=== simulador_caixa_agua ===
Fig. 1: simulador_caixa_agua, zoomed window
Window x 7 to 32, y 48 to 73 um. Cells in gray, sequential cells in the stronger gray; small squares are vias.
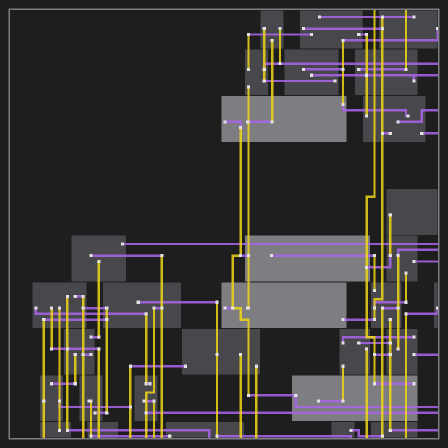

[src/rtl/simulador_caixa_agua_pkg.sv]
// Shared definitions for the water tank simulator: state and fault encodings
// plus the default parameter values used by the top and its prescaler.
package simulador_pkg;

    typedef enum logic [1:0] {
        REPOUSO    = 2'd0,
        ENCHENDO   = 2'd1,
        ESVAZIANDO = 2'd2,
        SATURADO   = 2'd3
    } estadoTanque;

    typedef enum logic [1:0] {
        FALHA_NENHUMA     = 2'b00,
        FALHA_ALTO_PRESO1 = 2'b01,
        FALHA_MEDIO_PRESO0 = 2'b10,
        FALHA_BAIXO_PRESO0 = 2'b11
    } tipoFalha;

    localparam int TICK_DIV_PADRAO      = 1000;
    localparam int CAPACIDADE_PADRAO    = 100;
    localparam int LIMIAR_BAIXO_PADRAO  = 20;
    localparam int LIMIAR_MEDIO_PADRAO  = 50;
    localparam int LIMIAR_ALTO_PADRAO   = 90;
    localparam int TAXA_ENCHE_PADRAO    = 3;
    localparam int TAXA_GOTEJA_PADRAO   = 1;
    localparam int TAXA_ASPERSAO_PADRAO = 2;

endpackage

[src/rtl/simulador_caixa_agua_gerador_tick.sv]
// Prescaler: counts 0..TICK_DIV-1 while enabled and flags the wrapping cycle.
// A synchronous clear restarts the period regardless of the enable.
module gerador_tick
    import simulador_pkg::*;
#(
    parameter int TICK_DIV = TICK_DIV_PADRAO
) (
    input  logic clock,
    input  logic resetN,
    input  logic habilita,
    input  logic limpa,
    output logic tick
);

    localparam int LARGURA = $clog2(TICK_DIV);
    localparam logic [LARGURA-1:0] ULTIMO = LARGURA'(TICK_DIV - 1);

    logic [LARGURA-1:0] contagem;

    // NOTE: state registers use non-blocking (<=) so every flop samples
    // pre-edge values; blocking here would create simulation order races.
    always_ff @(posedge clock) begin
        if (!resetN) begin
            contagem <= '0;
        end else if (limpa) begin
            contagem <= '0;
        end else if (habilita) begin
            contagem <= (contagem == ULTIMO) ? '0 : contagem + LARGURA'(1);
        end
    end

    assign tick = habilita && (contagem == ULTIMO);

endmodule

[src/rtl/simulador_caixa_agua.sv]
// Water tank simulator: integrates inflow/drain rates once per tick, saturates
// the volume to [0, CAPACIDADE] and drives registered level sensors and alarms.
module simulador_caixa_agua
    import simulador_pkg::*;
#(
    parameter int TICK_DIV      = TICK_DIV_PADRAO,
    parameter int CAPACIDADE    = CAPACIDADE_PADRAO,
    parameter int LIMIAR_BAIXO  = LIMIAR_BAIXO_PADRAO,
    parameter int LIMIAR_MEDIO  = LIMIAR_MEDIO_PADRAO,
    parameter int LIMIAR_ALTO   = LIMIAR_ALTO_PADRAO,
    parameter int TAXA_ENCHE    = TAXA_ENCHE_PADRAO,
    parameter int TAXA_GOTEJA   = TAXA_GOTEJA_PADRAO,
    parameter int TAXA_ASPERSAO = TAXA_ASPERSAO_PADRAO
) (
    input  logic       clock,
    input  logic       resetN,
    input  logic       valvulaEntrada,
    input  logic       gotejamento,
    input  logic       aspersao,
    input  logic       pausa,
    input  logic       carregarNivel,
    input  logic [6:0] nivelInicial,
    input  logic [1:0] falhaSensor,
    output logic       highLevel,
    output logic       mediumLevel,
    output logic       lowLevel,
    output logic [6:0] volume,
    output logic [1:0] estado,
    output logic       transbordo,
    output logic       seco
);

    localparam logic [6:0] CAP     = 7'(CAPACIDADE);
    localparam logic [6:0] LIM_B   = 7'(LIMIAR_BAIXO);
    localparam logic [6:0] LIM_M   = 7'(LIMIAR_MEDIO);
    localparam logic [6:0] LIM_A   = 7'(LIMIAR_ALTO);
    localparam logic signed [8:0] ENCHE   = 9'(TAXA_ENCHE);
    localparam logic signed [8:0] GOTEJA  = 9'(TAXA_GOTEJA);
    localparam logic signed [8:0] ASPERSA = 9'(TAXA_ASPERSAO);

    logic              tick;
    logic [6:0]        volumeReg, volumeNext;
    estadoTanque       estadoReg, estadoNext;
    logic signed [8:0] liquido;
    logic signed [9:0] soma;
    logic              altoNext, medioNext, baixoNext;

    gerador_tick #(.TICK_DIV(TICK_DIV)) uGeradorTick (
        .clock    (clock),
        .resetN   (resetN),
        .habilita (!pausa),
        .limpa    (carregarNivel),
        .tick     (tick)
    );

    // NOTE: every signal driven here gets a default first, so no path through
    // the block leaves it unassigned and no latch is inferred.
    always_comb begin
        volumeNext = volumeReg;
        estadoNext = estadoReg;
        liquido = (valvulaEntrada ? ENCHE : 9'sd0)
                - (gotejamento ? GOTEJA : 9'sd0)
                - (aspersao ? ASPERSA : 9'sd0);
        soma = $signed({3'b000, volumeReg}) + $signed({liquido[8], liquido});

        if (carregarNivel) begin
            volumeNext = (nivelInicial > CAP) ? CAP : nivelInicial;
            estadoNext = REPOUSO;
        end else if (tick) begin
            if (soma < 10'sd0) begin
                volumeNext = '0;
                estadoNext = SATURADO;
            end else if (soma > $signed({3'b000, CAP})) begin
                volumeNext = CAP;
                estadoNext = SATURADO;
            end else begin
                volumeNext = soma[6:0];
                if (liquido > 9'sd0)      estadoNext = ENCHENDO;
                else if (liquido < 9'sd0) estadoNext = ESVAZIANDO;
                else                      estadoNext = REPOUSO;
            end
        end
    end

    always_ff @(posedge clock) begin
        if (!resetN) begin
            volumeReg <= '0;
            estadoReg <= REPOUSO;
        end else begin
            volumeReg <= volumeNext;
            estadoReg <= estadoNext;
        end
    end

    // Fault injection forces one sensor in the same path the healthy value takes.
    always_comb begin
        baixoNext = (volumeReg >= LIM_B);
        medioNext = (volumeReg >= LIM_M);
        altoNext  = (volumeReg >= LIM_A);
        case (tipoFalha'(falhaSensor))
            FALHA_ALTO_PRESO1:  altoNext  = 1'b1;
            FALHA_MEDIO_PRESO0: medioNext = 1'b0;
            FALHA_BAIXO_PRESO0: baixoNext = 1'b0;
            default: ;
        endcase
    end

    always_ff @(posedge clock) begin
        if (!resetN) begin
            highLevel   <= 1'b0;
            mediumLevel <= 1'b0;
            lowLevel    <= 1'b0;
            transbordo  <= 1'b0;
            seco        <= 1'b0;
        end else begin
            highLevel   <= altoNext;
            mediumLevel <= medioNext;
            lowLevel    <= baixoNext;
            transbordo  <= (volumeReg == CAP) && valvulaEntrada;
            seco        <= (volumeReg == 7'd0) && (gotejamento || aspersao);
        end
    end

    assign volume = volumeReg;
    assign estado = estadoReg;

endmodule

[config.mk]
export PLATFORM = sky130hd
export DESIGN_NAME = simulador_caixa_agua
export DESIGN_NICKNAME = d
export VERILOG_FILES = /design/src/rtl/simulador_caixa_agua_pkg.sv /design/src/rtl/simulador_caixa_agua_gerador_tick.sv /design/src/rtl/simulador_caixa_agua.sv
export SDC_FILE = /design/constraint.sdc
export NUM_CORES = 1
export LEC_CHECK = 0
export CAP_MARGIN = 20
export CELL_PAD_IN_SITES_DETAIL_PLACEMENT = 1
export CELL_PAD_IN_SITES_GLOBAL_PLACEMENT = 2
export CORE_AREA = 4 4 75 77
export DETAILED_ROUTE_END_ITERATION = 16
export DIE_AREA = 0 0 79 81
export MAX_ROUTING_LAYER = met4
export PLACE_DENSITY_LB_ADDON = 0.1
export SLEW_MARGIN = 20
export SYNTH_ARGS = -nofsm -noshare
export SYNTH_HDL_FRONTEND = slang
export SYNTH_SLANG_ARGS = --single-unit
export TNS_END_PERCENT = 5
[constraint.sdc]
create_clock -name clock -period 7.3 [get_ports clock]
set_input_delay 1.46 -clock clock [delete_from_list [all_inputs] [get_ports clock]]
set_output_delay 1.46 -clock clock [all_outputs]
set_load 0.02 [all_outputs]
=== led_fb_writer ===
**src/rtl/led_pkg.sv**
```systemverilog
// rtl/led_pkg.sv - shared bit-plane memory word layout and sizing helpers
// Purpose: definitions shared by the framebuffer writer and the LED panel driver.
//   MEM_DATA_WIDTH  width of one bit-plane word {R0,G0,B0,R1,G1,B1}
//   POS_*           bit positions inside that word (0 = upper half row, 1 = lower half row)
//   wr_state_t      writer FSM states
//   mem_addr_width  half-frame word address width for a given panel size
//   mem_bit_width   plane index width for a given bit depth
//   pack_word       replicate one {r,g,b} triple into both halves of a word
package led_pkg;

  localparam int MEM_DATA_WIDTH = 6;
  localparam int PIX_WIDTH      = 24;
  localparam int COLOR_BITS     = 8;

  localparam int POS_R0 = 5;
  localparam int POS_G0 = 4;
  localparam int POS_B0 = 3;
  localparam int POS_R1 = 2;
  localparam int POS_G1 = 1;
  localparam int POS_B1 = 0;

  typedef enum logic {
    ST_IDLE  = 1'b0,
    ST_WRITE = 1'b1
  } wr_state_t;

  // Upper and lower half rows share one word, so a frame needs rows*cols/2 words.
  function automatic int mem_addr_width(input int n_rows, input int n_cols);
    return $clog2(n_rows * n_cols) - 1;
  endfunction

  function automatic int mem_bit_width(input int bitdepth);
    return (bitdepth > 1) ? $clog2(bitdepth) : 1;
  endfunction

  // The same colour bits go to both halves; mem_we decides which half lands.
  function automatic logic [MEM_DATA_WIDTH-1:0] pack_word(input logic r, input logic g,
                                                          input logic b);
    logic [MEM_DATA_WIDTH-1:0] w;
    w         = '0;
    w[POS_R0] = r;
    w[POS_G0] = g;
    w[POS_B0] = b;
    w[POS_R1] = r;
    w[POS_G1] = g;
    w[POS_B1] = b;
    return w;
  endfunction

endpackage

```
**src/rtl/led_plane_slicer.sv**
```systemverilog
// rtl/led_plane_slicer.sv - selects one bit-plane {r,g,b} out of an RGB888 pixel
// Purpose: combinational bit-plane extraction with MSB-aligned truncation.
// Ports:
//   pix    in  24  {R[7:0],G[7:0],B[7:0]}
//   plane  in  3   plane index, 0 = LSB plane actually stored
//   depth  in  3   planes stored, modulo 8 (8 is passed as 0)
//   rgb    out 3   {r,g,b} bit of the selected plane
module led_plane_slicer
  import led_pkg::*;
(
  input  logic [PIX_WIDTH-1:0] pix,
  input  logic [2:0]           plane,
  input  logic [2:0]           depth,
  output logic [2:0]           rgb
);

  logic [2:0]            idx;
  logic [COLOR_BITS-1:0] r_byte;
  logic [COLOR_BITS-1:0] g_byte;
  logic [COLOR_BITS-1:0] b_byte;

  always_comb begin
    // Source bit is 8 - depth + plane; modulo 8 that is plane - depth, which
    // also makes depth = 8 (encoded as 0) map plane b straight to bit b.
    idx    = plane - depth;
    r_byte = pix[23:16];
    g_byte = pix[15:8];
    b_byte = pix[7:0];
    rgb    = {r_byte[idx], g_byte[idx], b_byte[idx]};
  end

endmodule

```
**src/rtl/led_fb_writer.sv**
```systemverilog
// rtl/led_fb_writer.sv - raster RGB888 stream to double-buffered bit-plane BRAM writer
// Purpose: accepts one pixel, writes its bit-planes one per cycle, walks the raster
//   with a running row base address and flips the write buffer on frame completion.
// Ports:
//   clk, ctrl_rst            clock, synchronous active-high reset
//   ctrl_en                  low = stop accepting pixels
//   ctrl_n_rows/n_cols       panel geometry (rows even)
//   ctrl_bitdepth            planes stored per colour, 1..BITDEPTH_MAX
//   s_pix_valid/ready/data/last   pixel stream, ready registered
//   mem_clk/en/we/buffer/addr/bit/dout   bit-plane memory write port
//   wr_buffer                buffer being written (driver shows the other one)
//   frame_done               1-cycle pulse on buffer flip
//   err_len                  sticky s_pix_last position mismatch
module led_fb_writer
  import led_pkg::*;
#(
  parameter int N_ROWS_MAX       = 64,
  parameter int N_COLS_MAX       = 256,
  parameter int BITDEPTH_MAX     = 8,
  parameter int CTRL_REG_WIDTH   = 32,
  parameter int MEM_W_ADDR_WIDTH = mem_addr_width(N_ROWS_MAX, N_COLS_MAX),
  parameter int MEM_BIT_WIDTH    = mem_bit_width(BITDEPTH_MAX)
) (
  input  logic                        clk,
  input  logic                        ctrl_rst,
  input  logic                        ctrl_en,
  input  logic [CTRL_REG_WIDTH-1:0]   ctrl_n_rows,
  input  logic [CTRL_REG_WIDTH-1:0]   ctrl_n_cols,
  input  logic [CTRL_REG_WIDTH-1:0]   ctrl_bitdepth,
  input  logic                        s_pix_valid,
  output logic                        s_pix_ready,
  input  logic [PIX_WIDTH-1:0]        s_pix_data,
  input  logic                        s_pix_last,
  output logic                        mem_clk,
  output logic                        mem_en,
  output logic [1:0]                  mem_we,
  output logic                        mem_buffer,
  output logic [MEM_W_ADDR_WIDTH-1:0] mem_addr,
  output logic [MEM_BIT_WIDTH-1:0]    mem_bit,
  output logic [MEM_DATA_WIDTH-1:0]   mem_dout,
  output logic                        wr_buffer,
  output logic                        frame_done,
  output logic                        err_len
);

  localparam int ROW_W   = $clog2(N_ROWS_MAX) + 1;
  localparam int COL_W   = $clog2(N_COLS_MAX) + 1;
  localparam int DEPTH_W = MEM_BIT_WIDTH + 1;
  localparam int AW      = MEM_W_ADDR_WIDTH;

  wr_state_t              state;
  logic [PIX_WIDTH-1:0]   pix_q;
  logic                   last_q;
  logic [MEM_BIT_WIDTH-1:0] plane;
  logic [ROW_W-1:0]       row;
  logic [COL_W-1:0]       col;
  logic [AW-1:0]          base;

  logic [ROW_W-1:0]       n_rows;
  logic [ROW_W-1:0]       half;
  logic [COL_W-1:0]       n_cols;
  logic [DEPTH_W-1:0]     depth;
  logic [ROW_W-1:0]       row_inc;
  logic                   upper;
  logic                   row_last;
  logic                   col_last;
  logic                   plane_done;
  logic [AW-1:0]          addr_now;
  logic [PIX_WIDTH-1:0]   slice_pix;
  logic [MEM_BIT_WIDTH-1:0] slice_plane;
  logic [2:0]             slice_rgb;

  assign mem_clk = clk;

  // Out-of-range configuration is clamped so counters never run past the arrays.
  always_comb begin
    n_rows = (ctrl_n_rows > CTRL_REG_WIDTH'(N_ROWS_MAX)) ? ROW_W'(N_ROWS_MAX)
                                                          : ctrl_n_rows[ROW_W-1:0];
    n_cols = (ctrl_n_cols > CTRL_REG_WIDTH'(N_COLS_MAX)) ? COL_W'(N_COLS_MAX)
                                                          : ctrl_n_cols[COL_W-1:0];
    if (ctrl_bitdepth == '0) begin
      depth = DEPTH_W'(1);
    end else if (ctrl_bitdepth > CTRL_REG_WIDTH'(BITDEPTH_MAX)) begin
      depth = DEPTH_W'(BITDEPTH_MAX);
    end else begin
      depth = ctrl_bitdepth[DEPTH_W-1:0];
    end
    half       = n_rows >> 1;
    row_inc    = row + ROW_W'(1);
    upper      = (row < half);
    row_last   = (row == n_rows - ROW_W'(1));
    col_last   = (col == n_cols - COL_W'(1));
    plane_done = ({1'b0, plane} + DEPTH_W'(1)) == depth;
    addr_now   = base + AW'(col);
    // In IDLE the slicer looks at the incoming pixel so plane 0 is presented
    // the cycle right after the handshake; in WRITE it looks one plane ahead.
    if (state == ST_IDLE) begin
      slice_pix   = s_pix_data;
      slice_plane = '0;
    end else begin
      slice_pix   = pix_q;
      slice_plane = plane + MEM_BIT_WIDTH'(1);
    end
  end

  led_plane_slicer u_slicer (
    .pix   (slice_pix),
    .plane (3'(slice_plane)),
    .depth (depth[2:0]),
    .rgb   (slice_rgb)
  );

  always_ff @(posedge clk) begin
    if (ctrl_rst) begin
      state       <= ST_IDLE;
      s_pix_ready <= 1'b0;
      mem_en      <= 1'b0;
      mem_we      <= 2'b00;
      mem_buffer  <= 1'b0;
      mem_addr    <= '0;
      mem_bit     <= '0;
      mem_dout    <= '0;
      wr_buffer   <= 1'b0;
      frame_done  <= 1'b0;
      err_len     <= 1'b0;
      pix_q       <= '0;
      last_q      <= 1'b0;
      plane       <= '0;
      row         <= '0;
      col         <= '0;
      base        <= '0;
    end else begin
      frame_done <= 1'b0;
      case (state)
        ST_IDLE: begin
          if (s_pix_valid && s_pix_ready) begin
            pix_q       <= s_pix_data;
            last_q      <= s_pix_last;
            s_pix_ready <= 1'b0;
            plane       <= '0;
            mem_en      <= 1'b1;
            mem_we      <= upper ? 2'b10 : 2'b01;
            mem_buffer  <= wr_buffer;
            mem_addr    <= addr_now;
            mem_bit     <= slice_plane;
            mem_dout    <= pack_word(slice_rgb[2], slice_rgb[1], slice_rgb[0]);
            state       <= ST_WRITE;
          end else begin
            s_pix_ready <= ctrl_en;
          end
        end
        ST_WRITE: begin
          if (plane_done) begin
            mem_en      <= 1'b0;
            mem_we      <= 2'b00;
            s_pix_ready <= ctrl_en;
            state       <= ST_IDLE;
            if (row_last && col_last) begin
              wr_buffer  <= ~wr_buffer;
              frame_done <= 1'b1;
              if (!last_q) begin
                err_len <= 1'b1;
              end
              row  <= '0;
              col  <= '0;
              base <= '0;
            end else if (last_q) begin
              // Early end: restart the raster; the partial frame gets overwritten.
              err_len <= 1'b1;
              row     <= '0;
              col     <= '0;
              base    <= '0;
            end else if (col_last) begin
              col  <= '0;
              row  <= row_inc;
              // Lower half restarts at word 0 of the same buffer.
              base <= (row_inc == half) ? '0 : base + AW'(n_cols);
            end else begin
              col <= col + COL_W'(1);
            end
          end else begin
            plane    <= slice_plane;
            mem_bit  <= slice_plane;
            mem_dout <= pack_word(slice_rgb[2], slice_rgb[1], slice_rgb[0]);
          end
        end
        default: state <= ST_IDLE;
      endcase
    end
  end

endmodule

```
**config.mk**
```make
export PLATFORM = sky130hd
export DESIGN_NAME = led_fb_writer
export DESIGN_NICKNAME = d
export VERILOG_FILES = /design/src/rtl/led_pkg.sv /design/src/rtl/led_plane_slicer.sv /design/src/rtl/led_fb_writer.sv
export SDC_FILE = /design/constraint.sdc
export NUM_CORES = 1
export LEC_CHECK = 0
export ABC_AREA = 1
export CAP_MARGIN = 20
export CORE_MARGIN = 1.5
export CORE_UTILIZATION = 45
export CTS_BUF_LIST = sky130_fd_sc_hd__clkbuf_16
export CTS_CLUSTER_DIAMETER = 150
export CTS_CLUSTER_SIZE = 30
export DETAILED_ROUTE_END_ITERATION = 7
export PLACE_DENSITY = 0.81
export SYNTH_ARGS = -nofsm -noshare
export SYNTH_HDL_FRONTEND = slang
export SYNTH_HIERARCHICAL = 1
export SYNTH_SLANG_ARGS = --single-unit
```
**constraint.sdc**
```tcl
create_clock -name clk -period 6.9 [get_ports clk]
set_input_delay 1.035 -clock clk [delete_from_list [all_inputs] [get_ports clk]]
set_output_delay 1.035 -clock clk [all_outputs]
set_load 0.02 [all_outputs]
```
Fig. 2: led_fb_writer, zoomed window
Window x 18 to 43, y 79 to 104 um. Cells in gray, sequential cells in the stronger gray; small squares are vias.
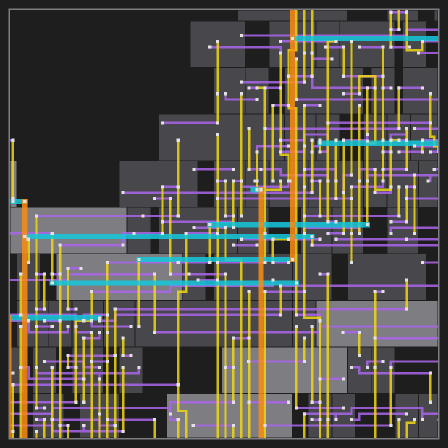
Orange shows met4. Purple shows met1. Cyan shows met3. Yellow shows met2.
Most frequent: nand2_1 (12), a21oi_1 (7). 58 logic cells have their middle in the window. Netlist names of flops here include `base` (3), `col` (2). Sequential cells in the window: 5.

==> results.txt, led_fb_writer <==
outcome - finished, final reports clean
CP startpoint kind - clock port
number of distinct standard cells referenced by the synthesized netlist - 42
unrepaired setup endpoints after global routing - no
Worst Min Path Start - mem_we[1]$_SDFFE_PP0P_
fraction of standard cell area in multi-input logic - 48.6%
path class of the lowest-slack min-delay path - flop to flop
dominant register cell - sky130_fd_sc_hd__dfxtp_1
slowest library cell on the worst path - sky130_fd_sc_hd__clkdlybuf4s50_1
Seq area share - 19.6%
most flop-heavy register - pix_q
GR Layer Usage met3 - 5.01%
drt via density - 5.08
maximum clock skew at final layout - 0.00745 ns
fraction of the core area covered by cells at the end of the flow - 60.5%
fraction of post-synthesis cell area in the top cell type by area - 25.9%
Power Clock - 591 uW
combinational share of power - 16.4%
combinational group power - 215 uW
number of cells in Yosys stat - 1065
most common cell after layout, fill and taps aside - sky130_fd_sc_hd__nand2_1
number of iterations in the first detailed-routing pass - 5
leading cell types in the layout, fill and taps excluded - 308 x sky130_fd_sc_hd__nand2_1, 199 x sky130_fd_sc_hd__nor2_1, 155 x sky130_fd_sc_hd__clkdlybuf4s50_1, 118 x sky130_fd_sc_hd__inv_1, 82 x sky130_fd_sc_hd__dfxtp_1
launch point of the critical path - clk
final-layout clock-cell area share - 4.62%
Final Total Pwr - 1.31 mW
number of pins with negative max-slew slack in the final report - 0
Area contributors post-synth - sky130_fd_sc_hd__dfxtp_1 26%, sky130_fd_sc_hd__nand2_1 18%, sky130_fd_sc_hd__nor2_1 12%
mean instance size in the synthesized netlist - 5.95 um2
routed length on met1 - 7610 um
Multi-input comb cells - 826
detailed-routed wire length on met3 - 986 um
cell occurring most often along the worst timing path - sky130_fd_sc_hd__clkbuf_16
number of buffers outside the clock class in the layout - 158
cell types with the highest counts after synthesis - 308 x sky130_fd_sc_hd__nand2_1, 199 x sky130_fd_sc_hd__nor2_1, 118 x sky130_fd_sc_hd__inv_1, 82 x sky130_fd_sc_hd__dfxtp_1, 79 x sky130_fd_sc_hd__nand3_1
cell area power density - 156 nW/um2
Tapcell Cnt - 180
count leader, synth - sky130_fd_sc_hd__nand2_1
average wire per standard cell - 12.4 um
cell internal pwr - 967 uW
DRC Markers - 0
floorplan row count - 43
global-route wire length before repair - 28700 um
worst setup margin - 1.65 ns
count of library flops with an enable pin - 0
share of synthesized area spent on multiplexers - 0%
register-to-register path setup slack - 4.09 ns
total tool warning count - 27
final design instance area without fill - 8360 um2
number of nets at the end of the flow - 1365
critical path arrival - 4.22 ns
switching power summed over all nets - 339 uW
max reg flops - 24
synthesized-area fraction occupied by xor and xnor cells - 4.56%
Final Hold Fails - 0
Fig. 3: simulador_caixa_agua, congestion heat map
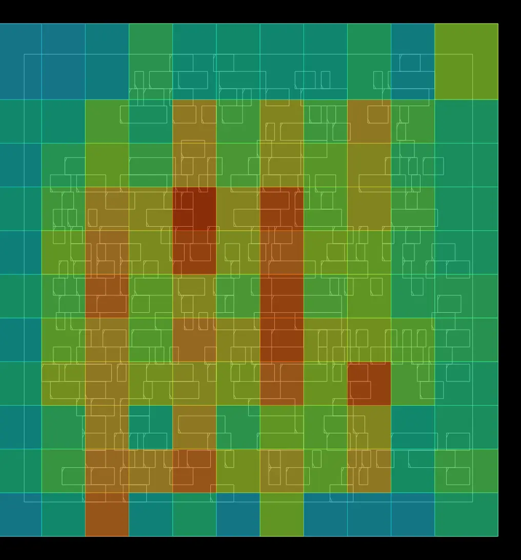
GR Layer Usage met3: 1.77%
combined global-route utilization of all metal layers: 15.3%
fraction of the core area covered by cells at the end of the flow: 40.8%

Fig. 4: simulador_caixa_agua, sizing map
Drawn at 4 px/um.
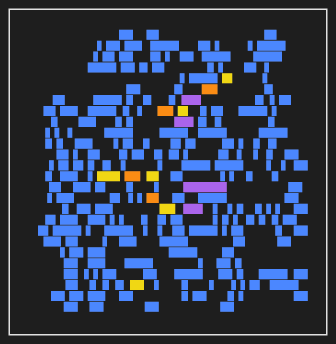
Orange shows drive 3 to 4, cells 4, share 1.8%. Yellow shows drive 2, cells 6, share 2.7%. Purple shows drive 6 and up, cells 4, share 1.8%. Blue shows drive 1 or less, cells 212, share 94%.

Notes on Fig. 1 above:
Yellow shows met2. Purple shows met1.
24 logic cells have their middle in the window. Most frequent: dfxtp_1 (4), o21ai_0 (3), ha_1 (3). Sequential cells in the window: 4. Netlist names of flops here include `estado` (2), `uGeradorTick.contagem` (2).

==> results.txt, simulador_caixa_agua <==
antenna viol nets, final - 0
number of iterations in the first detailed-routing pass - 4
top-level I/O count - 30
maximum buffer depth of the clock tree - 2
iteration-0 DRC count of the detailed router - 26
cell-by-cell trace of the critical path - clkdlybuf4s50_1, inv_1, ha_1, ha_1, inv_1, ha_1, inv_1, ha_1, a21oi_1, o221ai_1, or4_4, and2_4, o41ai_1
weighted congestion at the end of routability-driven global placement - 0.861
synthesized instance count - 196
largest non-sequential cell family by area - simple AND/OR/NAND/NOR gates
via count of the first global-routing pass - 1501
Buffers & Inverters on Critical Path - 4
placement-stage cell area - 1960 um2
floorplan row count - 26
endpoint of the worst setup timing path - volume[0]$_SDFFE_PN0P_
slew at the pin closest to its max-slew limit - 0.640 ns
worst slew margin relative to its limit - 57.3%
register-to-register path setup slack - 4.38 ns
most common cell after layout, fill and taps aside - sky130_fd_sc_hd__clkdlybuf4s50_1
maximum achievable frequency - 209 MHz
layout-stage area growth over the synthesis result - 27.0%
Clock Buffer Count - 3
simple share - 25.2%
and-or/or-and share of the synthesized area - 20.3%
fraction of post-synthesis cell area in the top cell type by area - 29.9%
met2 Use GR - 24.1%
detailed-routed wire length on met3 - 145 um
outcome - finished, final reports clean
total standard cell area after synthesis - 1610 um2
startpoint of the worst-slack reg-to-reg timing path - volume[0]$_SDFFE_PN0P_
initial antenna violation count - 0
switching power summed over all nets - 94.4 uW
unrepaired setup endpoints after global routing - no
switching share of power - 28.0%
Min-Delay Endpoint - uGeradorTick.contagem[9]$_SDFFE_PP0N_
GRT overflow - 0
Multi-input comb cells - 158
cell type with the highest aggregate area in the netlist - sky130_fd_sc_hd__dfxtp_1
level count of the clock H-tree - 1

==> notes/layouts.md <==
Pictures saved along the way, in no particular order.

Placement by cell class.
panel A
Drawn at 4 px/um.
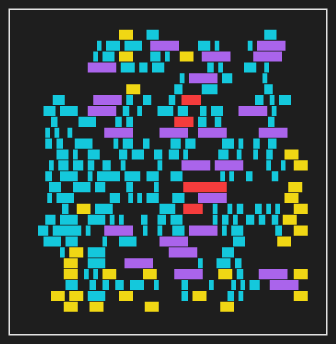
panel B
Drawn at 3 px/um.
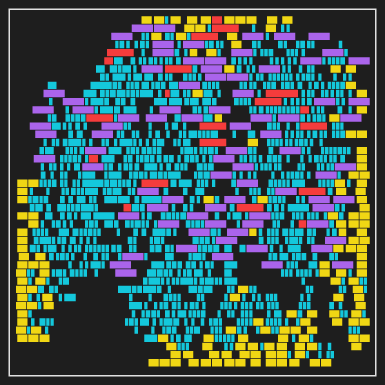
| from | picture |
|---|---|
| led_fb_writer | panel B |
| simulador_caixa_agua | panel A |
The one with the highest utilization is panel B.


=== reg_ctrl ===
Fig. 5: reg_ctrl, placement by cell class
Drawn at 6 px/um.
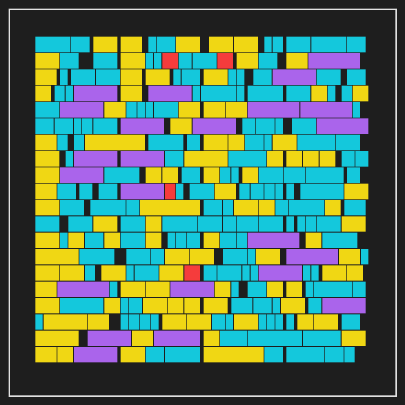

===== src/rtl/byter_pkg.sv =====
// Shared definitions for the byter control path: opcodes, controller states
// and fixed register indices used by reg_ctrl.
package byter_pkg;

  typedef enum logic [2:0] {
    FETCH    = 3'd0,
    DECODE   = 3'd1,
    EXEC     = 3'd2,
    MEM_WAIT = 3'd3,
    HALT     = 3'd4
  } state_t;

  localparam logic [3:0] OP_NOP  = 4'h0;
  localparam logic [3:0] OP_MOV  = 4'h1;
  localparam logic [3:0] OP_LDI  = 4'h2;
  localparam logic [3:0] OP_LD   = 4'h3;
  localparam logic [3:0] OP_ST   = 4'h4;
  localparam logic [3:0] OP_JMP  = 4'h5;
  localparam logic [3:0] OP_HALT = 4'hF;

  localparam logic [3:0] R_PCL = 4'd12;
  localparam logic [3:0] R_PCH = 4'd13;
  localparam logic [3:0] R_LIT = 4'd14;
  localparam logic [3:0] R_MEM = 4'd15;

  function automatic logic is_mem_op(input logic [3:0] op);
    return (op == OP_LD) || (op == OP_ST);
  endfunction

  function automatic logic is_legal_op(input logic [3:0] op);
    return (op <= OP_JMP) || (op == OP_HALT);
  endfunction

endpackage


===== src/rtl/reg_ctrl.sv =====
// Multi-cycle sequencer for the byter register file: fetch/decode/execute with
// a memory wait state guarded by a timeout counter.
//
// state    | meaning
// FETCH    | ready for an instruction, latch on instr_valid
// DECODE   | register selects from ra/rb, no strobes
// EXEC     | opcode-specific strobes / PC controls
// MEM_WAIT | memory request held until ack or timeout
// HALT     | terminal until reset
module reg_ctrl
  import byter_pkg::*;
#(
  parameter int unsigned MEM_TIMEOUT = 15
) (
  input  logic        clk,
  input  logic        reset,
  input  logic        instr_valid,
  input  logic [15:0] instr,
  output logic        instr_ready,
  input  logic        mem_ack,
  output logic        mem_req,
  output logic        mem_we,
  output logic        regEnable,
  output logic        litEnable,
  output logic        memEnable,
  output logic [3:0]  SA,
  output logic [3:0]  SB,
  output logic [7:0]  lit,
  output logic        pc_inc,
  output logic        pc_load,
  output logic        halted,
  output logic        err
);

  localparam logic [3:0] CNT_LAST = 4'(MEM_TIMEOUT - 1);

  state_t      state_q, state_d;
  logic [15:0] instr_q, instr_d;
  logic [3:0]  cnt_q, cnt_d;

  logic [3:0] op, ra, rb;
  logic [7:0] imm;
  logic       timeout_hit;

  assign op  = instr_q[15:12];
  assign ra  = instr_q[11:8];
  assign rb  = instr_q[7:4];
  assign imm = instr_q[7:0];

  assign timeout_hit = (state_q == MEM_WAIT) && !mem_ack && (cnt_q == CNT_LAST);

  always_ff @(posedge clk) begin
    if (reset) begin
      state_q <= FETCH;
      instr_q <= 16'h0000;
      cnt_q   <= 4'd0;
    end else begin
      state_q <= state_d;
      instr_q <= instr_d;
      cnt_q   <= cnt_d;
    end
  end

  always_comb begin
    state_d = state_q;
    instr_d = instr_q;
    cnt_d   = cnt_q;
    case (state_q)
      FETCH: begin
        if (instr_valid) begin
          instr_d = instr;
          state_d = DECODE;
        end
      end
      DECODE: state_d = EXEC;
      EXEC: begin
        if (is_mem_op(op)) begin
          cnt_d   = 4'd0;
          state_d = MEM_WAIT;
        end else if (op == OP_HALT) begin
          state_d = HALT;
        end else begin
          state_d = FETCH;
        end
      end
      MEM_WAIT: begin
        if (mem_ack || timeout_hit) begin
          cnt_d   = 4'd0;
          state_d = FETCH;
        end else begin
          cnt_d = cnt_q + 4'd1;
        end
      end
      HALT:    state_d = HALT;
      default: state_d = FETCH;
    endcase
  end

  // Ready is held low while reset is applied so the reset cycle shows all-zero outputs.
  always_comb begin
    instr_ready = 1'b0;
    mem_req     = 1'b0;
    mem_we      = 1'b0;
    regEnable   = 1'b0;
    litEnable   = 1'b0;
    memEnable   = 1'b0;
    SA          = 4'd0;
    SB          = 4'd0;
    lit         = 8'h00;
    pc_inc      = 1'b0;
    pc_load     = 1'b0;
    halted      = 1'b0;
    err         = 1'b0;
    case (state_q)
      FETCH: instr_ready = !reset;
      DECODE: begin
        SA = ra;
        SB = rb;
      end
      EXEC: begin
        SA = ra;
        SB = rb;
        case (op)
          OP_NOP: pc_inc = 1'b1;
          OP_MOV: begin
            regEnable = 1'b1;
            pc_inc    = 1'b1;
          end
          OP_LDI: begin
            regEnable = 1'b1;
            litEnable = 1'b1;
            lit       = imm;
            SA        = R_LIT;
            pc_inc    = 1'b1;
          end
          OP_LD, OP_ST: begin
            memEnable = 1'b1;
            mem_req   = 1'b1;
            mem_we    = (op == OP_ST);
          end
          OP_JMP: begin
            pc_load = 1'b1;
            SA      = R_PCH;
            SB      = R_PCL;
          end
          OP_HALT: ;
          default: begin
            pc_inc = 1'b1;
            err    = !is_legal_op(op);
          end
        endcase
      end
      MEM_WAIT: begin
        memEnable = 1'b1;
        mem_req   = 1'b1;
        mem_we    = (op == OP_ST);
        SA        = (op == OP_LD) ? R_MEM : ra;
        SB        = rb;
        regEnable = mem_ack && (op == OP_LD);
        pc_inc    = mem_ack || timeout_hit;
        err       = timeout_hit;
      end
      HALT:    halted = 1'b1;
      default: ;
    endcase
  end

endmodule


===== config.mk =====
export PLATFORM = sky130hd
export DESIGN_NAME = reg_ctrl
export DESIGN_NICKNAME = d
export VERILOG_FILES = /design/src/rtl/byter_pkg.sv /design/src/rtl/reg_ctrl.sv
export SDC_FILE = /design/constraint.sdc
export NUM_CORES = 1
export LEC_CHECK = 0
export ABC_AREA = 1
export CAP_MARGIN = 10
export CORE_MARGIN = 4
export CORE_UTILIZATION = 40
export DETAILED_ROUTE_END_ITERATION = 6
export HOLD_SLACK_MARGIN = 0.1
export PLACE_DENSITY = 0.84
export RECOVER_POWER = 100
export SLEW_MARGIN = 40
export SYNTH_ARGS = -nofsm -noshare
export SYNTH_HDL_FRONTEND = slang
export SYNTH_SLANG_ARGS = --single-unit

===== constraint.sdc =====
create_clock -name clk -period 1.1 [get_ports clk]
set_input_delay 0.11 -clock clk [delete_from_list [all_inputs] [get_ports clk]]
set_output_delay 0.11 -clock clk [all_outputs]
set_load 0.02 [all_outputs]

=== matrix_frame_scanner ===
===== config.mk =====
export PLATFORM = sky130hd
export DESIGN_NAME = matrix_frame_scanner
export DESIGN_NICKNAME = d
export VERILOG_FILES = /design/src/rtl/matrix_frame_scanner.sv
export SDC_FILE = /design/constraint.sdc
export NUM_CORES = 1
export LEC_CHECK = 0
export ABC_CLOCK_PERIOD_IN_PS = 2600
export CAP_MARGIN = 0
export CORE_MARGIN = 5
export CORE_UTILIZATION = 50
export DETAILED_ROUTE_END_ITERATION = 6
export GPL_TIMING_DRIVEN = 0
export PLACE_DENSITY = 0.67
export SETUP_SLACK_MARGIN = 0.15
export SYNTH_ARGS = -nofsm -noshare
export SYNTH_HDL_FRONTEND = slang
export SYNTH_SLANG_ARGS = --single-unit

===== constraint.sdc =====
create_clock -name CLK -period 2.6 [get_ports CLK]
set_input_delay 0.39 -clock CLK [delete_from_list [all_inputs] [get_ports CLK]]
set_output_delay 0.39 -clock CLK [all_outputs]
set_load 0.05 [all_outputs]

===== src/rtl/matrix_frame_scanner.sv =====
// rtl/matrix_frame_scanner.sv - double-buffered 8x8 RGB frame store with column-scan driver
// Optional leading per-column blanking is compiled in with `define MATRIX_BLANK_EN.
module matrix_frame_scanner #(
  parameter int SCAN_DIV  = 50000,
  parameter int BLANK_CYC = 4
) (
  input  logic       CLK,
  input  logic       ResetN,
  input  logic       wr_en,
  input  logic [2:0] wr_col,
  input  logic [7:0] wr_r,
  input  logic [7:0] wr_g,
  input  logic [7:0] wr_b,
  input  logic       swap_req,
  output logic       swap_ack,
  output logic       frame_start,
  output logic [7:0] DATA_R,
  output logic [7:0] DATA_G,
  output logic [7:0] DATA_B,
  output logic [2:0] COMM,
  output logic       enable
);

  localparam int DW = (SCAN_DIV > 1) ? $clog2(SCAN_DIV) : 1;
  localparam logic [DW-1:0] DIV_LAST = DW'(SCAN_DIV - 1);
`ifdef MATRIX_BLANK_EN
  localparam bit BLANK_EN = 1'b1;
`else
  localparam bit BLANK_EN = 1'b0;
`endif

  typedef enum logic {S_IDLE, S_PEND} state_t;

  state_t                state_q, state_d;
  logic [1:0][7:0][23:0] mem_q, mem_d;
  logic                  bank_sel_q, bank_sel_d;
  logic [DW-1:0]         div_cnt_q, div_cnt_d;
  logic [2:0]            col_q, col_d;
  logic [23:0]           data_q, data_d;
  logic                  swap_ack_q, swap_ack_d;
  logic                  frame_start_q, frame_start_d;
  logic                  enable_q;
  logic                  wrap;

  always_ff @(posedge CLK or negedge ResetN) begin
    if (!ResetN) begin
      state_q       <= S_IDLE;
      mem_q         <= '0;
      bank_sel_q    <= 1'b0;
      div_cnt_q     <= '0;
      col_q         <= 3'd0;
      data_q        <= '1;
      swap_ack_q    <= 1'b0;
      frame_start_q <= 1'b0;
      enable_q      <= 1'b0;
    end else begin
      state_q       <= state_d;
      mem_q         <= mem_d;
      bank_sel_q    <= bank_sel_d;
      div_cnt_q     <= div_cnt_d;
      col_q         <= col_d;
      data_q        <= data_d;
      swap_ack_q    <= swap_ack_d;
      frame_start_q <= frame_start_d;
      enable_q      <= 1'b1;
    end
  end

  always_comb begin
    div_cnt_d     = div_cnt_q + 1'b1;
    col_d         = col_q;
    wrap          = 1'b0;
    mem_d         = mem_q;
    state_d       = state_q;
    bank_sel_d    = bank_sel_q;
    swap_ack_d    = 1'b0;

    if (div_cnt_q == DIV_LAST) begin
      div_cnt_d = '0;
      col_d     = col_q + 3'd1;
      wrap      = (col_q == 3'd7);
    end

    // Write uses the pre-swap back bank, so a write on the swap edge shows in the new frame.
    if (wr_en) mem_d[~bank_sel_q][wr_col] = {wr_r, wr_g, wr_b};

    // A request arriving while pending or during the ack cycle is dropped, not queued.
    case (state_q)
      S_IDLE: if (swap_req && !swap_ack_q) state_d = S_PEND;
      S_PEND: begin
        if (wrap) begin
          state_d    = S_IDLE;
          bank_sel_d = ~bank_sel_q;
          swap_ack_d = 1'b1;
        end
      end
      default: state_d = S_IDLE;
    endcase

    frame_start_d = wrap;
    data_d        = ~mem_d[bank_sel_d][col_d];
    if (BLANK_EN && (int'(div_cnt_d) < BLANK_CYC)) data_d = '1;
  end

  assign COMM        = col_q;
  assign DATA_R      = data_q[23:16];
  assign DATA_G      = data_q[15:8];
  assign DATA_B      = data_q[7:0];
  assign swap_ack    = swap_ack_q;
  assign frame_start = frame_start_q;
  assign enable      = enable_q;

endmodule


=== uart_tx_arbiter ===
**src/rtl/uart_tx_arbiter.sv**
```systemverilog
// uart_tx_arbiter
//   Shares one UART transmit byte input among NREQ packet sources. Arbitration
//   is round-robin, and a grant is held until the requester's last byte. An
//   optional header byte (HDR_BASE + index) starts every packet. At most BURST
//   bytes are written before the block waits for the UART buffer to drain.
//
// Ports
//   clk         single clock, shared with the UART byte input
//   resetn      asynchronous active-low reset
//   req_valid   per-requester byte valid
//   req_data    per-requester byte, requester i at [8i+7:8i]
//   req_last    per-requester last-byte-of-packet flag
//   req_ready   per-requester accept (only the granted index can be high)
//   o_din       byte to the UART
//   o_valid     one-cycle write strobe to the UART
//   i_tx_empty  UART transmit buffer empty flag
//   o_grant     one-hot locked requester, zero when idle
//   o_busy      high whenever the FSM is not in IDLE
//
// state    | meaning
// ---------+-------------------------------------------------------------
// ST_IDLE  | no packet locked; round-robin scan from r_ptr
// ST_HDR   | write the header byte for the locked requester
// ST_DATA  | forward bytes of the locked requester until its last byte
// ST_DRAIN | burst budget spent; guard period, then wait for UART empty
module uart_tx_arbiter #(
    parameter int         NREQ     = 4,
    parameter int         BURST    = 256,
    parameter int         HDR_EN   = 1,
    parameter logic [7:0] HDR_BASE = 8'hA0,
    parameter int         GUARD    = 3
) (
    input  logic              clk,
    input  logic              resetn,
    input  logic [NREQ-1:0]   req_valid,
    input  logic [8*NREQ-1:0] req_data,
    input  logic [NREQ-1:0]   req_last,
    output logic [NREQ-1:0]   req_ready,
    output logic [7:0]        o_din,
    output logic              o_valid,
    input  logic              i_tx_empty,
    output logic [NREQ-1:0]   o_grant,
    output logic              o_busy
);

    localparam int PW = $clog2(NREQ);
    localparam int CW = $clog2(BURST + 1);
    localparam int GW = (GUARD > 0) ? $clog2(GUARD + 1) : 1;
    localparam logic [CW-1:0] BURST_C = CW'(BURST);
    localparam logic [GW-1:0] GUARD_C = GW'(GUARD);

    typedef enum logic [1:0] {ST_IDLE, ST_HDR, ST_DATA, ST_DRAIN} state_t;

    state_t          r_state;
    state_t          r_ret;
    logic [PW-1:0]   r_ptr;
    logic [PW-1:0]   r_g;
    logic [CW-1:0]   r_burst_cnt;
    logic [GW-1:0]   r_guard_cnt;
    logic [7:0]      r_din;
    logic            r_valid;
    logic [NREQ-1:0] r_grant;

    logic            w_found;
    logic [PW-1:0]   w_pick;
    int              w_idx;
    logic            w_at_limit;
    logic            w_accept;
    logic [7:0]      w_data_sel;
    logic [CW-1:0]   w_cnt_inc;
    logic [PW-1:0]   w_g_next;

    // Rotating scan: first asserted request at or after r_ptr, wrapping.
    always_comb begin
        w_found = 1'b0;
        w_pick  = '0;
        w_idx   = 0;
        for (int k = 0; k < NREQ; k++) begin
            w_idx = int'(r_ptr) + k;
            if (w_idx >= NREQ) w_idx = w_idx - NREQ;
            if (!w_found && req_valid[w_idx[PW-1:0]]) begin
                w_found = 1'b1;
                w_pick  = w_idx[PW-1:0];
            end
        end
    end

    assign w_at_limit = (r_burst_cnt == BURST_C);
    assign w_data_sel = req_data[{r_g, 3'b000} +: 8];
    assign w_accept   = (r_state == ST_DATA) && !w_at_limit && req_valid[r_g];
    assign w_cnt_inc  = r_burst_cnt + CW'(1);
    assign w_g_next   = (r_g == PW'(NREQ - 1)) ? '0 : r_g + PW'(1);

    always_comb begin
        req_ready = '0;
        if (r_state == ST_DATA && !w_at_limit) req_ready[r_g] = 1'b1;
    end

    always_ff @(posedge clk or negedge resetn) begin
        if (!resetn) begin
            r_state     <= ST_IDLE;
            r_ret       <= ST_IDLE;
            r_ptr       <= '0;
            r_g         <= '0;
            r_burst_cnt <= '0;
            r_guard_cnt <= '0;
            r_din       <= '0;
            r_valid     <= 1'b0;
            r_grant     <= '0;
        end else begin
            r_valid <= 1'b0;
            case (r_state)
                ST_IDLE: begin
                    if (w_found) begin
                        r_g     <= w_pick;
                        r_grant <= NREQ'(1) << w_pick;
                        r_state <= (HDR_EN != 0) ? ST_HDR : ST_DATA;
                    end
                end
                ST_HDR: begin
                    if (w_at_limit) begin
                        r_state     <= ST_DRAIN;
                        r_ret       <= ST_HDR;
                        r_guard_cnt <= GUARD_C;
                    end else begin
                        r_din       <= HDR_BASE + {{(8-PW){1'b0}}, r_g};
                        r_valid     <= 1'b1;
                        r_burst_cnt <= w_cnt_inc;
                        r_state     <= ST_DATA;
                    end
                end
                ST_DATA: begin
                    if (w_accept) begin
                        r_din       <= w_data_sel;
                        r_valid     <= 1'b1;
                        r_burst_cnt <= w_cnt_inc;
                        // A last byte ends the packet even when it also fills
                        // the burst; the next packet pays for the drain.
                        if (req_last[r_g]) begin
                            r_state <= ST_IDLE;
                            r_ptr   <= w_g_next;
                            r_grant <= '0;
                        end else if (w_cnt_inc == BURST_C) begin
                            r_state     <= ST_DRAIN;
                            r_ret       <= ST_DATA;
                            r_guard_cnt <= GUARD_C;
                        end
                    end else if (w_at_limit) begin
                        r_state     <= ST_DRAIN;
                        r_ret       <= ST_DATA;
                        r_guard_cnt <= GUARD_C;
                    end
                end
                ST_DRAIN: begin
                    // The empty flag lags the last write, so ignore it until
                    // the guard counter has expired.
                    if (r_guard_cnt != '0) begin
                        r_guard_cnt <= r_guard_cnt - GW'(1);
                    end else if (i_tx_empty) begin
                        r_burst_cnt <= '0;
                        r_state     <= r_ret;
                    end
                end
                default: r_state <= ST_IDLE;
            endcase
        end
    end

    assign o_din   = r_din;
    assign o_valid = r_valid;
    assign o_grant = r_grant;
    assign o_busy  = (r_state != ST_IDLE);

endmodule

```
**config.mk**
```make
export PLATFORM = sky130hd
export DESIGN_NAME = uart_tx_arbiter
export DESIGN_NICKNAME = d
export VERILOG_FILES = /design/src/rtl/uart_tx_arbiter.sv
export SDC_FILE = /design/constraint.sdc
export NUM_CORES = 1
export LEC_CHECK = 0
export ABC_CLOCK_PERIOD_IN_PS = 4400
export CAP_MARGIN = 20
export CORE_AREA = 3 3 64 77
export CTS_CLUSTER_SIZE = 14
export DETAILED_ROUTE_END_ITERATION = 8
export DIE_AREA = 0 0 67 80
export PLACE_DENSITY_LB_ADDON = 0.2
export SYNTH_ARGS = -nofsm -noshare
export SYNTH_HDL_FRONTEND = slang
export SYNTH_SLANG_ARGS = --single-unit
```
**constraint.sdc**
```tcl
create_clock -name clk -period 4.4 [get_ports clk]
set_input_delay 0.66 -clock clk [delete_from_list [all_inputs] [get_ports clk]]
set_output_delay 0.66 -clock clk [all_outputs]
set_load 0.005 [all_outputs]
```
=== dmem_arbiter ===
$ cat src/rtl/dmem_arbiter.sv
// Round-robin arbiter sharing one single-port data SRAM between two masters.
// SRAM controls are registered; read data returns in issue order via a tagged pipe.
module dmem_arbiter #(
  parameter int AW     = 7,
  parameter int DW     = 32,
  parameter int RD_LAT = 1
) (
  input  logic          clk,
  input  logic          rst_n,
  input  logic          m0_req,
  input  logic          m0_we,
  input  logic [AW-1:0] m0_addr,
  input  logic [DW-1:0] m0_wdata,
  output logic          m0_gnt,
  output logic          m0_rvalid,
  output logic [DW-1:0] m0_rdata,
  input  logic          m1_req,
  input  logic          m1_we,
  input  logic [AW-1:0] m1_addr,
  input  logic [DW-1:0] m1_wdata,
  output logic          m1_gnt,
  output logic          m1_rvalid,
  output logic [DW-1:0] m1_rdata,
  output logic          CEN,
  output logic          WEN,
  output logic          OEN,
  output logic [AW-1:0] A,
  output logic [DW-1:0] Data2Mem,
  input  logic [DW-1:0] ReadDataMem
);

  logic              last;
  logic              grant_any;
  logic              grant_port;
  logic              sel_we;
  logic [AW-1:0]     sel_addr;
  logic [DW-1:0]     sel_wdata;
  logic [RD_LAT-1:0] pipe_vld;
  logic [RD_LAT-1:0] pipe_port;
  logic              ret_vld;
  logic              ret_port;

  // On contention the port that did not win last time gets the grant.
  always_comb begin
    m0_gnt     = m0_req & (~m1_req | last);
    m1_gnt     = m1_req & (~m0_req | ~last);
    grant_any  = m0_gnt | m1_gnt;
    grant_port = m1_gnt;
    sel_we     = grant_port ? m1_we    : m0_we;
    sel_addr   = grant_port ? m1_addr  : m0_addr;
    sel_wdata  = grant_port ? m1_wdata : m0_wdata;
  end

  assign ret_vld  = pipe_vld[RD_LAT-1];
  assign ret_port = pipe_port[RD_LAT-1];

  always_ff @(posedge clk or negedge rst_n) begin
    if (!rst_n) begin
      last      <= 1'b1;
      CEN       <= 1'b1;
      WEN       <= 1'b1;
      OEN       <= 1'b1;
      A         <= '0;
      Data2Mem  <= '0;
      pipe_vld  <= '0;
      pipe_port <= '0;
      m0_rvalid <= 1'b0;
      m1_rvalid <= 1'b0;
      m0_rdata  <= '0;
      m1_rdata  <= '0;
    end else begin
      if (grant_any) begin
        last     <= grant_port;
        CEN      <= 1'b0;
        A        <= sel_addr;
        WEN      <= ~sel_we;
        OEN      <= sel_we;
        Data2Mem <= sel_we ? sel_wdata : '0;
      end else begin
        CEN <= 1'b1;
        WEN <= 1'b1;
        OEN <= 1'b1;
      end

      // Stage k holds the read launched k+1 cycles ago; the last stage is sampled now.
      pipe_vld[0]  <= grant_any & ~sel_we;
      pipe_port[0] <= grant_port;
      for (int i = 1; i < RD_LAT; i++) begin
        pipe_vld[i]  <= pipe_vld[i-1];
        pipe_port[i] <= pipe_port[i-1];
      end

      m0_rvalid <= ret_vld & ~ret_port;
      m1_rvalid <= ret_vld & ret_port;
      if (ret_vld && !ret_port) m0_rdata <= ReadDataMem;
      if (ret_vld && ret_port)  m1_rdata <= ReadDataMem;
    end
  end

endmodule

$ cat config.mk
export PLATFORM = sky130hd
export DESIGN_NAME = dmem_arbiter
export DESIGN_NICKNAME = d
export VERILOG_FILES = /design/src/rtl/dmem_arbiter.sv
export SDC_FILE = /design/constraint.sdc
export NUM_CORES = 1
export LEC_CHECK = 0
export ABC_CLOCK_PERIOD_IN_PS = 1500
export CAP_MARGIN = 20
export CORE_MARGIN = 8
export CORE_UTILIZATION = 37
export DETAILED_ROUTE_END_ITERATION = 10
export HOLD_SLACK_MARGIN = 0.05
export PLACE_DENSITY = 0.77
export SLEW_MARGIN = 20
export SYNTH_ARGS = -nofsm -noshare
export SYNTH_HDL_FRONTEND = slang
export SYNTH_SLANG_ARGS = --single-unit
$ cat constraint.sdc
create_clock -name clk -period 1.5 [get_ports clk]
set_input_delay 0.15 -clock clk [delete_from_list [all_inputs] [get_ports clk]]
set_output_delay 0.15 -clock clk [all_outputs]
set_load 0.005 [all_outputs]
=== burst_sram_ctrl ===
**config.mk**
```make
export PLATFORM = sky130hd
export DESIGN_NAME = burst_sram_ctrl
export DESIGN_NICKNAME = d
export VERILOG_FILES = /design/src/rtl/burst_sram_pkg.sv /design/src/rtl/burst_sram_array.sv /design/src/rtl/burst_sram_ctrl.sv
export SDC_FILE = /design/constraint.sdc
export NUM_CORES = 1
export LEC_CHECK = 0
export CAP_MARGIN = 0
export CORE_ASPECT_RATIO = 0.7
export CORE_MARGIN = 2
export CORE_UTILIZATION = 30
export CTS_CLUSTER_SIZE = 30
export DETAILED_ROUTE_END_ITERATION = 7
export PLACE_DENSITY = 0.52
export SLEW_MARGIN = 30
export SYNTH_ARGS = -nofsm -noshare
export SYNTH_HDL_FRONTEND = slang
export SYNTH_SLANG_ARGS = --single-unit
export TNS_END_PERCENT = 5
```
**constraint.sdc**
```tcl
create_clock -name clk -period 5.9 [get_ports clk]
set_input_delay 0.59 -clock clk [delete_from_list [all_inputs] [get_ports clk]]
set_output_delay 0.59 -clock clk [all_outputs]
set_load 0.02 [all_outputs]
```
**src/rtl/burst_sram_pkg.sv**
```systemverilog
// burst_sram_pkg
// Shared definitions for the burst SRAM controller:
//   state_t    - controller FSM states (IDLE, BURST)
//   BURST_INCR - linear address sequencing, wraps at the end of memory
//   BURST_WRAP - address sequencing confined to an aligned WRAP_BEATS window
package burst_sram_pkg;

    typedef enum logic {
        IDLE  = 1'b0,
        BURST = 1'b1
    } state_t;

    localparam logic BURST_INCR = 1'b0;
    localparam logic BURST_WRAP = 1'b1;

endpackage

```
**src/rtl/burst_sram_array.sv**
```systemverilog
// burst_sram_array
// Single-port synchronous-read memory of 2^AW words of DW bits.
// Ports:
//   clk   in  clock
//   en    in  access enable for this edge
//   we    in  1 = write wdata to addr, 0 = read addr into rdata
//   addr  in  word address
//   wdata in  write data
//   rdata out registered read data; holds its value on writes and idle cycles
// Contents are never reset.
module burst_sram_array #(
    parameter int DW = 8,
    parameter int AW = 4
) (
    input  logic          clk,
    input  logic          en,
    input  logic          we,
    input  logic [AW-1:0] addr,
    input  logic [DW-1:0] wdata,
    output logic [DW-1:0] rdata
);

    logic [DW-1:0] mem [2**AW];
    logic [DW-1:0] rdata_q;
    logic [DW-1:0] rdata_d;

    // The read register only changes on a read access, so the last read
    // word stays visible while the controller is idle or writing.
    always_comb begin
        rdata_d = rdata_q;
        if (en && !we) begin
            rdata_d = mem[addr];
        end
    end

    always_ff @(posedge clk) begin
        if (en && we) begin
            mem[addr] <= wdata;
        end
        rdata_q <= rdata_d;
    end

    assign rdata = rdata_q;

endmodule

```
**src/rtl/burst_sram_ctrl.sv**
```systemverilog
// burst_sram_ctrl
// Single-port SRAM with a burst engine supporting INCR and WRAP sequencing.
// Ports:
//   clk        in  clock, rising edge
//   rst_n      in  synchronous active-low reset
//   cs         in  request strobe, accepted only while ready=1
//   we         in  1 = write burst, 0 = read burst (sampled at accept)
//   burst_type in  0 = INCR, 1 = WRAP (sampled at accept)
//   addr       in  start address (sampled at accept)
//   burst_len  in  beat count, 0 behaves as 1
//   data_in    in  write data for the beat executing at the next edge
//   ready      out idle and able to accept a request
//   data_out   out registered read data
//   rd_valid   out data_out carries a read beat this cycle
//   rd_last    out this read beat is the last of its burst
//   done       out one-cycle pulse after the final beat of any burst
// Beat 0 executes on the accepting edge itself, so a one-beat burst never
// leaves IDLE.
module burst_sram_ctrl
    import burst_sram_pkg::*;
#(
    parameter int DW         = 8,
    parameter int AW         = 4,
    parameter int LW         = 4,
    parameter int WRAP_BEATS = 4
) (
    input  logic          clk,
    input  logic          rst_n,
    input  logic          cs,
    input  logic          we,
    input  logic          burst_type,
    input  logic [AW-1:0] addr,
    input  logic [LW-1:0] burst_len,
    input  logic [DW-1:0] data_in,
    output logic          ready,
    output logic [DW-1:0] data_out,
    output logic          rd_valid,
    output logic          rd_last,
    output logic          done
);

    localparam logic [LW-1:0] LEN_ONE   = LW'(1);
    localparam logic [AW-1:0] WRAP_MASK = AW'(WRAP_BEATS - 1);

    state_t        state_q, state_d;
    logic [LW-1:0] cnt_q, cnt_d;
    logic [LW-1:0] len_q, len_d;
    logic [AW-1:0] base_q, base_d;
    logic          we_q, we_d;
    logic          type_q, type_d;
    logic          ready_q, ready_d;
    logic          rd_valid_q, rd_valid_d;
    logic          rd_last_q, rd_last_d;
    logic          done_q, done_d;
    logic          have_data_q, have_data_d;

    logic          accept;
    logic [LW-1:0] n_eff;
    logic          beat_active;
    logic          beat_we;
    logic          beat_type;
    logic [AW-1:0] beat_base;
    logic [LW-1:0] beat_cnt;
    logic          beat_last;
    logic [AW-1:0] addr_mask;
    logic [AW-1:0] beat_sum;
    logic [AW-1:0] beat_addr;
    logic          mem_en;
    logic [DW-1:0] mem_rdata;

    // Beat decode. In IDLE the beat (if any) comes straight from the request
    // pins; in BURST it comes from the latched request and the beat counter.
    // The address is built by masking: bits outside the mask are held from
    // the start address, bits inside it advance with the beat index. INCR
    // uses an all-ones mask, WRAP the window mask.
    always_comb begin
        accept    = cs && ready_q;
        n_eff     = (burst_len == '0) ? LEN_ONE : burst_len;
        beat_active = accept;
        beat_we   = we;
        beat_type = burst_type;
        beat_base = addr;
        beat_cnt  = '0;
        beat_last = (n_eff == LEN_ONE);
        if (state_q == BURST) begin
            beat_active = 1'b1;
            beat_we     = we_q;
            beat_type   = type_q;
            beat_base   = base_q;
            beat_cnt    = cnt_q;
            beat_last   = (cnt_q == len_q - LEN_ONE);
        end
        addr_mask = '1;
        case (beat_type)
            BURST_INCR: addr_mask = '1;
            BURST_WRAP: addr_mask = WRAP_MASK;
            default:    addr_mask = '1;
        endcase
        beat_sum  = beat_base + AW'(beat_cnt);
        beat_addr = (beat_base & ~addr_mask) | (beat_sum & addr_mask);
    end

    // Next-state logic. ready is registered and simply reflects whether the
    // FSM will sit in IDLE after this edge.
    always_comb begin
        state_d = state_q;
        cnt_d   = cnt_q;
        len_d   = len_q;
        base_d  = base_q;
        we_d    = we_q;
        type_d  = type_q;
        case (state_q)
            IDLE: begin
                if (accept) begin
                    len_d  = n_eff;
                    base_d = addr;
                    we_d   = we;
                    type_d = burst_type;
                    if (n_eff != LEN_ONE) begin
                        state_d = BURST;
                        cnt_d   = LEN_ONE;
                    end
                end
            end
            BURST: begin
                cnt_d = cnt_q + LEN_ONE;
                if (beat_last) begin
                    state_d = IDLE;
                end
            end
            default: state_d = IDLE;
        endcase
        ready_d     = (state_d == IDLE);
        rd_valid_d  = beat_active && !beat_we;
        rd_last_d   = rd_valid_d && beat_last;
        done_d      = beat_active && beat_last;
        have_data_d = have_data_q || rd_valid_d;
    end

    always_ff @(posedge clk) begin
        if (!rst_n) begin
            state_q     <= IDLE;
            cnt_q       <= '0;
            len_q       <= '0;
            base_q      <= '0;
            we_q        <= 1'b0;
            type_q      <= BURST_INCR;
            ready_q     <= 1'b0;
            rd_valid_q  <= 1'b0;
            rd_last_q   <= 1'b0;
            done_q      <= 1'b0;
            have_data_q <= 1'b0;
        end else begin
            state_q     <= state_d;
            cnt_q       <= cnt_d;
            len_q       <= len_d;
            base_q      <= base_d;
            we_q        <= we_d;
            type_q      <= type_d;
            ready_q     <= ready_d;
            rd_valid_q  <= rd_valid_d;
            rd_last_q   <= rd_last_d;
            done_q      <= done_d;
            have_data_q <= have_data_d;
        end
    end

    // The memory has no reset, so its enable is gated by rst_n to stop an
    // in-flight burst from touching the array on the reset edge.
    assign mem_en = beat_active && rst_n;

    burst_sram_array #(
        .DW(DW),
        .AW(AW)
    ) u_array (
        .clk  (clk),
        .en   (mem_en),
        .we   (beat_we),
        .addr (beat_addr),
        .wdata(data_in),
        .rdata(mem_rdata)
    );

    // The array's read register is not reset; data_out reads as zero until
    // the first read beat after reset has loaded it.
    assign data_out = have_data_q ? mem_rdata : '0;
    assign ready    = ready_q;
    assign rd_valid = rd_valid_q;
    assign rd_last  = rd_last_q;
    assign done     = done_q;

endmodule

```
Fig. 6: dmem_arbiter, metal 1
Drawn at 4 px/um.
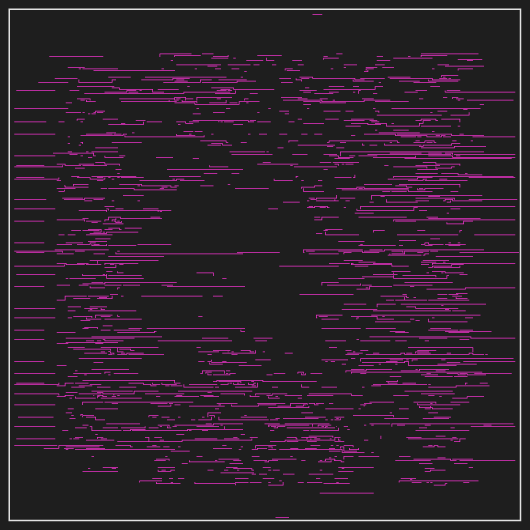
The layer carries 5790 um of wire. The longest straight run is 38.6 um. 590 nets have wire on it. The wires run mostly horizontal. The layer holds 41% of the routed length.
overall via count from detail_route: 3577
drt total wl: 14300 um
met1 layer usage reported by global route: 20.2%

Fig. 7: dmem_arbiter, congestion heat map
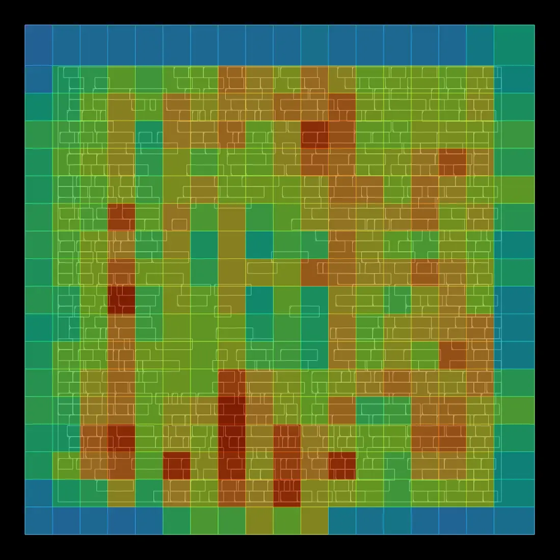
GR Layer Usage met3: 7.03%
fraction of the core area covered by cells at the end of the flow: 63.6%
met2 Use GR: 28.1%
average wire per standard cell: 19.1 um

==> results.txt, dmem_arbiter <==
outcome - finished, violations left
failing checks - negative setup slack
Min Clock Period, post-route - 1.59 ns
drt via density - 4.79
final number of setup-violating endpoints - 33
Cell Count, Final, Fillers Out - 747
fraction of post-synthesis cell area in the top cell type by area - 58.3%
cell-by-cell trace of the critical path - buf_6, or2b_1, buf_6, a32oi_4, buf_12, clkbuf_16, o21ai_2
worst setup margin - -0.0925 ns
share of layout cells above drive strength 1 - 27.3%
Biggest consumer - sequential cells
synthesized instance count - 334
level count of the clock H-tree - 3
crit-path max FO - 8
floorplan row count - 40
synthesized-area fraction occupied by xor and xnor cells - 0%
share of synthesized area spent on multiplexers - 22.7%
layout sequential cell count - 111
number of nets at the end of the flow - 690
cell internal pwr - 6.87 mW
slowest library cell on the worst path - sky130_fd_sc_hd__dfstp_2
top cell category - flip-flops and latches
vertical extent of the die - 127 um
pre-CTS WS - -0.242 ns
Clock Buffer Count - 10
path class of the lowest-slack min-delay path - input port to async pin
launch point of the critical path - last$_DFFE_PN1P_
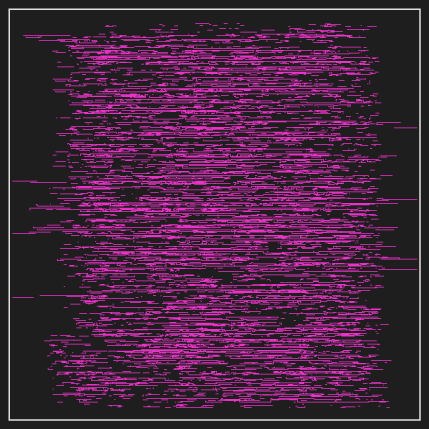
Fig. 8. Metal 1 (matrix_frame_scanner).
Drawn at 2 px/um.
The layer carries 23.5 mm of wire. The longest straight run is 73.6 um. The wires run mostly horizontal.

==> results.txt, matrix_frame_scanner <==
crit-path max FO - 7
initial antenna violation count - 0
synthesized instance count - 1478
clock tree from TritonCTS - yes
cell internal pwr - 12.2 mW
Tapcell Cnt - 511
hold path depth - 3
number of iterations in the first detailed-routing pass - 5
Seq. pwr - 7.54 mW
startpoint of the worst-slack reg-to-reg timing path - div_cnt_q[13]$_DFF_PN0_
Clock Buffer Count - 77
most flop-heavy register - mem_q
Biggest consumer - sequential cells
part of the total power dissipated in the clock network - 43.6%
most common cell after layout, fill and taps aside - sky130_fd_sc_hd__dfrtp_1
maximum clock skew at final layout - 0.0133 ns
switching power summed over all nets - 3.49 mW
switching share of power - 22.3%
worst slew margin relative to its limit - 38.9%
number of buffers added on ports - 60
global routing's busiest layer - met1
number of distinct standard cells referenced by the synthesized netlist - 47
Min-Delay Endpoint - state_q$_DFF_PN0_
dominant register cell - sky130_fd_sc_hd__dfrtp_1
layout-stage area growth over the synthesis result - 21.9%
final period utilization - 104%
Final Hold Fails - 0
largest net degree at the start of global routing - 125
cell type with the highest aggregate area in the netlist - sky130_fd_sc_hd__dfrtp_1
count leader, synth - sky130_fd_sc_hd__dfrtp_1
antenna viol nets, final - 0
pre-CTS WS - -0.892 ns
buffering overhead - 8.39%
# Max-Cap Violations - 0
Top delay family on crit path - simple AND/OR/NAND/NOR gates
worst setup margin - -0.109 ns
Min Clock Period, post-route - 2.71 ns
outcome - finished, violations left
leakage power total - 10.3 nW
Final Total Pwr - 15.7 mW
placement-stage cell area - 20300 um2
launch point of the critical path - div_cnt_q[13]$_DFF_PN0_
number of antenna cells inserted - 0
failing checks - negative setup slack
simple share - 5.20%
top cell category - flip-flops and latches
final number of setup-violating endpoints - 20
total of warnings raised by yosys - 0
number of nets at the end of the flow - 1662
HPWL reported at the end of detailed placement - 33900 um
share of the yosys chip area belonging to registers - 57.2%
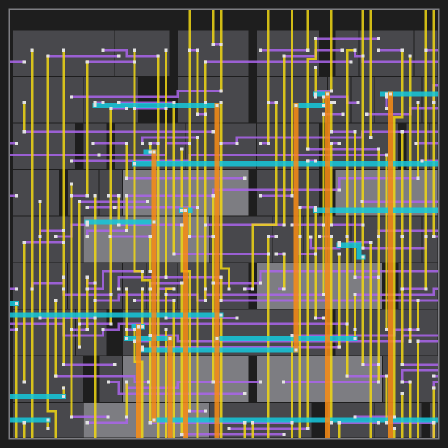
Fig. 9. Zoomed window (reg_ctrl).
Window x 4 to 29, y 36 to 61 um. Cells in gray, sequential cells in the stronger gray; small squares are vias.
Yellow shows met2. Orange shows met4. Cyan shows met3. Purple shows met1.
Sequential cells in the window: 7. 55 logic cells have their middle in the window. Netlist names of flops here include `instr_q` (7). Most frequent: inv_1 (8), clkdlybuf4s50_1 (7), dfxtp_1 (7).

Fig. 10: reg_ctrl, sizing map
Drawn at 6 px/um.
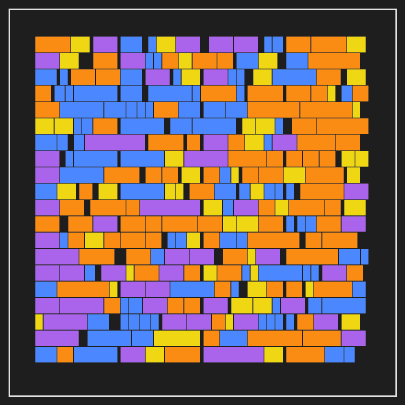
Yellow shows drive 2, cells 50, share 18%. Purple shows drive 6 and up, cells 46, share 16%. Orange shows drive 3 to 4, cells 90, share 32%. Blue shows drive 1 or less, cells 95, share 34%.
worst setup margin: -0.700 ns
layout-stage area growth over the synthesis result: 128%
final design instance area without fill: 2880 um2

Notes on Fig. 5 above:
Red shows clock drivers and dummy loads, cells 4, share of their area 0.97%. Purple shows flops, cells 23, share of their area 17%. Yellow shows other buffers and delay cells, cells 94, share of their area 36%. Cyan shows all other logic, cells 160, share of their area 46%.

==> results.txt, reg_ctrl <==
outcome - finished, violations left
failing checks - negative setup slack
Area contributors post-synth - sky130_fd_sc_hd__dfxtp_1 36%, sky130_fd_sc_hd__inv_1 10%, sky130_fd_sc_hd__a21oi_1 10%
synthesized instance count - 189
# Max-Cap Violations - 0
cell type with the highest aggregate area in the netlist - sky130_fd_sc_hd__dfxtp_1
number of buffers outside the clock class in the layout - 94
Clock Buffer Count - 3
worst setup margin - -0.700 ns
layout sequential cell count - 23
fill count - 75
fraction of post-synthesis cell area in the top cell type by area - 36.4%
number of buffers inserted by hold repair at cts - 0
ys async rst share - 0%
final number of setup-violating endpoints - 49
pre-CTS WS - -0.710 ns
Biggest consumer - combinational cells
Initial Util - 41.8%
simple share - 27.0%
buffering overhead - 34.9%
switching share of power - 40.0%
detailed-routed wire length on met3 - 528 um
synthesized-area fraction occupied by xor and xnor cells - 0.692%
combinational share of power - 48.4%
final-layout clock-cell area share - 0.954%
combinational group power - 1.34 mW
leading cell types in the layout, fill and taps excluded - 38 x sky130_fd_sc_hd__buf_6, 30 x sky130_fd_sc_hd__buf_4, 23 x sky130_fd_sc_hd__inv_1, 20 x sky130_fd_sc_hd__nor2_4, 19 x sky130_fd_sc_hd__clkdlybuf4s50_1
post-CTS setup-driven buffer insertion count - 8
Root Driver - sky130_fd_sc_hd__clkbuf_4
Fig. 11: uart_tx_arbiter, congestion heat map
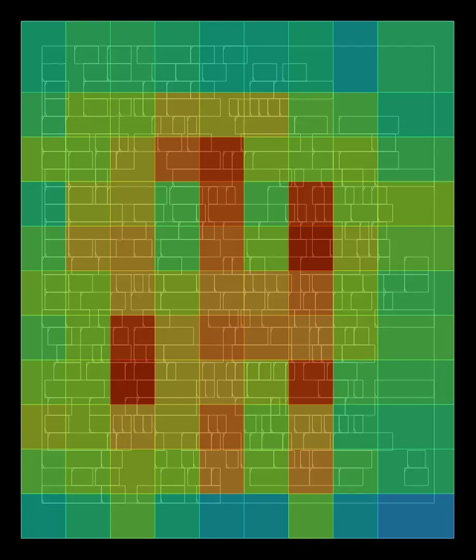
global routing's busiest layer: met2
GR Layer Usage met3: 5.92%

==> results.txt, uart_tx_arbiter <==
outcome - finished, final reports clean
total tool warning count - 34
Multi-input comb cells - 169
level count of the clock H-tree - 2
overall via count from detail_route - 1904
hold path depth - 2
met2 wire len - 2470 um
DRC Markers - 0
Clock Buffer Count - 7
global-route wire length before repair - 8160 um
slowest cell delay on critical path - 0.54 ns
Min Clock Period, post-route - 3.05 ns
cell types with the highest counts after synthesis - 34 x sky130_fd_sc_hd__nand2_1, 32 x sky130_fd_sc_hd__dfrtp_1, 19 x sky130_fd_sc_hd__o21ai_0, 13 x sky130_fd_sc_hd__inv_1, 12 x sky130_fd_sc_hd__ha_1
Seq. pwr - 538 uW
Min-Delay Endpoint - o_din[3]$_DFFE_PN0P_
vertical extent of the die - 80 um
number of cells in Yosys stat - 225
launch point of the critical path - r_burst_cnt[4]$_DFFE_PN0P_
fraction of standard cell area in multi-input logic - 43.9%
Seq area share - 27.7%
synthesized-area fraction occupied by xor and xnor cells - 2.01%
combinational share of power - 54.4%
floorplan row count - 26
top cell category - combinational gates
cell area power density - 591 nW/um2
area used by multi-input combinational logic - 1270 um2
via count of the first global-routing pass - 1855
worst hold margin - 0.483 ns
drt total wl - 5030 um
number of iterations in the first detailed-routing pass - 5
number of buffers added by the clock tree synthesis step - 5
CP startpoint kind - flop
count leader, synth - sky130_fd_sc_hd__nand2_1
sequential share of power - 31.4%
number of buffers inserted by hold repair at cts - 0
cell-by-cell trace of the critical path - nor4_1, nand2_1, and3_1, clkdlybuf4s50_1
Die Outline Area - 5360 um2
slowest library cell on the worst path - sky130_fd_sc_hd__nor4_1
cell depth of the worst setup path - 4
FF-to-FF path depth - 7
number of distinct standard cells referenced by the synthesized netlist - 49
pre-CTS WS - 1.32 ns
Root Driver - sky130_fd_sc_hd__clkbuf_8
slew at the pin closest to its max-slew limit - 1.09 ns
combinational group power - 932 uW
largest non-sequential cell family by area - AND-OR/OR-AND gates
top-level I/O count - 61
mean instance size in the synthesized netlist - 9.66 um2
path class of the lowest-slack min-delay path - flop to flop
post-CTS setup-driven buffer insertion count - 0
Net Count, Synth - 280
maximum buffer depth of the clock tree - 2
count of library flops with an enable pin - 0
ys async rst share - 100%
type of element capturing the critical path - primary output
Buffers & Inverters on Critical Path - 1
antenna viol nets, final - 0
number of pins with negative max-slew slack in the final report - 0
dominant register cell - sky130_fd_sc_hd__dfrtp_1
Fig. 12: burst_sram_ctrl, placement by cell class
Drawn at 2 px/um.
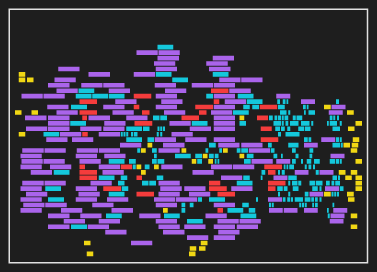
Red shows clock drivers and dummy loads, cells 32, share of their area 8.2%. Purple shows flops, cells 156, share of their area 61%. Cyan shows all other logic, cells 197, share of their area 25%. Yellow shows other buffers and delay cells, cells 45, share of their area 5.7%.

==> results.txt, burst_sram_ctrl <==
outcome - finished, final reports clean
mean instance size in the synthesized netlist - 17.2 um2
crit-path max FO - 26
top-level I/O count - 33
cell-by-cell trace of the critical path - mux2_2, ha_1, a21oi_2, a21oi_1, a2111o_1, or3_1, nand2b_1, nor2_1
count leader, synth - sky130_fd_sc_hd__edfxtp_1
sequential standard cell area - 4480 um2
combinational share of power - 9.2%
overall via count from detail_route - 3345
critical path arrival - 4.35 ns
fraction of the core area covered by cells at the end of the flow - 36.7%
Tapcell Cnt - 276
via count of the first global-routing pass - 3434
vertical extent of the die - 126 um
drt total wl - 13700 um
count of library flops with an enable pin - 136
Cell Count, Final, Fillers Out - 706
CP startpoint kind - flop
number of distinct standard cells referenced by the synthesized netlist - 40
Min Clock Period, post-route - 4.30 ns
and-or/or-and share of the synthesized area - 2.53%
slew at the pin closest to its max-slew limit - 0.860 ns
slowest cell delay on critical path - 0.87 ns
switching share of power - 25.1%
total of warnings raised by yosys - 0
Final Total Pwr - 2.53 mW
Initial Util - 30.7%
simple share - 7.25%

=== bpu ===
Fig. 13: bpu, sizing map
Drawn at 2 px/um.
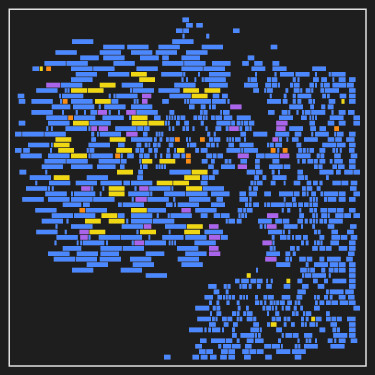

**src/rtl/bpu.sv**
```systemverilog
// Core101 branch prediction unit: direct-mapped 2-bit counter table,
// registered lookup with bypass from a same-cycle training update.
module bpu #(
   parameter int DATA_WIDTH  = 32,
   parameter int INDEX_WIDTH = 6
) (
   input  logic                  clk_in,
   input  logic                  rst_in,
   input  logic                  bpu_lookup_valid_in,
   input  logic [DATA_WIDTH-1:0] bpu_lookup_pc_in,
   input  logic [DATA_WIDTH-1:0] bpu_lookup_imm_in,
   input  logic                  bpu_update_valid_in,
   input  logic [DATA_WIDTH-1:0] bpu_update_pc_in,
   input  logic                  bpu_update_prediction_in,
   input  logic                  bpu_update_correction_in,
   output logic                  bpu_ready_out,
   output logic                  bpu_pred_valid_out,
   output logic                  bpu_prediction_out,
   output logic [DATA_WIDTH-1:0] bpu_target_out,
   output logic [15:0]           bpu_mispredict_count_out
);

   localparam int ENTRIES = 1 << INDEX_WIDTH;

   typedef enum logic {INIT, READY} state_e;

   state_e                  state_q, state_d;
   logic [INDEX_WIDTH-1:0]  ptr_q, ptr_d;
   logic [1:0]              tbl_q [ENTRIES];
   logic                    pred_valid_q, pred_q;
   logic [DATA_WIDTH-1:0]   target_q;
   logic [15:0]             miss_q;

   logic                    init_we, ready, lk_acc, up_acc, outcome;
   logic [INDEX_WIDTH-1:0]  lk_idx, up_idx;
   logic [1:0]              up_old, up_new;
   logic                    pred_d;
   logic                    unused_pc_bits;

   assign lk_idx  = bpu_lookup_pc_in[INDEX_WIDTH+1:2];
   assign up_idx  = bpu_update_pc_in[INDEX_WIDTH+1:2];
   assign ready   = (state_q == READY);
   assign lk_acc  = ready & bpu_lookup_valid_in;
   assign up_acc  = ready & bpu_update_valid_in;
   assign outcome = bpu_update_prediction_in ^ bpu_update_correction_in;
   assign up_old  = tbl_q[up_idx];

   assign unused_pc_bits = ^{bpu_lookup_pc_in[DATA_WIDTH-1:INDEX_WIDTH+2],
                             bpu_lookup_pc_in[1:0],
                             bpu_update_pc_in[DATA_WIDTH-1:INDEX_WIDTH+2],
                             bpu_update_pc_in[1:0]};

   always_comb begin
      up_new = up_old;
      if (outcome) begin
         if (up_old != 2'b11) up_new = up_old + 2'd1;
      end else begin
         if (up_old != 2'b00) up_new = up_old - 2'd1;
      end
   end

   // same-index update wins so the lookup sees the post-update counter
   always_comb begin
      pred_d = tbl_q[lk_idx][1];
      if (up_acc && (up_idx == lk_idx)) pred_d = up_new[1];
   end

   always_comb begin
      state_d = state_q;
      ptr_d   = ptr_q;
      init_we = 1'b0;
      case (state_q)
         INIT: begin
            init_we = 1'b1;
            ptr_d   = ptr_q + 1'b1;
            if (ptr_q == {INDEX_WIDTH{1'b1}}) state_d = READY;
         end
         READY: state_d = READY;
      endcase
   end

   always_ff @(posedge clk_in) begin
      if (rst_in) begin
         state_q      <= INIT;
         ptr_q        <= '0;
         pred_valid_q <= 1'b0;
         pred_q       <= 1'b0;
         target_q     <= '0;
         miss_q       <= '0;
      end else begin
         state_q      <= state_d;
         ptr_q        <= ptr_d;
         pred_valid_q <= lk_acc;
         if (lk_acc) begin
            pred_q   <= pred_d;
            target_q <= bpu_lookup_pc_in + bpu_lookup_imm_in;
         end
         if (up_acc && bpu_update_correction_in && (miss_q != 16'hFFFF))
            miss_q <= miss_q + 16'd1;
      end
   end

   always_ff @(posedge clk_in) begin
      if (!rst_in) begin
         if (init_we)     tbl_q[ptr_q]  <= 2'b01;
         else if (up_acc) tbl_q[up_idx] <= up_new;
      end
   end

   assign bpu_ready_out            = ready;
   assign bpu_pred_valid_out       = pred_valid_q;
   assign bpu_prediction_out       = pred_q;
   assign bpu_target_out           = target_q;
   assign bpu_mispredict_count_out = miss_q;

endmodule
```
**config.mk**
```make
export PLATFORM = sky130hd
export DESIGN_NAME = bpu
export DESIGN_NICKNAME = d
export VERILOG_FILES = /design/src/rtl/bpu.sv
export SDC_FILE = /design/constraint.sdc
export NUM_CORES = 1
export LEC_CHECK = 0
export CAP_MARGIN = 20
export CORE_MARGIN = 2
export CORE_UTILIZATION = 33
export CTS_BUF_LIST = sky130_fd_sc_hd__clkbuf_4 sky130_fd_sc_hd__clkbuf_8
export CTS_CLUSTER_DIAMETER = 50
export DETAILED_ROUTE_END_ITERATION = 6
export HOLD_SLACK_MARGIN = 0.08
export REMOVE_ABC_BUFFERS = 1
export SLEW_MARGIN = 20
export SYNTH_ARGS = -nofsm -noshare
export SYNTH_HDL_FRONTEND = slang
export SYNTH_SLANG_ARGS = --single-unit
```
**constraint.sdc**
```tcl
create_clock -name clk_in -period 5.6 [get_ports clk_in]
set_input_delay 0.56 -clock clk_in [delete_from_list [all_inputs] [get_ports clk_in]]
set_output_delay 0.56 -clock clk_in [all_outputs]
set_load 0.02 [all_outputs]
```
=== pulse_out_monitor_flat ===
**src/rtl/pulse_out_monitor_pkg.sv**
```systemverilog
`default_nettype none
//============================================================================
// pulse_mon_pkg - state encoding and pulser timing constants for pulse_out_monitor
// Rev 1.0
//============================================================================
package pulse_mon_pkg;

   localparam logic [1:0] c_ST_IDLE      = 2'd0;
   localparam logic [1:0] c_ST_WAIT_RISE = 2'd1;
   localparam logic [1:0] c_ST_MEASURE   = 2'd2;
   localparam logic [1:0] c_ST_WAIT_LOW  = 2'd3;

   typedef enum logic [1:0] {
      IDLE      = c_ST_IDLE,
      WAIT_RISE = c_ST_WAIT_RISE,
      MEASURE   = c_ST_MEASURE,
      WAIT_LOW  = c_ST_WAIT_LOW
   } mon_state_e;

   // Nominal pulser timing, shared with the pulser block
   localparam int c_PULSER_NOM_HIGH = 3;
   localparam int c_PULSER_PERIOD   = 2400;

endpackage
`default_nettype wire

```
**src/rtl/pulse_out_monitor_if.sv**
```systemverilog
`default_nettype none
//============================================================================
// pulse_out_monitor_if - command/sense/status bundle between pulser top and monitor
// Rev 1.0  (Width_Min_Seen/Width_Max_Seen present only with PULSE_MON_STATS_EN)
//============================================================================
interface pulse_out_monitor_if #(
   parameter int CNT_W = 12
);
   logic             Pulse_Control_In;
   logic             Out_Pulse_Measure;
   logic             Reset_All_Errors;
   logic             Pulse_Seen;
   logic [CNT_W-1:0] Pulse_Width_Meas;
   logic [15:0]      Pulse_Count;
   logic             No_Response_Error;
   logic             Width_Error;
   logic             Spurious_Error;
   logic             Rate_Error;
   logic             Monitor_Error_Any;
`ifdef PULSE_MON_STATS_EN
   logic [CNT_W-1:0] Width_Min_Seen;
   logic [CNT_W-1:0] Width_Max_Seen;
`endif

   modport master (
`ifdef PULSE_MON_STATS_EN
      input  Width_Min_Seen, Width_Max_Seen,
`endif
      output Pulse_Control_In, Out_Pulse_Measure, Reset_All_Errors,
      input  Pulse_Seen, Pulse_Width_Meas, Pulse_Count,
      input  No_Response_Error, Width_Error, Spurious_Error, Rate_Error, Monitor_Error_Any
   );

   modport slave (
`ifdef PULSE_MON_STATS_EN
      output Width_Min_Seen, Width_Max_Seen,
`endif
      input  Pulse_Control_In, Out_Pulse_Measure, Reset_All_Errors,
      output Pulse_Seen, Pulse_Width_Meas, Pulse_Count,
      output No_Response_Error, Width_Error, Spurious_Error, Rate_Error, Monitor_Error_Any
   );

endinterface
`default_nettype wire

```
**src/rtl/pulse_out_monitor_sync_edge.sv**
```systemverilog
`default_nettype none
//============================================================================
// pulse_sync_edge - N-stage synchronizer with registered rise/fall strobes
// Rev 1.0
//============================================================================
module pulse_sync_edge #(
   parameter int STAGES = 2
) (
   input  wire logic clk,
   input  wire logic reset_n,
   input  wire logic i_async,
   output logic      o_level,
   output logic      o_rise,
   output logic      o_fall
);

   logic [STAGES-1:0] r_sync;
   logic [STAGES:0]   r_vld;
   logic              r_level;
   logic              r_rise;
   logic              r_fall;

   // r_vld tracks which stages hold real samples since reset, so a level that
   // was already high at reset release never produces an edge.
   always_ff @(posedge clk or negedge reset_n) begin
      if (!reset_n) begin
         r_sync  <= '0;
         r_vld   <= '0;
         r_level <= 1'b0;
         r_rise  <= 1'b0;
         r_fall  <= 1'b0;
      end else begin
         r_sync  <= {r_sync[STAGES-2:0], i_async};
         r_vld   <= {r_vld[STAGES-1:0], 1'b1};
         r_level <= r_sync[STAGES-1];
         r_rise  <= r_vld[STAGES] &  r_sync[STAGES-1] & ~r_level;
         r_fall  <= r_vld[STAGES] & ~r_sync[STAGES-1] &  r_level;
      end
   end

   assign o_level = r_level;
   assign o_rise  = r_rise;
   assign o_fall  = r_fall;

endmodule
`default_nettype wire

```
**src/rtl/pulse_out_monitor.sv**
```systemverilog
`default_nettype none
//============================================================================
// pulse_out_monitor - checks pulser command against sensed output pulse, measures
// width/spacing, raises sticky errors. Rev 1.0  (optional stats: PULSE_MON_STATS_EN)
//============================================================================
module pulse_out_monitor
   import pulse_mon_pkg::*;
#(
   parameter int CNT_W        = 12,
   parameter int RESP_TIMEOUT = 8,
   parameter int WIDTH_MIN    = 2,
   parameter int WIDTH_MAX    = 5,
   parameter int MIN_GAP      = 2400
) (
   input  wire logic          clk,
   input  wire logic          reset_n,
   pulse_out_monitor_if.slave bus
);

   localparam logic [CNT_W-1:0] c_CNT_MAX      = '1;
   localparam logic [CNT_W-1:0] c_TIMEOUT_LAST = CNT_W'(RESP_TIMEOUT - 1);
   localparam logic [CNT_W-1:0] c_WMIN         = CNT_W'(WIDTH_MIN);
   localparam logic [CNT_W-1:0] c_WMAX         = CNT_W'(WIDTH_MAX);
   localparam logic [CNT_W-1:0] c_WOVER        = CNT_W'(WIDTH_MAX + 1);
   // Gap counter reads D-1 at a rise D cycles after the previous one
   localparam logic [CNT_W-1:0] c_GAP_LIM      = CNT_W'(MIN_GAP - 1);

   logic             w_sense_lvl;
   logic             w_sense_rise;
   logic             w_sense_fall;
   logic             w_cmd_rise;

   mon_state_e       r_state;
   logic             r_cmd_prev;
   logic [CNT_W-1:0] r_timer;
   logic [CNT_W-1:0] r_width;
   logic [CNT_W-1:0] r_gap;
   logic             r_first_seen;
   logic             r_pulse_seen;
   logic [CNT_W-1:0] r_width_meas;
   logic [15:0]      r_pulse_count;
   logic             r_err_noresp;
   logic             r_err_width;
   logic             r_err_spur;
   logic             r_err_rate;
   logic             r_err_any;

   pulse_sync_edge #(.STAGES(2)) u_sense_sync (
      .clk     (clk),
      .reset_n (reset_n),
      .i_async (bus.Out_Pulse_Measure),
      .o_level (w_sense_lvl),
      .o_rise  (w_sense_rise),
      .o_fall  (w_sense_fall)
   );

   assign w_cmd_rise = bus.Pulse_Control_In & ~r_cmd_prev;

   always_ff @(posedge clk or negedge reset_n) begin
      if (!reset_n) begin
         r_state       <= IDLE;
         r_cmd_prev    <= 1'b0;
         r_timer       <= '0;
         r_width       <= '0;
         r_gap         <= '0;
         r_first_seen  <= 1'b0;
         r_pulse_seen  <= 1'b0;
         r_width_meas  <= '0;
         r_pulse_count <= '0;
         r_err_noresp  <= 1'b0;
         r_err_width   <= 1'b0;
         r_err_spur    <= 1'b0;
         r_err_rate    <= 1'b0;
         r_err_any     <= 1'b0;
      end else begin
         r_cmd_prev   <= bus.Pulse_Control_In;
         r_pulse_seen <= 1'b0;
         r_err_any    <= r_err_noresp | r_err_width | r_err_spur | r_err_rate;

         // Clear first; any set further down overrides it in the same cycle
         if (bus.Reset_All_Errors) begin
            r_err_noresp <= 1'b0;
            r_err_width  <= 1'b0;
            r_err_spur   <= 1'b0;
            r_err_rate   <= 1'b0;
         end

         if (w_sense_rise) begin
            if (r_first_seen && (r_gap < c_GAP_LIM))
               r_err_rate <= 1'b1;
            r_gap        <= '0;
            r_first_seen <= 1'b1;
         end else if (r_gap != c_CNT_MAX) begin
            r_gap <= r_gap + 1'b1;
         end

         case (r_state)
            IDLE: begin
               if (w_sense_rise) begin
                  if (w_cmd_rise) begin
                     r_state <= MEASURE;
                     r_width <= CNT_W'(1);
                  end else begin
                     r_err_spur <= 1'b1;
                     r_state    <= WAIT_LOW;
                  end
               end else if (w_cmd_rise) begin
                  r_state <= WAIT_RISE;
                  r_timer <= '0;
               end
            end
            WAIT_RISE: begin
               if (w_sense_rise) begin
                  r_state <= MEASURE;
                  r_width <= CNT_W'(1);
               end else if (r_timer == c_TIMEOUT_LAST) begin
                  r_err_noresp <= 1'b1;
                  r_state      <= IDLE;
               end else begin
                  r_timer <= r_timer + 1'b1;
               end
            end
            MEASURE: begin
               if (w_sense_fall) begin
                  r_width_meas  <= r_width;
                  r_pulse_seen  <= 1'b1;
                  r_pulse_count <= r_pulse_count + 16'd1;
                  if (r_width < c_WMIN)
                     r_err_width <= 1'b1;
                  r_state <= IDLE;
               end else if (w_sense_lvl) begin
                  if (r_width >= c_WMAX) begin
                     r_err_width  <= 1'b1;
                     r_width_meas <= c_WOVER;
                     r_state      <= WAIT_LOW;
                  end else if (r_width != c_CNT_MAX) begin
                     r_width <= r_width + 1'b1;
                  end
               end
            end
            WAIT_LOW: begin
               if (!w_sense_lvl)
                  r_state <= IDLE;
            end
            default: r_state <= IDLE;
         endcase
      end
   end

   assign bus.Pulse_Seen        = r_pulse_seen;
   assign bus.Pulse_Width_Meas  = r_width_meas;
   assign bus.Pulse_Count       = r_pulse_count;
   assign bus.No_Response_Error = r_err_noresp;
   assign bus.Width_Error       = r_err_width;
   assign bus.Spurious_Error    = r_err_spur;
   assign bus.Rate_Error        = r_err_rate;
   assign bus.Monitor_Error_Any = r_err_any;

`ifdef PULSE_MON_STATS_EN
   logic             w_meas_done;
   logic [CNT_W-1:0] r_wmin;
   logic [CNT_W-1:0] r_wmax;

   assign w_meas_done = (r_state == MEASURE) && w_sense_fall;

   always_ff @(posedge clk or negedge reset_n) begin
      if (!reset_n) begin
         r_wmin <= '1;
         r_wmax <= '0;
      end else if (bus.Reset_All_Errors) begin
         r_wmin <= '1;
         r_wmax <= '0;
      end else if (w_meas_done) begin
         if (r_width < r_wmin)
            r_wmin <= r_width;
         if (r_width > r_wmax)
            r_wmax <= r_width;
      end
   end

   assign bus.Width_Min_Seen = r_wmin;
   assign bus.Width_Max_Seen = r_wmax;
`endif

endmodule
`default_nettype wire
```
**src/flat_wrapper.sv**
```systemverilog
// flat-port wrapper written by rule: the top's interface ports become plain ports
module pulse_out_monitor_flat import pulse_mon_pkg::*;
#(
   parameter int CNT_W        = 12,
   parameter int RESP_TIMEOUT = 8,
   parameter int WIDTH_MIN    = 2,
   parameter int WIDTH_MAX    = 5,
   parameter int MIN_GAP      = 2400
)
  (clk, reset_n, bus_Pulse_Control_In, bus_Out_Pulse_Measure, bus_Reset_All_Errors, bus_Pulse_Seen, bus_Pulse_Width_Meas, bus_Pulse_Count, bus_No_Response_Error, bus_Width_Error, bus_Spurious_Error, bus_Rate_Error, bus_Monitor_Error_Any);
  pulse_out_monitor_if #(.CNT_W(CNT_W)) bus_i ();
  input  wire logic clk;
  input  wire logic reset_n;
  input wire logic [$bits(bus_i.Pulse_Control_In)-1:0] bus_Pulse_Control_In;
  input wire logic [$bits(bus_i.Out_Pulse_Measure)-1:0] bus_Out_Pulse_Measure;
  input wire logic [$bits(bus_i.Reset_All_Errors)-1:0] bus_Reset_All_Errors;
  output wire logic [$bits(bus_i.Pulse_Seen)-1:0] bus_Pulse_Seen;
  output wire logic [$bits(bus_i.Pulse_Width_Meas)-1:0] bus_Pulse_Width_Meas;
  output wire logic [$bits(bus_i.Pulse_Count)-1:0] bus_Pulse_Count;
  output wire logic [$bits(bus_i.No_Response_Error)-1:0] bus_No_Response_Error;
  output wire logic [$bits(bus_i.Width_Error)-1:0] bus_Width_Error;
  output wire logic [$bits(bus_i.Spurious_Error)-1:0] bus_Spurious_Error;
  output wire logic [$bits(bus_i.Rate_Error)-1:0] bus_Rate_Error;
  output wire logic [$bits(bus_i.Monitor_Error_Any)-1:0] bus_Monitor_Error_Any;
  assign bus_i.Pulse_Control_In = bus_Pulse_Control_In;
  assign bus_i.Out_Pulse_Measure = bus_Out_Pulse_Measure;
  assign bus_i.Reset_All_Errors = bus_Reset_All_Errors;
  assign bus_Pulse_Seen = bus_i.Pulse_Seen;
  assign bus_Pulse_Width_Meas = bus_i.Pulse_Width_Meas;
  assign bus_Pulse_Count = bus_i.Pulse_Count;
  assign bus_No_Response_Error = bus_i.No_Response_Error;
  assign bus_Width_Error = bus_i.Width_Error;
  assign bus_Spurious_Error = bus_i.Spurious_Error;
  assign bus_Rate_Error = bus_i.Rate_Error;
  assign bus_Monitor_Error_Any = bus_i.Monitor_Error_Any;
  pulse_out_monitor #(.CNT_W(CNT_W), .RESP_TIMEOUT(RESP_TIMEOUT), .WIDTH_MIN(WIDTH_MIN), .WIDTH_MAX(WIDTH_MAX), .MIN_GAP(MIN_GAP)) u_core (.clk(clk), .reset_n(reset_n), .bus(bus_i));
endmodule
```
**config.mk**
```make
export PLATFORM = sky130hd
export DESIGN_NAME = pulse_out_monitor_flat
export DESIGN_NICKNAME = d
export VERILOG_FILES = /design/src/rtl/pulse_out_monitor_pkg.sv /design/src/rtl/pulse_out_monitor_if.sv /design/src/rtl/pulse_out_monitor_sync_edge.sv /design/src/rtl/pulse_out_monitor.sv /design/src/flat_wrapper.sv
export SDC_FILE = /design/constraint.sdc
export NUM_CORES = 1
export LEC_CHECK = 0
export CAP_MARGIN = 15
export CORE_UTILIZATION = 34
export DETAILED_ROUTE_END_ITERATION = 8
export HOLD_SLACK_MARGIN = 0.05
export PLACE_DENSITY = 0.58
export SLEW_MARGIN = 30
export SYNTH_ARGS = -nofsm -noshare
export SYNTH_HDL_FRONTEND = slang
export SYNTH_SLANG_ARGS = --single-unit
```
**constraint.sdc**
```tcl
create_clock -name clk -period 1.83 [get_ports clk]
set_input_delay 0.366 -clock clk [delete_from_list [all_inputs] [get_ports clk]]
set_output_delay 0.366 -clock clk [all_outputs]
set_load 0.005 [all_outputs]
```
=== ov7670_init_sequencer ===
### src/rtl/ov7670_init_sequencer.sv
// OV7670 bring-up sequencer: sensor pin power-up timing, then a table-driven
// walk that issues (register, value) writes to the SCCB master or inserts ms delays.
`timescale 1ns/1ps
module ov7670_init_sequencer #(
   parameter int MS_CYCLES   = 50000,
   parameter int RST_LOW_MS  = 1,
   parameter int PWRUP_MS    = 3,
   parameter int ROM_AW      = 8,
   parameter int ACK_TIMEOUT = 100000
) (
   input  logic              clk,
   input  logic              rst,
   input  logic              restart,
   output logic [ROM_AW-1:0] rom_addr,
   input  logic [15:0]       rom_data,
   output logic              cmd_valid,
   input  logic              cmd_ready,
   output logic [7:0]        cmd_reg,
   output logic [7:0]        cmd_data,
   input  logic              cmd_done,
   output logic              ov7670_rst_n,
   output logic              ov7670_pwdn,
   output logic              done,
   output logic              error
);

   localparam int PW = (MS_CYCLES > 1) ? $clog2(MS_CYCLES) : 1;
   localparam int WW = (ACK_TIMEOUT > 1) ? $clog2(ACK_TIMEOUT) : 1;
   localparam logic [PW-1:0]     PRESC_MAX = PW'(MS_CYCLES - 1);
   localparam logic [WW-1:0]     WAIT_MAX  = WW'(ACK_TIMEOUT - 1);
   localparam logic [ROM_AW-1:0] ADDR_LAST = '1;
   localparam logic [15:0]       END_MARK  = 16'hFFFF;
   localparam logic [7:0]        DELAY_REG = 8'hF0;

   typedef enum logic [3:0] {
      S_RST, S_PWRUP, S_FETCH, S_DECODE, S_CMD, S_WAIT, S_DELAY, S_NEXT, S_DONE
   } state_t;

   state_t            r_state;
   state_t            w_next;
   logic [PW-1:0]     r_presc;
   logic [7:0]        r_ms;
   logic [7:0]        r_delay_ms;
   logic [WW-1:0]     r_wait;
   logic [ROM_AW-1:0] r_rom_addr;
   logic [7:0]        r_cmd_reg;
   logic [7:0]        r_cmd_data;
   logic              r_error;
   logic [7:0]        w_ms_target;
   logic              w_ms_done;
   logic              w_enter;

   // Millisecond budget of whichever timed state is currently active.
   always_comb begin
      w_ms_target = r_delay_ms;
      case (r_state)
         S_RST:   w_ms_target = 8'(RST_LOW_MS);
         S_PWRUP: w_ms_target = 8'(PWRUP_MS);
         default: ;
      endcase
   end

   assign w_ms_done = (r_presc == PRESC_MAX) && (r_ms == w_ms_target - 8'd1);
   assign w_enter   = (w_next != r_state);

   // NOTE: every signal assigned here gets a default first, so no path can infer a latch.
   always_comb begin
      w_next = r_state;
      case (r_state)
         S_RST:    if (w_ms_done) w_next = S_PWRUP;
         S_PWRUP:  if (w_ms_done) w_next = S_FETCH;
         S_FETCH:  w_next = S_DECODE;
         S_DECODE: begin
            if (rom_data == END_MARK)             w_next = S_DONE;
            else if (rom_data[15:8] == DELAY_REG) w_next = (rom_data[7:0] == 8'd0) ? S_NEXT : S_DELAY;
            else                                  w_next = S_CMD;
         end
         S_CMD:    if (cmd_ready) w_next = S_WAIT;
         S_WAIT: begin
            if (cmd_done)                w_next = S_NEXT;
            else if (r_wait == WAIT_MAX) w_next = S_DONE;
         end
         S_DELAY:  if (w_ms_done) w_next = S_NEXT;
         S_NEXT:   w_next = (r_rom_addr == ADDR_LAST) ? S_DONE : S_FETCH;
         S_DONE:   if (restart) w_next = S_RST;
         default:  w_next = S_RST;
      endcase
   end

   // NOTE: sequential state uses non-blocking assignments so all registers update together.
   always_ff @(posedge clk or negedge rst) begin
      if (!rst) r_state <= S_RST;
      else      r_state <= w_next;
   end

   always_ff @(posedge clk or negedge rst) begin
      if (!rst) begin
         r_presc    <= '0;
         r_ms       <= '0;
         r_wait     <= '0;
         r_delay_ms <= '0;
         r_rom_addr <= '0;
         r_cmd_reg  <= '0;
         r_cmd_data <= '0;
         r_error    <= 1'b0;
      end else begin
         // Timers restart from zero on every state entry.
         if (w_enter) begin
            r_presc <= '0;
            r_ms    <= '0;
            r_wait  <= '0;
         end else begin
            if (r_presc == PRESC_MAX) begin
               r_presc <= '0;
               r_ms    <= r_ms + 8'd1;
            end else begin
               r_presc <= r_presc + PW'(1);
            end
            r_wait <= r_wait + WW'(1);
         end

         case (r_state)
            S_PWRUP:  if (w_next == S_FETCH) r_rom_addr <= '0;
            S_DECODE: begin
               if (w_next == S_CMD) begin
                  r_cmd_reg  <= rom_data[15:8];
                  r_cmd_data <= rom_data[7:0];
               end else if (w_next == S_DELAY) begin
                  r_delay_ms <= rom_data[7:0];
               end else if (w_next == S_DONE) begin
                  r_error <= 1'b0;
               end
            end
            S_WAIT:   if (w_next == S_DONE) r_error <= 1'b1;
            S_NEXT: begin
               if (w_next == S_DONE) r_error    <= 1'b1;
               else                  r_rom_addr <= r_rom_addr + ROM_AW'(1);
            end
            S_DONE: begin
               if (w_next == S_RST) begin
                  r_error    <= 1'b0;
                  r_rom_addr <= '0;
               end
            end
            default: ;
         endcase
      end
   end

   // Decoded from the state so cmd_valid and the pins follow an asynchronous reset at once.
   assign cmd_valid    = (r_state == S_CMD);
   assign done         = (r_state == S_DONE);
   assign ov7670_pwdn  = (r_state == S_RST);
   assign ov7670_rst_n = (r_state != S_RST);
   assign rom_addr     = r_rom_addr;
   assign cmd_reg      = r_cmd_reg;
   assign cmd_data     = r_cmd_data;
   assign error        = r_error;

endmodule

### config.mk
export PLATFORM = sky130hd
export DESIGN_NAME = ov7670_init_sequencer
export DESIGN_NICKNAME = d
export VERILOG_FILES = /design/src/rtl/ov7670_init_sequencer.sv
export SDC_FILE = /design/constraint.sdc
export NUM_CORES = 1
export LEC_CHECK = 0
export ABC_AREA = 1
export CORE_MARGIN = 2
export CORE_UTILIZATION = 57
export DETAILED_ROUTE_END_ITERATION = 6
export GPL_TIMING_DRIVEN = 0
export PLACE_DENSITY = 0.81
export SYNTH_ARGS = -nofsm -noshare
export SYNTH_HDL_FRONTEND = slang
export SYNTH_SLANG_ARGS = --single-unit
### constraint.sdc
create_clock -name clk -period 3.8 [get_ports clk]
set_input_delay 1.14 -clock clk [delete_from_list [all_inputs] [get_ports clk]]
set_output_delay 1.14 -clock clk [all_outputs]
set_load 0.02 [all_outputs]
=== rx_status_regmap ===
===== config.mk =====
export PLATFORM = sky130hd
export DESIGN_NAME = rx_status_regmap
export DESIGN_NICKNAME = d
export VERILOG_FILES = /design/src/rtl/rx_status_regmap.sv
export SDC_FILE = /design/constraint.sdc
export NUM_CORES = 1
export LEC_CHECK = 0
export CORE_AREA = 2 2 195 197
export DETAILED_ROUTE_END_ITERATION = 7
export DIE_AREA = 0 0 197 199
export PLACE_DENSITY_LB_ADDON = 0.1
export SYNTH_ARGS = -nofsm -noshare
export SYNTH_HDL_FRONTEND = slang
export SYNTH_SLANG_ARGS = --single-unit

===== constraint.sdc =====
create_clock -name clk_i -period 4.7 [get_ports clk_i]
set_input_delay 0.94 -clock clk_i [delete_from_list [all_inputs] [get_ports clk_i]]
set_output_delay 0.94 -clock clk_i [all_outputs]
set_load 0.005 [all_outputs]

===== src/rtl/rx_status_regmap.sv =====
// AXI-lite register map for the receiver: identity words, read-only status words,
// strobed control registers and a sticky event block with enable-gated interrupt.
module rx_status_regmap #(
   parameter logic [31:0]          ID            = 32'h0000_0000,
   parameter int                   ADDRESS_WIDTH = 11,
   parameter int                   N_STATUS      = 8,
   parameter int                   N_CTRL        = 4,
   parameter int                   N_EVENTS      = 8,
   parameter logic [N_CTRL*32-1:0] CTRL_RESET    = '0
) (
   input  logic                     clk_i,
   input  logic                     reset_i,
   input  logic [ADDRESS_WIDTH-1:0] s_axi_if_awaddr,
   input  logic                     s_axi_if_awvalid,
   output logic                     s_axi_if_awready,
   input  logic [31:0]              s_axi_if_wdata,
   input  logic [3:0]               s_axi_if_wstrb,
   input  logic                     s_axi_if_wvalid,
   output logic                     s_axi_if_wready,
   output logic [1:0]               s_axi_if_bresp,
   output logic                     s_axi_if_bvalid,
   input  logic                     s_axi_if_bready,
   input  logic [ADDRESS_WIDTH-1:0] s_axi_if_araddr,
   input  logic                     s_axi_if_arvalid,
   output logic                     s_axi_if_arready,
   output logic [31:0]              s_axi_if_rdata,
   output logic [1:0]               s_axi_if_rresp,
   output logic                     s_axi_if_rvalid,
   input  logic                     s_axi_if_rready,
   input  logic [N_STATUS*32-1:0]   status_i,
   output logic [N_CTRL*32-1:0]     ctrl_o,
   output logic [N_CTRL-1:0]        ctrl_wr_o,
   input  logic [N_EVENTS-1:0]      event_i,
   output logic                     irq_o
);

   localparam int          AW       = ADDRESS_WIDTH - 2;
   localparam logic [31:0] VERSION  = 32'h0005_0000;
   localparam logic [31:0] MAGIC    = 32'h5258_7E7E;
   localparam logic [31:0] GEOMETRY = 32'(N_STATUS) | (32'(N_CTRL) << 8) | (32'(N_EVENTS) << 16);
   localparam logic [31:0] EVT_MASK = 32'((64'd1 << N_EVENTS) - 64'd1);

   typedef enum logic [1:0] {W_IDLE, W_EXEC, W_RESP} w_state_t;
   typedef enum logic {R_IDLE, R_DATA} r_state_t;

   function automatic logic [31:0] f_merge(input logic [31:0] old_val, input logic [31:0] new_val,
                                           input logic [3:0] strb);
      logic [31:0] m;
      m = {{8{strb[3]}}, {8{strb[2]}}, {8{strb[1]}}, {8{strb[0]}}};
      return (old_val & ~m) | (new_val & m);
   endfunction

   w_state_t            r_wstate, w_wstate_next;
   r_state_t            r_rstate, w_rstate_next;
   logic                r_rdy_en;
   logic                r_aw_held, r_w_held;
   logic [AW-1:0]       r_awaddr;
   logic [31:0]         r_wdata;
   logic [3:0]          r_wstrb;
   logic [1:0]          r_bresp;
   logic [31:0]         r_rdata;
   logic [1:0]          r_rresp;
   logic [31:0]         r_scratch, r_evt_en, r_evt_status;
   logic [N_CTRL*32-1:0] r_ctrl;
   logic [N_CTRL-1:0]   r_ctrl_wr;
   logic                r_irq;

   logic                w_aw_hs, w_w_hs, w_ar_hs, w_exec;
   logic [AW-1:0]       w_wr_word, w_ar_word;
   logic                w_wr_ctrl, w_wr_ok;
   logic [31:0]         w_w1c, w_evt_in, w_rd_data;
   logic                w_rd_err;
   logic [31:0]         w_status_arr [16];
   logic [31:0]         w_ctrl_arr [16];
   logic                w_unused;

   // Byte-lane bits of the addresses carry no meaning in a word-only map.
   assign w_unused = &{1'b0, s_axi_if_awaddr[1:0], s_axi_if_araddr[1:0]};

   assign s_axi_if_awready = r_rdy_en && (r_wstate == W_IDLE) && !r_aw_held;
   assign s_axi_if_wready  = r_rdy_en && (r_wstate == W_IDLE) && !r_w_held;
   assign s_axi_if_arready = r_rdy_en && (r_rstate == R_IDLE);
   assign s_axi_if_bvalid  = (r_wstate == W_RESP);
   assign s_axi_if_rvalid  = (r_rstate == R_DATA);
   assign s_axi_if_bresp   = r_bresp;
   assign s_axi_if_rdata   = r_rdata;
   assign s_axi_if_rresp   = r_rresp;
   assign ctrl_o           = r_ctrl;
   assign ctrl_wr_o        = r_ctrl_wr;
   assign irq_o            = r_irq;

   assign w_aw_hs   = s_axi_if_awvalid && s_axi_if_awready;
   assign w_w_hs    = s_axi_if_wvalid && s_axi_if_wready;
   assign w_ar_hs   = s_axi_if_arvalid && s_axi_if_arready;
   assign w_exec    = (r_wstate == W_EXEC);
   assign w_wr_word = r_awaddr;
   assign w_ar_word = s_axi_if_araddr[ADDRESS_WIDTH-1:2];
   assign w_evt_in  = 32'(event_i);
   assign w_wr_ctrl = (w_wr_word >= AW'(32)) && (w_wr_word < AW'(32 + N_CTRL));
   assign w_wr_ok   = w_wr_ctrl || (w_wr_word == AW'(4)) || (w_wr_word == AW'(5)) ||
                      (w_wr_word == AW'(6));
   assign w_w1c     = (w_exec && w_wr_word == AW'(5)) ? f_merge(32'h0, r_wdata, r_wstrb) : 32'h0;

   genvar gi;
   generate
      for (gi = 0; gi < 16; gi++) begin : g_words
         if (gi < N_STATUS) begin : g_st
            assign w_status_arr[gi] = status_i[32*gi +: 32];
         end else begin : g_st_none
            assign w_status_arr[gi] = 32'h0;
         end
         if (gi < N_CTRL) begin : g_ct
            assign w_ctrl_arr[gi] = r_ctrl[32*gi +: 32];
         end else begin : g_ct_none
            assign w_ctrl_arr[gi] = 32'h0;
         end
      end
   endgenerate

   always_comb begin
      w_wstate_next = r_wstate;
      case (r_wstate)
         W_IDLE:  if ((r_aw_held || w_aw_hs) && (r_w_held || w_w_hs)) w_wstate_next = W_EXEC;
         W_EXEC:  w_wstate_next = W_RESP;
         W_RESP:  if (s_axi_if_bready) w_wstate_next = W_IDLE;
         default: w_wstate_next = W_IDLE;
      endcase
   end

   always_ff @(posedge clk_i) begin
      if (reset_i) begin
         r_wstate  <= W_IDLE;
         r_rdy_en  <= 1'b0;
         r_aw_held <= 1'b0;
         r_w_held  <= 1'b0;
         r_awaddr  <= '0;
         r_wdata   <= '0;
         r_wstrb   <= '0;
         r_bresp   <= 2'b00;
      end else begin
         r_wstate <= w_wstate_next;
         r_rdy_en <= 1'b1;
         if (w_aw_hs) begin
            r_aw_held <= 1'b1;
            r_awaddr  <= s_axi_if_awaddr[ADDRESS_WIDTH-1:2];
         end
         if (w_w_hs) begin
            r_w_held <= 1'b1;
            r_wdata  <= s_axi_if_wdata;
            r_wstrb  <= s_axi_if_wstrb;
         end
         if (w_exec) begin
            r_aw_held <= 1'b0;
            r_w_held  <= 1'b0;
            r_bresp   <= w_wr_ok ? 2'b00 : 2'b10;
         end
      end
   end

   // Register file; an event arriving in the clearing cycle survives the W1C.
   always_ff @(posedge clk_i) begin
      if (reset_i) begin
         r_scratch    <= '0;
         r_evt_en     <= '0;
         r_evt_status <= '0;
         r_ctrl       <= CTRL_RESET;
         r_ctrl_wr    <= '0;
         r_irq        <= 1'b0;
      end else begin
         r_ctrl_wr    <= '0;
         r_evt_status <= ((r_evt_status & ~w_w1c) | w_evt_in) & EVT_MASK;
         r_irq        <= |(r_evt_status & r_evt_en);
         if (w_exec) begin
            if (w_wr_word == AW'(4)) r_scratch <= f_merge(r_scratch, r_wdata, r_wstrb);
            if (w_wr_word == AW'(6)) r_evt_en <= f_merge(r_evt_en, r_wdata, r_wstrb) & EVT_MASK;
            for (int j = 0; j < N_CTRL; j++) begin
               if (w_wr_word == AW'(32 + j)) begin
                  r_ctrl[32*j +: 32] <= f_merge(r_ctrl[32*j +: 32], r_wdata, r_wstrb);
                  r_ctrl_wr[j]       <= 1'b1;
               end
            end
         end
      end
   end

   always_comb begin
      w_rd_data = 32'h0;
      w_rd_err  = 1'b0;
      if (w_ar_word >= AW'(16) && w_ar_word < AW'(16 + N_STATUS)) begin
         w_rd_data = w_status_arr[w_ar_word[3:0]];
      end else if (w_ar_word >= AW'(32) && w_ar_word < AW'(32 + N_CTRL)) begin
         w_rd_data = w_ctrl_arr[w_ar_word[3:0]];
      end else begin
         case (w_ar_word)
            AW'(0):  w_rd_data = VERSION;
            AW'(1):  w_rd_data = ID;
            AW'(2):  w_rd_data = GEOMETRY;
            AW'(3):  w_rd_data = MAGIC;
            AW'(4):  w_rd_data = r_scratch;
            AW'(5):  w_rd_data = r_evt_status;
            AW'(6):  w_rd_data = r_evt_en;
            default: w_rd_err  = 1'b1;
         endcase
      end
   end

   always_comb begin
      w_rstate_next = r_rstate;
      case (r_rstate)
         R_IDLE:  if (w_ar_hs) w_rstate_next = R_DATA;
         R_DATA:  if (s_axi_if_rready) w_rstate_next = R_IDLE;
         default: w_rstate_next = R_IDLE;
      endcase
   end

   always_ff @(posedge clk_i) begin
      if (reset_i) begin
         r_rstate <= R_IDLE;
         r_rdata  <= '0;
         r_rresp  <= 2'b00;
      end else begin
         r_rstate <= w_rstate_next;
         if (w_ar_hs) begin
            r_rdata <= w_rd_data;
            r_rresp <= w_rd_err ? 2'b10 : 2'b00;
         end
      end
   end

endmodule


Fig. 14: rx_status_regmap, metal 1
Drawn at 2 px/um.
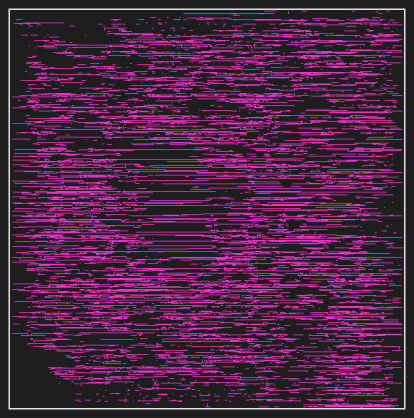
2072 nets have wire on it. The layer carries 24.8 mm of wire. The longest straight run is 75.0 um. The wires run mostly horizontal. The layer holds 41% of the routed length.

==> results.txt, rx_status_regmap <==
outcome - finished, final reports clean
final period utilization - 68.3%
vertical extent of the die - 199 um
FA/HA/MAJ Cells, Area Fraction - 0%
Power Clock - 2.40 mW
total tool warning count - 34
routed length on met1 - 24800 um
clock-pin slew of the registers on the worst-case setup and hold paths - 0.06 ns
yosys stat chip area - 13100 um2
Final Hold Fails - 0
number of pins with negative max-slew slack in the final report - 0
slowest library cell on the worst path - sky130_fd_sc_hd__clkdlybuf4s50_1
# Max-Cap Violations - 0
worst voltage drop across the vdd grid - 265 uV
share of the yosys chip area belonging to registers - 40.7%
Cell Count, Final, Fillers Out - 2433
leading cell types in the layout, fill and taps excluded - 492 x sky130_fd_sc_hd__clkdlybuf4s50_1, 400 x sky130_fd_sc_hd__nand2_1, 266 x sky130_fd_sc_hd__dfxtp_1, 190 x sky130_fd_sc_hd__a21oi_1, 116 x sky130_fd_sc_hd__mux2i_1
level count of the clock H-tree - 1
DRC Markers - 0
top cell category - combinational gates
simple share - 19.6%
Min Clock Period, post-route - 3.21 ns
register-to-register path setup slack - 1.70 ns
clock tree from TritonCTS - yes
maximum buffer depth of the clock tree - 3
placement-stage cell area - 18400 um2
slowest cell delay on critical path - 0.52 ns
switching share of power - 24.4%
met1 layer usage reported by global route - 38.1%
worst setup margin - 1.49 ns
path class of the lowest-slack min-delay path - flop to flop
Top delay family on crit path - buffers and inverters
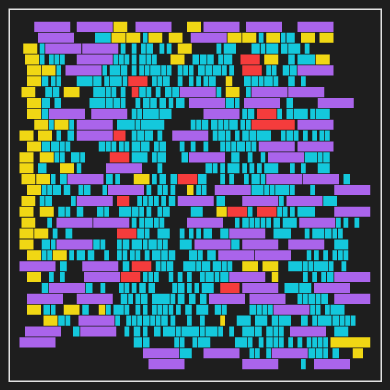
Fig. 15. Placement by cell class (ov7670_init_sequencer).
Drawn at 4 px/um.
Purple shows flops, cells 78, share of their area 37%. Yellow shows other buffers and delay cells, cells 61, share of their area 12%. Cyan shows all other logic, cells 495, share of their area 47%. Red shows clock drivers and dummy loads, cells 16, share of their area 4.2%.
final design instance area without fill: 5340 um2
Seq area share: 36.6%
fraction of the core area covered by cells at the end of the flow: 69.8%

Fig. 16: ov7670_init_sequencer, metal 1
Drawn at 4 px/um.
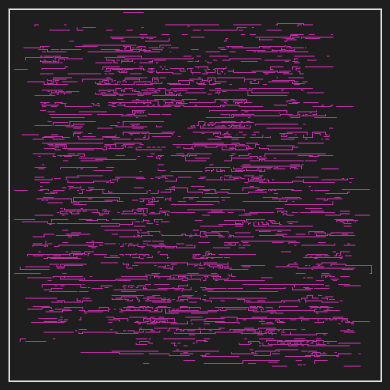
The wires run mostly horizontal. The layer holds 44% of the routed length. The layer carries 4380 um of wire. The longest straight run is 23.5 um.

==> results.txt, ov7670_init_sequencer <==
average wire per standard cell - 13.2 um
met1 layer usage reported by global route - 30.9%
via count of the first global-routing pass - 3837
launch point of the critical path - rom_data[14]
overall via count from detail_route - 3991
total of warnings raised by yosys - 0
outcome - finished, final reports clean
fraction of standard cell area in multi-input logic - 39.2%
DRC Markers - 0
clk ins delay skew pair - 0.35 ns
Cell Count, Final, Fillers Out - 752
fill count - 629
share of the yosys chip area belonging to registers - 43.6%
synthesized instance count - 584
cell resize tally after clock tree synthesis - 0
clock tree from TritonCTS - yes
post-CTS setup-driven buffer insertion count - 0
number of cells in Yosys stat - 584
global routing's busiest layer - met2
worst voltage drop across the vdd grid - 198 uV
endpoint of the worst setup timing path - r_presc[13]$_DFF_PN0_
FF-to-FF path depth - 21
Power Clock - 678 uW
number of pins with negative max-slew slack in the final report - 0
Net Count, Synth - 610
cell type with the highest aggregate area in the netlist - sky130_fd_sc_hd__dfrtp_1
switching power summed over all nets - 539 uW
total tool warning count - 26
FA/HA/MAJ Cells, Area Fraction - 1.40%
required time of the critical path - 4.03 ns
clock tree sinks - 78
Area contributors post-synth - sky130_fd_sc_hd__dfrtp_1 44%, sky130_fd_sc_hd__nand2_1 11%, sky130_fd_sc_hd__inv_1 7.5%
Final Hold Fails - 0
type of element capturing the critical path - flop
final period utilization - 93.5%
share of synthesized area spent on multiplexers - 0%
most common cell after layout, fill and taps aside - sky130_fd_sc_hd__nand2_1
met2 Use GR - 43.7%
Buffers & Inverters on Critical Path - 2
sequential share of power - 50.2%
mean instance size in the synthesized netlist - 7.66 um2
Tapcell Cnt - 102
Seq. pwr - 979 uW
met2 wire len - 4960 um
fraction of post-synthesis cell area in the top cell type by area - 43.6%
dominant register cell - sky130_fd_sc_hd__dfrtp_1
Clock Buffer Count - 12
combinational share of power - 15.1%
level count of the clock H-tree - 3
number of ordinary inverters in the final layout - 91
top cell category - combinational gates
HPWL reported at the end of detailed placement - 7470 um
count leader, synth - sky130_fd_sc_hd__nand2_1
GR Layer Usage met3 - 4.15%
FF-to-FF End - r_presc[13]$_DFF_PN0_
number of buffers inserted by hold repair at cts - 0
part of the total power dissipated in the clock network - 34.8%
max reg flops - 17
number of antenna cells inserted - 0
vertical extent of the die - 92.6 um
path class of the lowest-slack min-delay path - flop to flop
area inside the core boundary - 7650 um2
number of distinct standard cells referenced by the synthesized netlist - 35
number of buffers added on ports - 49
weighted congestion at the end of routability-driven global placement - 0.968
floorplan row count - 32
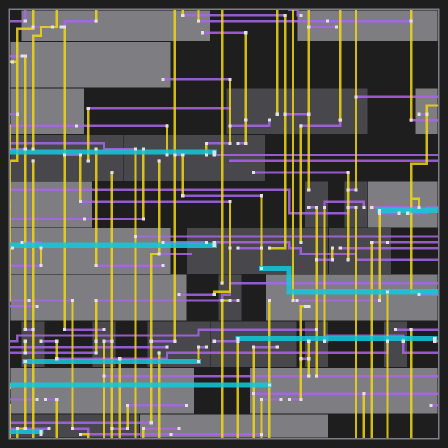
Fig. 17. Zoomed window (bpu).
Window x 32 to 57, y 121 to 146 um. Cells in gray, sequential cells in the stronger gray; small squares are vias.
Purple shows met1. Cyan shows met3. Yellow shows met2.
Netlist names of flops here include `tbl_q` (9). 24 logic cells have their middle in the window. Sequential cells in the window: 9. Most frequent: edfxtp_1 (9), nor2_1 (7), mux4_2 (5).

## Picture notes: Fig. 13
Blue shows drive 1 or less, cells 896, share 91%. Purple shows drive 6 and up, cells 32, share 3.2%. Yellow shows drive 2, cells 45, share 4.6%. Orange shows drive 3 to 4, cells 12, share 1.2%.

==> results.txt, bpu <==
CP startpoint kind - input port
Min-Delay Endpoint - bpu_target_out[13]$_SDFFE_PP0P_
met2 Use GR - 27.9%
Power Clock - 971 uW
register-to-register path setup slack - 2.19 ns
final number of setup-violating endpoints - 0
number of placed cells counting well taps - 1343
launch point of the critical path - bpu_update_pc_in[5]
largest net degree at the start of global routing - 59
number of distinct standard cells referenced by the synthesized netlist - 65
Worst Min Path Start - bpu_target_out[13]$_SDFFE_PP0P_
Multi-input comb cells - 616
total tool warning count - 51
startpoint of the worst-slack reg-to-reg timing path - tbl_q[45][0]$_DFFE_PP_
leakage power total - 4.38 nW
buffering overhead - 11.2%
worst setup margin - 1.61 ns
final design instance area without fill - 12100 um2
outcome - finished, final reports clean
max reg flops - 128
met2 wire len - 12400 um
# Max-Cap Violations - 0
vertical extent of the die - 178 um
Top delay family on crit path - buffers and inverters
number of buffers added on ports - 126
pre-CTS WS - 1.11 ns
Initial Util - 33.6%
Seq area share - 41.3%
Min Clock Period, post-route - 3.99 ns
hold path depth - 2
cell-by-cell trace of the critical path - clkdlybuf4s50_1, mux2i_1, mux4_2, nor2_1, a311o_1, maj3_2, and2_1, buf_4
required time of the critical path - 5.85 ns
clk ins delay skew pair - 0.49 ns
worst voltage drop across the vdd grid - 136 uV
fraction of the core area covered by cells at the end of the flow - 40.7%
unrepaired setup endpoints after global routing - no
Biggest consumer - sequential cells
count leader, synth - sky130_fd_sc_hd__edfxtp_1
cell type with the highest aggregate area in the netlist - sky130_fd_sc_hd__edfxtp_1
FA/HA/MAJ Cells, Area Fraction - 4.56%
Clock Buffer Count - 17
setup_tns - 0 ns
type of element capturing the critical path - flop
Fig. 18: pulse_out_monitor_flat, sizing map
Drawn at 3 px/um.
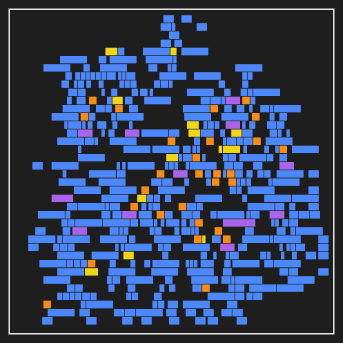
Yellow shows drive 2, cells 13, share 3.0%. Purple shows drive 6 and up, cells 12, share 2.8%. Blue shows drive 1 or less, cells 376, share 88%. Orange shows drive 3 to 4, cells 28, share 6.5%.
final design instance area without fill: 4730 um2
number of buffers outside the clock class in the layout: 66
layout-stage area growth over the synthesis result: 24.5%

==> results.txt, pulse_out_monitor_flat <==
floorplan row count - 38
crit-path max FO - 7
count leader, synth - sky130_fd_sc_hd__dfrtp_1
number of ordinary inverters in the final layout - 7
number of pins with negative max-slew slack in the final report - 0
fill count - 1061
type of element capturing the critical path - primary output
clock tree sinks - 82
path class of the lowest-slack min-delay path - flop to flop
number of cells in Yosys stat - 359
HPWL reported at the end of detailed placement - 5560 um
drt via density - 5.17
Die Width - 108 um
combinational group power - 1.12 mW
sequential share of power - 48.6%
drt total wl - 8140 um
Multi-input comb cells - 259
top-level I/O count - 39
combinational share of power - 23.8%
cell depth of the worst setup path - 1
Die Outline Area - 11600 um2
and-or/or-and share of the synthesized area - 13.5%
number of iterations in the first detailed-routing pass - 4
global-route wire length before repair - 14000 um
critical path arrival - 1.35 ns
count of state elements after synthesis - 82
dominant register cell - sky130_fd_sc_hd__dfrtp_1
area used by multi-input combinational logic - 1680 um2
part of the total power dissipated in the clock network - 27.6%
pre-CTS WS - -0.141 ns
setup_tns - 0 ns
number of distinct standard cells referenced by the synthesized netlist - 59
FA/HA/MAJ Cells, Area Fraction - 1.98%
met2 wire len - 3850 um
area inside the core boundary - 10800 um2
mean instance size in the synthesized netlist - 10.6 um2
average wire per standard cell - 14.3 um
count of library flops with an enable pin - 0
initial antenna violation count - 0
total of warnings raised by yosys - 0
total standard cell area after synthesis - 3800 um2
Biggest consumer - sequential cells
layout sequential cell count - 82
most common cell after layout, fill and taps aside - sky130_fd_sc_hd__dfrtp_1
share of synthesized area spent on multiplexers - 1.98%
launch point of the critical path - u_core.bus.Pulse_Count[7]$_DFFE_PN0P_
maximum clock skew at final layout - 0.00667 ns
outcome - finished, final reports clean

=== mdio_master ===
Fig. 19: mdio_master, placement by cell class
Drawn at 4 px/um.
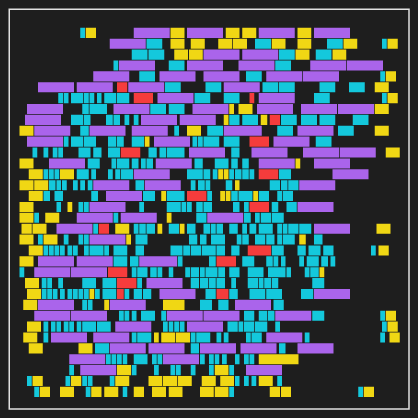

`src/rtl/mdio_master.sv`:
```
// Clause-22 MDIO management master.
//
// On an accepted start request the master latches its configuration and serialises one
// management frame (preamble, ST/OP/PHYAD/REGAD header, turnaround, 16 data bits) onto
// MDC/MDIO. Read frames release the line from the turnaround onwards and shift the PHY's
// answer into mdio_rx_data, which is strobed by mdio_rx_vld together with mdio_done.
//
// Ports:
//   s_axi_aclk       system clock
//   s_axi_aresetn    asynchronous active-low reset
//   mdio_cfg_word_0  [7:0] mdc_div, [8] preamble_suppress
//   mdio_cfg_word_1  [4:0] reg_addr, [12:8] phy_addr, [17:16] op (01 write, 10 read)
//   mdio_tx_data     [15:0] write data
//   mdio_start       single-cycle start request
//   mdio_busy        frame in progress
//   mdio_done        one-cycle pulse at frame end
//   mdio_err         one-cycle pulse when a start with an invalid op is rejected
//   mdio_rx_data     {zeros, read data}, held until the next read completes
//   mdio_rx_vld      one-cycle pulse with updated mdio_rx_data
//   mdc              management clock, held low while idle
//   mdio_o/mdio_t    serial data out / tristate (1 = release line)
//   mdio_i           serial data in
module mdio_master #(
  parameter int unsigned REG_DATA_WIDTH = 32,
  parameter int unsigned PREAMBLE_LEN   = 32
) (
  input  logic                      s_axi_aclk,
  input  logic                      s_axi_aresetn,
  input  logic [REG_DATA_WIDTH-1:0] mdio_cfg_word_0,
  input  logic [REG_DATA_WIDTH-1:0] mdio_cfg_word_1,
  input  logic [REG_DATA_WIDTH-1:0] mdio_tx_data,
  input  logic                      mdio_start,
  output logic                      mdio_busy,
  output logic                      mdio_done,
  output logic                      mdio_err,
  output logic [REG_DATA_WIDTH-1:0] mdio_rx_data,
  output logic                      mdio_rx_vld,
  output logic                      mdc,
  output logic                      mdio_o,
  output logic                      mdio_t,
  input  logic                      mdio_i
);

  typedef enum logic [2:0] {StIdle, StPre, StHdr, StTa, StData, StEnd} state_e;

  state_e      state_q;
  logic [7:0]  div_q;
  logic [7:0]  pcnt_q;
  logic [5:0]  bit_cnt_q;
  logic [1:0]  op_q;
  logic [4:0]  phy_q;
  logic [4:0]  reg_q;
  logic [15:0] tx_q;
  logic [15:0] rx_sh_q;
  logic [15:0] rx_data_q;
  logic        mdc_q, mdio_o_q, mdio_t_q;
  logic        busy_q, done_q, err_q, rx_vld_q;

  logic        is_read;
  logic        tick, rise, fall;
  logic [1:0]  start_op;
  logic        start_ok;
  logic [15:0] hdr;
  state_e      adv_state;
  logic [5:0]  adv_cnt;
  logic        drv_t, drv_o;

  assign is_read  = (op_q == 2'b10);
  assign start_op = mdio_cfg_word_1[17:16];
  assign start_ok = (start_op == 2'b01) || (start_op == 2'b10);
  // Two pad bits keep a 4-bit index in range; only [13:0] is ever addressed.
  assign hdr      = {2'b00, 2'b01, op_q, phy_q, reg_q};

  assign tick = busy_q && (pcnt_q == div_q);
  assign rise = tick && !mdc_q;
  assign fall = tick && mdc_q;

  // State and bit index that take effect on the next falling MDC edge.
  always_comb begin
    adv_state = state_q;
    adv_cnt   = bit_cnt_q - 6'd1;
    if (bit_cnt_q == 6'd0) begin
      case (state_q)
        StPre:   begin adv_state = StHdr;  adv_cnt = 6'd13; end
        StHdr:   begin adv_state = StTa;   adv_cnt = 6'd1;  end
        StTa:    begin adv_state = StData; adv_cnt = 6'd15; end
        default: begin adv_state = state_q; adv_cnt = bit_cnt_q; end
      endcase
    end
  end

  // Line value for the bit that starts at that falling edge.
  always_comb begin
    drv_t = 1'b1;
    drv_o = 1'b1;
    case (adv_state)
      StPre: begin
        drv_t = 1'b0;
        drv_o = 1'b1;
      end
      StHdr: begin
        drv_t = 1'b0;
        drv_o = hdr[adv_cnt[3:0]];
      end
      StTa: begin
        if (!is_read) begin
          drv_t = 1'b0;
          drv_o = adv_cnt[0];  // 1 then 0
        end
      end
      StData: begin
        if (!is_read) begin
          drv_t = 1'b0;
          drv_o = tx_q[adv_cnt[3:0]];
        end
      end
      default: ;
    endcase
  end

  always_ff @(posedge s_axi_aclk or negedge s_axi_aresetn) begin
    if (!s_axi_aresetn) begin
      state_q   <= StIdle;
      div_q     <= 8'd0;
      pcnt_q    <= 8'd0;
      bit_cnt_q <= 6'd0;
      op_q      <= 2'b00;
      phy_q     <= 5'd0;
      reg_q     <= 5'd0;
      tx_q      <= 16'd0;
      rx_sh_q   <= 16'd0;
      rx_data_q <= 16'd0;
      mdc_q     <= 1'b0;
      mdio_o_q  <= 1'b1;
      mdio_t_q  <= 1'b1;
      busy_q    <= 1'b0;
      done_q    <= 1'b0;
      err_q     <= 1'b0;
      rx_vld_q  <= 1'b0;
    end else begin
      done_q   <= 1'b0;
      err_q    <= 1'b0;
      rx_vld_q <= 1'b0;
      if (state_q == StIdle) begin
        pcnt_q <= 8'd0;
        mdc_q  <= 1'b0;
        if (mdio_start) begin
          if (start_ok) begin
            div_q    <= (mdio_cfg_word_0[7:0] == 8'd0) ? 8'd1 : mdio_cfg_word_0[7:0];
            op_q     <= start_op;
            phy_q    <= mdio_cfg_word_1[12:8];
            reg_q    <= mdio_cfg_word_1[4:0];
            tx_q     <= mdio_tx_data[15:0];
            busy_q   <= 1'b1;
            mdio_t_q <= 1'b0;
            if (mdio_cfg_word_0[8]) begin
              state_q   <= StHdr;
              bit_cnt_q <= 6'd13;
              mdio_o_q  <= 1'b0;  // ST msb
            end else begin
              state_q   <= StPre;
              bit_cnt_q <= 6'(PREAMBLE_LEN - 1);
              mdio_o_q  <= 1'b1;
            end
          end else begin
            err_q <= 1'b1;
          end
        end
      end else begin
        if (tick) begin
          pcnt_q <= 8'd0;
          mdc_q  <= ~mdc_q;
        end else begin
          pcnt_q <= pcnt_q + 8'd1;
        end
        if (rise && (state_q == StData)) begin
          if (is_read) begin
            rx_sh_q <= {rx_sh_q[14:0], mdio_i};
          end
          if (bit_cnt_q == 6'd0) begin
            state_q <= StEnd;
          end
        end
        if (fall) begin
          if (state_q == StEnd) begin
            state_q  <= StIdle;
            busy_q   <= 1'b0;
            done_q   <= 1'b1;
            mdc_q    <= 1'b0;
            mdio_t_q <= 1'b1;
            mdio_o_q <= 1'b1;
            pcnt_q   <= 8'd0;
            if (is_read) begin
              rx_vld_q  <= 1'b1;
              rx_data_q <= rx_sh_q;
            end
          end else begin
            state_q   <= adv_state;
            bit_cnt_q <= adv_cnt;
            mdio_t_q  <= drv_t;
            mdio_o_q  <= drv_o;
          end
        end
      end
    end
  end

  assign mdio_busy    = busy_q;
  assign mdio_done    = done_q;
  assign mdio_err     = err_q;
  assign mdio_rx_vld  = rx_vld_q;
  assign mdio_rx_data = {{(REG_DATA_WIDTH-16){1'b0}}, rx_data_q};
  assign mdc          = mdc_q;
  assign mdio_o       = mdio_o_q;
  assign mdio_t       = mdio_t_q;

  logic unused_cfg;
  assign unused_cfg = ^{mdio_cfg_word_0[REG_DATA_WIDTH-1:9], mdio_cfg_word_1[REG_DATA_WIDTH-1:18],
                        mdio_cfg_word_1[15:13], mdio_cfg_word_1[7:5],
                        mdio_tx_data[REG_DATA_WIDTH-1:16]};

endmodule
```
`config.mk`:
```
export PLATFORM = sky130hd
export DESIGN_NAME = mdio_master
export DESIGN_NICKNAME = d
export VERILOG_FILES = /design/src/rtl/mdio_master.sv
export SDC_FILE = /design/constraint.sdc
export NUM_CORES = 1
export LEC_CHECK = 0
export ABC_AREA = 0
export CORE_MARGIN = 2
export CORE_UTILIZATION = 50
export DETAILED_ROUTE_END_ITERATION = 7
export GPL_TIMING_DRIVEN = 0
export PLACE_DENSITY = 0.85
export SYNTH_ARGS = -nofsm -noshare
export SYNTH_HDL_FRONTEND = slang
export SYNTH_SLANG_ARGS = --single-unit
```
`constraint.sdc`:
```
create_clock -name s_axi_aclk -period 4.4 [get_ports s_axi_aclk]
set_input_delay 0.66 -clock s_axi_aclk [delete_from_list [all_inputs] [get_ports s_axi_aclk]]
set_output_delay 0.66 -clock s_axi_aclk [all_outputs]
set_load 0.1 [all_outputs]
```
=== logic_unit_arbiter_flat ===
$ cat config.mk
export PLATFORM = sky130hd
export DESIGN_NAME = logic_unit_arbiter_flat
export DESIGN_NICKNAME = d
export VERILOG_FILES = /design/src/rtl/logic_unit_arbiter_if.sv /design/src/rtl/logic_unit_arbiter.sv /design/src/flat_wrapper.sv
export SDC_FILE = /design/constraint.sdc
export NUM_CORES = 1
export LEC_CHECK = 0
export CAP_MARGIN = 20
export CORE_MARGIN = 2
export CORE_UTILIZATION = 60
export CTS_CLUSTER_DIAMETER = 30
export CTS_CLUSTER_SIZE = 25
export DETAILED_ROUTE_END_ITERATION = 10
export DONT_BUFFER_PORTS = 1
export GPL_ROUTABILITY_DRIVEN = 0
export PLACE_DENSITY = 0.76
export REMOVE_ABC_BUFFERS = 1
export SLEW_MARGIN = 25
export SYNTH_ARGS = -nofsm -noshare
export SYNTH_HDL_FRONTEND = slang
export SYNTH_SLANG_ARGS = --single-unit
$ cat constraint.sdc
create_clock -name clk -period 2.6 [get_ports clk]
set_input_delay 0.52 -clock clk [delete_from_list [all_inputs] [get_ports clk]]
set_output_delay 0.52 -clock clk [all_outputs]
set_load 0.005 [all_outputs]
$ cat src/rtl/logic_unit_arbiter_if.sv
// Request/grant/result bundle between the clients and the shared logic unit.
// The master modport is the client side; the slave modport is the arbiter.
interface logic_unit_arbiter_if #(
    parameter int unsigned NREQ  = 4,
    parameter int unsigned WIDTH = 8
) ();
    logic [NREQ-1:0]       req;
    logic [NREQ*WIDTH-1:0] op_a;
    logic [NREQ*WIDTH-1:0] op_b;
    logic [NREQ*2-1:0]     op_sel;
    logic [NREQ-1:0]       gnt;
    logic [NREQ-1:0]       done;
    logic [WIDTH-1:0]      result;
    logic                  busy;

    modport master (
        output req, op_a, op_b, op_sel,
        input  gnt, done, result, busy
    );

    modport slave (
        input  req, op_a, op_b, op_sel,
        output gnt, done, result, busy
    );
endinterface

$ cat src/rtl/logic_unit_arbiter.sv
// Round-robin shared bitwise logic unit (AND/OR/XOR/NOT A) for NREQ requesters.
// Each operation takes three cycles: grant/latch, execute, respond with done pulse.
// Optional feature: define LU_ARB_STATS_EN to add a saturating op_count output.
module logic_unit_arbiter #(
    parameter int unsigned NREQ  = 4,
    parameter int unsigned WIDTH = 8
) (
    input  logic               clk,
    input  logic               rst,
    logic_unit_arbiter_if.slave bus
`ifdef LU_ARB_STATS_EN
    ,
    output logic [15:0]        op_count
`endif
);
    localparam int unsigned PTR_W = $clog2(NREQ);
    localparam logic [PTR_W-1:0] LAST_IDX = PTR_W'(NREQ - 1);

    typedef enum logic [1:0] {StIdle, StExec, StResp} state_e;

    state_e             state_q, state_d;
    logic [NREQ-1:0]    gnt_q, gnt_d;
    logic [NREQ-1:0]    done_q, done_d;
    logic [WIDTH-1:0]   result_q, result_d;
    logic [PTR_W-1:0]   rr_q, rr_d;
    logic [PTR_W-1:0]   win_q, win_d;
    logic [WIDTH-1:0]   a_q, a_d;
    logic [WIDTH-1:0]   b_q, b_d;
    logic [1:0]         sel_q, sel_d;

    logic               req_any;
    logic [PTR_W-1:0]   win_idx;
    logic [PTR_W-1:0]   cand;
    int unsigned        scan_idx;
    logic [WIDTH-1:0]   a_win, b_win;
    logic [1:0]         sel_win;

    function automatic logic [WIDTH-1:0] lu_eval(input logic [WIDTH-1:0] a,
                                                 input logic [WIDTH-1:0] b,
                                                 input logic [1:0]       sel);
        logic [WIDTH-1:0] r;
        unique case (sel)
            2'b00: r = a & b;
            2'b01: r = a | b;
            2'b10: r = a ^ b;
            2'b11: r = ~a;
        endcase
        return r;
    endfunction

    // Round-robin search: first requester at or after rr_q, wrapping mod NREQ.
    always_comb begin
        req_any  = 1'b0;
        win_idx  = '0;
        cand     = '0;
        scan_idx = 0;
        for (int unsigned i = 0; i < NREQ; i++) begin
            scan_idx = 32'(rr_q) + i;
            if (scan_idx >= NREQ) begin
                scan_idx = scan_idx - NREQ;
            end
            cand = PTR_W'(scan_idx);
            if (!req_any && bus.req[cand]) begin
                req_any = 1'b1;
                win_idx = cand;
            end
        end
    end

    // Operand mux for the current winner.
    always_comb begin
        a_win   = '0;
        b_win   = '0;
        sel_win = '0;
        for (int unsigned i = 0; i < NREQ; i++) begin
            if (PTR_W'(i) == win_idx) begin
                a_win   = bus.op_a[i*WIDTH +: WIDTH];
                b_win   = bus.op_b[i*WIDTH +: WIDTH];
                sel_win = bus.op_sel[i*2 +: 2];
            end
        end
    end

    // Next-state and datapath updates; requests are only looked at in StIdle.
    always_comb begin
        state_d  = state_q;
        gnt_d    = gnt_q;
        done_d   = '0;
        result_d = result_q;
        rr_d     = rr_q;
        win_d    = win_q;
        a_d      = a_q;
        b_d      = b_q;
        sel_d    = sel_q;
        unique case (state_q)
            StIdle: begin
                if (req_any) begin
                    gnt_d          = '0;
                    gnt_d[win_idx] = 1'b1;
                    win_d          = win_idx;
                    a_d            = a_win;
                    b_d            = b_win;
                    sel_d          = sel_win;
                    state_d        = StExec;
                end
            end
            StExec: begin
                result_d = lu_eval(a_q, b_q, sel_q);
                done_d   = gnt_q;
                state_d  = StResp;
            end
            StResp: begin
                gnt_d   = '0;
                rr_d    = (win_q == LAST_IDX) ? '0 : win_q + PTR_W'(1);
                state_d = StIdle;
            end
            default: begin
                gnt_d   = '0;
                state_d = StIdle;
            end
        endcase
    end

    // State and datapath registers; reset aborts any operation in flight.
    always_ff @(posedge clk or posedge rst) begin
        if (rst) begin
            state_q  <= StIdle;
            gnt_q    <= '0;
            done_q   <= '0;
            result_q <= '0;
            rr_q     <= '0;
            win_q    <= '0;
            a_q      <= '0;
            b_q      <= '0;
            sel_q    <= '0;
        end else begin
            state_q  <= state_d;
            gnt_q    <= gnt_d;
            done_q   <= done_d;
            result_q <= result_d;
            rr_q     <= rr_d;
            win_q    <= win_d;
            a_q      <= a_d;
            b_q      <= b_d;
            sel_q    <= sel_d;
        end
    end

    assign bus.gnt    = gnt_q;
    assign bus.done   = done_q;
    assign bus.result = result_q;
    assign bus.busy   = (state_q != StIdle);

`ifdef LU_ARB_STATS_EN
    logic [15:0] op_count_q;

    // Completed-operation counter, saturating at all-ones.
    always_ff @(posedge clk or posedge rst) begin
        if (rst) begin
            op_count_q <= '0;
        end else if (state_q == StResp && op_count_q != 16'hFFFF) begin
            op_count_q <= op_count_q + 16'd1;
        end
    end

    assign op_count = op_count_q;
`endif

endmodule

$ cat src/flat_wrapper.sv
// flat-port wrapper written by rule: the top's interface ports become plain ports
module logic_unit_arbiter_flat 
#(
    parameter int unsigned NREQ  = 4,
    parameter int unsigned WIDTH = 8
)
  (clk, rst, bus_req, bus_op_a, bus_op_b, bus_op_sel, bus_gnt, bus_done, bus_result, bus_busy);
  logic_unit_arbiter_if #(.NREQ(NREQ), .WIDTH(WIDTH)) bus_i ();
  input  logic clk;
  input  logic rst;
  input wire logic [$bits(bus_i.req)-1:0] bus_req;
  input wire logic [$bits(bus_i.op_a)-1:0] bus_op_a;
  input wire logic [$bits(bus_i.op_b)-1:0] bus_op_b;
  input wire logic [$bits(bus_i.op_sel)-1:0] bus_op_sel;
  output wire logic [$bits(bus_i.gnt)-1:0] bus_gnt;
  output wire logic [$bits(bus_i.done)-1:0] bus_done;
  output wire logic [$bits(bus_i.result)-1:0] bus_result;
  output wire logic [$bits(bus_i.busy)-1:0] bus_busy;
  assign bus_i.req = bus_req;
  assign bus_i.op_a = bus_op_a;
  assign bus_i.op_b = bus_op_b;
  assign bus_i.op_sel = bus_op_sel;
  assign bus_gnt = bus_i.gnt;
  assign bus_done = bus_i.done;
  assign bus_result = bus_i.result;
  assign bus_busy = bus_i.busy;
  logic_unit_arbiter #(.NREQ(NREQ), .WIDTH(WIDTH)) u_core (.clk(clk), .rst(rst), .bus(bus_i));
endmodule
=== fix_field_assembler ===
### src/rtl/fix_pkg.sv
// ============================================================================
// Module   : fix_pkg
// Purpose  : Shared ASCII constants, FSM states and field record for the
//            FIX field assembler.
// Revision : 1.0 - initial release
// ============================================================================
`default_nettype none

package fix_pkg;

    localparam logic [7:0] SOH_C  = 8'h01;
    localparam logic [7:0] SEP_C  = 8'h3D;
    localparam logic [7:0] DIG0_C = 8'h30;
    localparam logic [7:0] DIG9_C = 8'h39;

    localparam int TAG_W_C     = 20;
    localparam int VAL_BYTES_C = 16;
    localparam int LEN_W_C     = $clog2(VAL_BYTES_C + 1);

    typedef enum logic [1:0] {
        S_IDLE = 2'd0,
        S_TAG  = 2'd1,
        S_VAL  = 2'd2
    } fix_state_e;

    typedef struct packed {
        logic [TAG_W_C-1:0]       tag;
        logic [VAL_BYTES_C*8-1:0] val;
        logic [LEN_W_C-1:0]       len;
        logic                     tag_err;
        logic                     trunc;
        logic [7:0]               sum;
    } fix_rec_t;

    function automatic logic is_digit(input logic [7:0] b);
        return (b >= DIG0_C) && (b <= DIG9_C);
    endfunction

endpackage

`default_nettype wire

### src/rtl/fix_tag_decoder.sv
// ============================================================================
// Module   : fix_tag_decoder
// Purpose  : Combinational ASCII-decimal tag accumulator with digit check,
//            overflow detection and saturation.
// Revision : 1.0 - initial release
// ============================================================================
`default_nettype none

module fix_tag_decoder
    import fix_pkg::*;
#(
    parameter int TAG_W = TAG_W_C
) (
    input  logic             start_i,
    input  logic [TAG_W-1:0] tag_i,
    input  logic             err_i,
    input  logic [7:0]       byte_i,
    output logic [TAG_W-1:0] tag_o,
    output logic             err_o
);

    localparam int PROD_W = TAG_W + 4;

    logic [TAG_W-1:0]  w_base;
    logic              w_base_err;
    logic [PROD_W-1:0] w_prod;
    logic [PROD_W-1:0] w_base_ext;

    always_comb begin
        w_base     = start_i ? '0 : tag_i;
        w_base_err = start_i ? 1'b0 : err_i;
        w_base_ext = {4'b0000, w_base};
        // Low nibble of an ASCII digit is its value; x10 = x8 + x2.
        w_prod     = (w_base_ext << 3) + (w_base_ext << 1)
                   + {{(PROD_W-4){1'b0}}, byte_i[3:0]};
        tag_o      = w_base;
        err_o      = w_base_err;
        if (!is_digit(byte_i)) begin
            err_o = 1'b1;
        end else if (w_prod > {4'b0000, {TAG_W{1'b1}}}) begin
            tag_o = '1;
            err_o = 1'b1;
        end else begin
            tag_o = w_prod[TAG_W-1:0];
        end
    end

endmodule

`default_nettype wire

### src/rtl/fix_field_assembler.sv
// ============================================================================
// Module   : fix_field_assembler
// Purpose  : Assembles parser byte/strobe stream into tag/value field records
//            on a one-entry valid/ready output. Optional checksum: define
//            FIX_FIELD_CHECKSUM_EN.
// Revision : 1.0 - initial release
// ============================================================================
`default_nettype none

module fix_field_assembler
    import fix_pkg::*;
#(
    parameter int TAG_W     = TAG_W_C,
    parameter int VAL_BYTES = VAL_BYTES_C,
    parameter int LEN_W     = $clog2(VAL_BYTES + 1)
) (
    input  logic                   clk,
    input  logic                   rst_n,
    input  logic [7:0]             data_i,
    input  logic                   tag_s_i,
    input  logic                   value_s_i,
    output logic                   field_valid_o,
    input  logic                   field_ready_i,
    output logic [TAG_W-1:0]       tag_o,
    output logic [VAL_BYTES*8-1:0] val_o,
    output logic [LEN_W-1:0]       len_o,
    output logic                   tag_err_o,
    output logic                   trunc_o,
    output logic                   ovf_o,
    output logic [7:0]             sum_o
);

    fix_state_e             state_q;
    logic [TAG_W-1:0]       tag_acc_q;
    logic                   tag_err_q;
    logic [VAL_BYTES*8-1:0] val_q;
    logic [LEN_W-1:0]       len_q;
    logic                   trunc_q;
    fix_rec_t               rec_q;
    logic                   field_valid_q;
    logic                   ovf_q;

    logic [TAG_W-1:0]       tag_d;
    logic                   tag_err_d;
    logic [VAL_BYTES*8-1:0] val_d;
    logic [LEN_W-1:0]       len_d;
    logic                   trunc_d;
    logic [7:0]             sum_d;
    fix_rec_t               rec_d;

    logic w_is_tag;
    logic w_is_val;
    logic w_start;
    logic w_store;
    logic w_complete;

    assign w_is_tag   = tag_s_i;
    assign w_is_val   = value_s_i & ~tag_s_i;
    assign w_start    = w_is_tag & (state_q != S_TAG);
    assign w_store    = w_is_val & (state_q != S_IDLE);
    assign w_complete = (state_q == S_VAL) & ~w_is_val;

    fix_tag_decoder #(
        .TAG_W (TAG_W)
    ) u_tag_dec (
        .start_i (state_q != S_TAG),
        .tag_i   (tag_acc_q),
        .err_i   (tag_err_q),
        .byte_i  (data_i),
        .tag_o   (tag_d),
        .err_o   (tag_err_d)
    );

    always_comb begin
        val_d   = val_q;
        len_d   = len_q;
        trunc_d = trunc_q;
        if (len_q < LEN_W'(VAL_BYTES)) begin
            for (int k = 0; k < VAL_BYTES; k++) begin
                if (LEN_W'(k) == len_q) begin
                    val_d[8*k +: 8] = data_i;
                end
            end
            len_d = len_q + LEN_W'(1);
        end else begin
            trunc_d = 1'b1;
        end
    end

`ifdef FIX_FIELD_CHECKSUM_EN
    logic [7:0] sum_q;
    logic [7:0] w_sum_next;

    // The '=' is implied by leaving S_TAG; the SOH is implied at completion.
    always_comb begin
        w_sum_next = sum_q;
        if (w_is_tag) begin
            w_sum_next = (state_q == S_TAG) ? sum_q + data_i : data_i;
        end else if (state_q == S_TAG) begin
            w_sum_next = sum_q + SEP_C + (w_is_val ? data_i : 8'h00);
        end else if (w_store) begin
            w_sum_next = sum_q + data_i;
        end
    end

    always_ff @(posedge clk or negedge rst_n) begin
        if (!rst_n) begin
            sum_q <= 8'h00;
        end else begin
            sum_q <= w_sum_next;
        end
    end

    assign sum_d = sum_q + SOH_C;
`else
    assign sum_d = 8'h00;
`endif

    always_comb begin
        rec_d         = '0;
        rec_d.tag     = tag_acc_q;
        rec_d.val     = val_q;
        rec_d.len     = len_q;
        rec_d.tag_err = tag_err_q;
        rec_d.trunc   = trunc_q;
        rec_d.sum     = sum_d;
    end

    always_ff @(posedge clk or negedge rst_n) begin
        if (!rst_n) begin
            state_q       <= S_IDLE;
            tag_acc_q     <= '0;
            tag_err_q     <= 1'b0;
            val_q         <= '0;
            len_q         <= '0;
            trunc_q       <= 1'b0;
            rec_q         <= '0;
            field_valid_q <= 1'b0;
            ovf_q         <= 1'b0;
        end else begin
            if (w_is_tag) begin
                tag_acc_q <= tag_d;
                tag_err_q <= tag_err_d;
            end
            if (w_start) begin
                val_q   <= '0;
                len_q   <= '0;
                trunc_q <= 1'b0;
            end else if (w_store) begin
                val_q   <= val_d;
                len_q   <= len_d;
                trunc_q <= trunc_d;
            end

            case (state_q)
                S_IDLE: if (w_is_tag) state_q <= S_TAG;
                S_TAG:  if (!w_is_tag) state_q <= S_VAL;
                S_VAL: begin
                    if (w_is_tag) begin
                        state_q <= S_TAG;
                    end else if (!w_is_val) begin
                        state_q <= S_IDLE;
                    end
                end
                default: state_q <= S_IDLE;
            endcase

            // A full, stalled output register drops the new field.
            if (w_complete && (!field_valid_q || field_ready_i)) begin
                rec_q         <= rec_d;
                field_valid_q <= 1'b1;
            end else begin
                if (w_complete) begin
                    ovf_q <= 1'b1;
                end
                if (field_valid_q && field_ready_i) begin
                    field_valid_q <= 1'b0;
                end
            end
        end
    end

    assign field_valid_o = field_valid_q;
    assign tag_o         = rec_q.tag;
    assign val_o         = rec_q.val;
    assign len_o         = rec_q.len;
    assign tag_err_o     = rec_q.tag_err;
    assign trunc_o       = rec_q.trunc;
    assign ovf_o         = ovf_q;
    assign sum_o         = rec_q.sum;

endmodule

`default_nettype wire
### config.mk
export PLATFORM = sky130hd
export DESIGN_NAME = fix_field_assembler
export DESIGN_NICKNAME = d
export VERILOG_FILES = /design/src/rtl/fix_pkg.sv /design/src/rtl/fix_tag_decoder.sv /design/src/rtl/fix_field_assembler.sv
export SDC_FILE = /design/constraint.sdc
export NUM_CORES = 1
export LEC_CHECK = 0
export ABC_CLOCK_PERIOD_IN_PS = 4250
export CELL_PAD_IN_SITES_DETAIL_PLACEMENT = 1
export CELL_PAD_IN_SITES_GLOBAL_PLACEMENT = 1
export CORE_MARGIN = 1
export CORE_UTILIZATION = 30
export CTS_BUF_LIST = sky130_fd_sc_hd__clkbuf_8
export CTS_CLUSTER_DIAMETER = 30
export DETAILED_ROUTE_END_ITERATION = 10
export MAX_ROUTING_LAYER = met4
export PLACE_DENSITY_LB_ADDON = 0.1
export SYNTH_ARGS = -nofsm -noshare
export SYNTH_HDL_FRONTEND = slang
export SYNTH_HIERARCHICAL = 1
export SYNTH_SLANG_ARGS = --single-unit
### constraint.sdc
create_clock -name clk -period 4.25 [get_ports clk]
set_input_delay 0.6375 -clock clk [delete_from_list [all_inputs] [get_ports clk]]
set_output_delay 0.6375 -clock clk [all_outputs]
set_load 0.05 [all_outputs]
Fig. 20: mdio_master, congestion heat map
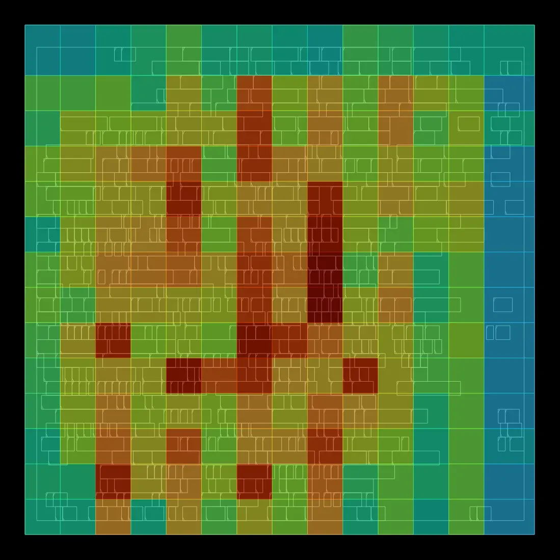
met1 layer usage reported by global route: 27.4%
combined global-route utilization of all metal layers: 20.6%
met2 Use GR: 33.7%
fraction of the core area covered by cells at the end of the flow: 63.5%

About Fig. 19:
Red shows clock drivers and dummy loads, cells 16, share of their area 3.3%. Purple shows flops, cells 92, share of their area 42%. Yellow shows other buffers and delay cells, cells 103, share of their area 16%. Cyan shows all other logic, cells 347, share of their area 38%.
final design instance area without fill: 5590 um2
floorplan row count: 34
Seq area share: 41.2%

==> results.txt, mdio_master <==
top-level I/O count - 139
routed length on met1 - 4300 um
cell-by-cell trace of the critical path - xnor2_1, nand3_1, nor4_1, ha_1, nand2_1, nor3_1, and2_1, clkbuf_1, buf_2, mux2_1
endpoint of the worst setup timing path - rx_data_q[15]$_DFFE_PN0P_
antenna viol nets, final - 0
Buffers & Inverters on Critical Path - 2
post-CTS setup-driven buffer insertion count - 0
startpoint of the worst-slack reg-to-reg timing path - pcnt_q[5]$_DFF_PN0_
cell internal pwr - 1.10 mW
iteration-0 DRC count of the detailed router - 253
combinational share of power - 8.7%
count of library flops with an enable pin - 0
Seq. pwr - 845 uW
cell depth of the worst setup path - 10
final-layout clock-cell area share - 3.22%
cell area power density - 267 nW/um2
largest non-sequential cell family by area - simple AND/OR/NAND/NOR gates
Die Width - 99.6 um
cell resize tally after clock tree synthesis - 0
total tool warning count - 86
Top delay family on crit path - simple AND/OR/NAND/NOR gates
number of placed cells counting well taps - 650
share of layout cells above drive strength 1 - 12.5%
outcome - finished, final reports clean
clock tree from TritonCTS - yes
slowest library cell on the worst path - sky130_fd_sc_hd__nor4_1
Tapcell Cnt - 108
simple share - 17.8%
synthesized instance count - 463
launch point of the critical path - pcnt_q[5]$_DFF_PN0_
register-to-register path setup slack - 0.97 ns
number of nets at the end of the flow - 657
slew at the pin closest to its max-slew limit - 0.992 ns
Fig. 21: logic_unit_arbiter_flat, congestion heat map
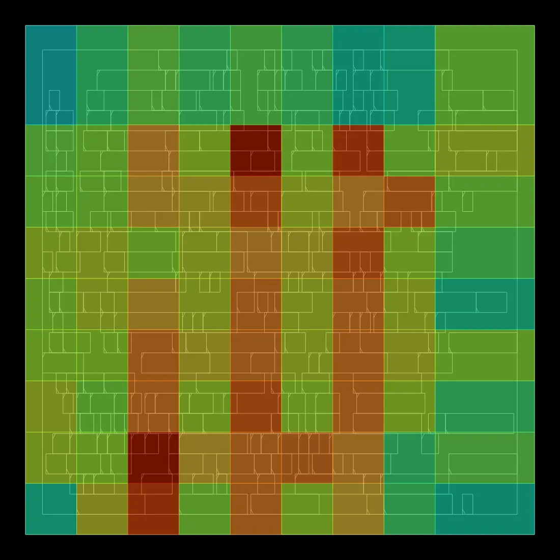
fraction of the core area covered by cells at the end of the flow: 66.0%
met1 layer usage reported by global route: 32.1%

==> results.txt, logic_unit_arbiter_flat <==
number of buffers inserted by hold repair at cts - 0
number of nets at the end of the flow - 353
GR Layer Usage met3 - 5.84%
buffering overhead - 2.27%
Area contributors post-synth - sky130_fd_sc_hd__dfrtp_1 40%, sky130_fd_sc_hd__ha_1 8.5%, sky130_fd_sc_hd__mux4_2 7.2%
path class of the lowest-slack min-delay path - input port to async pin
share of the yosys chip area belonging to registers - 40.0%
Seq. pwr - 1.20 mW
# Max-Cap Violations - 0
GRT overflow - 0
startpoint of the worst-slack reg-to-reg timing path - u_core.rr_q[0]$_DFFE_PP0N_
cell resize tally after clock tree synthesis - 0
Buffers & Inverters on Critical Path - 1
drt total wl - 5480 um
Min Clock Period, post-route - 2.07 ns
number of buffers outside the clock class in the layout - 8
via count of the first global-routing pass - 1892
combinational share of power - 50.6%
FF-to-FF path depth - 7
layout sequential cell count - 40
setup_tns - 0 ns
Die Outline Area - 4700 um2
leakage power total - 1.26 nW
worst setup margin - 0.527 ns
pre-CTS WS - 0.544 ns
placement-stage cell area - 2550 um2
switching power summed over all nets - 1.29 mW
iteration-0 DRC count of the detailed router - 115
outcome - finished, final reports clean
final-layout clock-cell area share - 3.51%
register-to-register path setup slack - 0.53 ns
slew at the pin closest to its max-slew limit - 0.800 ns
Root Driver - sky130_fd_sc_hd__clkbuf_8
Die Width - 68.6 um
yosys stat chip area - 2500 um2
layout-stage area growth over the synthesis result - 5.50%
Multi-input comb cells - 174
fraction of standard cell area in multi-input logic - 49.8%
number of antenna cells inserted - 0
final design instance area without fill - 2640 um2
floorplan row count - 23
vertical extent of the die - 68.6 um
number of cells in Yosys stat - 259
mean instance size in the synthesized netlist - 9.66 um2
area inside the core boundary - 4000 um2
unrepaired setup endpoints after global routing - no
cell type with the highest aggregate area in the netlist - sky130_fd_sc_hd__dfrtp_1
largest non-sequential cell family by area - AND-OR/OR-AND gates
most common cell after layout, fill and taps aside - sky130_fd_sc_hd__nand2_1
count of state elements after synthesis - 40
type of element capturing the critical path - flop
FF-to-FF End - u_core.a_q[0]$_DFFE_PP0P_
global-route wire length before repair - 8730 um
final period utilization - 79.7%
total of warnings raised by yosys - 0
share of synthesized area spent on multiplexers - 11.9%
ys async rst share - 100%
launch point of the critical path - u_core.rr_q[0]$_DFFE_PP0N_
total standard cell area after synthesis - 2500 um2
slowest cell delay on critical path - 0.52 ns
simple share - 14.6%
worst slew margin relative to its limit - 46.7%
Fig. 22: fix_field_assembler, sizing map
Drawn at 1.5 px/um.
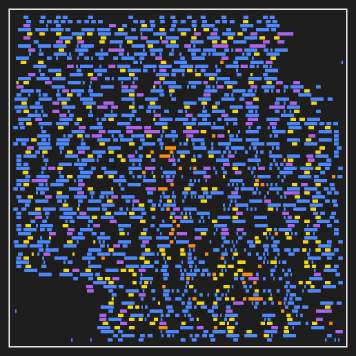
Orange shows drive 3 to 4, cells 40, share 2.7%. Yellow shows drive 2, cells 252, share 17%. Purple shows drive 6 and up, cells 140, share 9.6%. Blue shows drive 1 or less, cells 1032, share 70%.
number of buffers outside the clock class in the layout: 207
layout-stage area growth over the synthesis result: 30.9%
worst setup margin: 0.206 ns
final design instance area without fill: 19300 um2

Fig. 23: fix_field_assembler, placement by cell class
Drawn at 1.5 px/um.
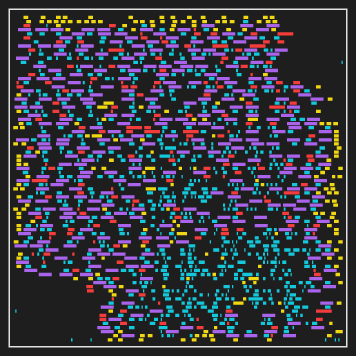
Red shows clock drivers and dummy loads, cells 167, share of their area 11%. Yellow shows other buffers and delay cells, cells 207, share of their area 11%. Cyan shows all other logic, cells 776, share of their area 35%. Purple shows flops, cells 314, share of their area 42%.

==> results.txt, fix_field_assembler <==
cell types with the highest counts after synthesis - 314 x sky130_fd_sc_hd__dfrtp_1, 176 x sky130_fd_sc_hd__mux2_2, 137 x sky130_fd_sc_hd__o21ai_0, 97 x sky130_fd_sc_hd__mux2i_1, 44 x sky130_fd_sc_hd__ha_1
Die Outline Area - 50100 um2
fraction of standard cell area in multi-input logic - 32.8%
cell type with the highest aggregate area in the netlist - sky130_fd_sc_hd__dfrtp_1
Initial Util - 30.7%
met2 wire len - 20400 um
global-route wire length before repair - 71700 um
final number of setup-violating endpoints - 0
count of state elements after synthesis - 314
average wire per standard cell - 21.5 um
clk ins delay skew pair - 0.65 ns
vertical extent of the die - 224 um
placement-stage cell area - 17200 um2
endpoint of the worst setup timing path - tag_acc_q[15]$_DFFE_PN0P_
# Max-Cap Violations - 0
leading cell types in the layout, fill and taps excluded - 314 x sky130_fd_sc_hd__dfrtp_1, 176 x sky130_fd_sc_hd__mux2_2, 168 x sky130_fd_sc_hd__clkdlybuf4s50_1, 137 x sky130_fd_sc_hd__o21ai_0, 114 x sky130_fd_sc_hd__clkbuf_8
type of element capturing the critical path - flop
most common cell after layout, fill and taps aside - sky130_fd_sc_hd__dfrtp_1
sequential share of power - 36.0%
outcome - finished, final reports clean
path class of the lowest-slack min-delay path - input port to async pin
cell resize tally after clock tree synthesis - 0
number of iterations in the first detailed-routing pass - 4
iteration-0 DRC count of the detailed router - 522
and-or/or-and share of the synthesized area - 11.7%
critical setup path kind - flop to flop
unrepaired setup endpoints after global routing - no
top cell category - flip-flops and latches
part of the total power dissipated in the clock network - 54.7%
Final Hold Fails - 0
GRT overflow - 0
met1 layer usage reported by global route - 26.8%

=== atm_keypad_frontend ===
Fig. 24: atm_keypad_frontend, congestion heat map
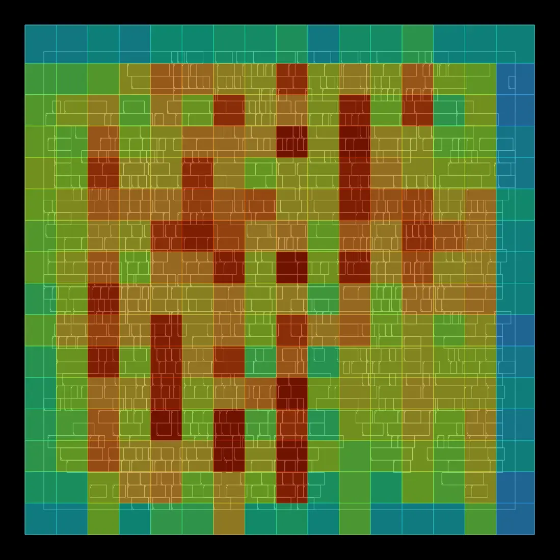

File: src/rtl/atm_keypad_frontend_pkg.sv
// Shared definitions for the ATM keypad front end.
//   - Key codes delivered by the keypad scanner (digits are 0-9).
//   - Operation codes presented to the ATM core.
//   - Keypad FSM state encoding, also exported on entry_state.
//   - Width of the BCD PIN fields.
package atm_keypad_frontend_pkg;

  localparam logic [3:0] KEY_ENTER  = 4'hA;
  localparam logic [3:0] KEY_CLEAR  = 4'hB;
  localparam logic [3:0] KEY_CANCEL = 4'hC;

  localparam logic [2:0] OP_BALANCE    = 3'd3;
  localparam logic [2:0] OP_WITHDRAW   = 3'd4;
  localparam logic [2:0] OP_DEPOSIT    = 3'd5;
  localparam logic [2:0] OP_CHANGE_PIN = 3'd6;

  // Number of BCD digits in a PIN / new PIN field.
  localparam int unsigned PIN_DIGITS = 4;

  typedef enum logic [2:0] {
    StIdle   = 3'd0,
    StAcc    = 3'd1,
    StPin    = 3'd2,
    StOp     = 3'd3,
    StAmt    = 3'd4,
    StNewPin = 3'd5,
    StSend   = 3'd6
  } kp_state_e;

  function automatic logic is_digit(input logic [3:0] code);
    return code <= 4'd9;
  endfunction

endpackage

File: src/rtl/kp_bcd_field.sv
// 4-digit packed BCD shift register used for PIN entry.
// New digits shift in at [3:0]; after four digits the first-entered digit sits in [15:12].
// Loads are ignored once the field is full; clear has priority over load.
// Ports:
//   clk      clock
//   rst      asynchronous active-low reset
//   i_load   shift i_digit in (ignored when full)
//   i_digit  BCD digit to shift in
//   i_clear  synchronous clear of value and digit count
//   o_value  packed BCD value
//   o_full   four digits have been entered
module kp_bcd_field
  import atm_keypad_frontend_pkg::*;
(
  input  logic        clk,
  input  logic        rst,
  input  logic        i_load,
  input  logic [3:0]  i_digit,
  input  logic        i_clear,
  output logic [15:0] o_value,
  output logic        o_full
);

  logic [15:0] r_value;
  logic [2:0]  r_count;
  logic        w_full;

  assign w_full = (r_count == 3'(PIN_DIGITS));

  always_ff @(posedge clk or negedge rst) begin
    if (!rst) begin
      r_value <= '0;
      r_count <= '0;
    end else if (i_clear) begin
      r_value <= '0;
      r_count <= '0;
    end else if (i_load && !w_full) begin
      r_value <= {r_value[11:0], i_digit};
      r_count <= r_count + 3'd1;
    end
  end

  assign o_value = r_value;
  assign o_full  = w_full;

endmodule

File: src/rtl/atm_keypad_frontend.sv
// ATM keypad front end: turns single-key keypad events into a complete transaction
// request (account, PIN, operation, amount, new PIN, language) and offers it to the
// core over a valid/ready handshake. Handles CLEAR, CANCEL and session timeout so the
// core only ever sees complete requests.
// Build option: define KP_TIMEOUT_EN to enable the idle-session timeout; without it the
// timeout port is tied low and sessions wait indefinitely.
// Ports:
//   clk, rst       clock, asynchronous active-low reset
//   key_valid      one-cycle strobe qualifying key_code
//   key_code       0-9 digit, 0xA ENTER, 0xB CLEAR, 0xC CANCEL, 0xD-0xF ignored
//   language_sel   language choice, latched on the session-start ENTER
//   req_ready      core accepts the request
//   req_valid      request complete and held stable
//   acc_num, pin, new_pin, amount, operation, language   request fields
//   busy           session in progress (state != IDLE)
//   timeout        one-cycle pulse when a session is abandoned by timeout
//   entry_state    current FSM state
module atm_keypad_frontend
  import atm_keypad_frontend_pkg::*;
#(
  parameter int unsigned TIMEOUT_CYCLES = 1000,
  parameter int unsigned MAX_AMT_DIGITS = 9    // 1..9 keeps amount within 32 bits
) (
  input  logic        clk,
  input  logic        rst,
  input  logic        key_valid,
  input  logic [3:0]  key_code,
  input  logic        language_sel,
  input  logic        req_ready,
  output logic        req_valid,
  output logic [3:0]  acc_num,
  output logic [15:0] pin,
  output logic [15:0] new_pin,
  output logic [31:0] amount,
  output logic [2:0]  operation,
  output logic        language,
  output logic        busy,
  output logic        timeout,
  output logic [2:0]  entry_state
);

  localparam logic [3:0] AmtMaxCnt = 4'(MAX_AMT_DIGITS);

  kp_state_e   r_state, w_state_d;

  logic        w_key_digit, w_key_enter, w_key_clear, w_key_cancel;
  logic        w_in_entry, w_start, w_abort, w_expire;

  logic [3:0]  r_acc, w_acc_d;
  logic        r_acc_filled, w_acc_filled_d;
  logic [31:0] r_amount, w_amount_d;
  logic [3:0]  r_amt_cnt, w_amt_cnt_d;
  logic [2:0]  r_op, w_op_d;
  logic        r_lang, w_lang_d;

  logic        w_pin_clear, w_pin_load, w_pin_full;
  logic        w_npin_clear, w_npin_load, w_npin_full;
  logic [15:0] w_pin_value, w_npin_value;

  // Key decode
  assign w_key_digit  = key_valid && is_digit(key_code);
  assign w_key_enter  = key_valid && (key_code == KEY_ENTER);
  assign w_key_clear  = key_valid && (key_code == KEY_CLEAR);
  assign w_key_cancel = key_valid && (key_code == KEY_CANCEL);

  assign w_in_entry = r_state inside {StAcc, StPin, StOp, StAmt, StNewPin};
  assign w_start    = (r_state == StIdle) && w_key_enter;
  // CANCEL or timeout in an entry state drops the whole session.
  assign w_abort    = w_in_entry && (w_key_cancel || w_expire);

`ifdef KP_TIMEOUT_EN
  localparam int unsigned TcntW = (TIMEOUT_CYCLES > 1) ? $clog2(TIMEOUT_CYCLES) : 1;

  logic [TcntW-1:0] r_tcnt, w_tcnt_d;
  logic             r_timeout;

  // A key on the expiry cycle (even an ignored one) wins over the timeout.
  assign w_expire = w_in_entry && !key_valid && (r_tcnt == TcntW'(TIMEOUT_CYCLES - 1));

  always_comb begin
    w_tcnt_d = r_tcnt + 1'b1;
    if (!w_in_entry || key_valid || (w_state_d != r_state)) begin
      w_tcnt_d = '0;
    end
  end

  always_ff @(posedge clk or negedge rst) begin
    if (!rst) begin
      r_tcnt    <= '0;
      r_timeout <= 1'b0;
    end else begin
      r_tcnt    <= w_tcnt_d;
      r_timeout <= w_expire;
    end
  end

  assign timeout = r_timeout;
`else
  logic w_unused_timeout_cfg;

  assign w_unused_timeout_cfg = (TIMEOUT_CYCLES != 0);
  assign w_expire             = 1'b0;
  assign timeout              = 1'b0;
`endif

  // FSM: state register
  always_ff @(posedge clk or negedge rst) begin
    if (!rst) begin
      r_state <= StIdle;
    end else begin
      r_state <= w_state_d;
    end
  end

  // FSM: next state
  always_comb begin
    w_state_d = r_state;
    if (w_abort) begin
      w_state_d = StIdle;
    end else begin
      case (r_state)
        StIdle: begin
          if (w_key_enter) w_state_d = StAcc;
        end
        StAcc: begin
          if (w_key_enter && r_acc_filled) w_state_d = StPin;
        end
        StPin: begin
          if (w_key_enter && w_pin_full) w_state_d = StOp;
        end
        StOp: begin
          if (w_key_digit) begin
            case (key_code)
              4'd1:       w_state_d = StSend;
              4'd2, 4'd3: w_state_d = StAmt;
              4'd4:       w_state_d = StNewPin;
              default:    w_state_d = r_state;
            endcase
          end
        end
        StAmt: begin
          if (w_key_enter && (r_amount != '0)) w_state_d = StSend;
        end
        StNewPin: begin
          if (w_key_enter && w_npin_full) w_state_d = StSend;
        end
        StSend: begin
          if (req_ready) w_state_d = StIdle;
        end
        default: w_state_d = StIdle;
      endcase
    end
  end

  // FSM: outputs
  always_comb begin
    req_valid   = (r_state == StSend);
    busy        = (r_state != StIdle);
    entry_state = r_state;
  end

  // Field next-state. Fields are only touched in entry states, so they stay stable in
  // SEND and after the handshake until the next session-start ENTER.
  always_comb begin
    w_acc_d        = r_acc;
    w_acc_filled_d = r_acc_filled;
    w_amount_d     = r_amount;
    w_amt_cnt_d    = r_amt_cnt;
    w_op_d         = r_op;
    w_lang_d       = r_lang;
    if (w_start || w_abort) begin
      w_acc_d        = '0;
      w_acc_filled_d = 1'b0;
      w_amount_d     = '0;
      w_amt_cnt_d    = '0;
      w_op_d         = '0;
      w_lang_d       = w_start ? language_sel : 1'b0;
    end else begin
      case (r_state)
        StAcc: begin
          if (w_key_clear) begin
            w_acc_d        = '0;
            w_acc_filled_d = 1'b0;
          end else if (w_key_digit) begin
            w_acc_d        = key_code;
            w_acc_filled_d = 1'b1;
          end
        end
        StOp: begin
          if (w_key_clear) begin
            w_op_d = '0;
          end else if (w_key_digit) begin
            case (key_code)
              4'd1:    w_op_d = OP_BALANCE;
              4'd2:    w_op_d = OP_WITHDRAW;
              4'd3:    w_op_d = OP_DEPOSIT;
              4'd4:    w_op_d = OP_CHANGE_PIN;
              default: w_op_d = r_op;
            endcase
          end
        end
        StAmt: begin
          if (w_key_clear) begin
            w_amount_d  = '0;
            w_amt_cnt_d = '0;
          end else if (w_key_digit && (r_amt_cnt < AmtMaxCnt)) begin
            // amount * 10 + digit
            w_amount_d  = (r_amount << 3) + (r_amount << 1) + {28'd0, key_code};
            w_amt_cnt_d = r_amt_cnt + 4'd1;
          end
        end
        default: ;
      endcase
    end
  end

  always_ff @(posedge clk or negedge rst) begin
    if (!rst) begin
      r_acc        <= '0;
      r_acc_filled <= 1'b0;
      r_amount     <= '0;
      r_amt_cnt    <= '0;
      r_op         <= '0;
      r_lang       <= 1'b0;
    end else begin
      r_acc        <= w_acc_d;
      r_acc_filled <= w_acc_filled_d;
      r_amount     <= w_amount_d;
      r_amt_cnt    <= w_amt_cnt_d;
      r_op         <= w_op_d;
      r_lang       <= w_lang_d;
    end
  end

  // PIN and new-PIN fields
  assign w_pin_clear  = w_start || w_abort || ((r_state == StPin) && w_key_clear);
  assign w_pin_load   = (r_state == StPin) && w_key_digit;
  assign w_npin_clear = w_start || w_abort || ((r_state == StNewPin) && w_key_clear);
  assign w_npin_load  = (r_state == StNewPin) && w_key_digit;

  kp_bcd_field u_pin_field (
    .clk     (clk),
    .rst     (rst),
    .i_load  (w_pin_load),
    .i_digit (key_code),
    .i_clear (w_pin_clear),
    .o_value (w_pin_value),
    .o_full  (w_pin_full)
  );

  kp_bcd_field u_new_pin_field (
    .clk     (clk),
    .rst     (rst),
    .i_load  (w_npin_load),
    .i_digit (key_code),
    .i_clear (w_npin_clear),
    .o_value (w_npin_value),
    .o_full  (w_npin_full)
  );

  assign acc_num   = r_acc;
  assign pin       = w_pin_value;
  assign new_pin   = w_npin_value;
  assign amount    = r_amount;
  assign operation = r_op;
  assign language  = r_lang;

endmodule

File: config.mk
export PLATFORM = sky130hd
export DESIGN_NAME = atm_keypad_frontend
export DESIGN_NICKNAME = d
export VERILOG_FILES = /design/src/rtl/atm_keypad_frontend_pkg.sv /design/src/rtl/kp_bcd_field.sv /design/src/rtl/atm_keypad_frontend.sv
export SDC_FILE = /design/constraint.sdc
export NUM_CORES = 1
export LEC_CHECK = 0
export CORE_MARGIN = 4
export CORE_UTILIZATION = 55
export CTS_CLUSTER_SIZE = 30
export DETAILED_ROUTE_END_ITERATION = 8
export HOLD_SLACK_MARGIN = 0.08
export PLACE_DENSITY = 0.81
export SYNTH_ARGS = -nofsm -noshare
export SYNTH_HDL_FRONTEND = slang
export SYNTH_SLANG_ARGS = --single-unit
File: constraint.sdc
create_clock -name clk -period 4.5 [get_ports clk]
set_input_delay 0.45 -clock clk [delete_from_list [all_inputs] [get_ports clk]]
set_output_delay 0.45 -clock clk [all_outputs]
set_load 0.05 [all_outputs]
=== sdram_arb2 ===
--- config.mk ---
export PLATFORM = sky130hd
export DESIGN_NAME = sdram_arb2
export DESIGN_NICKNAME = d
export VERILOG_FILES = /design/src/rtl/sdram_arb2.sv
export SDC_FILE = /design/constraint.sdc
export NUM_CORES = 1
export LEC_CHECK = 0
export CORE_ASPECT_RATIO = 0.9
export CORE_MARGIN = 2
export CORE_UTILIZATION = 39
export CTS_CLUSTER_DIAMETER = 40
export DETAILED_ROUTE_END_ITERATION = 10
export PLACE_DENSITY = 0.78
export REMOVE_ABC_BUFFERS = 1
export SLEW_MARGIN = 15
export SYNTH_ARGS = -nofsm -noshare
export SYNTH_HDL_FRONTEND = slang
export SYNTH_SLANG_ARGS = --single-unit
--- constraint.sdc ---
create_clock -name clk_clk -period 2.7 [get_ports clk_clk]
set_clock_uncertainty 0.2 [all_clocks]
set_input_delay 0.27 -clock clk_clk [delete_from_list [all_inputs] [get_ports clk_clk]]
set_output_delay 0.27 -clock clk_clk [all_outputs]
set_load 0.02 [all_outputs]
--- src/rtl/sdram_arb2.sv ---
// Two-master round-robin arbiter for the SDRAM controller Avalon-MM slave, with in-order read-tag FIFO.
// Define SDRAM_ARB_FIXED_PRIO_EN to give master 0 fixed priority over master 1.
module sdram_arb2 #(
   parameter int unsigned ADDR_W   = 25,
   parameter int unsigned DATA_W   = 16,
   parameter int unsigned BE_W     = 2,
   parameter int unsigned MAX_PEND = 8
) (
   input  logic                        clk_clk,
   input  logic                        reset_reset,
   input  logic [ADDR_W-1:0]           m0_address,
   input  logic [BE_W-1:0]             m0_byteenable,
   input  logic                        m0_read,
   input  logic                        m0_write,
   input  logic [DATA_W-1:0]           m0_writedata,
   output logic                        m0_waitrequest,
   output logic [DATA_W-1:0]           m0_readdata,
   output logic                        m0_readdatavalid,
   input  logic [ADDR_W-1:0]           m1_address,
   input  logic [BE_W-1:0]             m1_byteenable,
   input  logic                        m1_read,
   input  logic                        m1_write,
   input  logic [DATA_W-1:0]           m1_writedata,
   output logic                        m1_waitrequest,
   output logic [DATA_W-1:0]           m1_readdata,
   output logic                        m1_readdatavalid,
   output logic [ADDR_W-1:0]           sdram_address,
   output logic [BE_W-1:0]             sdram_byteenable_n,
   output logic                        sdram_chipselect,
   output logic [DATA_W-1:0]           sdram_writedata,
   output logic                        sdram_read_n,
   output logic                        sdram_write_n,
   input  logic [DATA_W-1:0]           sdram_readdata,
   input  logic                        sdram_readdatavalid,
   input  logic                        sdram_waitrequest,
   output logic [$clog2(MAX_PEND):0]   pend_count,
   output logic                        err_underflow
);

   localparam int unsigned PTR_W = $clog2(MAX_PEND);
   localparam int unsigned PC_W  = $clog2(MAX_PEND) + 1;

   typedef enum logic {IDLE, ISSUE} state_t;

   typedef struct packed {
      logic [ADDR_W-1:0] addr;
      logic [BE_W-1:0]   be_n;
      logic [DATA_W-1:0] wdata;
      logic              rd;
      logic              tag;
   } cmd_t;

   state_t            state, state_d;
   cmd_t              cmd_q, sel_cmd_c;
   logic              last_grant;
   logic              tag_mem [MAX_PEND];
   logic [PTR_W-1:0]  wr_ptr, rd_ptr;
   logic [PC_W-1:0]   fifo_cnt;
   logic              pend_full_c, m0_elig_c, m1_elig_c, sel_m1_c;
   logic              accept_c, consume_c, push_c, pop_c, fifo_empty_c;

   assign pend_full_c  = (pend_count == PC_W'(MAX_PEND));
   assign m0_elig_c    = (m0_read | m0_write) & ~(m0_read & pend_full_c);
   assign m1_elig_c    = (m1_read | m1_write) & ~(m1_read & pend_full_c);
   assign fifo_empty_c = (fifo_cnt == '0);
   assign push_c       = consume_c & cmd_q.rd;
   assign pop_c        = sdram_readdatavalid & ~fifo_empty_c;

   // On a tie the master that did not win last time is picked
`ifdef SDRAM_ARB_FIXED_PRIO_EN
   assign sel_m1_c = m1_elig_c & ~m0_elig_c;
`else
   assign sel_m1_c = m1_elig_c & (~m0_elig_c | ~last_grant);
`endif

   // Next state, grant handshake and command selection
   always_comb begin
      state_d        = state;
      accept_c       = 1'b0;
      consume_c      = 1'b0;
      m0_waitrequest = 1'b1;
      m1_waitrequest = 1'b1;
      sel_cmd_c      = '0;
      if (sel_m1_c) begin
         sel_cmd_c.addr  = m1_address;
         sel_cmd_c.be_n  = ~m1_byteenable;
         sel_cmd_c.wdata = m1_writedata;
         sel_cmd_c.rd    = m1_read;
         sel_cmd_c.tag   = 1'b1;
      end else begin
         sel_cmd_c.addr  = m0_address;
         sel_cmd_c.be_n  = ~m0_byteenable;
         sel_cmd_c.wdata = m0_writedata;
         sel_cmd_c.rd    = m0_read;
         sel_cmd_c.tag   = 1'b0;
      end
      case (state)
         IDLE: begin
            if (!reset_reset && (m0_elig_c || m1_elig_c)) begin
               accept_c = 1'b1;
               state_d  = ISSUE;
               if (sel_m1_c) m1_waitrequest = 1'b0;
               else          m0_waitrequest = 1'b0;
            end
         end
         ISSUE: begin
            if (!sdram_waitrequest) begin
               consume_c = 1'b1;
               state_d   = IDLE;
            end
         end
         default: state_d = IDLE;
      endcase
   end

   always_ff @(posedge clk_clk) begin
      if (reset_reset) state <= IDLE;
      else             state <= state_d;
   end

   // Command registers driving the controller port
   always_ff @(posedge clk_clk) begin
      if (reset_reset) begin
         cmd_q            <= '0;
         cmd_q.be_n       <= '1;
         sdram_chipselect <= 1'b0;
         sdram_read_n     <= 1'b1;
         sdram_write_n    <= 1'b1;
         last_grant       <= 1'b1;
      end else if (accept_c) begin
         cmd_q            <= sel_cmd_c;
         sdram_chipselect <= 1'b1;
         sdram_read_n     <= ~sel_cmd_c.rd;
         sdram_write_n    <= sel_cmd_c.rd;
         last_grant       <= sel_cmd_c.tag;
      end else if (consume_c) begin
         sdram_chipselect <= 1'b0;
         sdram_read_n     <= 1'b1;
         sdram_write_n    <= 1'b1;
      end
   end

   assign sdram_address      = cmd_q.addr;
   assign sdram_byteenable_n = cmd_q.be_n;
   assign sdram_writedata    = cmd_q.wdata;

   always_ff @(posedge clk_clk) begin
      if (push_c) tag_mem[wr_ptr] <= cmd_q.tag;
   end

   // Tag FIFO pointers, occupancy, pending count and return path
   always_ff @(posedge clk_clk) begin
      if (reset_reset) begin
         wr_ptr           <= '0;
         rd_ptr           <= '0;
         fifo_cnt         <= '0;
         pend_count       <= '0;
         err_underflow    <= 1'b0;
         m0_readdatavalid <= 1'b0;
         m1_readdatavalid <= 1'b0;
         m0_readdata      <= '0;
         m1_readdata      <= '0;
      end else begin
         if (push_c) wr_ptr <= wr_ptr + PTR_W'(1);
         if (pop_c)  rd_ptr <= rd_ptr + PTR_W'(1);
         fifo_cnt   <= fifo_cnt + PC_W'(push_c) - PC_W'(pop_c);
         pend_count <= pend_count + PC_W'(accept_c & sel_cmd_c.rd) - PC_W'(pop_c);
         if (sdram_readdatavalid && fifo_empty_c) err_underflow <= 1'b1;
         m0_readdatavalid <= pop_c & ~tag_mem[rd_ptr];
         m1_readdatavalid <= pop_c & tag_mem[rd_ptr];
         if (pop_c) begin
            m0_readdata <= sdram_readdata;
            m1_readdata <= sdram_readdata;
         end
      end
   end

endmodule
=== starsoc_vga_timing ===
--- config.mk ---
export PLATFORM = sky130hd
export DESIGN_NAME = starsoc_vga_timing
export DESIGN_NICKNAME = d
export VERILOG_FILES = /design/src/rtl/starsoc_vga_timing.sv
export SDC_FILE = /design/constraint.sdc
export NUM_CORES = 1
export LEC_CHECK = 0
export ABC_AREA = 1
export CORE_ASPECT_RATIO = 2
export CORE_MARGIN = 2
export CORE_UTILIZATION = 44
export CTS_CLUSTER_SIZE = 25
export DETAILED_ROUTE_END_ITERATION = 10
export PLACE_DENSITY_LB_ADDON = 0.05
export RECOVER_POWER = 25
export SLEW_MARGIN = 20
export SYNTH_ARGS = -nofsm -noshare
export SYNTH_HDL_FRONTEND = slang
export SYNTH_SLANG_ARGS = --single-unit
--- constraint.sdc ---
create_clock -name clk -period 1.6 [get_ports clk]
set_input_delay 0.24 -clock clk [delete_from_list [all_inputs] [get_ports clk]]
set_output_delay 0.24 -clock clk [all_outputs]
set_load 0.005 [all_outputs]
--- src/rtl/starsoc_vga_timing.sv ---
// Parametrised VGA timing generator: pixel-tick divider, h/v counters, sync/blank decode, strobes.
// Optional macro STARSOC_VGA_PIPE_EN registers hsync/vsync/video_on one pixel slot behind the counters.
module starsoc_vga_timing #(
    parameter int H_VISIBLE   = 640,
    parameter int H_FP        = 16,
    parameter int H_SYNC      = 96,
    parameter int H_BP        = 48,
    parameter int V_VISIBLE   = 480,
    parameter int V_FP        = 10,
    parameter int V_SYNC      = 2,
    parameter int V_BP        = 33,
    parameter int CLK_DIV     = 4,
    parameter int HSYNC_POL   = 0,
    parameter int VSYNC_POL   = 0,
    parameter int FRAME_CNT_W = 16,
    localparam int H_MAX = H_VISIBLE + H_FP + H_SYNC + H_BP - 1,
    localparam int V_MAX = V_VISIBLE + V_FP + V_SYNC + V_BP - 1,
    localparam int H_W   = $clog2(H_MAX + 1),
    localparam int V_W   = $clog2(V_MAX + 1)
) (
    input  logic                   clk,
    input  logic                   rst_n,
    input  logic                   en,
    output logic                   pix_tick,
    output logic [H_W-1:0]         hcount,
    output logic [V_W-1:0]         vcount,
    output logic                   hsync,
    output logic                   vsync,
    output logic                   video_on,
    output logic                   line_start,
    output logic                   frame_start,
    output logic [FRAME_CNT_W-1:0] frame_count
);

    localparam int DIV_W = (CLK_DIV > 1) ? $clog2(CLK_DIV) : 1;

    localparam logic [DIV_W-1:0] DIV_LAST  = DIV_W'(CLK_DIV - 1);
    localparam logic [H_W-1:0]   H_LAST    = H_W'(H_MAX);
    localparam logic [H_W-1:0]   H_VIS_END = H_W'(H_VISIBLE);
    localparam logic [H_W-1:0]   HS_FIRST  = H_W'(H_VISIBLE + H_FP);
    localparam logic [H_W-1:0]   HS_LAST   = H_W'(H_VISIBLE + H_FP + H_SYNC - 1);
    localparam logic [V_W-1:0]   V_LAST    = V_W'(V_MAX);
    localparam logic [V_W-1:0]   V_VIS_END = V_W'(V_VISIBLE);
    localparam logic [V_W-1:0]   VS_FIRST  = V_W'(V_VISIBLE + V_FP);
    localparam logic [V_W-1:0]   VS_LAST   = V_W'(V_VISIBLE + V_FP + V_SYNC - 1);
    localparam logic             HS_ACT    = 1'(HSYNC_POL);
    localparam logic             VS_ACT    = 1'(VSYNC_POL);

    logic [DIV_W-1:0]       div_r;
    logic [H_W-1:0]         hcount_r;
    logic [V_W-1:0]         vcount_r;
    logic                   line_start_r;
    logic                   frame_start_r;
    logic [FRAME_CNT_W-1:0] frame_count_r;
    logic                   tick_s;
    logic                   h_last_s;
    logic                   v_last_s;
    logic                   hsync_dec_s;
    logic                   vsync_dec_s;
    logic                   video_on_dec_s;

    // Pixel tick and end-of-line / end-of-frame conditions
    always_comb begin
        tick_s   = en && (div_r == DIV_LAST);
        h_last_s = (hcount_r == H_LAST);
        v_last_s = (vcount_r == V_LAST);
    end

    // Clock divider: advances only while enabled, so a pause resumes at the same phase
    always_ff @(posedge clk or negedge rst_n) begin
        if (!rst_n) begin
            div_r <= '0;
        end else if (en) begin
            div_r <= (div_r == DIV_LAST) ? '0 : div_r + DIV_W'(1);
        end else begin
            div_r <= div_r;
        end
    end

    // Horizontal and vertical position counters
    always_ff @(posedge clk or negedge rst_n) begin
        if (!rst_n) begin
            hcount_r <= '0;
            vcount_r <= '0;
        end else if (tick_s) begin
            if (h_last_s) begin
                hcount_r <= '0;
                vcount_r <= v_last_s ? '0 : vcount_r + V_W'(1);
            end else begin
                hcount_r <= hcount_r + H_W'(1);
                vcount_r <= vcount_r;
            end
        end else begin
            hcount_r <= hcount_r;
            vcount_r <= vcount_r;
        end
    end

    // Wrap strobes and completed-frame count; the post-reset origin produces no strobe
    always_ff @(posedge clk or negedge rst_n) begin
        if (!rst_n) begin
            line_start_r  <= 1'b0;
            frame_start_r <= 1'b0;
            frame_count_r <= '0;
        end else begin
            line_start_r  <= tick_s && h_last_s;
            frame_start_r <= tick_s && h_last_s && v_last_s;
            if (tick_s && h_last_s && v_last_s) begin
                frame_count_r <= frame_count_r + FRAME_CNT_W'(1);
            end else begin
                frame_count_r <= frame_count_r;
            end
        end
    end

    // Sync and blanking decode from the current position
    always_comb begin
        hsync_dec_s    = ((hcount_r >= HS_FIRST) && (hcount_r <= HS_LAST)) ? HS_ACT : ~HS_ACT;
        vsync_dec_s    = ((vcount_r >= VS_FIRST) && (vcount_r <= VS_LAST)) ? VS_ACT : ~VS_ACT;
        video_on_dec_s = (hcount_r < H_VIS_END) && (vcount_r < V_VIS_END);
    end

`ifdef STARSOC_VGA_PIPE_EN
    logic hsync_r;
    logic vsync_r;
    logic video_on_r;

    // One-slot delayed decode to line up with a single-stage pixel/ROM pipeline
    always_ff @(posedge clk or negedge rst_n) begin
        if (!rst_n) begin
            hsync_r    <= ~HS_ACT;
            vsync_r    <= ~VS_ACT;
            video_on_r <= 1'b1;
        end else if (tick_s) begin
            hsync_r    <= hsync_dec_s;
            vsync_r    <= vsync_dec_s;
            video_on_r <= video_on_dec_s;
        end else begin
            hsync_r    <= hsync_r;
            vsync_r    <= vsync_r;
            video_on_r <= video_on_r;
        end
    end

    assign hsync    = hsync_r;
    assign vsync    = vsync_r;
    assign video_on = video_on_r;
`else
    assign hsync    = hsync_dec_s;
    assign vsync    = vsync_dec_s;
    assign video_on = video_on_dec_s;
`endif

    assign pix_tick    = tick_s;
    assign hcount      = hcount_r;
    assign vcount      = vcount_r;
    assign line_start  = line_start_r;
    assign frame_start = frame_start_r;
    assign frame_count = frame_count_r;

endmodule
=== ula_8bits ===
File: config.mk
export PLATFORM = sky130hd
export DESIGN_NAME = ula_8bits
export DESIGN_NICKNAME = d
export VERILOG_FILES = /design/src/rtl/ula_pkg.sv /design/src/rtl/ula_slice4.sv /design/src/rtl/ula_8bits.sv
export SDC_FILE = /design/constraint.sdc
export NUM_CORES = 1
export LEC_CHECK = 0
export CAP_MARGIN = 20
export CORE_MARGIN = 8
export CORE_UTILIZATION = 41
export DETAILED_ROUTE_END_ITERATION = 12
export PLACE_DENSITY = 0.67
export SLEW_MARGIN = 20
export SYNTH_ARGS = -nofsm -noshare
export SYNTH_HDL_FRONTEND = slang
export SYNTH_HIERARCHICAL = 1
export SYNTH_SLANG_ARGS = --single-unit
File: constraint.sdc
create_clock -name clk -period 6.07 [get_ports clk]
set_clock_uncertainty 0.15 [all_clocks]
set_input_delay 1.214 -clock clk [delete_from_list [all_inputs] [get_ports clk]]
set_output_delay 1.214 -clock clk [all_outputs]
set_load 0.01 [all_outputs]
File: src/rtl/ula_pkg.sv
// Shared constants and helpers for the ula_8bits ALU.
//   - Mode constants (arithmetic / logic).
//   - 4-bit function-select codes for each mode.
//   - is_sub_op(): flags the codes whose carry-out is reported as a borrow.
package ula_pkg;

  localparam logic MODE_ARIT  = 1'b0;
  localparam logic MODE_LOGIC = 1'b1;

  // Arithmetic-mode codes (every result also adds c_in)
  localparam logic [3:0] ARIT_A          = 4'b0000;
  localparam logic [3:0] ARIT_A_OR_B     = 4'b0001;
  localparam logic [3:0] ARIT_A_OR_NB    = 4'b0010;
  localparam logic [3:0] ARIT_MINUS1     = 4'b0011;
  localparam logic [3:0] ARIT_A_P_ANB    = 4'b0100;
  localparam logic [3:0] ARIT_AOB_P_ANB  = 4'b0101;
  localparam logic [3:0] ARIT_A_M_B_M1   = 4'b0110;
  localparam logic [3:0] ARIT_ANB_M1     = 4'b0111;
  localparam logic [3:0] ARIT_A_P_AB     = 4'b1000;
  localparam logic [3:0] ARIT_A_P_B      = 4'b1001;
  localparam logic [3:0] ARIT_AONB_P_AB  = 4'b1010;
  localparam logic [3:0] ARIT_AB_M1      = 4'b1011;
  localparam logic [3:0] ARIT_A_P_A      = 4'b1100;
  localparam logic [3:0] ARIT_AOB_P_A    = 4'b1101;
  localparam logic [3:0] ARIT_AONB_P_A   = 4'b1110;
  localparam logic [3:0] ARIT_A_M1       = 4'b1111;

  // Logic-mode codes
  localparam logic [3:0] LOGIC_NOT_A     = 4'b0000;
  localparam logic [3:0] LOGIC_NOR       = 4'b0001;
  localparam logic [3:0] LOGIC_NA_AND_B  = 4'b0010;
  localparam logic [3:0] LOGIC_ZERO      = 4'b0011;
  localparam logic [3:0] LOGIC_NAND      = 4'b0100;
  localparam logic [3:0] LOGIC_NOT_B     = 4'b0101;
  localparam logic [3:0] LOGIC_XOR       = 4'b0110;
  localparam logic [3:0] LOGIC_A_AND_NB  = 4'b0111;
  localparam logic [3:0] LOGIC_NA_OR_B   = 4'b1000;
  localparam logic [3:0] LOGIC_XNOR      = 4'b1001;
  localparam logic [3:0] LOGIC_B         = 4'b1010;
  localparam logic [3:0] LOGIC_AND       = 4'b1011;
  localparam logic [3:0] LOGIC_ONES      = 4'b1100;
  localparam logic [3:0] LOGIC_A_OR_NB   = 4'b1101;
  localparam logic [3:0] LOGIC_OR        = 4'b1110;
  localparam logic [3:0] LOGIC_A         = 4'b1111;

  // Codes whose result is a subtraction; their carry-out is inverted into a borrow.
  function automatic logic is_sub_op(input logic [3:0] s);
    return (s == ARIT_MINUS1)   || (s == ARIT_A_M_B_M1) || (s == ARIT_ANB_M1) ||
           (s == ARIT_AB_M1)    || (s == ARIT_A_M1);
  endfunction

endpackage

File: src/rtl/ula_slice4.sv
// One 4-bit 74181-style slice.
//   a, b   : operand nibbles
//   s, m   : function select and mode (0 = arithmetic, 1 = logic)
//   c_in   : carry into this nibble (ignored in logic mode)
//   f      : result nibble
//   c_out  : natural (non-inverted) carry out of bit 3; 0 in logic mode
module ula_slice4
  import ula_pkg::*;
(
  input  logic [3:0] a,
  input  logic [3:0] b,
  input  logic [3:0] s,
  input  logic       m,
  input  logic       c_in,
  output logic [3:0] f,
  output logic       c_out
);

  logic [3:0] x;
  logic [3:0] y;
  logic [4:0] sum;

  always_comb begin
    x   = a | (s[0] ? b : 4'h0) | (s[1] ? ~b : 4'h0);
    y   = (s[2] ? (a & ~b) : 4'h0) | (s[3] ? (a & b) : 4'h0);
    sum = {1'b0, x} + {1'b0, y} + {4'h0, c_in};
  end

  always_comb begin
    f     = 4'h0;
    c_out = 1'b0;
    if (m == MODE_ARIT) begin
      f     = sum[3:0];
      c_out = sum[4];
    end else begin
      unique case (s)
        LOGIC_NOT_A:    f = ~a;
        LOGIC_NOR:      f = ~(a | b);
        LOGIC_NA_AND_B: f = ~a & b;
        LOGIC_ZERO:     f = 4'h0;
        LOGIC_NAND:     f = ~(a & b);
        LOGIC_NOT_B:    f = ~b;
        LOGIC_XOR:      f = a ^ b;
        LOGIC_A_AND_NB: f = a & ~b;
        LOGIC_NA_OR_B:  f = ~a | b;
        LOGIC_XNOR:     f = ~(a ^ b);
        LOGIC_B:        f = b;
        LOGIC_AND:      f = a & b;
        LOGIC_ONES:     f = 4'hF;
        LOGIC_A_OR_NB:  f = a | ~b;
        LOGIC_OR:       f = a | b;
        LOGIC_A:        f = a;
        default:        f = 4'h0;
      endcase
    end
  end

endmodule

File: src/rtl/ula_8bits.sv
// 74181-compatible ALU, WIDTH bits wide (multiple of 4), built from ripple-chained
// 4-bit slices, with a registered copy of its outputs.
//   clk, rst_n        : clock and asynchronous active-low reset (registered outputs only)
//   a, b              : operands
//   s, m, c_in        : function select, mode (0 arith / 1 logic), carry-in
//   en                : capture enable for the registered outputs
//   f, c_out, a_eq_b  : combinational result, carry/borrow, all-ones flag
//   f_q, c_out_q, a_eq_b_q : registered copies (1-cycle latency)
module ula_8bits
  import ula_pkg::*;
#(
  parameter int unsigned WIDTH = 8
) (
  input  logic             clk,
  input  logic             rst_n,
  input  logic [WIDTH-1:0] a,
  input  logic [WIDTH-1:0] b,
  input  logic [3:0]       s,
  input  logic             m,
  input  logic             c_in,
  input  logic             en,
  output logic [WIDTH-1:0] f,
  output logic             c_out,
  output logic             a_eq_b,
  output logic [WIDTH-1:0] f_q,
  output logic             c_out_q,
  output logic             a_eq_b_q
);

  localparam int unsigned NSlice = WIDTH / 4;

  logic [NSlice:0] carry;

  assign carry[0] = c_in;

  for (genvar i = 0; i < NSlice; i++) begin : g_slice
    ula_slice4 u_slice (
      .a     (a[4*i +: 4]),
      .b     (b[4*i +: 4]),
      .s     (s),
      .m     (m),
      .c_in  (carry[i]),
      .f     (f[4*i +: 4]),
      .c_out (carry[i+1])
    );
  end

  always_comb begin
    c_out = 1'b0;
    if (m == MODE_ARIT) begin
      // Subtract-class codes report a borrow rather than a carry.
      c_out = is_sub_op(s) ? ~carry[NSlice] : carry[NSlice];
    end
  end

  assign a_eq_b = &f;

  always_ff @(posedge clk or negedge rst_n) begin
    if (!rst_n) begin
      f_q      <= '0;
      c_out_q  <= 1'b0;
      a_eq_b_q <= 1'b0;
    end else if (en) begin
      f_q      <= f;
      c_out_q  <= c_out;
      a_eq_b_q <= a_eq_b;
    end
  end

endmodule


==> screenshots <==
Congestion heat map.
picture 1
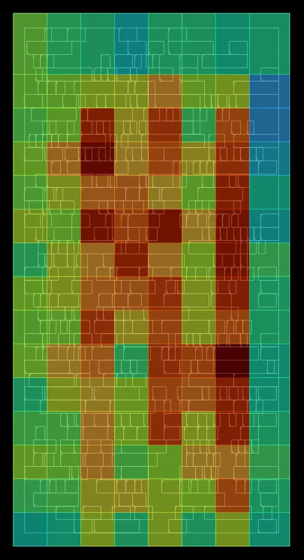
picture 2
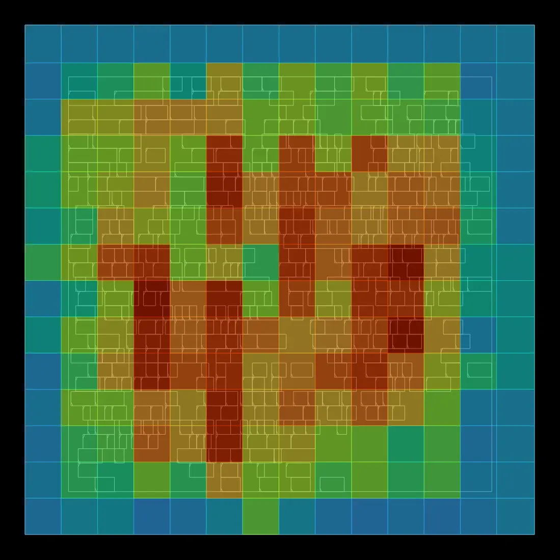
picture 3
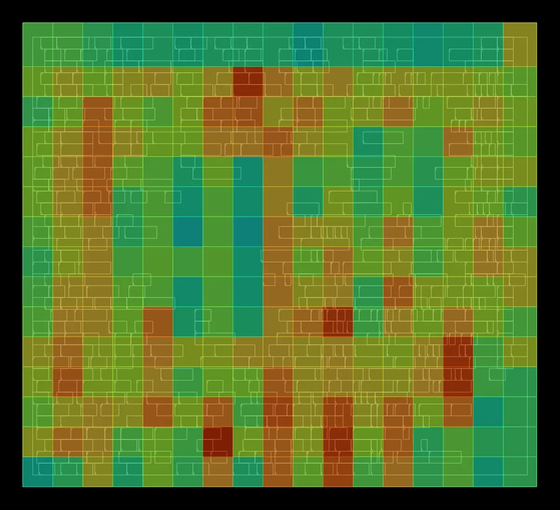
starsoc_vga_timing is picture 1.
ula_8bits is picture 2.
sdram_arb2 is picture 3.
- least wire per cell: picture 1
- highest track usage: picture 1

Fig. 25: ula_8bits, sizing map
Drawn at 4 px/um.
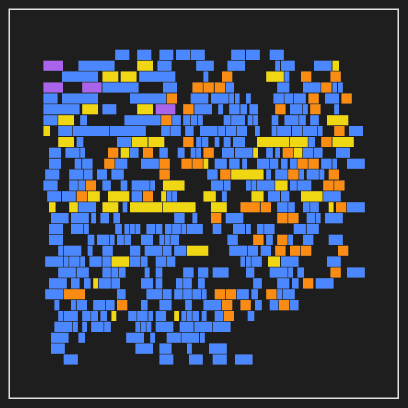
Orange shows drive 3 to 4, cells 59, share 14%. Purple shows drive 6 and up, cells 4, share 0.92%. Blue shows drive 1 or less, cells 328, share 76%. Yellow shows drive 2, cells 42, share 9.7%.

==> results.txt, ula_8bits <==
count leader, synth - sky130_fd_sc_hd__ha_1
DRC Markers - 0
worst slew margin relative to its limit - 67.7%
detailed-routed wire length on met3 - 509 um
Min Clock Period, post-route - 5.86 ns
startpoint of the worst-slack reg-to-reg timing path - f_q[7]$_DFFE_PN0P_
fraction of post-synthesis cell area in the top cell type by area - 17.7%
most flop-heavy register - f_q
count of library flops with an enable pin - 0
type of element capturing the critical path - primary output
FA/HA/MAJ Cells, Area Fraction - 20.7%
number of pins with negative max-slew slack in the final report - 0
number of placed cells counting well taps - 504
leakage power total - 1.71 nW
leading cell types in the layout, fill and taps excluded - 57 x sky130_fd_sc_hd__buf_4, 35 x sky130_fd_sc_hd__ha_1, 30 x sky130_fd_sc_hd__clkdlybuf4s50_1, 26 x sky130_fd_sc_hd__nor2_1, 24 x sky130_fd_sc_hd__inv_1
routed length on met1 - 3800 um
Area contributors post-synth - sky130_fd_sc_hd__ha_1 18%, sky130_fd_sc_hd__dfrtp_1 9.3%, sky130_fd_sc_hd__a21oi_1 4.7%
met2 Use GR - 31.5%
drt via density - 5.88
HPWL reported at the end of detailed placement - 6890 um
critical path arrival - 4.50 ns
endpoint of the worst setup timing path - a_eq_b
share of layout cells above drive strength 1 - 24.2%
FF-to-FF path depth - 1
outcome - finished, final reports clean
level count of the clock H-tree - 1
cell types with the highest counts after synthesis - 38 x sky130_fd_sc_hd__ha_1, 27 x sky130_fd_sc_hd__inv_1, 27 x sky130_fd_sc_hd__nor2_1, 25 x sky130_fd_sc_hd__a21oi_1, 23 x sky130_fd_sc_hd__nand2_1
Tapcell Cnt - 77
pre-CTS WS - -0.719 ns
max reg flops - 8
average wire per standard cell - 17.2 um
number of antenna cells inserted - 1
simple share - 20.4%
top cell category - combinational gates
worst setup margin - 0.207 ns
crit-path max FO - 3
total of warnings raised by yosys - 6
drt total wl - 8810 um
and-or/or-and share of the synthesized area - 31.9%
share of synthesized area spent on multiplexers - 7.51%
post-CTS setup-driven buffer insertion count - 1
ys async rst share - 100%
FF-to-FF End - f_q[7]$_DFFE_PN0P_
global routing's busiest layer - met2
number of ordinary inverters in the final layout - 31
met2 wire len - 4280 um
number of buffers inserted by hold repair at cts - 0
final period utilization - 96.6%
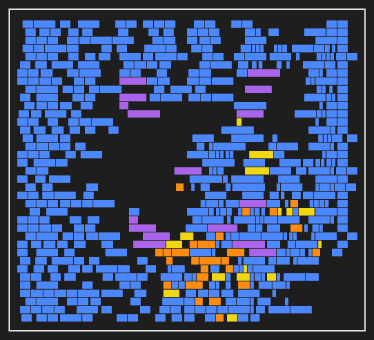
Fig. 26. Sizing map (sdram_arb2).
Drawn at 3 px/um.
Yellow shows drive 2, cells 15, share 2.6%. Blue shows drive 1 or less, cells 520, share 90%. Purple shows drive 6 and up, cells 16, share 2.8%. Orange shows drive 3 to 4, cells 26, share 4.5%.

==> results.txt, sdram_arb2 <==
GR Layer Usage met3 - 7.13%
met2 Use GR - 33.1%
met2 wire len - 6000 um
Die Width - 118 um
worst slew margin relative to its limit - 56.0%
layout sequential cell count - 94
cell resize tally after clock tree synthesis - 0
crit-path max FO - 4
number of pins with negative max-slew slack in the final report - 0
Initial Util - 40.0%
worst voltage drop across the vdd grid - 375 uV
FF-to-FF path depth - 12
and-or/or-and share of the synthesized area - 26.0%
combinational share of power - 38.0%
count leader, synth - sky130_fd_sc_hd__dfxtp_1
iteration-0 DRC count of the detailed router - 237
FA/HA/MAJ Cells, Area Fraction - 4.16%
sequential share of power - 33.9%
overall via count from detail_route - 3859
number of buffers added on ports - 196
HPWL reported at the end of detailed placement - 8790 um
cell internal pwr - 3.72 mW
floorplan row count - 37
clock tree sinks - 94
total tool warning count - 25
# Max-Cap Violations - 0
leakage power total - 2.49 nW
register-to-register path setup slack - 0.14 ns
area used by multi-input combinational logic - 1950 um2
sequential standard cell area - 1960 um2
FF-to-FF End - pend_count[2]$_SDFF_PP0_
number of distinct standard cells referenced by the synthesized netlist - 49
cell area power density - 830 nW/um2
largest net degree at the start of global routing - 45
Min Clock Period, post-route - 2.58 ns
number of ordinary inverters in the final layout - 16
setup_tns - 0 ns
initial antenna violation count - 0
met1 layer usage reported by global route - 22.4%
critical path arrival - 2.11 ns
largest non-sequential cell family by area - AND-OR/OR-AND gates
Buffers & Inverters on Critical Path - 2
Max Used Layer - met4
maximum achievable frequency - 388 MHz
drt via density - 5.26
Root Driver - sky130_fd_sc_hd__clkbuf_16
outcome - finished, final reports clean
ys async rst share - 0%
max reg flops - 25
clock-pin slew of the registers on the worst-case setup and hold paths - 0.07 ns
fraction of standard cell area in multi-input logic - 29.4%
endpoint of the worst setup timing path - m0_waitrequest
average wire per standard cell - 16.9 um
dominant register cell - sky130_fd_sc_hd__dfxtp_1
Top delay family on crit path - buffers and inverters
number of buffers inserted by hold repair at cts - 0
fraction of the core area covered by cells at the end of the flow - 58.2%
total standard cell area after synthesis - 4570 um2
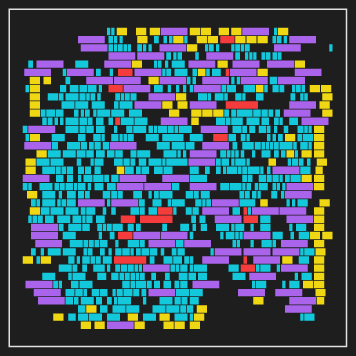
Fig. 27. Placement by cell class (atm_keypad_frontend).
Drawn at 3 px/um.
Yellow shows other buffers and delay cells, cells 94, share of their area 13%. Cyan shows all other logic, cells 549, share of their area 53%. Red shows clock drivers and dummy loads, cells 16, share of their area 3.3%. Purple shows flops, cells 86, share of their area 31%.

## Picture notes: Fig. 24
fraction of the core area covered by cells at the end of the flow: 68.3%
average wire per standard cell: 17.3 um
global routing's busiest layer: met2
met2 Use GR: 40.3%

==> results.txt, atm_keypad_frontend <==
Seq. pwr - 1.35 mW
path class of the lowest-slack min-delay path - input port to async pin
level count of the clock H-tree - 3
area used by multi-input combinational logic - 3540 um2
sequential standard cell area - 2150 um2
Die Outline Area - 12500 um2
FF-to-FF path depth - 12
number of buffers added by the clock tree synthesis step - 9
setup_tns - 0 ns
worst setup margin - 0.822 ns
maximum achievable frequency - 272 MHz
Clock Buffer Count - 12
fraction of standard cell area in multi-input logic - 49.7%
GR Layer Usage met3 - 4.13%
number of ordinary inverters in the final layout - 30
count of library flops with an enable pin - 0
most common cell after layout, fill and taps aside - sky130_fd_sc_hd__nand2_1
synthesized-area fraction occupied by xor and xnor cells - 3.69%
cell depth of the worst setup path - 13
clk ins delay skew pair - 0.37 ns
cell resize tally after clock tree synthesis - 0
Net Count, Synth - 743
Final Total Pwr - 5.31 mW
count of state elements after synthesis - 86
switching share of power - 51.3%
detailed-routed wire length on met3 - 854 um
leading cell types in the layout, fill and taps excluded - 89 x sky130_fd_sc_hd__nand2_1, 86 x sky130_fd_sc_hd__dfrtp_1, 84 x sky130_fd_sc_hd__clkdlybuf4s50_1, 64 x sky130_fd_sc_hd__ha_1, 57 x sky130_fd_sc_hd__a21oi_1
fraction of post-synthesis cell area in the top cell type by area - 36.2%
# Max-Cap Violations - 0
antenna viol nets, final - 0
Cell Count, Final, Fillers Out - 881
top cell category - combinational gates
number of buffers added on ports - 85
and-or/or-and share of the synthesized area - 21.1%
share of the yosys chip area belonging to registers - 36.2%
crit-path max FO - 4
initial antenna violation count - 0
outcome - finished, final reports clean
Fig. 28: starsoc_vga_timing, placement by cell class
Drawn at 4 px/um.
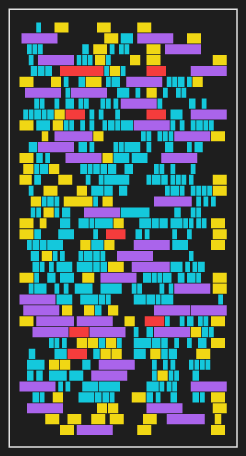
Yellow shows other buffers and delay cells, cells 85, share of their area 23%. Red shows clock drivers and dummy loads, cells 8, share of their area 3.8%. Purple shows flops, cells 40, share of their area 30%. Cyan shows all other logic, cells 273, share of their area 43%.
area inside the core boundary: 5370 um2
Seq area share: 29.6%

Fig. 29: starsoc_vga_timing, zoomed window
Window x 2 to 27, y 69 to 94 um. Cells in gray, sequential cells in the stronger gray; small squares are vias.
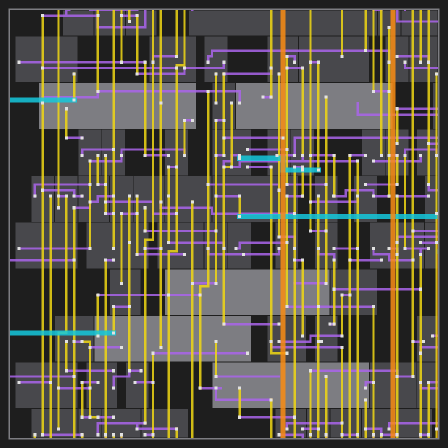
Yellow shows met2. Purple shows met1. Cyan shows met3. Orange shows met4.
Netlist names of flops here include `vcount` (3), `hcount` (2). Most frequent: nand2_1 (16), nor2_1 (8), buf_4 (8). Sequential cells in the window: 5. 67 logic cells have their middle in the window.

==> results.txt, starsoc_vga_timing <==
outcome - finished, final reports clean
number of nets at the end of the flow - 415
synthesized-area fraction occupied by xor and xnor cells - 4.33%
required time of the critical path - 1.36 ns
global-route wire length before repair - 11000 um
sequential standard cell area - 1010 um2
count of state elements after synthesis - 40
floorplan row count - 38
cell type with the highest aggregate area in the netlist - sky130_fd_sc_hd__dfrtp_1
slowest library cell on the worst path - sky130_fd_sc_hd__clkdlybuf4s50_1
part of the total power dissipated in the clock network - 30.8%
type of element capturing the critical path - primary output
number of pins with negative max-slew slack in the final report - 0
met1 layer usage reported by global route - 20.2%
simple share - 35.7%
Tapcell Cnt - 60
switching power summed over all nets - 861 uW
cell types with the highest counts after synthesis - 94 x sky130_fd_sc_hd__nand2_1, 40 x sky130_fd_sc_hd__dfrtp_1, 37 x sky130_fd_sc_hd__nor2_1, 34 x sky130_fd_sc_hd__inv_1, 21 x sky130_fd_sc_hd__nand3_1
combined global-route utilization of all metal layers - 23.2%
Area contributors post-synth - sky130_fd_sc_hd__dfrtp_1 41%, sky130_fd_sc_hd__nand2_1 15%, sky130_fd_sc_hd__nor2_1 5.7%
total standard cell area after synthesis - 2430 um2
number of buffers outside the clock class in the layout - 85
vertical extent of the die - 109 um
Final Hold Fails - 0
Clock Buffer Count - 7
Die Width - 56.5 um
iteration-0 DRC count of the detailed router - 86
Top delay family on crit path - buffers and inverters
FA/HA/MAJ Cells, Area Fraction - 3.60%
count leader, synth - sky130_fd_sc_hd__nand2_1
top cell category - combinational gates
Min Clock Period, post-route - 1.57 ns
cell area power density - 875 nW/um2
path class of the lowest-slack min-delay path - input port to async pin
number of buffers added on ports - 44
DRC Markers - 0
cell resize tally after clock tree synthesis - 11
worst setup margin - 0.0262 ns
ys async rst share - 100%
and-or/or-and share of the synthesized area - 6.59%
GR Layer Usage met3 - 3.44%
slowest cell delay on critical path - 0.50 ns
number of cells in Yosys stat - 316
cell depth of the worst setup path - 2
switching share of power - 28.9%
slew at the pin closest to its max-slew limit - 0.619 ns
number of iterations in the first detailed-routing pass - 4
number of distinct standard cells referenced by the synthesized netlist - 32
HPWL reported at the end of detailed placement - 4990 um
dominant register cell - sky130_fd_sc_hd__dfrtp_1
yosys stat chip area - 2430 um2
total tool warning count - 31
Buffers & Inverters on Critical Path - 2
final number of setup-violating endpoints - 0
Net Count, Synth - 326
Die Outline Area - 6170 um2
total of warnings raised by yosys - 0
maximum buffer depth of the clock tree - 2
Biggest consumer - sequential cells
FF-to-FF path depth - 8
clock tree sinks - 40

=== io_ctrl_flat ===
Fig. 30: io_ctrl_flat, placement by cell class
Drawn at 3 px/um.
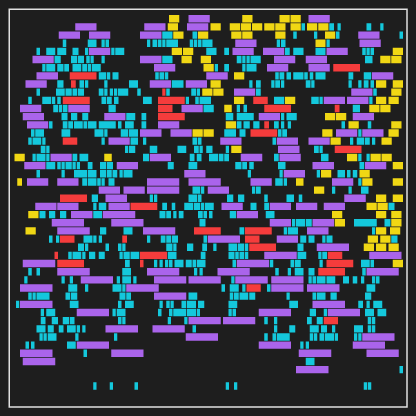

$ cat config.mk
export PLATFORM = sky130hd
export DESIGN_NAME = io_ctrl_flat
export DESIGN_NICKNAME = d
export VERILOG_FILES = /design/src/rtl/io_ctrl_if.sv /design/src/rtl/io_ctrl.sv /design/src/flat_wrapper.sv
export SDC_FILE = /design/constraint.sdc
export NUM_CORES = 1
export LEC_CHECK = 0
export ABC_AREA = 0
export CELL_PAD_IN_SITES_DETAIL_PLACEMENT = 0
export CELL_PAD_IN_SITES_GLOBAL_PLACEMENT = 1
export CORE_UTILIZATION = 35
export DETAILED_ROUTE_END_ITERATION = 10
export MAX_ROUTING_LAYER = met4
export PLACE_DENSITY = 0.69
export SLEW_MARGIN = 30
export SYNTH_ARGS = -nofsm -noshare
export SYNTH_HDL_FRONTEND = slang
export SYNTH_SLANG_ARGS = --single-unit
export TNS_END_PERCENT = 1
$ cat constraint.sdc
create_clock -name clock -period 4.95 [get_ports clock]
set_clock_uncertainty 0.1 [all_clocks]
set_input_delay 0.495 -clock clock [delete_from_list [all_inputs] [get_ports clock]]
set_output_delay 0.495 -clock clock [all_outputs]
set_load 0.1 [all_outputs]
$ cat src/rtl/io_ctrl_if.sv
// CPU-side bus between the processor core and the board I/O controller.
interface io_ctrl_if #(
  parameter int unsigned ADDR_W = 16,
  parameter int unsigned DATA_W = 32
);
  logic [ADDR_W-1:0] cpu_addr;
  logic [DATA_W-1:0] cpu_wdata;
  logic              cpu_wren;
  logic              cpu_rden;
  logic [DATA_W-1:0] cpu_rdata;
  logic              io_hit;

  modport master (
    output cpu_addr, cpu_wdata, cpu_wren, cpu_rden,
    input  cpu_rdata, io_hit
  );

  modport slave (
    input  cpu_addr, cpu_wdata, cpu_wren, cpu_rden,
    output cpu_rdata, io_hit
  );
endinterface

$ cat src/rtl/io_ctrl.sv
// Board I/O controller: CPU clock-enable generation, memory-mapped hex/LED/button
// registers with sticky press flags, and button-driven CPU reset.
module io_ctrl #(
  parameter int unsigned       ADDR_W   = 16,
  parameter int unsigned       DATA_W   = 32,
  parameter int unsigned       DIGITS   = 4,
  parameter int unsigned       NBTN     = 3,
  parameter int unsigned       PRESCALE = 2500000,
  parameter int unsigned       DEBOUNCE = 65536,
  parameter logic [ADDR_W-1:0] HEX_ADDR = ADDR_W'('hFFFF),
  parameter logic [ADDR_W-1:0] LED_ADDR = ADDR_W'('hFFFE),
  parameter logic [ADDR_W-1:0] BTN_ADDR = ADDR_W'('hFFFD)
) (
  input  logic                  clock,
  input  logic                  reset,
  io_ctrl_if.slave              bus,
  input  logic [NBTN-1:0]       buttons_n,
  input  logic                  step_mode,
  output logic                  cpu_ce,
  output logic                  cpu_rst,
  output logic [DIGITS*4-1:0]   hex_digits,
  output logic [7:0]            leds
);
  localparam int unsigned HEX_W  = DIGITS * 4;
  localparam int unsigned PRE_W  = $clog2(PRESCALE);
  localparam int unsigned DB_W   = (DEBOUNCE > 1) ? $clog2(DEBOUNCE) : 1;
  localparam int unsigned FLAG_LSB = 16;

  logic [NBTN-1:0]   r_sync1;
  logic [NBTN-1:0]   r_sync2;
  logic [DB_W-1:0]   r_db_cnt [NBTN];
  logic [NBTN-1:0]   r_level;
  logic [NBTN-1:0]   r_level_d;
  logic [NBTN-1:0]   r_sticky;
  logic [PRE_W-1:0]  r_pre_cnt;
  logic              r_ce;
  logic              r_rst;
  logic [HEX_W-1:0]  r_hex;
  logic [7:0]        r_leds;
  logic [DATA_W-1:0] r_rdata;

  logic [NBTN-1:0]   w_pressed;
  logic [NBTN-1:0]   w_press;
  logic [PRE_W-1:0]  w_pre_next;
  logic              w_hit_hex;
  logic              w_hit_led;
  logic              w_hit_btn;
  logic              w_wr;
  logic              w_rd;
  logic [DATA_W-1:0] w_btn_status;
  logic [DATA_W-1:0] w_rd_mux;
  logic              w_unused_wdata;

  assign w_pressed = ~r_sync2;
  assign w_press   = r_level & ~r_level_d;
  assign w_hit_hex = (bus.cpu_addr == HEX_ADDR);
  assign w_hit_led = (bus.cpu_addr == LED_ADDR);
  assign w_hit_btn = (bus.cpu_addr == BTN_ADDR);
  assign w_wr      = bus.cpu_wren & r_ce;
  assign w_rd      = bus.cpu_rden & r_ce;
  assign w_unused_wdata = ^bus.cpu_wdata;

  assign bus.io_hit    = w_hit_hex | w_hit_led | w_hit_btn;
  assign bus.cpu_rdata = r_rdata;
  assign cpu_ce        = r_ce;
  assign cpu_rst       = r_rst;
  assign hex_digits    = r_hex;
  assign leds          = r_leds;

  // Two-flop synchroniser for the asynchronous raw buttons (idle = released = 1).
  always_ff @(posedge clock) begin
    if (reset) begin
      r_sync1 <= '1;
      r_sync2 <= '1;
    end else begin
      r_sync1 <= buttons_n;
      r_sync2 <= r_sync1;
    end
  end

  // Per-button debounce: level flips after DEBOUNCE consecutive differing samples.
  always_ff @(posedge clock) begin
    if (reset) begin
      for (int i = 0; i < NBTN; i++) r_db_cnt[i] <= '0;
      r_level   <= '0;
      r_level_d <= '0;
    end else begin
      r_level_d <= r_level;
      for (int i = 0; i < NBTN; i++) begin
        if (w_pressed[i] != r_level[i]) begin
          if (r_db_cnt[i] == DB_W'(DEBOUNCE - 1)) begin
            r_db_cnt[i] <= '0;
            r_level[i]  <= ~r_level[i];
          end else begin
            r_db_cnt[i] <= r_db_cnt[i] + DB_W'(1);
          end
        end else begin
          r_db_cnt[i] <= '0;
        end
      end
    end
  end

  // Prescaler next value: held at 0 in step mode so a switch to run restarts the period.
  always_comb begin
    w_pre_next = '0;
    if (!step_mode && (r_pre_cnt != PRE_W'(PRESCALE - 1))) begin
      w_pre_next = r_pre_cnt + PRE_W'(1);
    end
  end

  // CPU clock-enable: aligned with the last prescaler count, or one pulse per button-2 press.
  always_ff @(posedge clock) begin
    if (reset) begin
      r_pre_cnt <= '0;
      r_ce      <= 1'b0;
    end else begin
      r_pre_cnt <= w_pre_next;
      r_ce      <= step_mode ? w_press[2] : (w_pre_next == PRE_W'(PRESCALE - 1));
    end
  end

  // CPU reset line: button 1 asserts (dominant), button 0 releases.
  always_ff @(posedge clock) begin
    if (reset) begin
      r_rst <= 1'b1;
    end else if (w_press[1]) begin
      r_rst <= 1'b1;
    end else if (w_press[0]) begin
      r_rst <= 1'b0;
    end
  end

  // Read-data source, taken from register values before this cycle's updates.
  always_comb begin
    w_btn_status = '0;
    w_btn_status[NBTN-1:0] = r_level;
    w_btn_status[FLAG_LSB +: NBTN] = r_sticky;
    w_rd_mux = '0;
    if (w_hit_hex) begin
      w_rd_mux = DATA_W'(r_hex);
    end else if (w_hit_led) begin
      w_rd_mux = DATA_W'(r_leds);
    end else if (w_hit_btn) begin
      w_rd_mux = w_btn_status;
    end
  end

  // Memory-mapped registers; a fresh press survives a same-cycle clearing read.
  always_ff @(posedge clock) begin
    if (reset) begin
      r_hex    <= '0;
      r_leds   <= '0;
      r_rdata  <= '0;
      r_sticky <= '0;
    end else begin
      if (w_wr && w_hit_hex) r_hex  <= bus.cpu_wdata[HEX_W-1:0];
      if (w_wr && w_hit_led) r_leds <= bus.cpu_wdata[7:0];
      if (w_rd) r_rdata <= w_rd_mux;
      r_sticky <= (r_sticky & ~{NBTN{w_rd & w_hit_btn}}) | w_press;
    end
  end
endmodule
$ cat src/flat_wrapper.sv
// flat-port wrapper written by rule: the top's interface ports become plain ports
module io_ctrl_flat 
#(
  parameter int unsigned       ADDR_W   = 16,
  parameter int unsigned       DATA_W   = 32,
  parameter int unsigned       DIGITS   = 4,
  parameter int unsigned       NBTN     = 3,
  parameter int unsigned       PRESCALE = 2500000,
  parameter int unsigned       DEBOUNCE = 65536,
  parameter logic [ADDR_W-1:0] HEX_ADDR = ADDR_W'('hFFFF),
  parameter logic [ADDR_W-1:0] LED_ADDR = ADDR_W'('hFFFE),
  parameter logic [ADDR_W-1:0] BTN_ADDR = ADDR_W'('hFFFD)
)
  (clock, reset, buttons_n, step_mode, cpu_ce, cpu_rst, hex_digits, leds, bus_cpu_addr, bus_cpu_wdata, bus_cpu_wren, bus_cpu_rden, bus_cpu_rdata, bus_io_hit);
  io_ctrl_if #(.ADDR_W(ADDR_W), .DATA_W(DATA_W)) bus_i ();
  input  logic clock;
  input  logic reset;
  input  logic [NBTN-1:0] buttons_n;
  input  logic step_mode;
  output logic cpu_ce;
  output logic cpu_rst;
  output logic [DIGITS*4-1:0] hex_digits;
  output logic [7:0] leds;
  input wire logic [$bits(bus_i.cpu_addr)-1:0] bus_cpu_addr;
  input wire logic [$bits(bus_i.cpu_wdata)-1:0] bus_cpu_wdata;
  input wire logic [$bits(bus_i.cpu_wren)-1:0] bus_cpu_wren;
  input wire logic [$bits(bus_i.cpu_rden)-1:0] bus_cpu_rden;
  output wire logic [$bits(bus_i.cpu_rdata)-1:0] bus_cpu_rdata;
  output wire logic [$bits(bus_i.io_hit)-1:0] bus_io_hit;
  assign bus_i.cpu_addr = bus_cpu_addr;
  assign bus_i.cpu_wdata = bus_cpu_wdata;
  assign bus_i.cpu_wren = bus_cpu_wren;
  assign bus_i.cpu_rden = bus_cpu_rden;
  assign bus_cpu_rdata = bus_i.cpu_rdata;
  assign bus_io_hit = bus_i.io_hit;
  io_ctrl #(.ADDR_W(ADDR_W), .DATA_W(DATA_W), .DIGITS(DIGITS), .NBTN(NBTN), .PRESCALE(PRESCALE), .DEBOUNCE(DEBOUNCE), .HEX_ADDR(HEX_ADDR), .LED_ADDR(LED_ADDR), .BTN_ADDR(BTN_ADDR)) u_core (.clock(clock), .reset(reset), .bus(bus_i), .buttons_n(buttons_n), .step_mode(step_mode), .cpu_ce(cpu_ce), .cpu_rst(cpu_rst), .hex_digits(hex_digits), .leds(leds));
endmodule
=== axi_mem_bist ===
[config.mk]
export PLATFORM = sky130hd
export DESIGN_NAME = axi_mem_bist
export DESIGN_NICKNAME = d
export VERILOG_FILES = /design/src/rtl/axi_bist_pkg.sv /design/src/rtl/axi_bist_watchdog.sv /design/src/rtl/axi_mem_bist.sv
export SDC_FILE = /design/constraint.sdc
export NUM_CORES = 1
export LEC_CHECK = 0
export ABC_CLOCK_PERIOD_IN_PS = 3400
export CORE_MARGIN = 2
export CORE_UTILIZATION = 35
export CTS_BUF_LIST = sky130_fd_sc_hd__clkbuf_2 sky130_fd_sc_hd__clkbuf_4 sky130_fd_sc_hd__clkbuf_8
export CTS_CLUSTER_SIZE = 20
export DETAILED_ROUTE_END_ITERATION = 8
export DONT_BUFFER_PORTS = 1
export MAX_ROUTING_LAYER = met4
export PLACE_DENSITY = 0.5
export RECOVER_POWER = 50
export SYNTH_ARGS = -nofsm -noshare
export SYNTH_HDL_FRONTEND = slang
export SYNTH_SLANG_ARGS = --single-unit
[constraint.sdc]
create_clock -name clk -period 3.4 [get_ports clk]
set_input_delay 0.68 -clock clk [delete_from_list [all_inputs] [get_ports clk]]
set_output_delay 0.68 -clock clk [all_outputs]
set_load 0.005 [all_outputs]
[src/rtl/axi_bist_pkg.sv]
// Shared types and AXI constants for the memory BIST controller.
// Imported by the BIST top level.
package axi_bist_pkg;

    typedef enum logic [2:0] {
        IDLE,
        WR_AW,
        WR_DATA,
        WR_RESP,
        RD_AR,
        RD_DATA,
        DONE
    } state_t;

    localparam logic [1:0] RESP_OKAY  = 2'b00;
    localparam logic [1:0] BURST_INCR = 2'b01;
    localparam logic [2:0] SIZE_4B    = 3'b010;

endpackage

[src/rtl/axi_bist_watchdog.sv]
// Cycle watchdog: counts enabled cycles since the last clear and
// flags expiry on the cycle the count would reach the limit.
module axi_bist_watchdog #(
    parameter int limit = 1024
) (
    input  logic clk,
    input  logic rst,
    input  logic clear,
    input  logic enable,
    output logic expired
);

    localparam int CW = $clog2(limit + 1);

    logic [CW-1:0] cnt;

    always_ff @(posedge clk) begin
        if (!rst) begin
            cnt <= '0;
        end else if (clear) begin
            cnt <= '0;
        end else if (enable) begin
            cnt <= cnt + 1'b1;
        end
    end

    assign expired = enable && !clear && (cnt == CW'(limit - 1));

endmodule

[src/rtl/axi_mem_bist.sv]
// AXI4 master BIST: writes seed-derived INCR bursts, reads them back
// and counts mismatches, with a handshake watchdog.
module axi_mem_bist
    import axi_bist_pkg::*;
#(
    parameter int addr_width = 32,
    parameter int data_width = 32,
    parameter int id_width = 4,
    parameter int burst_len = 16,
    parameter logic [id_width-1:0] bist_id = 'h3,
    parameter int timeout = 1024
) (
    input  logic                    clk,
    input  logic                    rst,
    input  logic                    start,
    input  logic [addr_width-1:0]   base_addr,
    input  logic [7:0]              num_bursts,
    input  logic [data_width-1:0]   seed,
    output logic                    busy,
    output logic                    done,
    output logic                    pass,
    output logic [15:0]             err_count,
    output logic                    timed_out,
    output logic [id_width-1:0]     awid,
    output logic [addr_width-1:0]   awaddr,
    output logic [7:0]              awlen,
    output logic [2:0]              awsize,
    output logic [1:0]              awburst,
    output logic                    awvalid,
    input  logic                    awready,
    output logic [data_width-1:0]   wdata,
    output logic [data_width/8-1:0] wstrb,
    output logic                    wvalid,
    output logic                    wlast,
    input  logic                    wready,
    input  logic [id_width-1:0]     bid,
    input  logic [1:0]              bresp,
    input  logic                    bvalid,
    output logic                    bready,
    output logic [id_width-1:0]     arid,
    output logic [addr_width-1:0]   araddr,
    output logic [7:0]              arlen,
    output logic [2:0]              arsize,
    output logic [1:0]              arburst,
    output logic                    arvalid,
    input  logic                    arready,
    input  logic [data_width-1:0]   rdata,
    input  logic [id_width-1:0]     rid,
    input  logic [1:0]              rresp,
    input  logic                    rvalid,
    input  logic                    rlast,
    output logic                    rready
);

    localparam int BW = $clog2(burst_len + 1);
    localparam logic [BW-1:0] LAST_BEAT = BW'(burst_len - 1);
    localparam logic [addr_width-1:0] BURST_BYTES = addr_width'(burst_len * 4);

    state_t state, state_nxt;

    logic [addr_width-1:0] base_q;
    logic [addr_width-1:0] burst_addr;
    logic [7:0]            nb_q;
    logic [7:0]            b_q;
    logic [data_width-1:0] seed_q;
    logic [data_width-1:0] k_q;
    logic [data_width-1:0] pattern;
    logic [BW-1:0]         beat_q;
    logic [15:0]           err_q;

    logic idle_like, start_ok;
    logic aw_hs, w_hs, b_hs, ar_hs, r_hs, any_hs;
    logic beat_last, burst_last;
    logic b_bad, r_bad, err_inc;
    logic wd_expired;

    assign idle_like = (state == IDLE) || (state == DONE);
    assign start_ok  = start && idle_like;

    // Handshakes decoded from state so the watchdog path never loops
    // back through the FSM output logic.
    assign aw_hs  = (state == WR_AW) && awready;
    assign w_hs   = (state == WR_DATA) && wready;
    assign b_hs   = (state == WR_RESP) && bvalid;
    assign ar_hs  = (state == RD_AR) && arready;
    assign r_hs   = (state == RD_DATA) && rvalid;
    assign any_hs = aw_hs || w_hs || b_hs || ar_hs || r_hs;

    assign beat_last  = (beat_q == LAST_BEAT);
    assign burst_last = ((b_q + 8'd1) == nb_q);
    assign pattern    = seed_q + k_q;
    assign burst_addr = base_q + addr_width'(b_q) * BURST_BYTES;

    assign b_bad = (bresp != RESP_OKAY) || (bid != bist_id);
    assign r_bad = (rdata != pattern) || (rresp != RESP_OKAY) ||
                   (rid != bist_id) || (rlast != beat_last);
    assign err_inc = (b_hs && b_bad) || (r_hs && r_bad);

    axi_bist_watchdog #(
        .limit (timeout)
    ) u_watchdog (
        .clk     (clk),
        .rst     (rst),
        .clear   (idle_like || any_hs),
        .enable  (!idle_like),
        .expired (wd_expired)
    );

    always_ff @(posedge clk) begin
        if (!rst) begin
            state <= IDLE;
        end else begin
            state <= state_nxt;
        end
    end

    always_comb begin
        state_nxt = state;
        awvalid   = 1'b0;
        wvalid    = 1'b0;
        wlast     = 1'b0;
        bready    = 1'b0;
        arvalid   = 1'b0;
        rready    = 1'b0;
        unique case (state)
            IDLE, DONE: begin
                if (start) begin
                    state_nxt = (num_bursts == 8'd0) ? DONE : WR_AW;
                end
            end
            WR_AW: begin
                awvalid = 1'b1;
                if (awready) state_nxt = WR_DATA;
            end
            WR_DATA: begin
                wvalid = 1'b1;
                wlast  = beat_last;
                if (wready && beat_last) state_nxt = WR_RESP;
            end
            WR_RESP: begin
                bready = 1'b1;
                if (bvalid) state_nxt = burst_last ? RD_AR : WR_AW;
            end
            RD_AR: begin
                arvalid = 1'b1;
                if (arready) state_nxt = RD_DATA;
            end
            RD_DATA: begin
                rready = 1'b1;
                if (rvalid && beat_last) begin
                    state_nxt = burst_last ? DONE : RD_AR;
                end
            end
            default: state_nxt = IDLE;
        endcase
        if (wd_expired) state_nxt = DONE;
    end

    always_ff @(posedge clk) begin
        if (!rst) begin
            base_q    <= '0;
            nb_q      <= '0;
            seed_q    <= '0;
            b_q       <= '0;
            k_q       <= '0;
            beat_q    <= '0;
            err_q     <= '0;
            timed_out <= 1'b0;
        end else if (start_ok) begin
            base_q    <= base_addr;
            nb_q      <= num_bursts;
            seed_q    <= seed;
            b_q       <= '0;
            k_q       <= '0;
            beat_q    <= '0;
            err_q     <= '0;
            timed_out <= 1'b0;
        end else begin
            if (wd_expired) timed_out <= 1'b1;
            if (w_hs || r_hs) begin
                k_q    <= k_q + 1'b1;
                beat_q <= beat_last ? '0 : beat_q + 1'b1;
            end
            // Pattern index restarts when the write phase hands over to reads.
            if (b_hs) begin
                b_q <= burst_last ? 8'd0 : b_q + 8'd1;
                if (burst_last) k_q <= '0;
            end
            if (r_hs && beat_last) b_q <= b_q + 8'd1;
            if (err_inc && (err_q != 16'hFFFF)) err_q <= err_q + 16'd1;
        end
    end

    assign busy      = !idle_like;
    assign done      = (state == DONE);
    assign pass      = done && (err_q == 16'd0) && !timed_out;
    assign err_count = err_q;

    assign awid    = bist_id;
    assign arid    = bist_id;
    assign awaddr  = burst_addr;
    assign araddr  = burst_addr;
    assign awlen   = 8'(burst_len - 1);
    assign arlen   = 8'(burst_len - 1);
    assign awsize  = SIZE_4B;
    assign arsize  = SIZE_4B;
    assign awburst = BURST_INCR;
    assign arburst = BURST_INCR;
    assign wdata   = pattern;
    assign wstrb   = '1;

endmodule

=== slurm16_cpu_wb_arbiter ===
--- config.mk ---
export PLATFORM = sky130hd
export DESIGN_NAME = slurm16_cpu_wb_arbiter
export DESIGN_NICKNAME = d
export VERILOG_FILES = /design/src/rtl/slurm16_cpu_wb_arbiter.sv
export SDC_FILE = /design/constraint.sdc
export NUM_CORES = 1
export LEC_CHECK = 0
export CORE_ASPECT_RATIO = 0.6
export CORE_MARGIN = 2
export CORE_UTILIZATION = 35
export DETAILED_ROUTE_END_ITERATION = 12
export SYNTH_ARGS = -nofsm -noshare
export SYNTH_HDL_FRONTEND = slang
export SYNTH_SLANG_ARGS = --single-unit
--- constraint.sdc ---
create_clock -name clk_i -period 4 [get_ports clk_i]
set_input_delay 0.8 -clock clk_i [delete_from_list [all_inputs] [get_ports clk_i]]
set_output_delay 0.8 -clock clk_i [all_outputs]
set_load 0.005 [all_outputs]
--- src/rtl/slurm16_cpu_wb_arbiter.sv ---
// slurm16_cpu_wb_arbiter
//   Shares the single register-file write port between the pipeline writeback
//   stage and an auxiliary multi-cycle result source. The pipeline always wins
//   the port. Auxiliary results are held in an in-order FIFO and written back
//   whenever the pipeline leaves a writeback slot idle (wb_sel_i == 0).
//   Decode-stage reads of a register that still has a queued write are flagged
//   as hazards.
//
//   Optional feature macro: SLURM16_WB_ARB_WAW_SQUASH_EN
//     When defined, a pipeline write to a register that also has queued FIFO
//     entries invalidates those entries, because the pipeline value is newer.
//     An invalidated entry still drains through the port, but as a no-op
//     write (rf_sel_o = 0).
//
// Ports:
//   clk_i, rst_i              clock, asynchronous active-high reset
//   wb_sel_i / wb_data_i      pipeline writeback (sel 0 = idle slot)
//   aux_valid_i / aux_ready_o auxiliary handshake (ready = FIFO not full)
//   aux_sel_i / aux_data_i    auxiliary destination and data
//   rf_sel_o / rf_data_o      registered register-file write port
//   rf_src_aux_o              current rf write was drained from the FIFO
//   query_a_i / query_b_i     decode read selects
//   hazard_a_o / hazard_b_o   query matches a valid queued entry (combinational)
//   fifo_count_o              occupied FIFO entries
module slurm16_cpu_wb_arbiter #(
  parameter int REGISTER_BITS = 7,
  parameter int BITS          = 16,
  parameter int DEPTH         = 4
) (
  input  logic                     clk_i,
  input  logic                     rst_i,
  input  logic [REGISTER_BITS-1:0] wb_sel_i,
  input  logic [BITS-1:0]          wb_data_i,
  input  logic                     aux_valid_i,
  output logic                     aux_ready_o,
  input  logic [REGISTER_BITS-1:0] aux_sel_i,
  input  logic [BITS-1:0]          aux_data_i,
  output logic [REGISTER_BITS-1:0] rf_sel_o,
  output logic [BITS-1:0]          rf_data_o,
  output logic                     rf_src_aux_o,
  input  logic [REGISTER_BITS-1:0] query_a_i,
  input  logic [REGISTER_BITS-1:0] query_b_i,
  output logic                     hazard_a_o,
  output logic                     hazard_b_o,
  output logic [$clog2(DEPTH):0]   fifo_count_o
);

  localparam int PW = $clog2(DEPTH);
  localparam int CW = PW + 1;

  logic [REGISTER_BITS-1:0] sel_q  [DEPTH];
  logic [BITS-1:0]          data_q [DEPTH];
  logic [DEPTH-1:0]         vld_q, vld_d;
  logic [PW-1:0]            wr_ptr_q, rd_ptr_q;
  logic [CW-1:0]            count_q;

  logic full, push, store, pop, wb_active;

  // Ready is held low during reset; a same-cycle pop never frees a slot for
  // this cycle's push, so ready depends only on the registered count.
  assign full        = (count_q == CW'(DEPTH));
  assign aux_ready_o = !full && !rst_i;
  assign push        = aux_valid_i && aux_ready_o;
  // Results addressed to r0 complete the handshake but are never stored.
  assign store       = push && (aux_sel_i != '0);
  assign wb_active   = (wb_sel_i != '0);
  assign pop         = !wb_active && (count_q != '0);

  assign fifo_count_o = count_q;

  // Hazards look only at entries present before this edge; the popped head
  // still counts since its write has not landed yet.
  always_comb begin
    hazard_a_o = 1'b0;
    hazard_b_o = 1'b0;
    for (int i = 0; i < DEPTH; i++) begin
      if (vld_q[i] && (sel_q[i] == query_a_i)) hazard_a_o = 1'b1;
      if (vld_q[i] && (sel_q[i] == query_b_i)) hazard_b_o = 1'b1;
    end
    if (query_a_i == '0) hazard_a_o = 1'b0;
    if (query_b_i == '0) hazard_b_o = 1'b0;
  end

  always_comb begin
    vld_d = vld_q;
`ifdef SLURM16_WB_ARB_WAW_SQUASH_EN
    // Squash compares against pre-edge entries only, so the entry being
    // written this cycle is never squashed.
    if (wb_active) begin
      for (int i = 0; i < DEPTH; i++) begin
        if (vld_q[i] && (sel_q[i] == wb_sel_i)) vld_d[i] = 1'b0;
      end
    end
`endif
    if (pop)   vld_d[rd_ptr_q] = 1'b0;
    if (store) vld_d[wr_ptr_q] = 1'b1;
  end

  always_ff @(posedge clk_i or posedge rst_i) begin
    if (rst_i) begin
      for (int i = 0; i < DEPTH; i++) begin
        sel_q[i]  <= '0;
        data_q[i] <= '0;
      end
      vld_q        <= '0;
      wr_ptr_q     <= '0;
      rd_ptr_q     <= '0;
      count_q      <= '0;
      rf_sel_o     <= '0;
      rf_data_o    <= '0;
      rf_src_aux_o <= 1'b0;
    end else begin
      vld_q <= vld_d;
      if (store) begin
        sel_q[wr_ptr_q]  <= aux_sel_i;
        data_q[wr_ptr_q] <= aux_data_i;
      end
      wr_ptr_q <= wr_ptr_q + PW'(store);
      rd_ptr_q <= rd_ptr_q + PW'(pop);
      count_q  <= count_q + CW'(store) - CW'(pop);

      if (wb_active) begin
        rf_sel_o     <= wb_sel_i;
        rf_data_o    <= wb_data_i;
        rf_src_aux_o <= 1'b0;
      end else if (pop) begin
        // A squashed head still drains, but as a write to r0 (no-op).
        rf_sel_o     <= vld_q[rd_ptr_q] ? sel_q[rd_ptr_q] : '0;
        rf_data_o    <= data_q[rd_ptr_q];
        rf_src_aux_o <= 1'b1;
      end else begin
        rf_sel_o     <= '0;
        rf_data_o    <= '0;
        rf_src_aux_o <= 1'b0;
      end
    end
  end

endmodule
Fig. 31: io_ctrl_flat, sizing map
Drawn at 3 px/um.
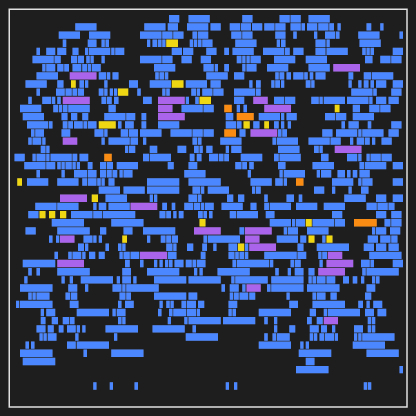
Purple shows drive 6 and up, cells 25, share 3.3%. Yellow shows drive 2, cells 20, share 2.6%. Orange shows drive 3 to 4, cells 6, share 0.79%. Blue shows drive 1 or less, cells 709, share 93%.

## Picture notes: Fig. 30
Cyan shows all other logic, cells 511, share of their area 39%. Red shows clock drivers and dummy loads, cells 32, share of their area 7.7%. Purple shows flops, cells 130, share of their area 42%. Yellow shows other buffers and delay cells, cells 87, share of their area 12%.

==> results.txt, io_ctrl_flat <==
dominant register cell - sky130_fd_sc_hd__dfxtp_1
Final Total Pwr - 2.44 mW
GRT overflow - 0
met2 Use GR - 24.0%
clk ins delay skew pair - 0.41 ns
count of library flops with an enable pin - 48
Min Clock Period, post-route - 2.79 ns
number of pins with negative max-slew slack in the final report - 0
cell types with the highest counts after synthesis - 106 x sky130_fd_sc_hd__nor2_1, 82 x sky130_fd_sc_hd__dfxtp_1, 65 x sky130_fd_sc_hd__nand2_1, 48 x sky130_fd_sc_hd__edfxtp_1, 37 x sky130_fd_sc_hd__xor2_1
number of cells in Yosys stat - 621
iteration-0 DRC count of the detailed router - 167
slowest cell delay on critical path - 0.58 ns
type of element capturing the critical path - primary output
largest net degree at the start of global routing - 44
worst setup margin - 2.16 ns
cell resize tally after clock tree synthesis - 0
level count of the clock H-tree - 4
routed length on met1 - 5910 um
Worst Min Path Start - u_core.r_sync1[2]$_SDFF_PP1_
worst hold margin - 0.311 ns
synthesized-area fraction occupied by xor and xnor cells - 9.16%
most flop-heavy register - u_core.r_db_cnt
share of synthesized area spent on multiplexers - 2.93%
outcome - finished, final reports clean
sequential share of power - 47.0%
# Max-Cap Violations - 0
final period utilization - 56.3%
cell-by-cell trace of the critical path - clkdlybuf4s50_1, nand4_1, nor4_4, o21a_1, buf_4
final number of setup-violating endpoints - 0
Die Outline Area - 17500 um2
final-layout clock-cell area share - 7.43%
global-route wire length before repair - 20500 um
largest non-sequential cell family by area - simple AND/OR/NAND/NOR gates
Area contributors post-synth - sky130_fd_sc_hd__dfxtp_1 28%, sky130_fd_sc_hd__edfxtp_1 24%, sky130_fd_sc_hd__nor2_1 6.7%
average wire per standard cell - 12.7 um
pre-CTS WS - 1.80 ns
register-to-register path setup slack - 2.38 ns
Die Width - 132 um
DRC Markers - 0
floorplan row count - 47
yosys stat chip area - 5930 um2
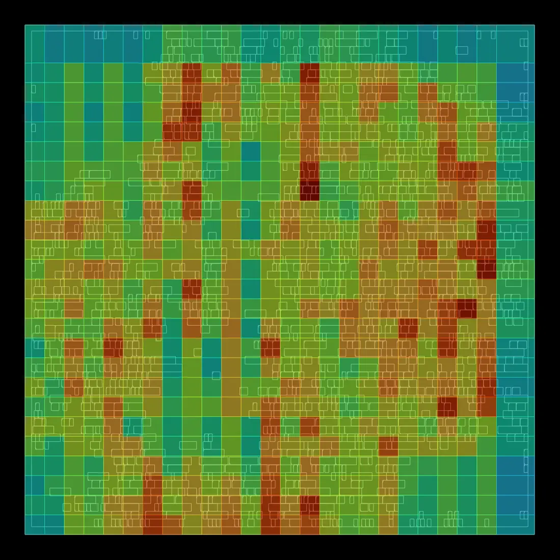
Fig. 32. Congestion heat map (axi_mem_bist).
GR Layer Usage met3: 3.60%
met1 layer usage reported by global route: 25.3%
combined global-route utilization of all metal layers: 19.9%
average wire per standard cell: 16.1 um
fraction of the core area covered by cells at the end of the flow: 45.3%

Fig. 33: axi_mem_bist, placement by cell class
Drawn at 2 px/um.
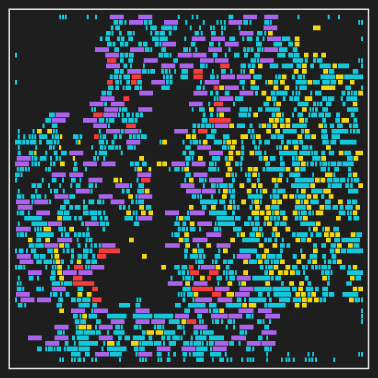
Yellow shows other buffers and delay cells, cells 258, share of their area 15%. Purple shows flops, cells 148, share of their area 23%. Red shows clock drivers and dummy loads, cells 30, share of their area 3.3%. Cyan shows all other logic, cells 1114, share of their area 59%.

==> results.txt, axi_mem_bist <==
outcome - finished, violations left
failing checks - negative setup slack
cell area power density - 389 nW/um2
clk ins delay skew pair - 0.46 ns
iteration-0 DRC count of the detailed router - 363
ys async rst share - 0%
Final Hold Fails - 0
overall via count from detail_route - 9924
Min Clock Period, post-route - 3.69 ns
slew at the pin closest to its max-slew limit - 1.15 ns
fraction of post-synthesis cell area in the top cell type by area - 27.7%
Min-Delay Endpoint - base_q[6]$_SDFFE_PN0P_
cell-by-cell trace of the critical path - ha_4, fa_2, xor2_1, or4_4, a2111o_1, nor4_2, o2111ai_1, and4b_1, nand4_2, or4_4, and3_4, mux2i_1
Seq area share - 21.8%
Die Outline Area - 32000 um2
Max Used Layer - met4
number of ordinary inverters in the final layout - 29
drt via density - 5.10
cell internal pwr - 3.46 mW
# Max-Cap Violations - 0
combinational share of power - 32.3%
maximum buffer depth of the clock tree - 2
mean instance size in the synthesized netlist - 7.82 um2
Final Total Pwr - 5.35 mW
setup_tns - -6.70 ns
Top delay family on crit path - simple AND/OR/NAND/NOR gates
buffering overhead - 14.5%
Multi-input comb cells - 1085
sequential standard cell area - 2990 um2
path class of the lowest-slack min-delay path - input port to flop
number of buffers added on ports - 0
pre-CTS WS - -0.554 ns
critical setup path kind - flop to flop
GRT overflow - 0
number of buffers inserted by hold repair at cts - 0
Seq. pwr - 2.08 mW
part of the total power dissipated in the clock network - 28.7%
final number of setup-violating endpoints - 36
worst setup margin - -0.286 ns
worst hold margin - 0.342 ns
switching share of power - 35.3%
endpoint of the worst setup timing path - err_count[5]$_SDFFE_PP0P_
final-layout clock-cell area share - 3.14%
Initial Util - 35.3%
number of distinct standard cells referenced by the synthesized netlist - 94
via count of the first global-routing pass - 9529
number of nets at the end of the flow - 1712
critical path arrival - 4.05 ns
Fig. 34: slurm16_cpu_wb_arbiter, placement by cell class
Drawn at 3 px/um.
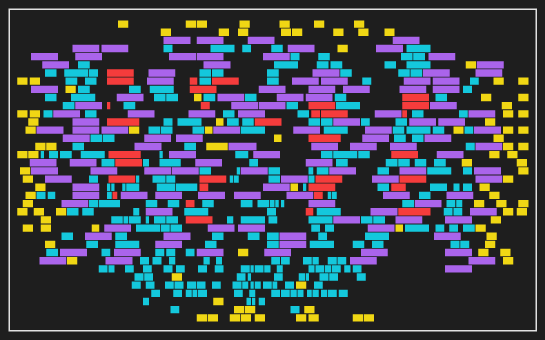
Cyan shows all other logic, cells 267, share of their area 37%. Purple shows flops, cells 127, share of their area 42%. Red shows clock drivers and dummy loads, cells 32, share of their area 8.3%. Yellow shows other buffers and delay cells, cells 100, share of their area 13%.

Fig. 35: slurm16_cpu_wb_arbiter, metal 1
Drawn at 4 px/um.
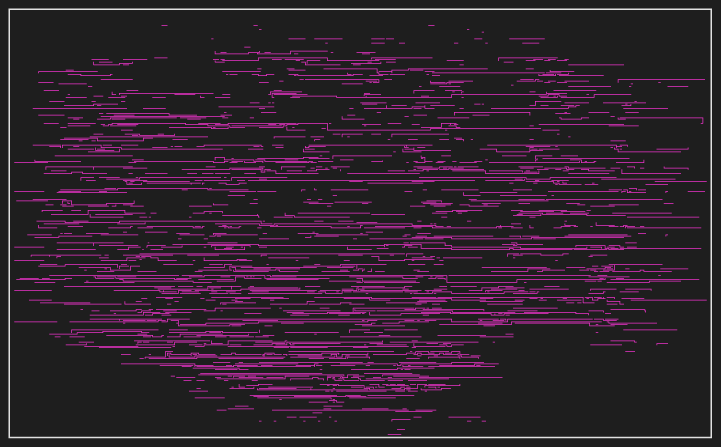
507 nets have wire on it. The layer holds 52% of the routed length. The longest straight run is 66.2 um. The wires run mostly horizontal.

==> results.txt, slurm16_cpu_wb_arbiter <==
Cell Count, Final, Fillers Out - 760
most common cell after layout, fill and taps aside - sky130_fd_sc_hd__dfrtp_1
fraction of post-synthesis cell area in the top cell type by area - 51.7%
HPWL reported at the end of detailed placement - 11400 um
GRT overflow - 0
worst voltage drop across the vdd grid - 266 uV
part of the total power dissipated in the clock network - 29.0%
Seq area share - 40.4%
fraction of standard cell area in multi-input logic - 34.8%
Biggest consumer - sequential cells
clock tree sinks - 127
weighted congestion at the end of routability-driven global placement - 0.916
combinational group power - 1.67 mW
startpoint of the worst-slack reg-to-reg timing path - fifo_count_o[1]$_DFF_PP0_
combined global-route utilization of all metal layers - 18.6%
Max Used Layer - met4
placement-stage cell area - 7240 um2
cell internal pwr - 3.93 mW
largest registers ranked by flip-flop count - data_q x64, sel_q x28, rf_data_o x16
Multi-input comb cells - 260
endpoint of the worst setup timing path - hazard_b_o
setup_tns - 0 ns
path class of the lowest-slack min-delay path - flop to flop
count of state elements after synthesis - 127
drt via density - 5.14
number of buffers inserted by hold repair at cts - 0
area used by multi-input combinational logic - 2740 um2
total of warnings raised by yosys - 0
Top delay family on crit path - buffers and inverters
top-level I/O count - 93
total tool warning count - 26
area inside the core boundary - 17200 um2
most flop-heavy register - data_q
fraction of the core area covered by cells at the end of the flow - 45.8%
outcome - finished, final reports clean
final design instance area without fill - 7870 um2
met2 wire len - 6630 um
leakage power total - 3.16 nW
Die Outline Area - 18700 um2
FF-to-FF End - fifo_count_o[2]$_DFF_PP0_
sequential share of power - 41.6%
global routing's busiest layer - met1
share of layout cells above drive strength 1 - 31.4%
max reg flops - 64
maximum achievable frequency - 274 MHz
level count of the clock H-tree - 4
synthesized-area fraction occupied by xor and xnor cells - 8.54%
met1 layer usage reported by global route - 28.9%
maximum clock skew at final layout - 0.00907 ns

## Gallery

Zoomed window.
shot_01.png
Window x 31 to 56, y 68 to 93 um. Cells in gray, sequential cells in the stronger gray; small squares are vias.
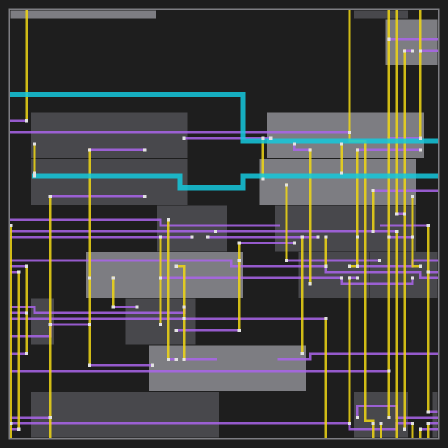
shot_02.png
Window x 32 to 57, y 122 to 147 um. Cells in gray, sequential cells in the stronger gray; small squares are vias.
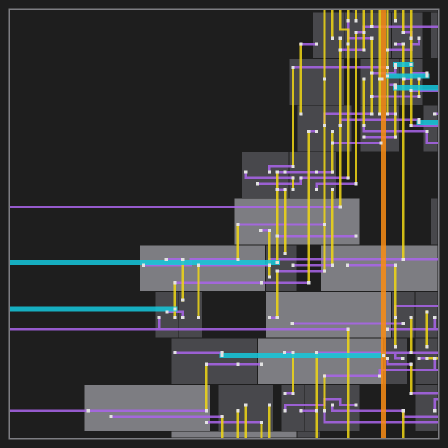
shot_03.png
Window x 21 to 46, y 87 to 112 um. Cells in gray, sequential cells in the stronger gray; small squares are vias.
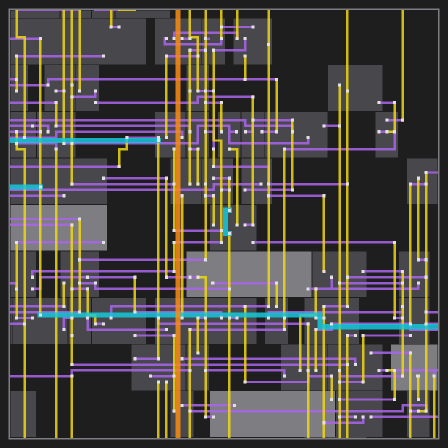
- shot_01.png = slurm16_cpu_wb_arbiter
- shot_03.png = io_ctrl_flat
- shot_02.png = axi_mem_bist


=== regfile_mp_sb ===
Fig. 36: regfile_mp_sb, zoomed window
Window x 83 to 108, y 274 to 299 um. Cells in gray, sequential cells in the stronger gray; small squares are vias.
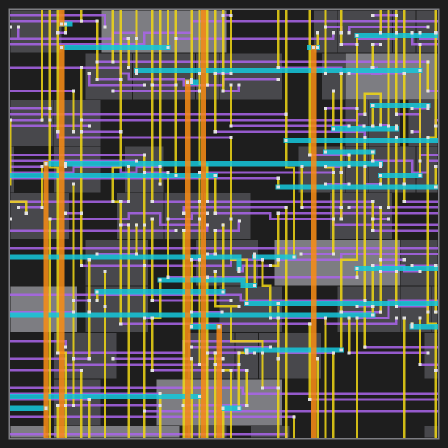

**src/rtl/riscv_pkg.sv**
```systemverilog
// Architectural register constants shared by decode and the register file.
package riscv_pkg;

  localparam int REGISTER_COUNT       = 32;
  localparam int REGISTER_INDEX_WIDTH = $clog2(REGISTER_COUNT);

  typedef logic [REGISTER_INDEX_WIDTH-1:0] reg_idx_t;

  localparam reg_idx_t X0 = '0;

  // x0 and indices beyond the implemented registers never hold state.
  function automatic logic idx_writable(input int idx, input int num_regs);
    return (idx != 0) && (idx < num_regs);
  endfunction

endpackage

```
**src/rtl/regfile_scoreboard.sv**
```systemverilog
// Per-register busy bits with reserve-over-clear priority and a registered busy population count.
module regfile_scoreboard
  import riscv_pkg::*;
#(
  parameter int NUM_REGS = REGISTER_COUNT,
  parameter int NUM_WR   = 2,
  localparam int IDXW    = $clog2(NUM_REGS)
) (
  input  logic                       clk,
  input  logic                       rst,
  input  logic                       rsv_en,
  input  logic [IDXW-1:0]            rsv_addr,
  input  logic [NUM_WR-1:0]          clr_en,
  input  logic [NUM_WR-1:0][IDXW-1:0] clr_addr,
  output logic [NUM_REGS-1:0]        busy,
  output logic [IDXW:0]              busy_count
);

  logic [NUM_REGS-1:0] busy_d, busy_q;
  logic [IDXW:0]       count_d, count_q;

  // A new producer reserving a register outranks a writeback retiring it in the same cycle.
  always_comb begin
    busy_d = busy_q;
    for (int r = 1; r < NUM_REGS; r++) begin
      for (int p = 0; p < NUM_WR; p++) begin
        if (clr_en[p] && (int'(clr_addr[p]) == r)) begin
          busy_d[r] = 1'b0;
        end
      end
      if (rsv_en && (int'(rsv_addr) == r)) begin
        busy_d[r] = 1'b1;
      end
    end
    busy_d[0] = 1'b0;

    count_d = '0;
    for (int r = 0; r < NUM_REGS; r++) begin
      count_d = count_d + (IDXW+1)'(busy_d[r]);
    end
  end

  always_ff @(posedge clk) begin
    if (rst) begin
      busy_q  <= '0;
      count_q <= '0;
    end else begin
      busy_q  <= busy_d;
      count_q <= count_d;
    end
  end

  assign busy       = busy_q;
  assign busy_count = count_q;

endmodule

```
**src/rtl/regfile_mp_sb.sv**
```systemverilog
// Multi-port register file with busy scoreboard; define REGFILE_BYPASS_EN for same-cycle
// write-through on the read ports.
module regfile_mp_sb
  import riscv_pkg::*;
#(
  parameter int XLEN     = 32,
  parameter int NUM_REGS = REGISTER_COUNT,
  parameter int NUM_RD   = 2,
  parameter int NUM_WR   = 2,
  localparam int IDXW    = $clog2(NUM_REGS)
) (
  input  logic                        clk,
  input  logic                        rst,
  input  logic [NUM_RD-1:0][IDXW-1:0] rd_addr,
  output logic [NUM_RD-1:0][XLEN-1:0] rd_data,
  output logic [NUM_RD-1:0]           rd_busy,
  input  logic [NUM_WR-1:0]           wr_en,
  input  logic [NUM_WR-1:0][IDXW-1:0] wr_addr,
  input  logic [NUM_WR-1:0][XLEN-1:0] wr_data,
  input  logic                        rsv_en,
  input  logic [IDXW-1:0]             rsv_addr,
  output logic [IDXW:0]               busy_count
);

  logic [NUM_REGS-1:0][XLEN-1:0] regs_d, regs_q;
  logic [NUM_REGS-1:0]           busy;
  logic [NUM_WR-1:0]             wr_valid;

  always_comb begin
    wr_valid = '0;
    for (int p = 0; p < NUM_WR; p++) begin
      wr_valid[p] = wr_en[p] && idx_writable(int'(wr_addr[p]), NUM_REGS);
    end
  end

  // Ports are scanned low to high so the highest-index writer to an address wins.
  always_comb begin
    regs_d = regs_q;
    for (int r = 1; r < NUM_REGS; r++) begin
      for (int p = 0; p < NUM_WR; p++) begin
        if (wr_valid[p] && (int'(wr_addr[p]) == r)) begin
          regs_d[r] = wr_data[p];
        end
      end
    end
    regs_d[0] = '0;
  end

  always_ff @(posedge clk) begin
    if (rst) begin
      regs_q <= '0;
    end else begin
      regs_q <= regs_d;
    end
  end

  regfile_scoreboard #(
    .NUM_REGS (NUM_REGS),
    .NUM_WR   (NUM_WR)
  ) u_scoreboard (
    .clk        (clk),
    .rst        (rst),
    .rsv_en     (rsv_en && idx_writable(int'(rsv_addr), NUM_REGS)),
    .rsv_addr   (rsv_addr),
    .clr_en     (wr_valid),
    .clr_addr   (wr_addr),
    .busy       (busy),
    .busy_count (busy_count)
  );

  always_comb begin
    rd_data = '0;
    rd_busy = '0;
    for (int i = 0; i < NUM_RD; i++) begin
      if (int'(rd_addr[i]) < NUM_REGS) begin
        rd_data[i] = regs_q[rd_addr[i]];
        rd_busy[i] = busy[rd_addr[i]];
      end
`ifdef REGFILE_BYPASS_EN
      // A same-cycle reservation keeps the register pending, so busy is not masked then.
      for (int p = 0; p < NUM_WR; p++) begin
        if (wr_valid[p] && (wr_addr[p] == rd_addr[i])) begin
          rd_data[i] = wr_data[p];
          if (!(rsv_en && (rsv_addr == rd_addr[i]))) begin
            rd_busy[i] = 1'b0;
          end
        end
      end
`endif
    end
  end

endmodule
```
**config.mk**
```make
export PLATFORM = sky130hd
export DESIGN_NAME = regfile_mp_sb
export DESIGN_NICKNAME = d
export VERILOG_FILES = /design/src/rtl/riscv_pkg.sv /design/src/rtl/regfile_scoreboard.sv /design/src/rtl/regfile_mp_sb.sv
export SDC_FILE = /design/constraint.sdc
export NUM_CORES = 2
export LEC_CHECK = 0
export ABC_CLOCK_PERIOD_IN_PS = 10710
export CAP_MARGIN = 0
export CORE_MARGIN = 2
export CORE_UTILIZATION = 45
export CTS_BUF_LIST = sky130_fd_sc_hd__clkbuf_4
export CTS_CLUSTER_DIAMETER = 50
export DETAILED_ROUTE_END_ITERATION = 8
export SYNTH_ARGS = -nofsm -noshare
export SYNTH_HDL_FRONTEND = slang
export SYNTH_HIERARCHICAL = 1
export SYNTH_SLANG_ARGS = --single-unit
```
**constraint.sdc**
```tcl
create_clock -name clk -period 10.71 [get_ports clk]
set_input_delay 1.071 -clock clk [delete_from_list [all_inputs] [get_ports clk]]
set_output_delay 1.071 -clock clk [all_outputs]
set_load 0.01 [all_outputs]
```
=== stream_fifo ===
--- src/rtl/stream_fifo.sv ---
// stream_fifo: synchronous FIFO with valid/ready handshakes on both sides,
// used to buffer streams between codec pipeline stages.
//
// Any DEPTH >= 2 is supported, including non-powers of two. Full and empty
// are derived from the occupancy register, so the pointers simply wrap at
// DEPTH-1.
//
// Ports:
//   clk, rst      rising-edge clock, synchronous active-high reset
//   flush         synchronous discard of all contents
//   din/din_vld   write data and request; din_rdy means space is available
//   dout/dout_vld head entry; a pop occurs on dout_vld & dout_rdy
//   count         entries held, 0..DEPTH (includes the output register)
//   almost_full   registered, count >= AF_LVL
//   almost_empty  registered, count <= AE_LVL
module stream_fifo #(
  parameter int DATA_WIDTH = 8,
  parameter int DEPTH      = 16,
  parameter int OUT_REG    = 0,
  parameter int AF_LVL     = DEPTH - 2,
  parameter int AE_LVL     = 1,
  localparam int AW        = $clog2(DEPTH),
  localparam int CW        = $clog2(DEPTH + 1)
) (
  input  logic                  clk,
  input  logic                  rst,
  input  logic                  flush,
  input  logic [DATA_WIDTH-1:0] din,
  input  logic                  din_vld,
  output logic                  din_rdy,
  output logic [DATA_WIDTH-1:0] dout,
  output logic                  dout_vld,
  input  logic                  dout_rdy,
  output logic [CW-1:0]         count,
  output logic                  almost_full,
  output logic                  almost_empty
);

  logic [DATA_WIDTH-1:0] mem [DEPTH];
  logic [AW-1:0]         wp, rp;
  logic [CW-1:0]         cnt_nxt;
  logic                  push, pop, rd_adv;

  // A pop in the same cycle never frees a slot for a push when full.
  assign din_rdy = (count != CW'(DEPTH)) & ~flush;
  assign push    = din_vld & din_rdy;

  generate
    if (OUT_REG != 0) begin : g_oreg
      logic                  ovld;
      logic [DATA_WIDTH-1:0] oreg;
      logic                  st_ne;

      // Words still in storage = count minus the one held in the output reg.
      assign st_ne    = count > {{(CW-1){1'b0}}, ovld};
      assign dout_vld = ovld & ~flush;
      assign pop      = dout_vld & dout_rdy;
      // Prefetch whenever the output reg is empty or being drained.
      assign rd_adv   = (~ovld | pop) & st_ne & ~flush;
      assign dout     = oreg;

      always_ff @(posedge clk) begin
        if (rst || flush) ovld <= 1'b0;
        else if (~ovld | pop) ovld <= st_ne;
      end

      always_ff @(posedge clk) begin
        if (rd_adv) oreg <= mem[rp];
      end
    end else begin : g_comb
      assign dout_vld = (count != '0) & ~flush;
      assign pop      = dout_vld & dout_rdy;
      assign rd_adv   = pop;
      assign dout     = mem[rp];
    end
  endgenerate

  always_ff @(posedge clk) begin
    if (push) mem[wp] <= din;
  end

  always_comb begin
    cnt_nxt = count;
    if (rst || flush)     cnt_nxt = '0;
    else if (push & ~pop) cnt_nxt = count + CW'(1);
    else if (pop & ~push) cnt_nxt = count - CW'(1);
  end

  always_ff @(posedge clk) begin
    if (rst || flush) begin
      wp <= '0;
      rp <= '0;
    end else begin
      if (push)   wp <= (wp == AW'(DEPTH - 1)) ? '0 : wp + AW'(1);
      if (rd_adv) rp <= (rp == AW'(DEPTH - 1)) ? '0 : rp + AW'(1);
    end
  end

  // Flags are computed from next-count so they move on the same edge as count.
  always_ff @(posedge clk) begin
    if (rst) begin
      count        <= '0;
      almost_full  <= (AF_LVL == 0);
      almost_empty <= 1'b1;
    end else begin
      count        <= cnt_nxt;
      almost_full  <= (cnt_nxt >= CW'(AF_LVL));
      almost_empty <= (cnt_nxt <= CW'(AE_LVL));
    end
  end

endmodule
--- config.mk ---
export PLATFORM = sky130hd
export DESIGN_NAME = stream_fifo
export DESIGN_NICKNAME = d
export VERILOG_FILES = /design/src/rtl/stream_fifo.sv
export SDC_FILE = /design/constraint.sdc
export NUM_CORES = 1
export LEC_CHECK = 0
export CAP_MARGIN = 20
export CORE_UTILIZATION = 52
export DETAILED_ROUTE_END_ITERATION = 7
export PLACE_DENSITY_LB_ADDON = 0.12
export SYNTH_ARGS = -nofsm -noshare
export SYNTH_HDL_FRONTEND = slang
export SYNTH_SLANG_ARGS = --single-unit
--- constraint.sdc ---
create_clock -name clk -period 2.25 [get_ports clk]
set_clock_uncertainty 0.05 [all_clocks]
set_input_delay 0.225 -clock clk [delete_from_list [all_inputs] [get_ports clk]]
set_output_delay 0.225 -clock clk [all_outputs]
set_load 0.02 [all_outputs]
Fig. 37: stream_fifo, metal 1
Drawn at 4 px/um.
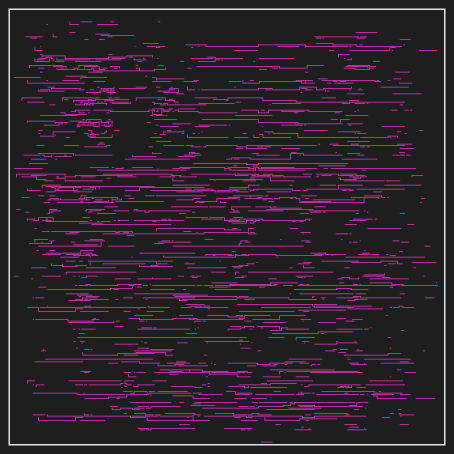
The wires run mostly horizontal. The layer holds 43% of the routed length. 360 nets have wire on it.
overall via count from detail_route: 3044
met1 layer usage reported by global route: 29.4%
drt total wl: 11800 um

Fig. 38: stream_fifo, sizing map
Drawn at 3 px/um.
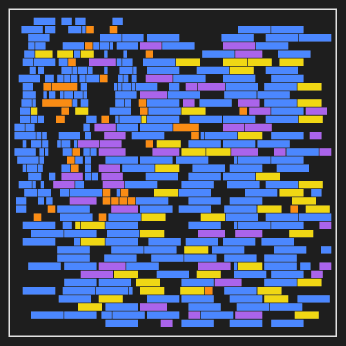
Orange shows drive 3 to 4, cells 32, share 8.3%. Yellow shows drive 2, cells 47, share 12%. Purple shows drive 6 and up, cells 44, share 11%. Blue shows drive 1 or less, cells 261, share 68%.

==> results.txt, stream_fifo <==
clock tree from TritonCTS - yes
clock-pin slew of the registers on the worst-case setup and hold paths - 0.06 ns
area used by multi-input combinational logic - 1580 um2
path class of the lowest-slack min-delay path - input port to flop
Die Outline Area - 11800 um2
Clock Buffer Count - 19
largest non-sequential cell family by area - multiplexers
number of buffers added by the clock tree synthesis step - 17
cell area power density - 800 nW/um2
final period utilization - 110%
Final Total Pwr - 5.90 mW
outcome - finished, violations left
post-CTS setup-driven buffer insertion count - 7
number of nets at the end of the flow - 391
sequential standard cell area - 4230 um2
maximum achievable frequency - 405 MHz
worst setup margin - -0.218 ns
Net Count, Synth - 316
number of placed cells counting well taps - 485
cell internal pwr - 4.78 mW
cell-by-cell trace of the critical path - buf_12, buf_12, mux4_2, mux4_2, buf_6
layout-stage area growth over the synthesis result - 24.9%
final number of setup-violating endpoints - 8
number of antenna cells inserted - 0
Multi-input comb cells - 130
GRT overflow - 0
CP startpoint kind - flop
final design instance area without fill - 7370 um2
top-level I/O count - 30
largest registers ranked by flip-flop count - mem x128, count x5
number of iterations in the first detailed-routing pass - 4
antenna viol nets, final - 0
unrepaired setup endpoints after global routing - yes
Seq area share - 57.3%
DRC Markers - 0
Seq. pwr - 2.98 mW
cell type with the highest aggregate area in the netlist - sky130_fd_sc_hd__edfxtp_1
worst hold margin - 0.393 ns
mean instance size in the synthesized netlist - 19.9 um2
Min Clock Period, post-route - 2.47 ns
drt via density - 5.81
cell depth of the worst setup path - 5
final-layout clock-cell area share - 7.79%
failing checks - negative setup slack
leakage power total - 2.46 nW
number of pins with negative max-slew slack in the final report - 0
global routing's busiest layer - met2
clk ins delay skew pair - 0.41 ns
Power Clock - 2.72 mW
met2 wire len - 6030 um
placement-stage cell area - 6700 um2
layout sequential cell count - 147
simple share - 5.83%
Buffers & Inverters on Critical Path - 3
Fig. 39: regfile_mp_sb, placement by cell class
Drawn at 1 px/um.
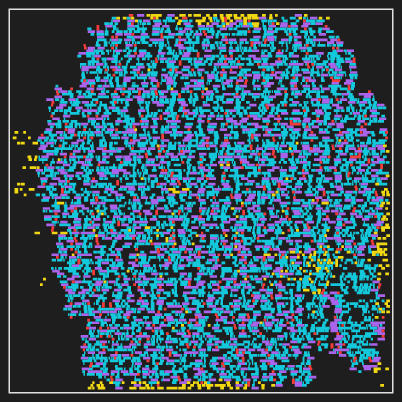
Yellow shows other buffers and delay cells, cells 339, share of their area 4.5%. Red shows clock drivers and dummy loads, cells 508, share of their area 5.4%. Cyan shows all other logic, cells 5359, share of their area 60%. Purple shows flops, cells 1029, share of their area 31%.

Notes on Fig. 36 above:
Cyan shows met3. Purple shows met1. Yellow shows met2. Orange shows met4.
Most frequent: mux2i_1 (14), nand2_1 (5), dfxtp_1 (5). Sequential cells in the window: 5. Netlist names of flops here include `regs_q` (5). 44 logic cells have their middle in the window.

==> results.txt, regfile_mp_sb <==
critical setup path kind - input port to flop
cell internal pwr - 6.30 mW
number of ordinary inverters in the final layout - 26
outcome - finished, final reports clean
cell occurring most often along the worst timing path - sky130_fd_sc_hd__fa_1
hold path depth - 2
largest net degree at the start of global routing - 202
GR Layer Usage met3 - 8.74%
clock tree sinks - 1029
Root Driver - sky130_fd_sc_hd__clkbuf_4
unrepaired setup endpoints after global routing - no
cell types with the highest counts after synthesis - 1663 x sky130_fd_sc_hd__mux2i_1, 1031 x sky130_fd_sc_hd__nor2_1, 1029 x sky130_fd_sc_hd__dfxtp_1, 784 x sky130_fd_sc_hd__a211oi_1, 604 x sky130_fd_sc_hd__clkbuf_1
sequential standard cell area - 20600 um2
met1 layer usage reported by global route - 48.1%
type of element capturing the critical path - flop
met2 Use GR - 49.4%
floorplan row count - 138
initial antenna violation count - 11
slew at the pin closest to its max-slew limit - 1.34 ns
number of buffers outside the clock class in the layout - 339
worst setup margin - 3.56 ns
number of placed cells counting well taps - 8617
Multi-input comb cells - 5333
share of synthesized area spent on multiplexers - 29.2%
fraction of post-synthesis cell area in the top cell type by area - 32.0%
count leader, synth - sky130_fd_sc_hd__mux2i_1
layout sequential cell count - 1029
most common cell after layout, fill and taps aside - sky130_fd_sc_hd__mux2i_1
synthesized instance count - 7282
ys async rst share - 0%
top-level I/O count - 166
maximum achievable frequency - 140 MHz
mean instance size in the synthesized netlist - 8.83 um2
largest non-sequential cell family by area - multiplexers
switching power summed over all nets - 2.77 mW
buffering overhead - 4.36%
met2 wire len - 109000 um
required time of the critical path - 11.84 ns
slowest cell delay on critical path - 0.76 ns
maximum buffer depth of the clock tree - 4
dominant register cell - sky130_fd_sc_hd__dfxtp_1
clk ins delay skew pair - 1.31 ns
yosys stat chip area - 64300 um2
leading cell types in the layout, fill and taps excluded - 1663 x sky130_fd_sc_hd__mux2i_1, 1029 x sky130_fd_sc_hd__nor2_1, 1029 x sky130_fd_sc_hd__dfxtp_1, 784 x sky130_fd_sc_hd__a211oi_1, 449 x sky130_fd_sc_hd__clkbuf_4
layout-stage area growth over the synthesis result - 8.66%
FA/HA/MAJ Cells, Area Fraction - 0.852%
and-or/or-and share of the synthesized area - 19.0%
weighted congestion at the end of routability-driven global placement - 0.871


==> notes/layouts.md <==
Pictures saved along the way, in no particular order.

Metal 1.
(a)
Drawn at 4 px/um.
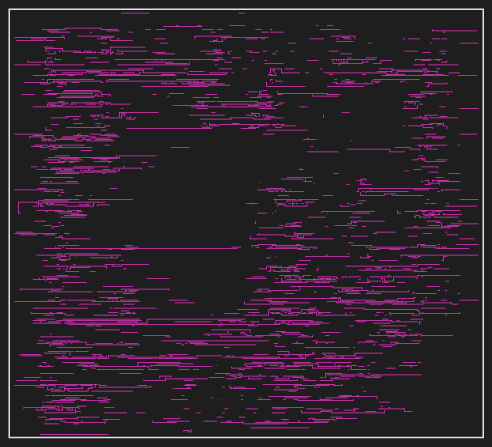
(b)
Drawn at 2 px/um.
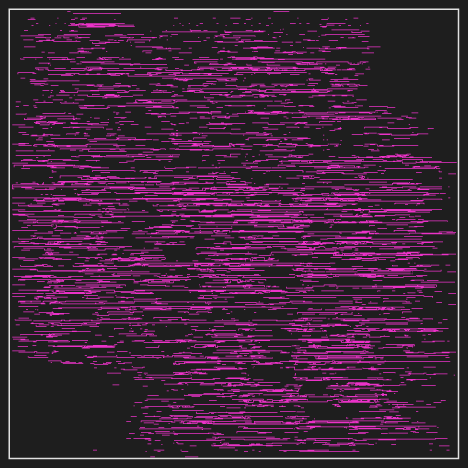
(c)
Drawn at 4 px/um.
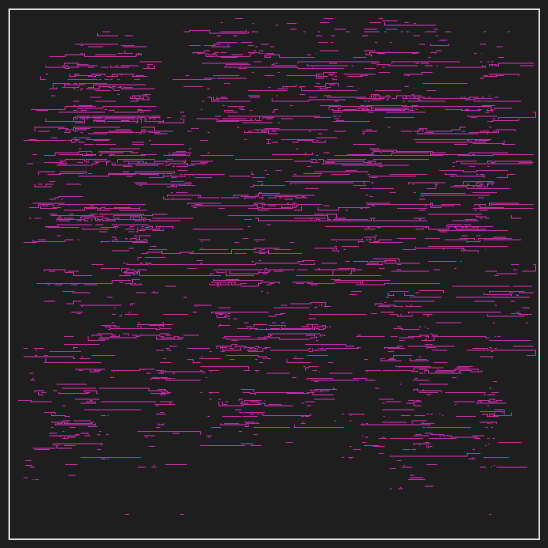
(d)
Drawn at 3 px/um.
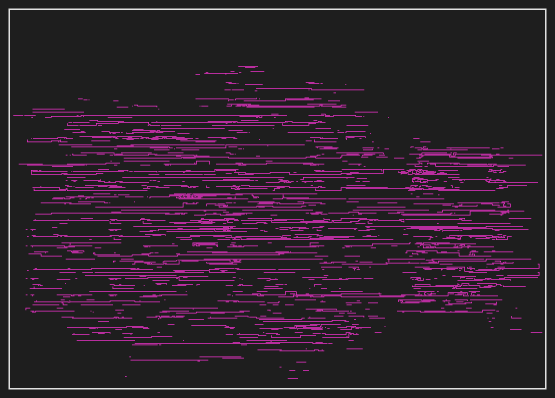
(e)
Drawn at 3 px/um.
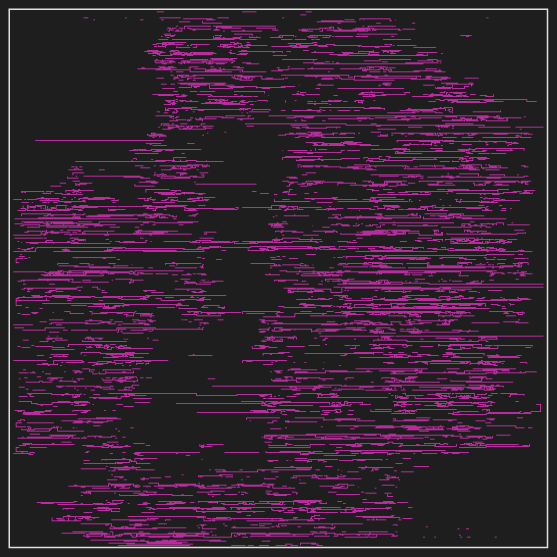
(f)
Drawn at 6 px/um.
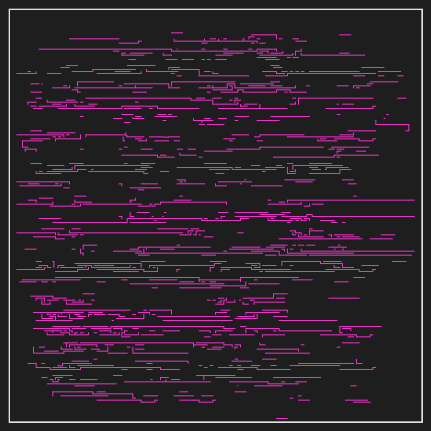
| from | picture |
|---|---|
| burst_sram_ctrl | (d) |
| axi_mem_bist | (e) |
| sdram_arb2 | (a) |
| fix_field_assembler | (b) |
| io_ctrl_flat | (c) |
| logic_unit_arbiter_flat | (f) |


## Gallery

Metal 1.
image #1
Drawn at 6 px/um.
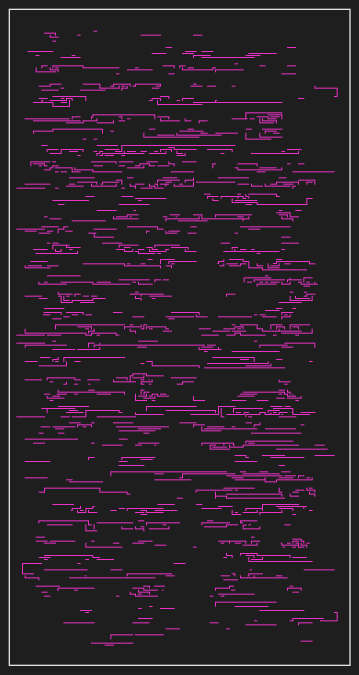
image #2
Drawn at 4 px/um.
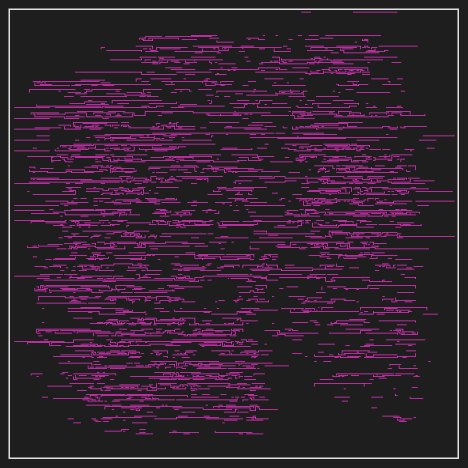
image #3
Drawn at 8 px/um.
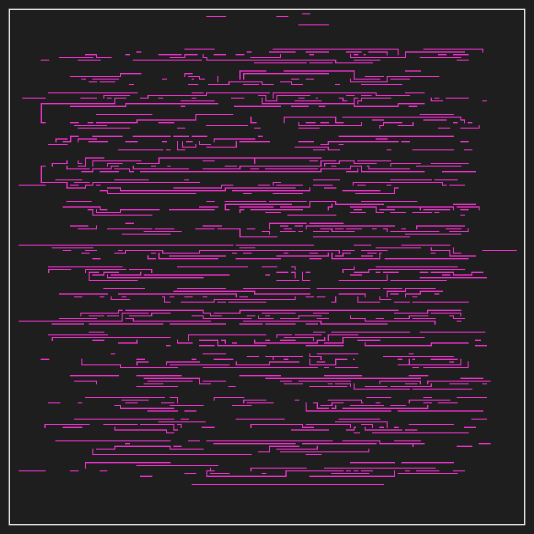
image #4
Drawn at 4 px/um.
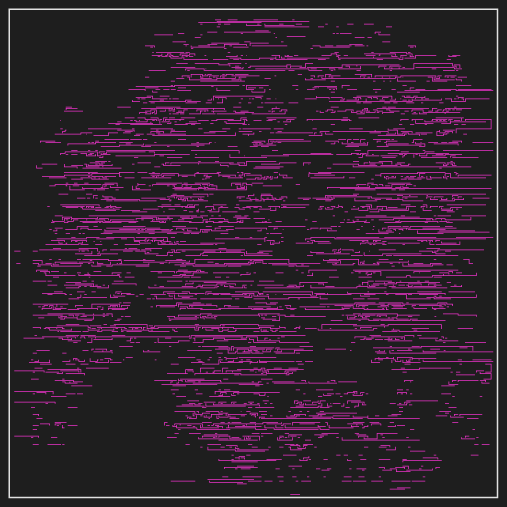
image #5
Drawn at 4 px/um.
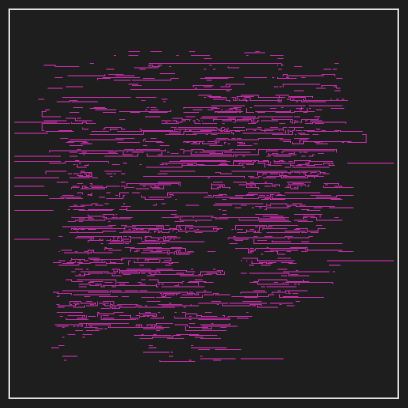
image #6
Drawn at 4 px/um.
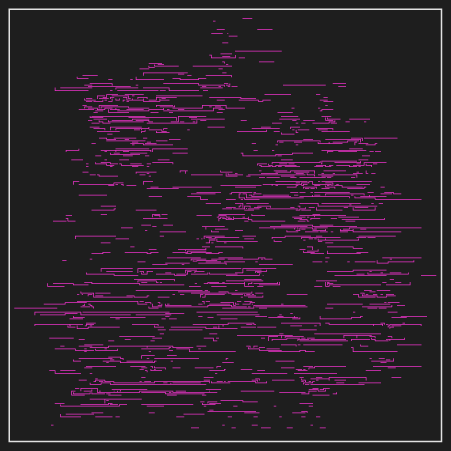
- smallest die: image #3
- largest die: image #4
Image #3 comes from reg_ctrl.
Image #1 comes from starsoc_vga_timing.
Image #4 comes from led_fb_writer.
Image #2 comes from atm_keypad_frontend.
Image #5 comes from ula_8bits.
Image #6 comes from pulse_out_monitor_flat.

No activity file was given, so power comes from the tool's default toggle rates.
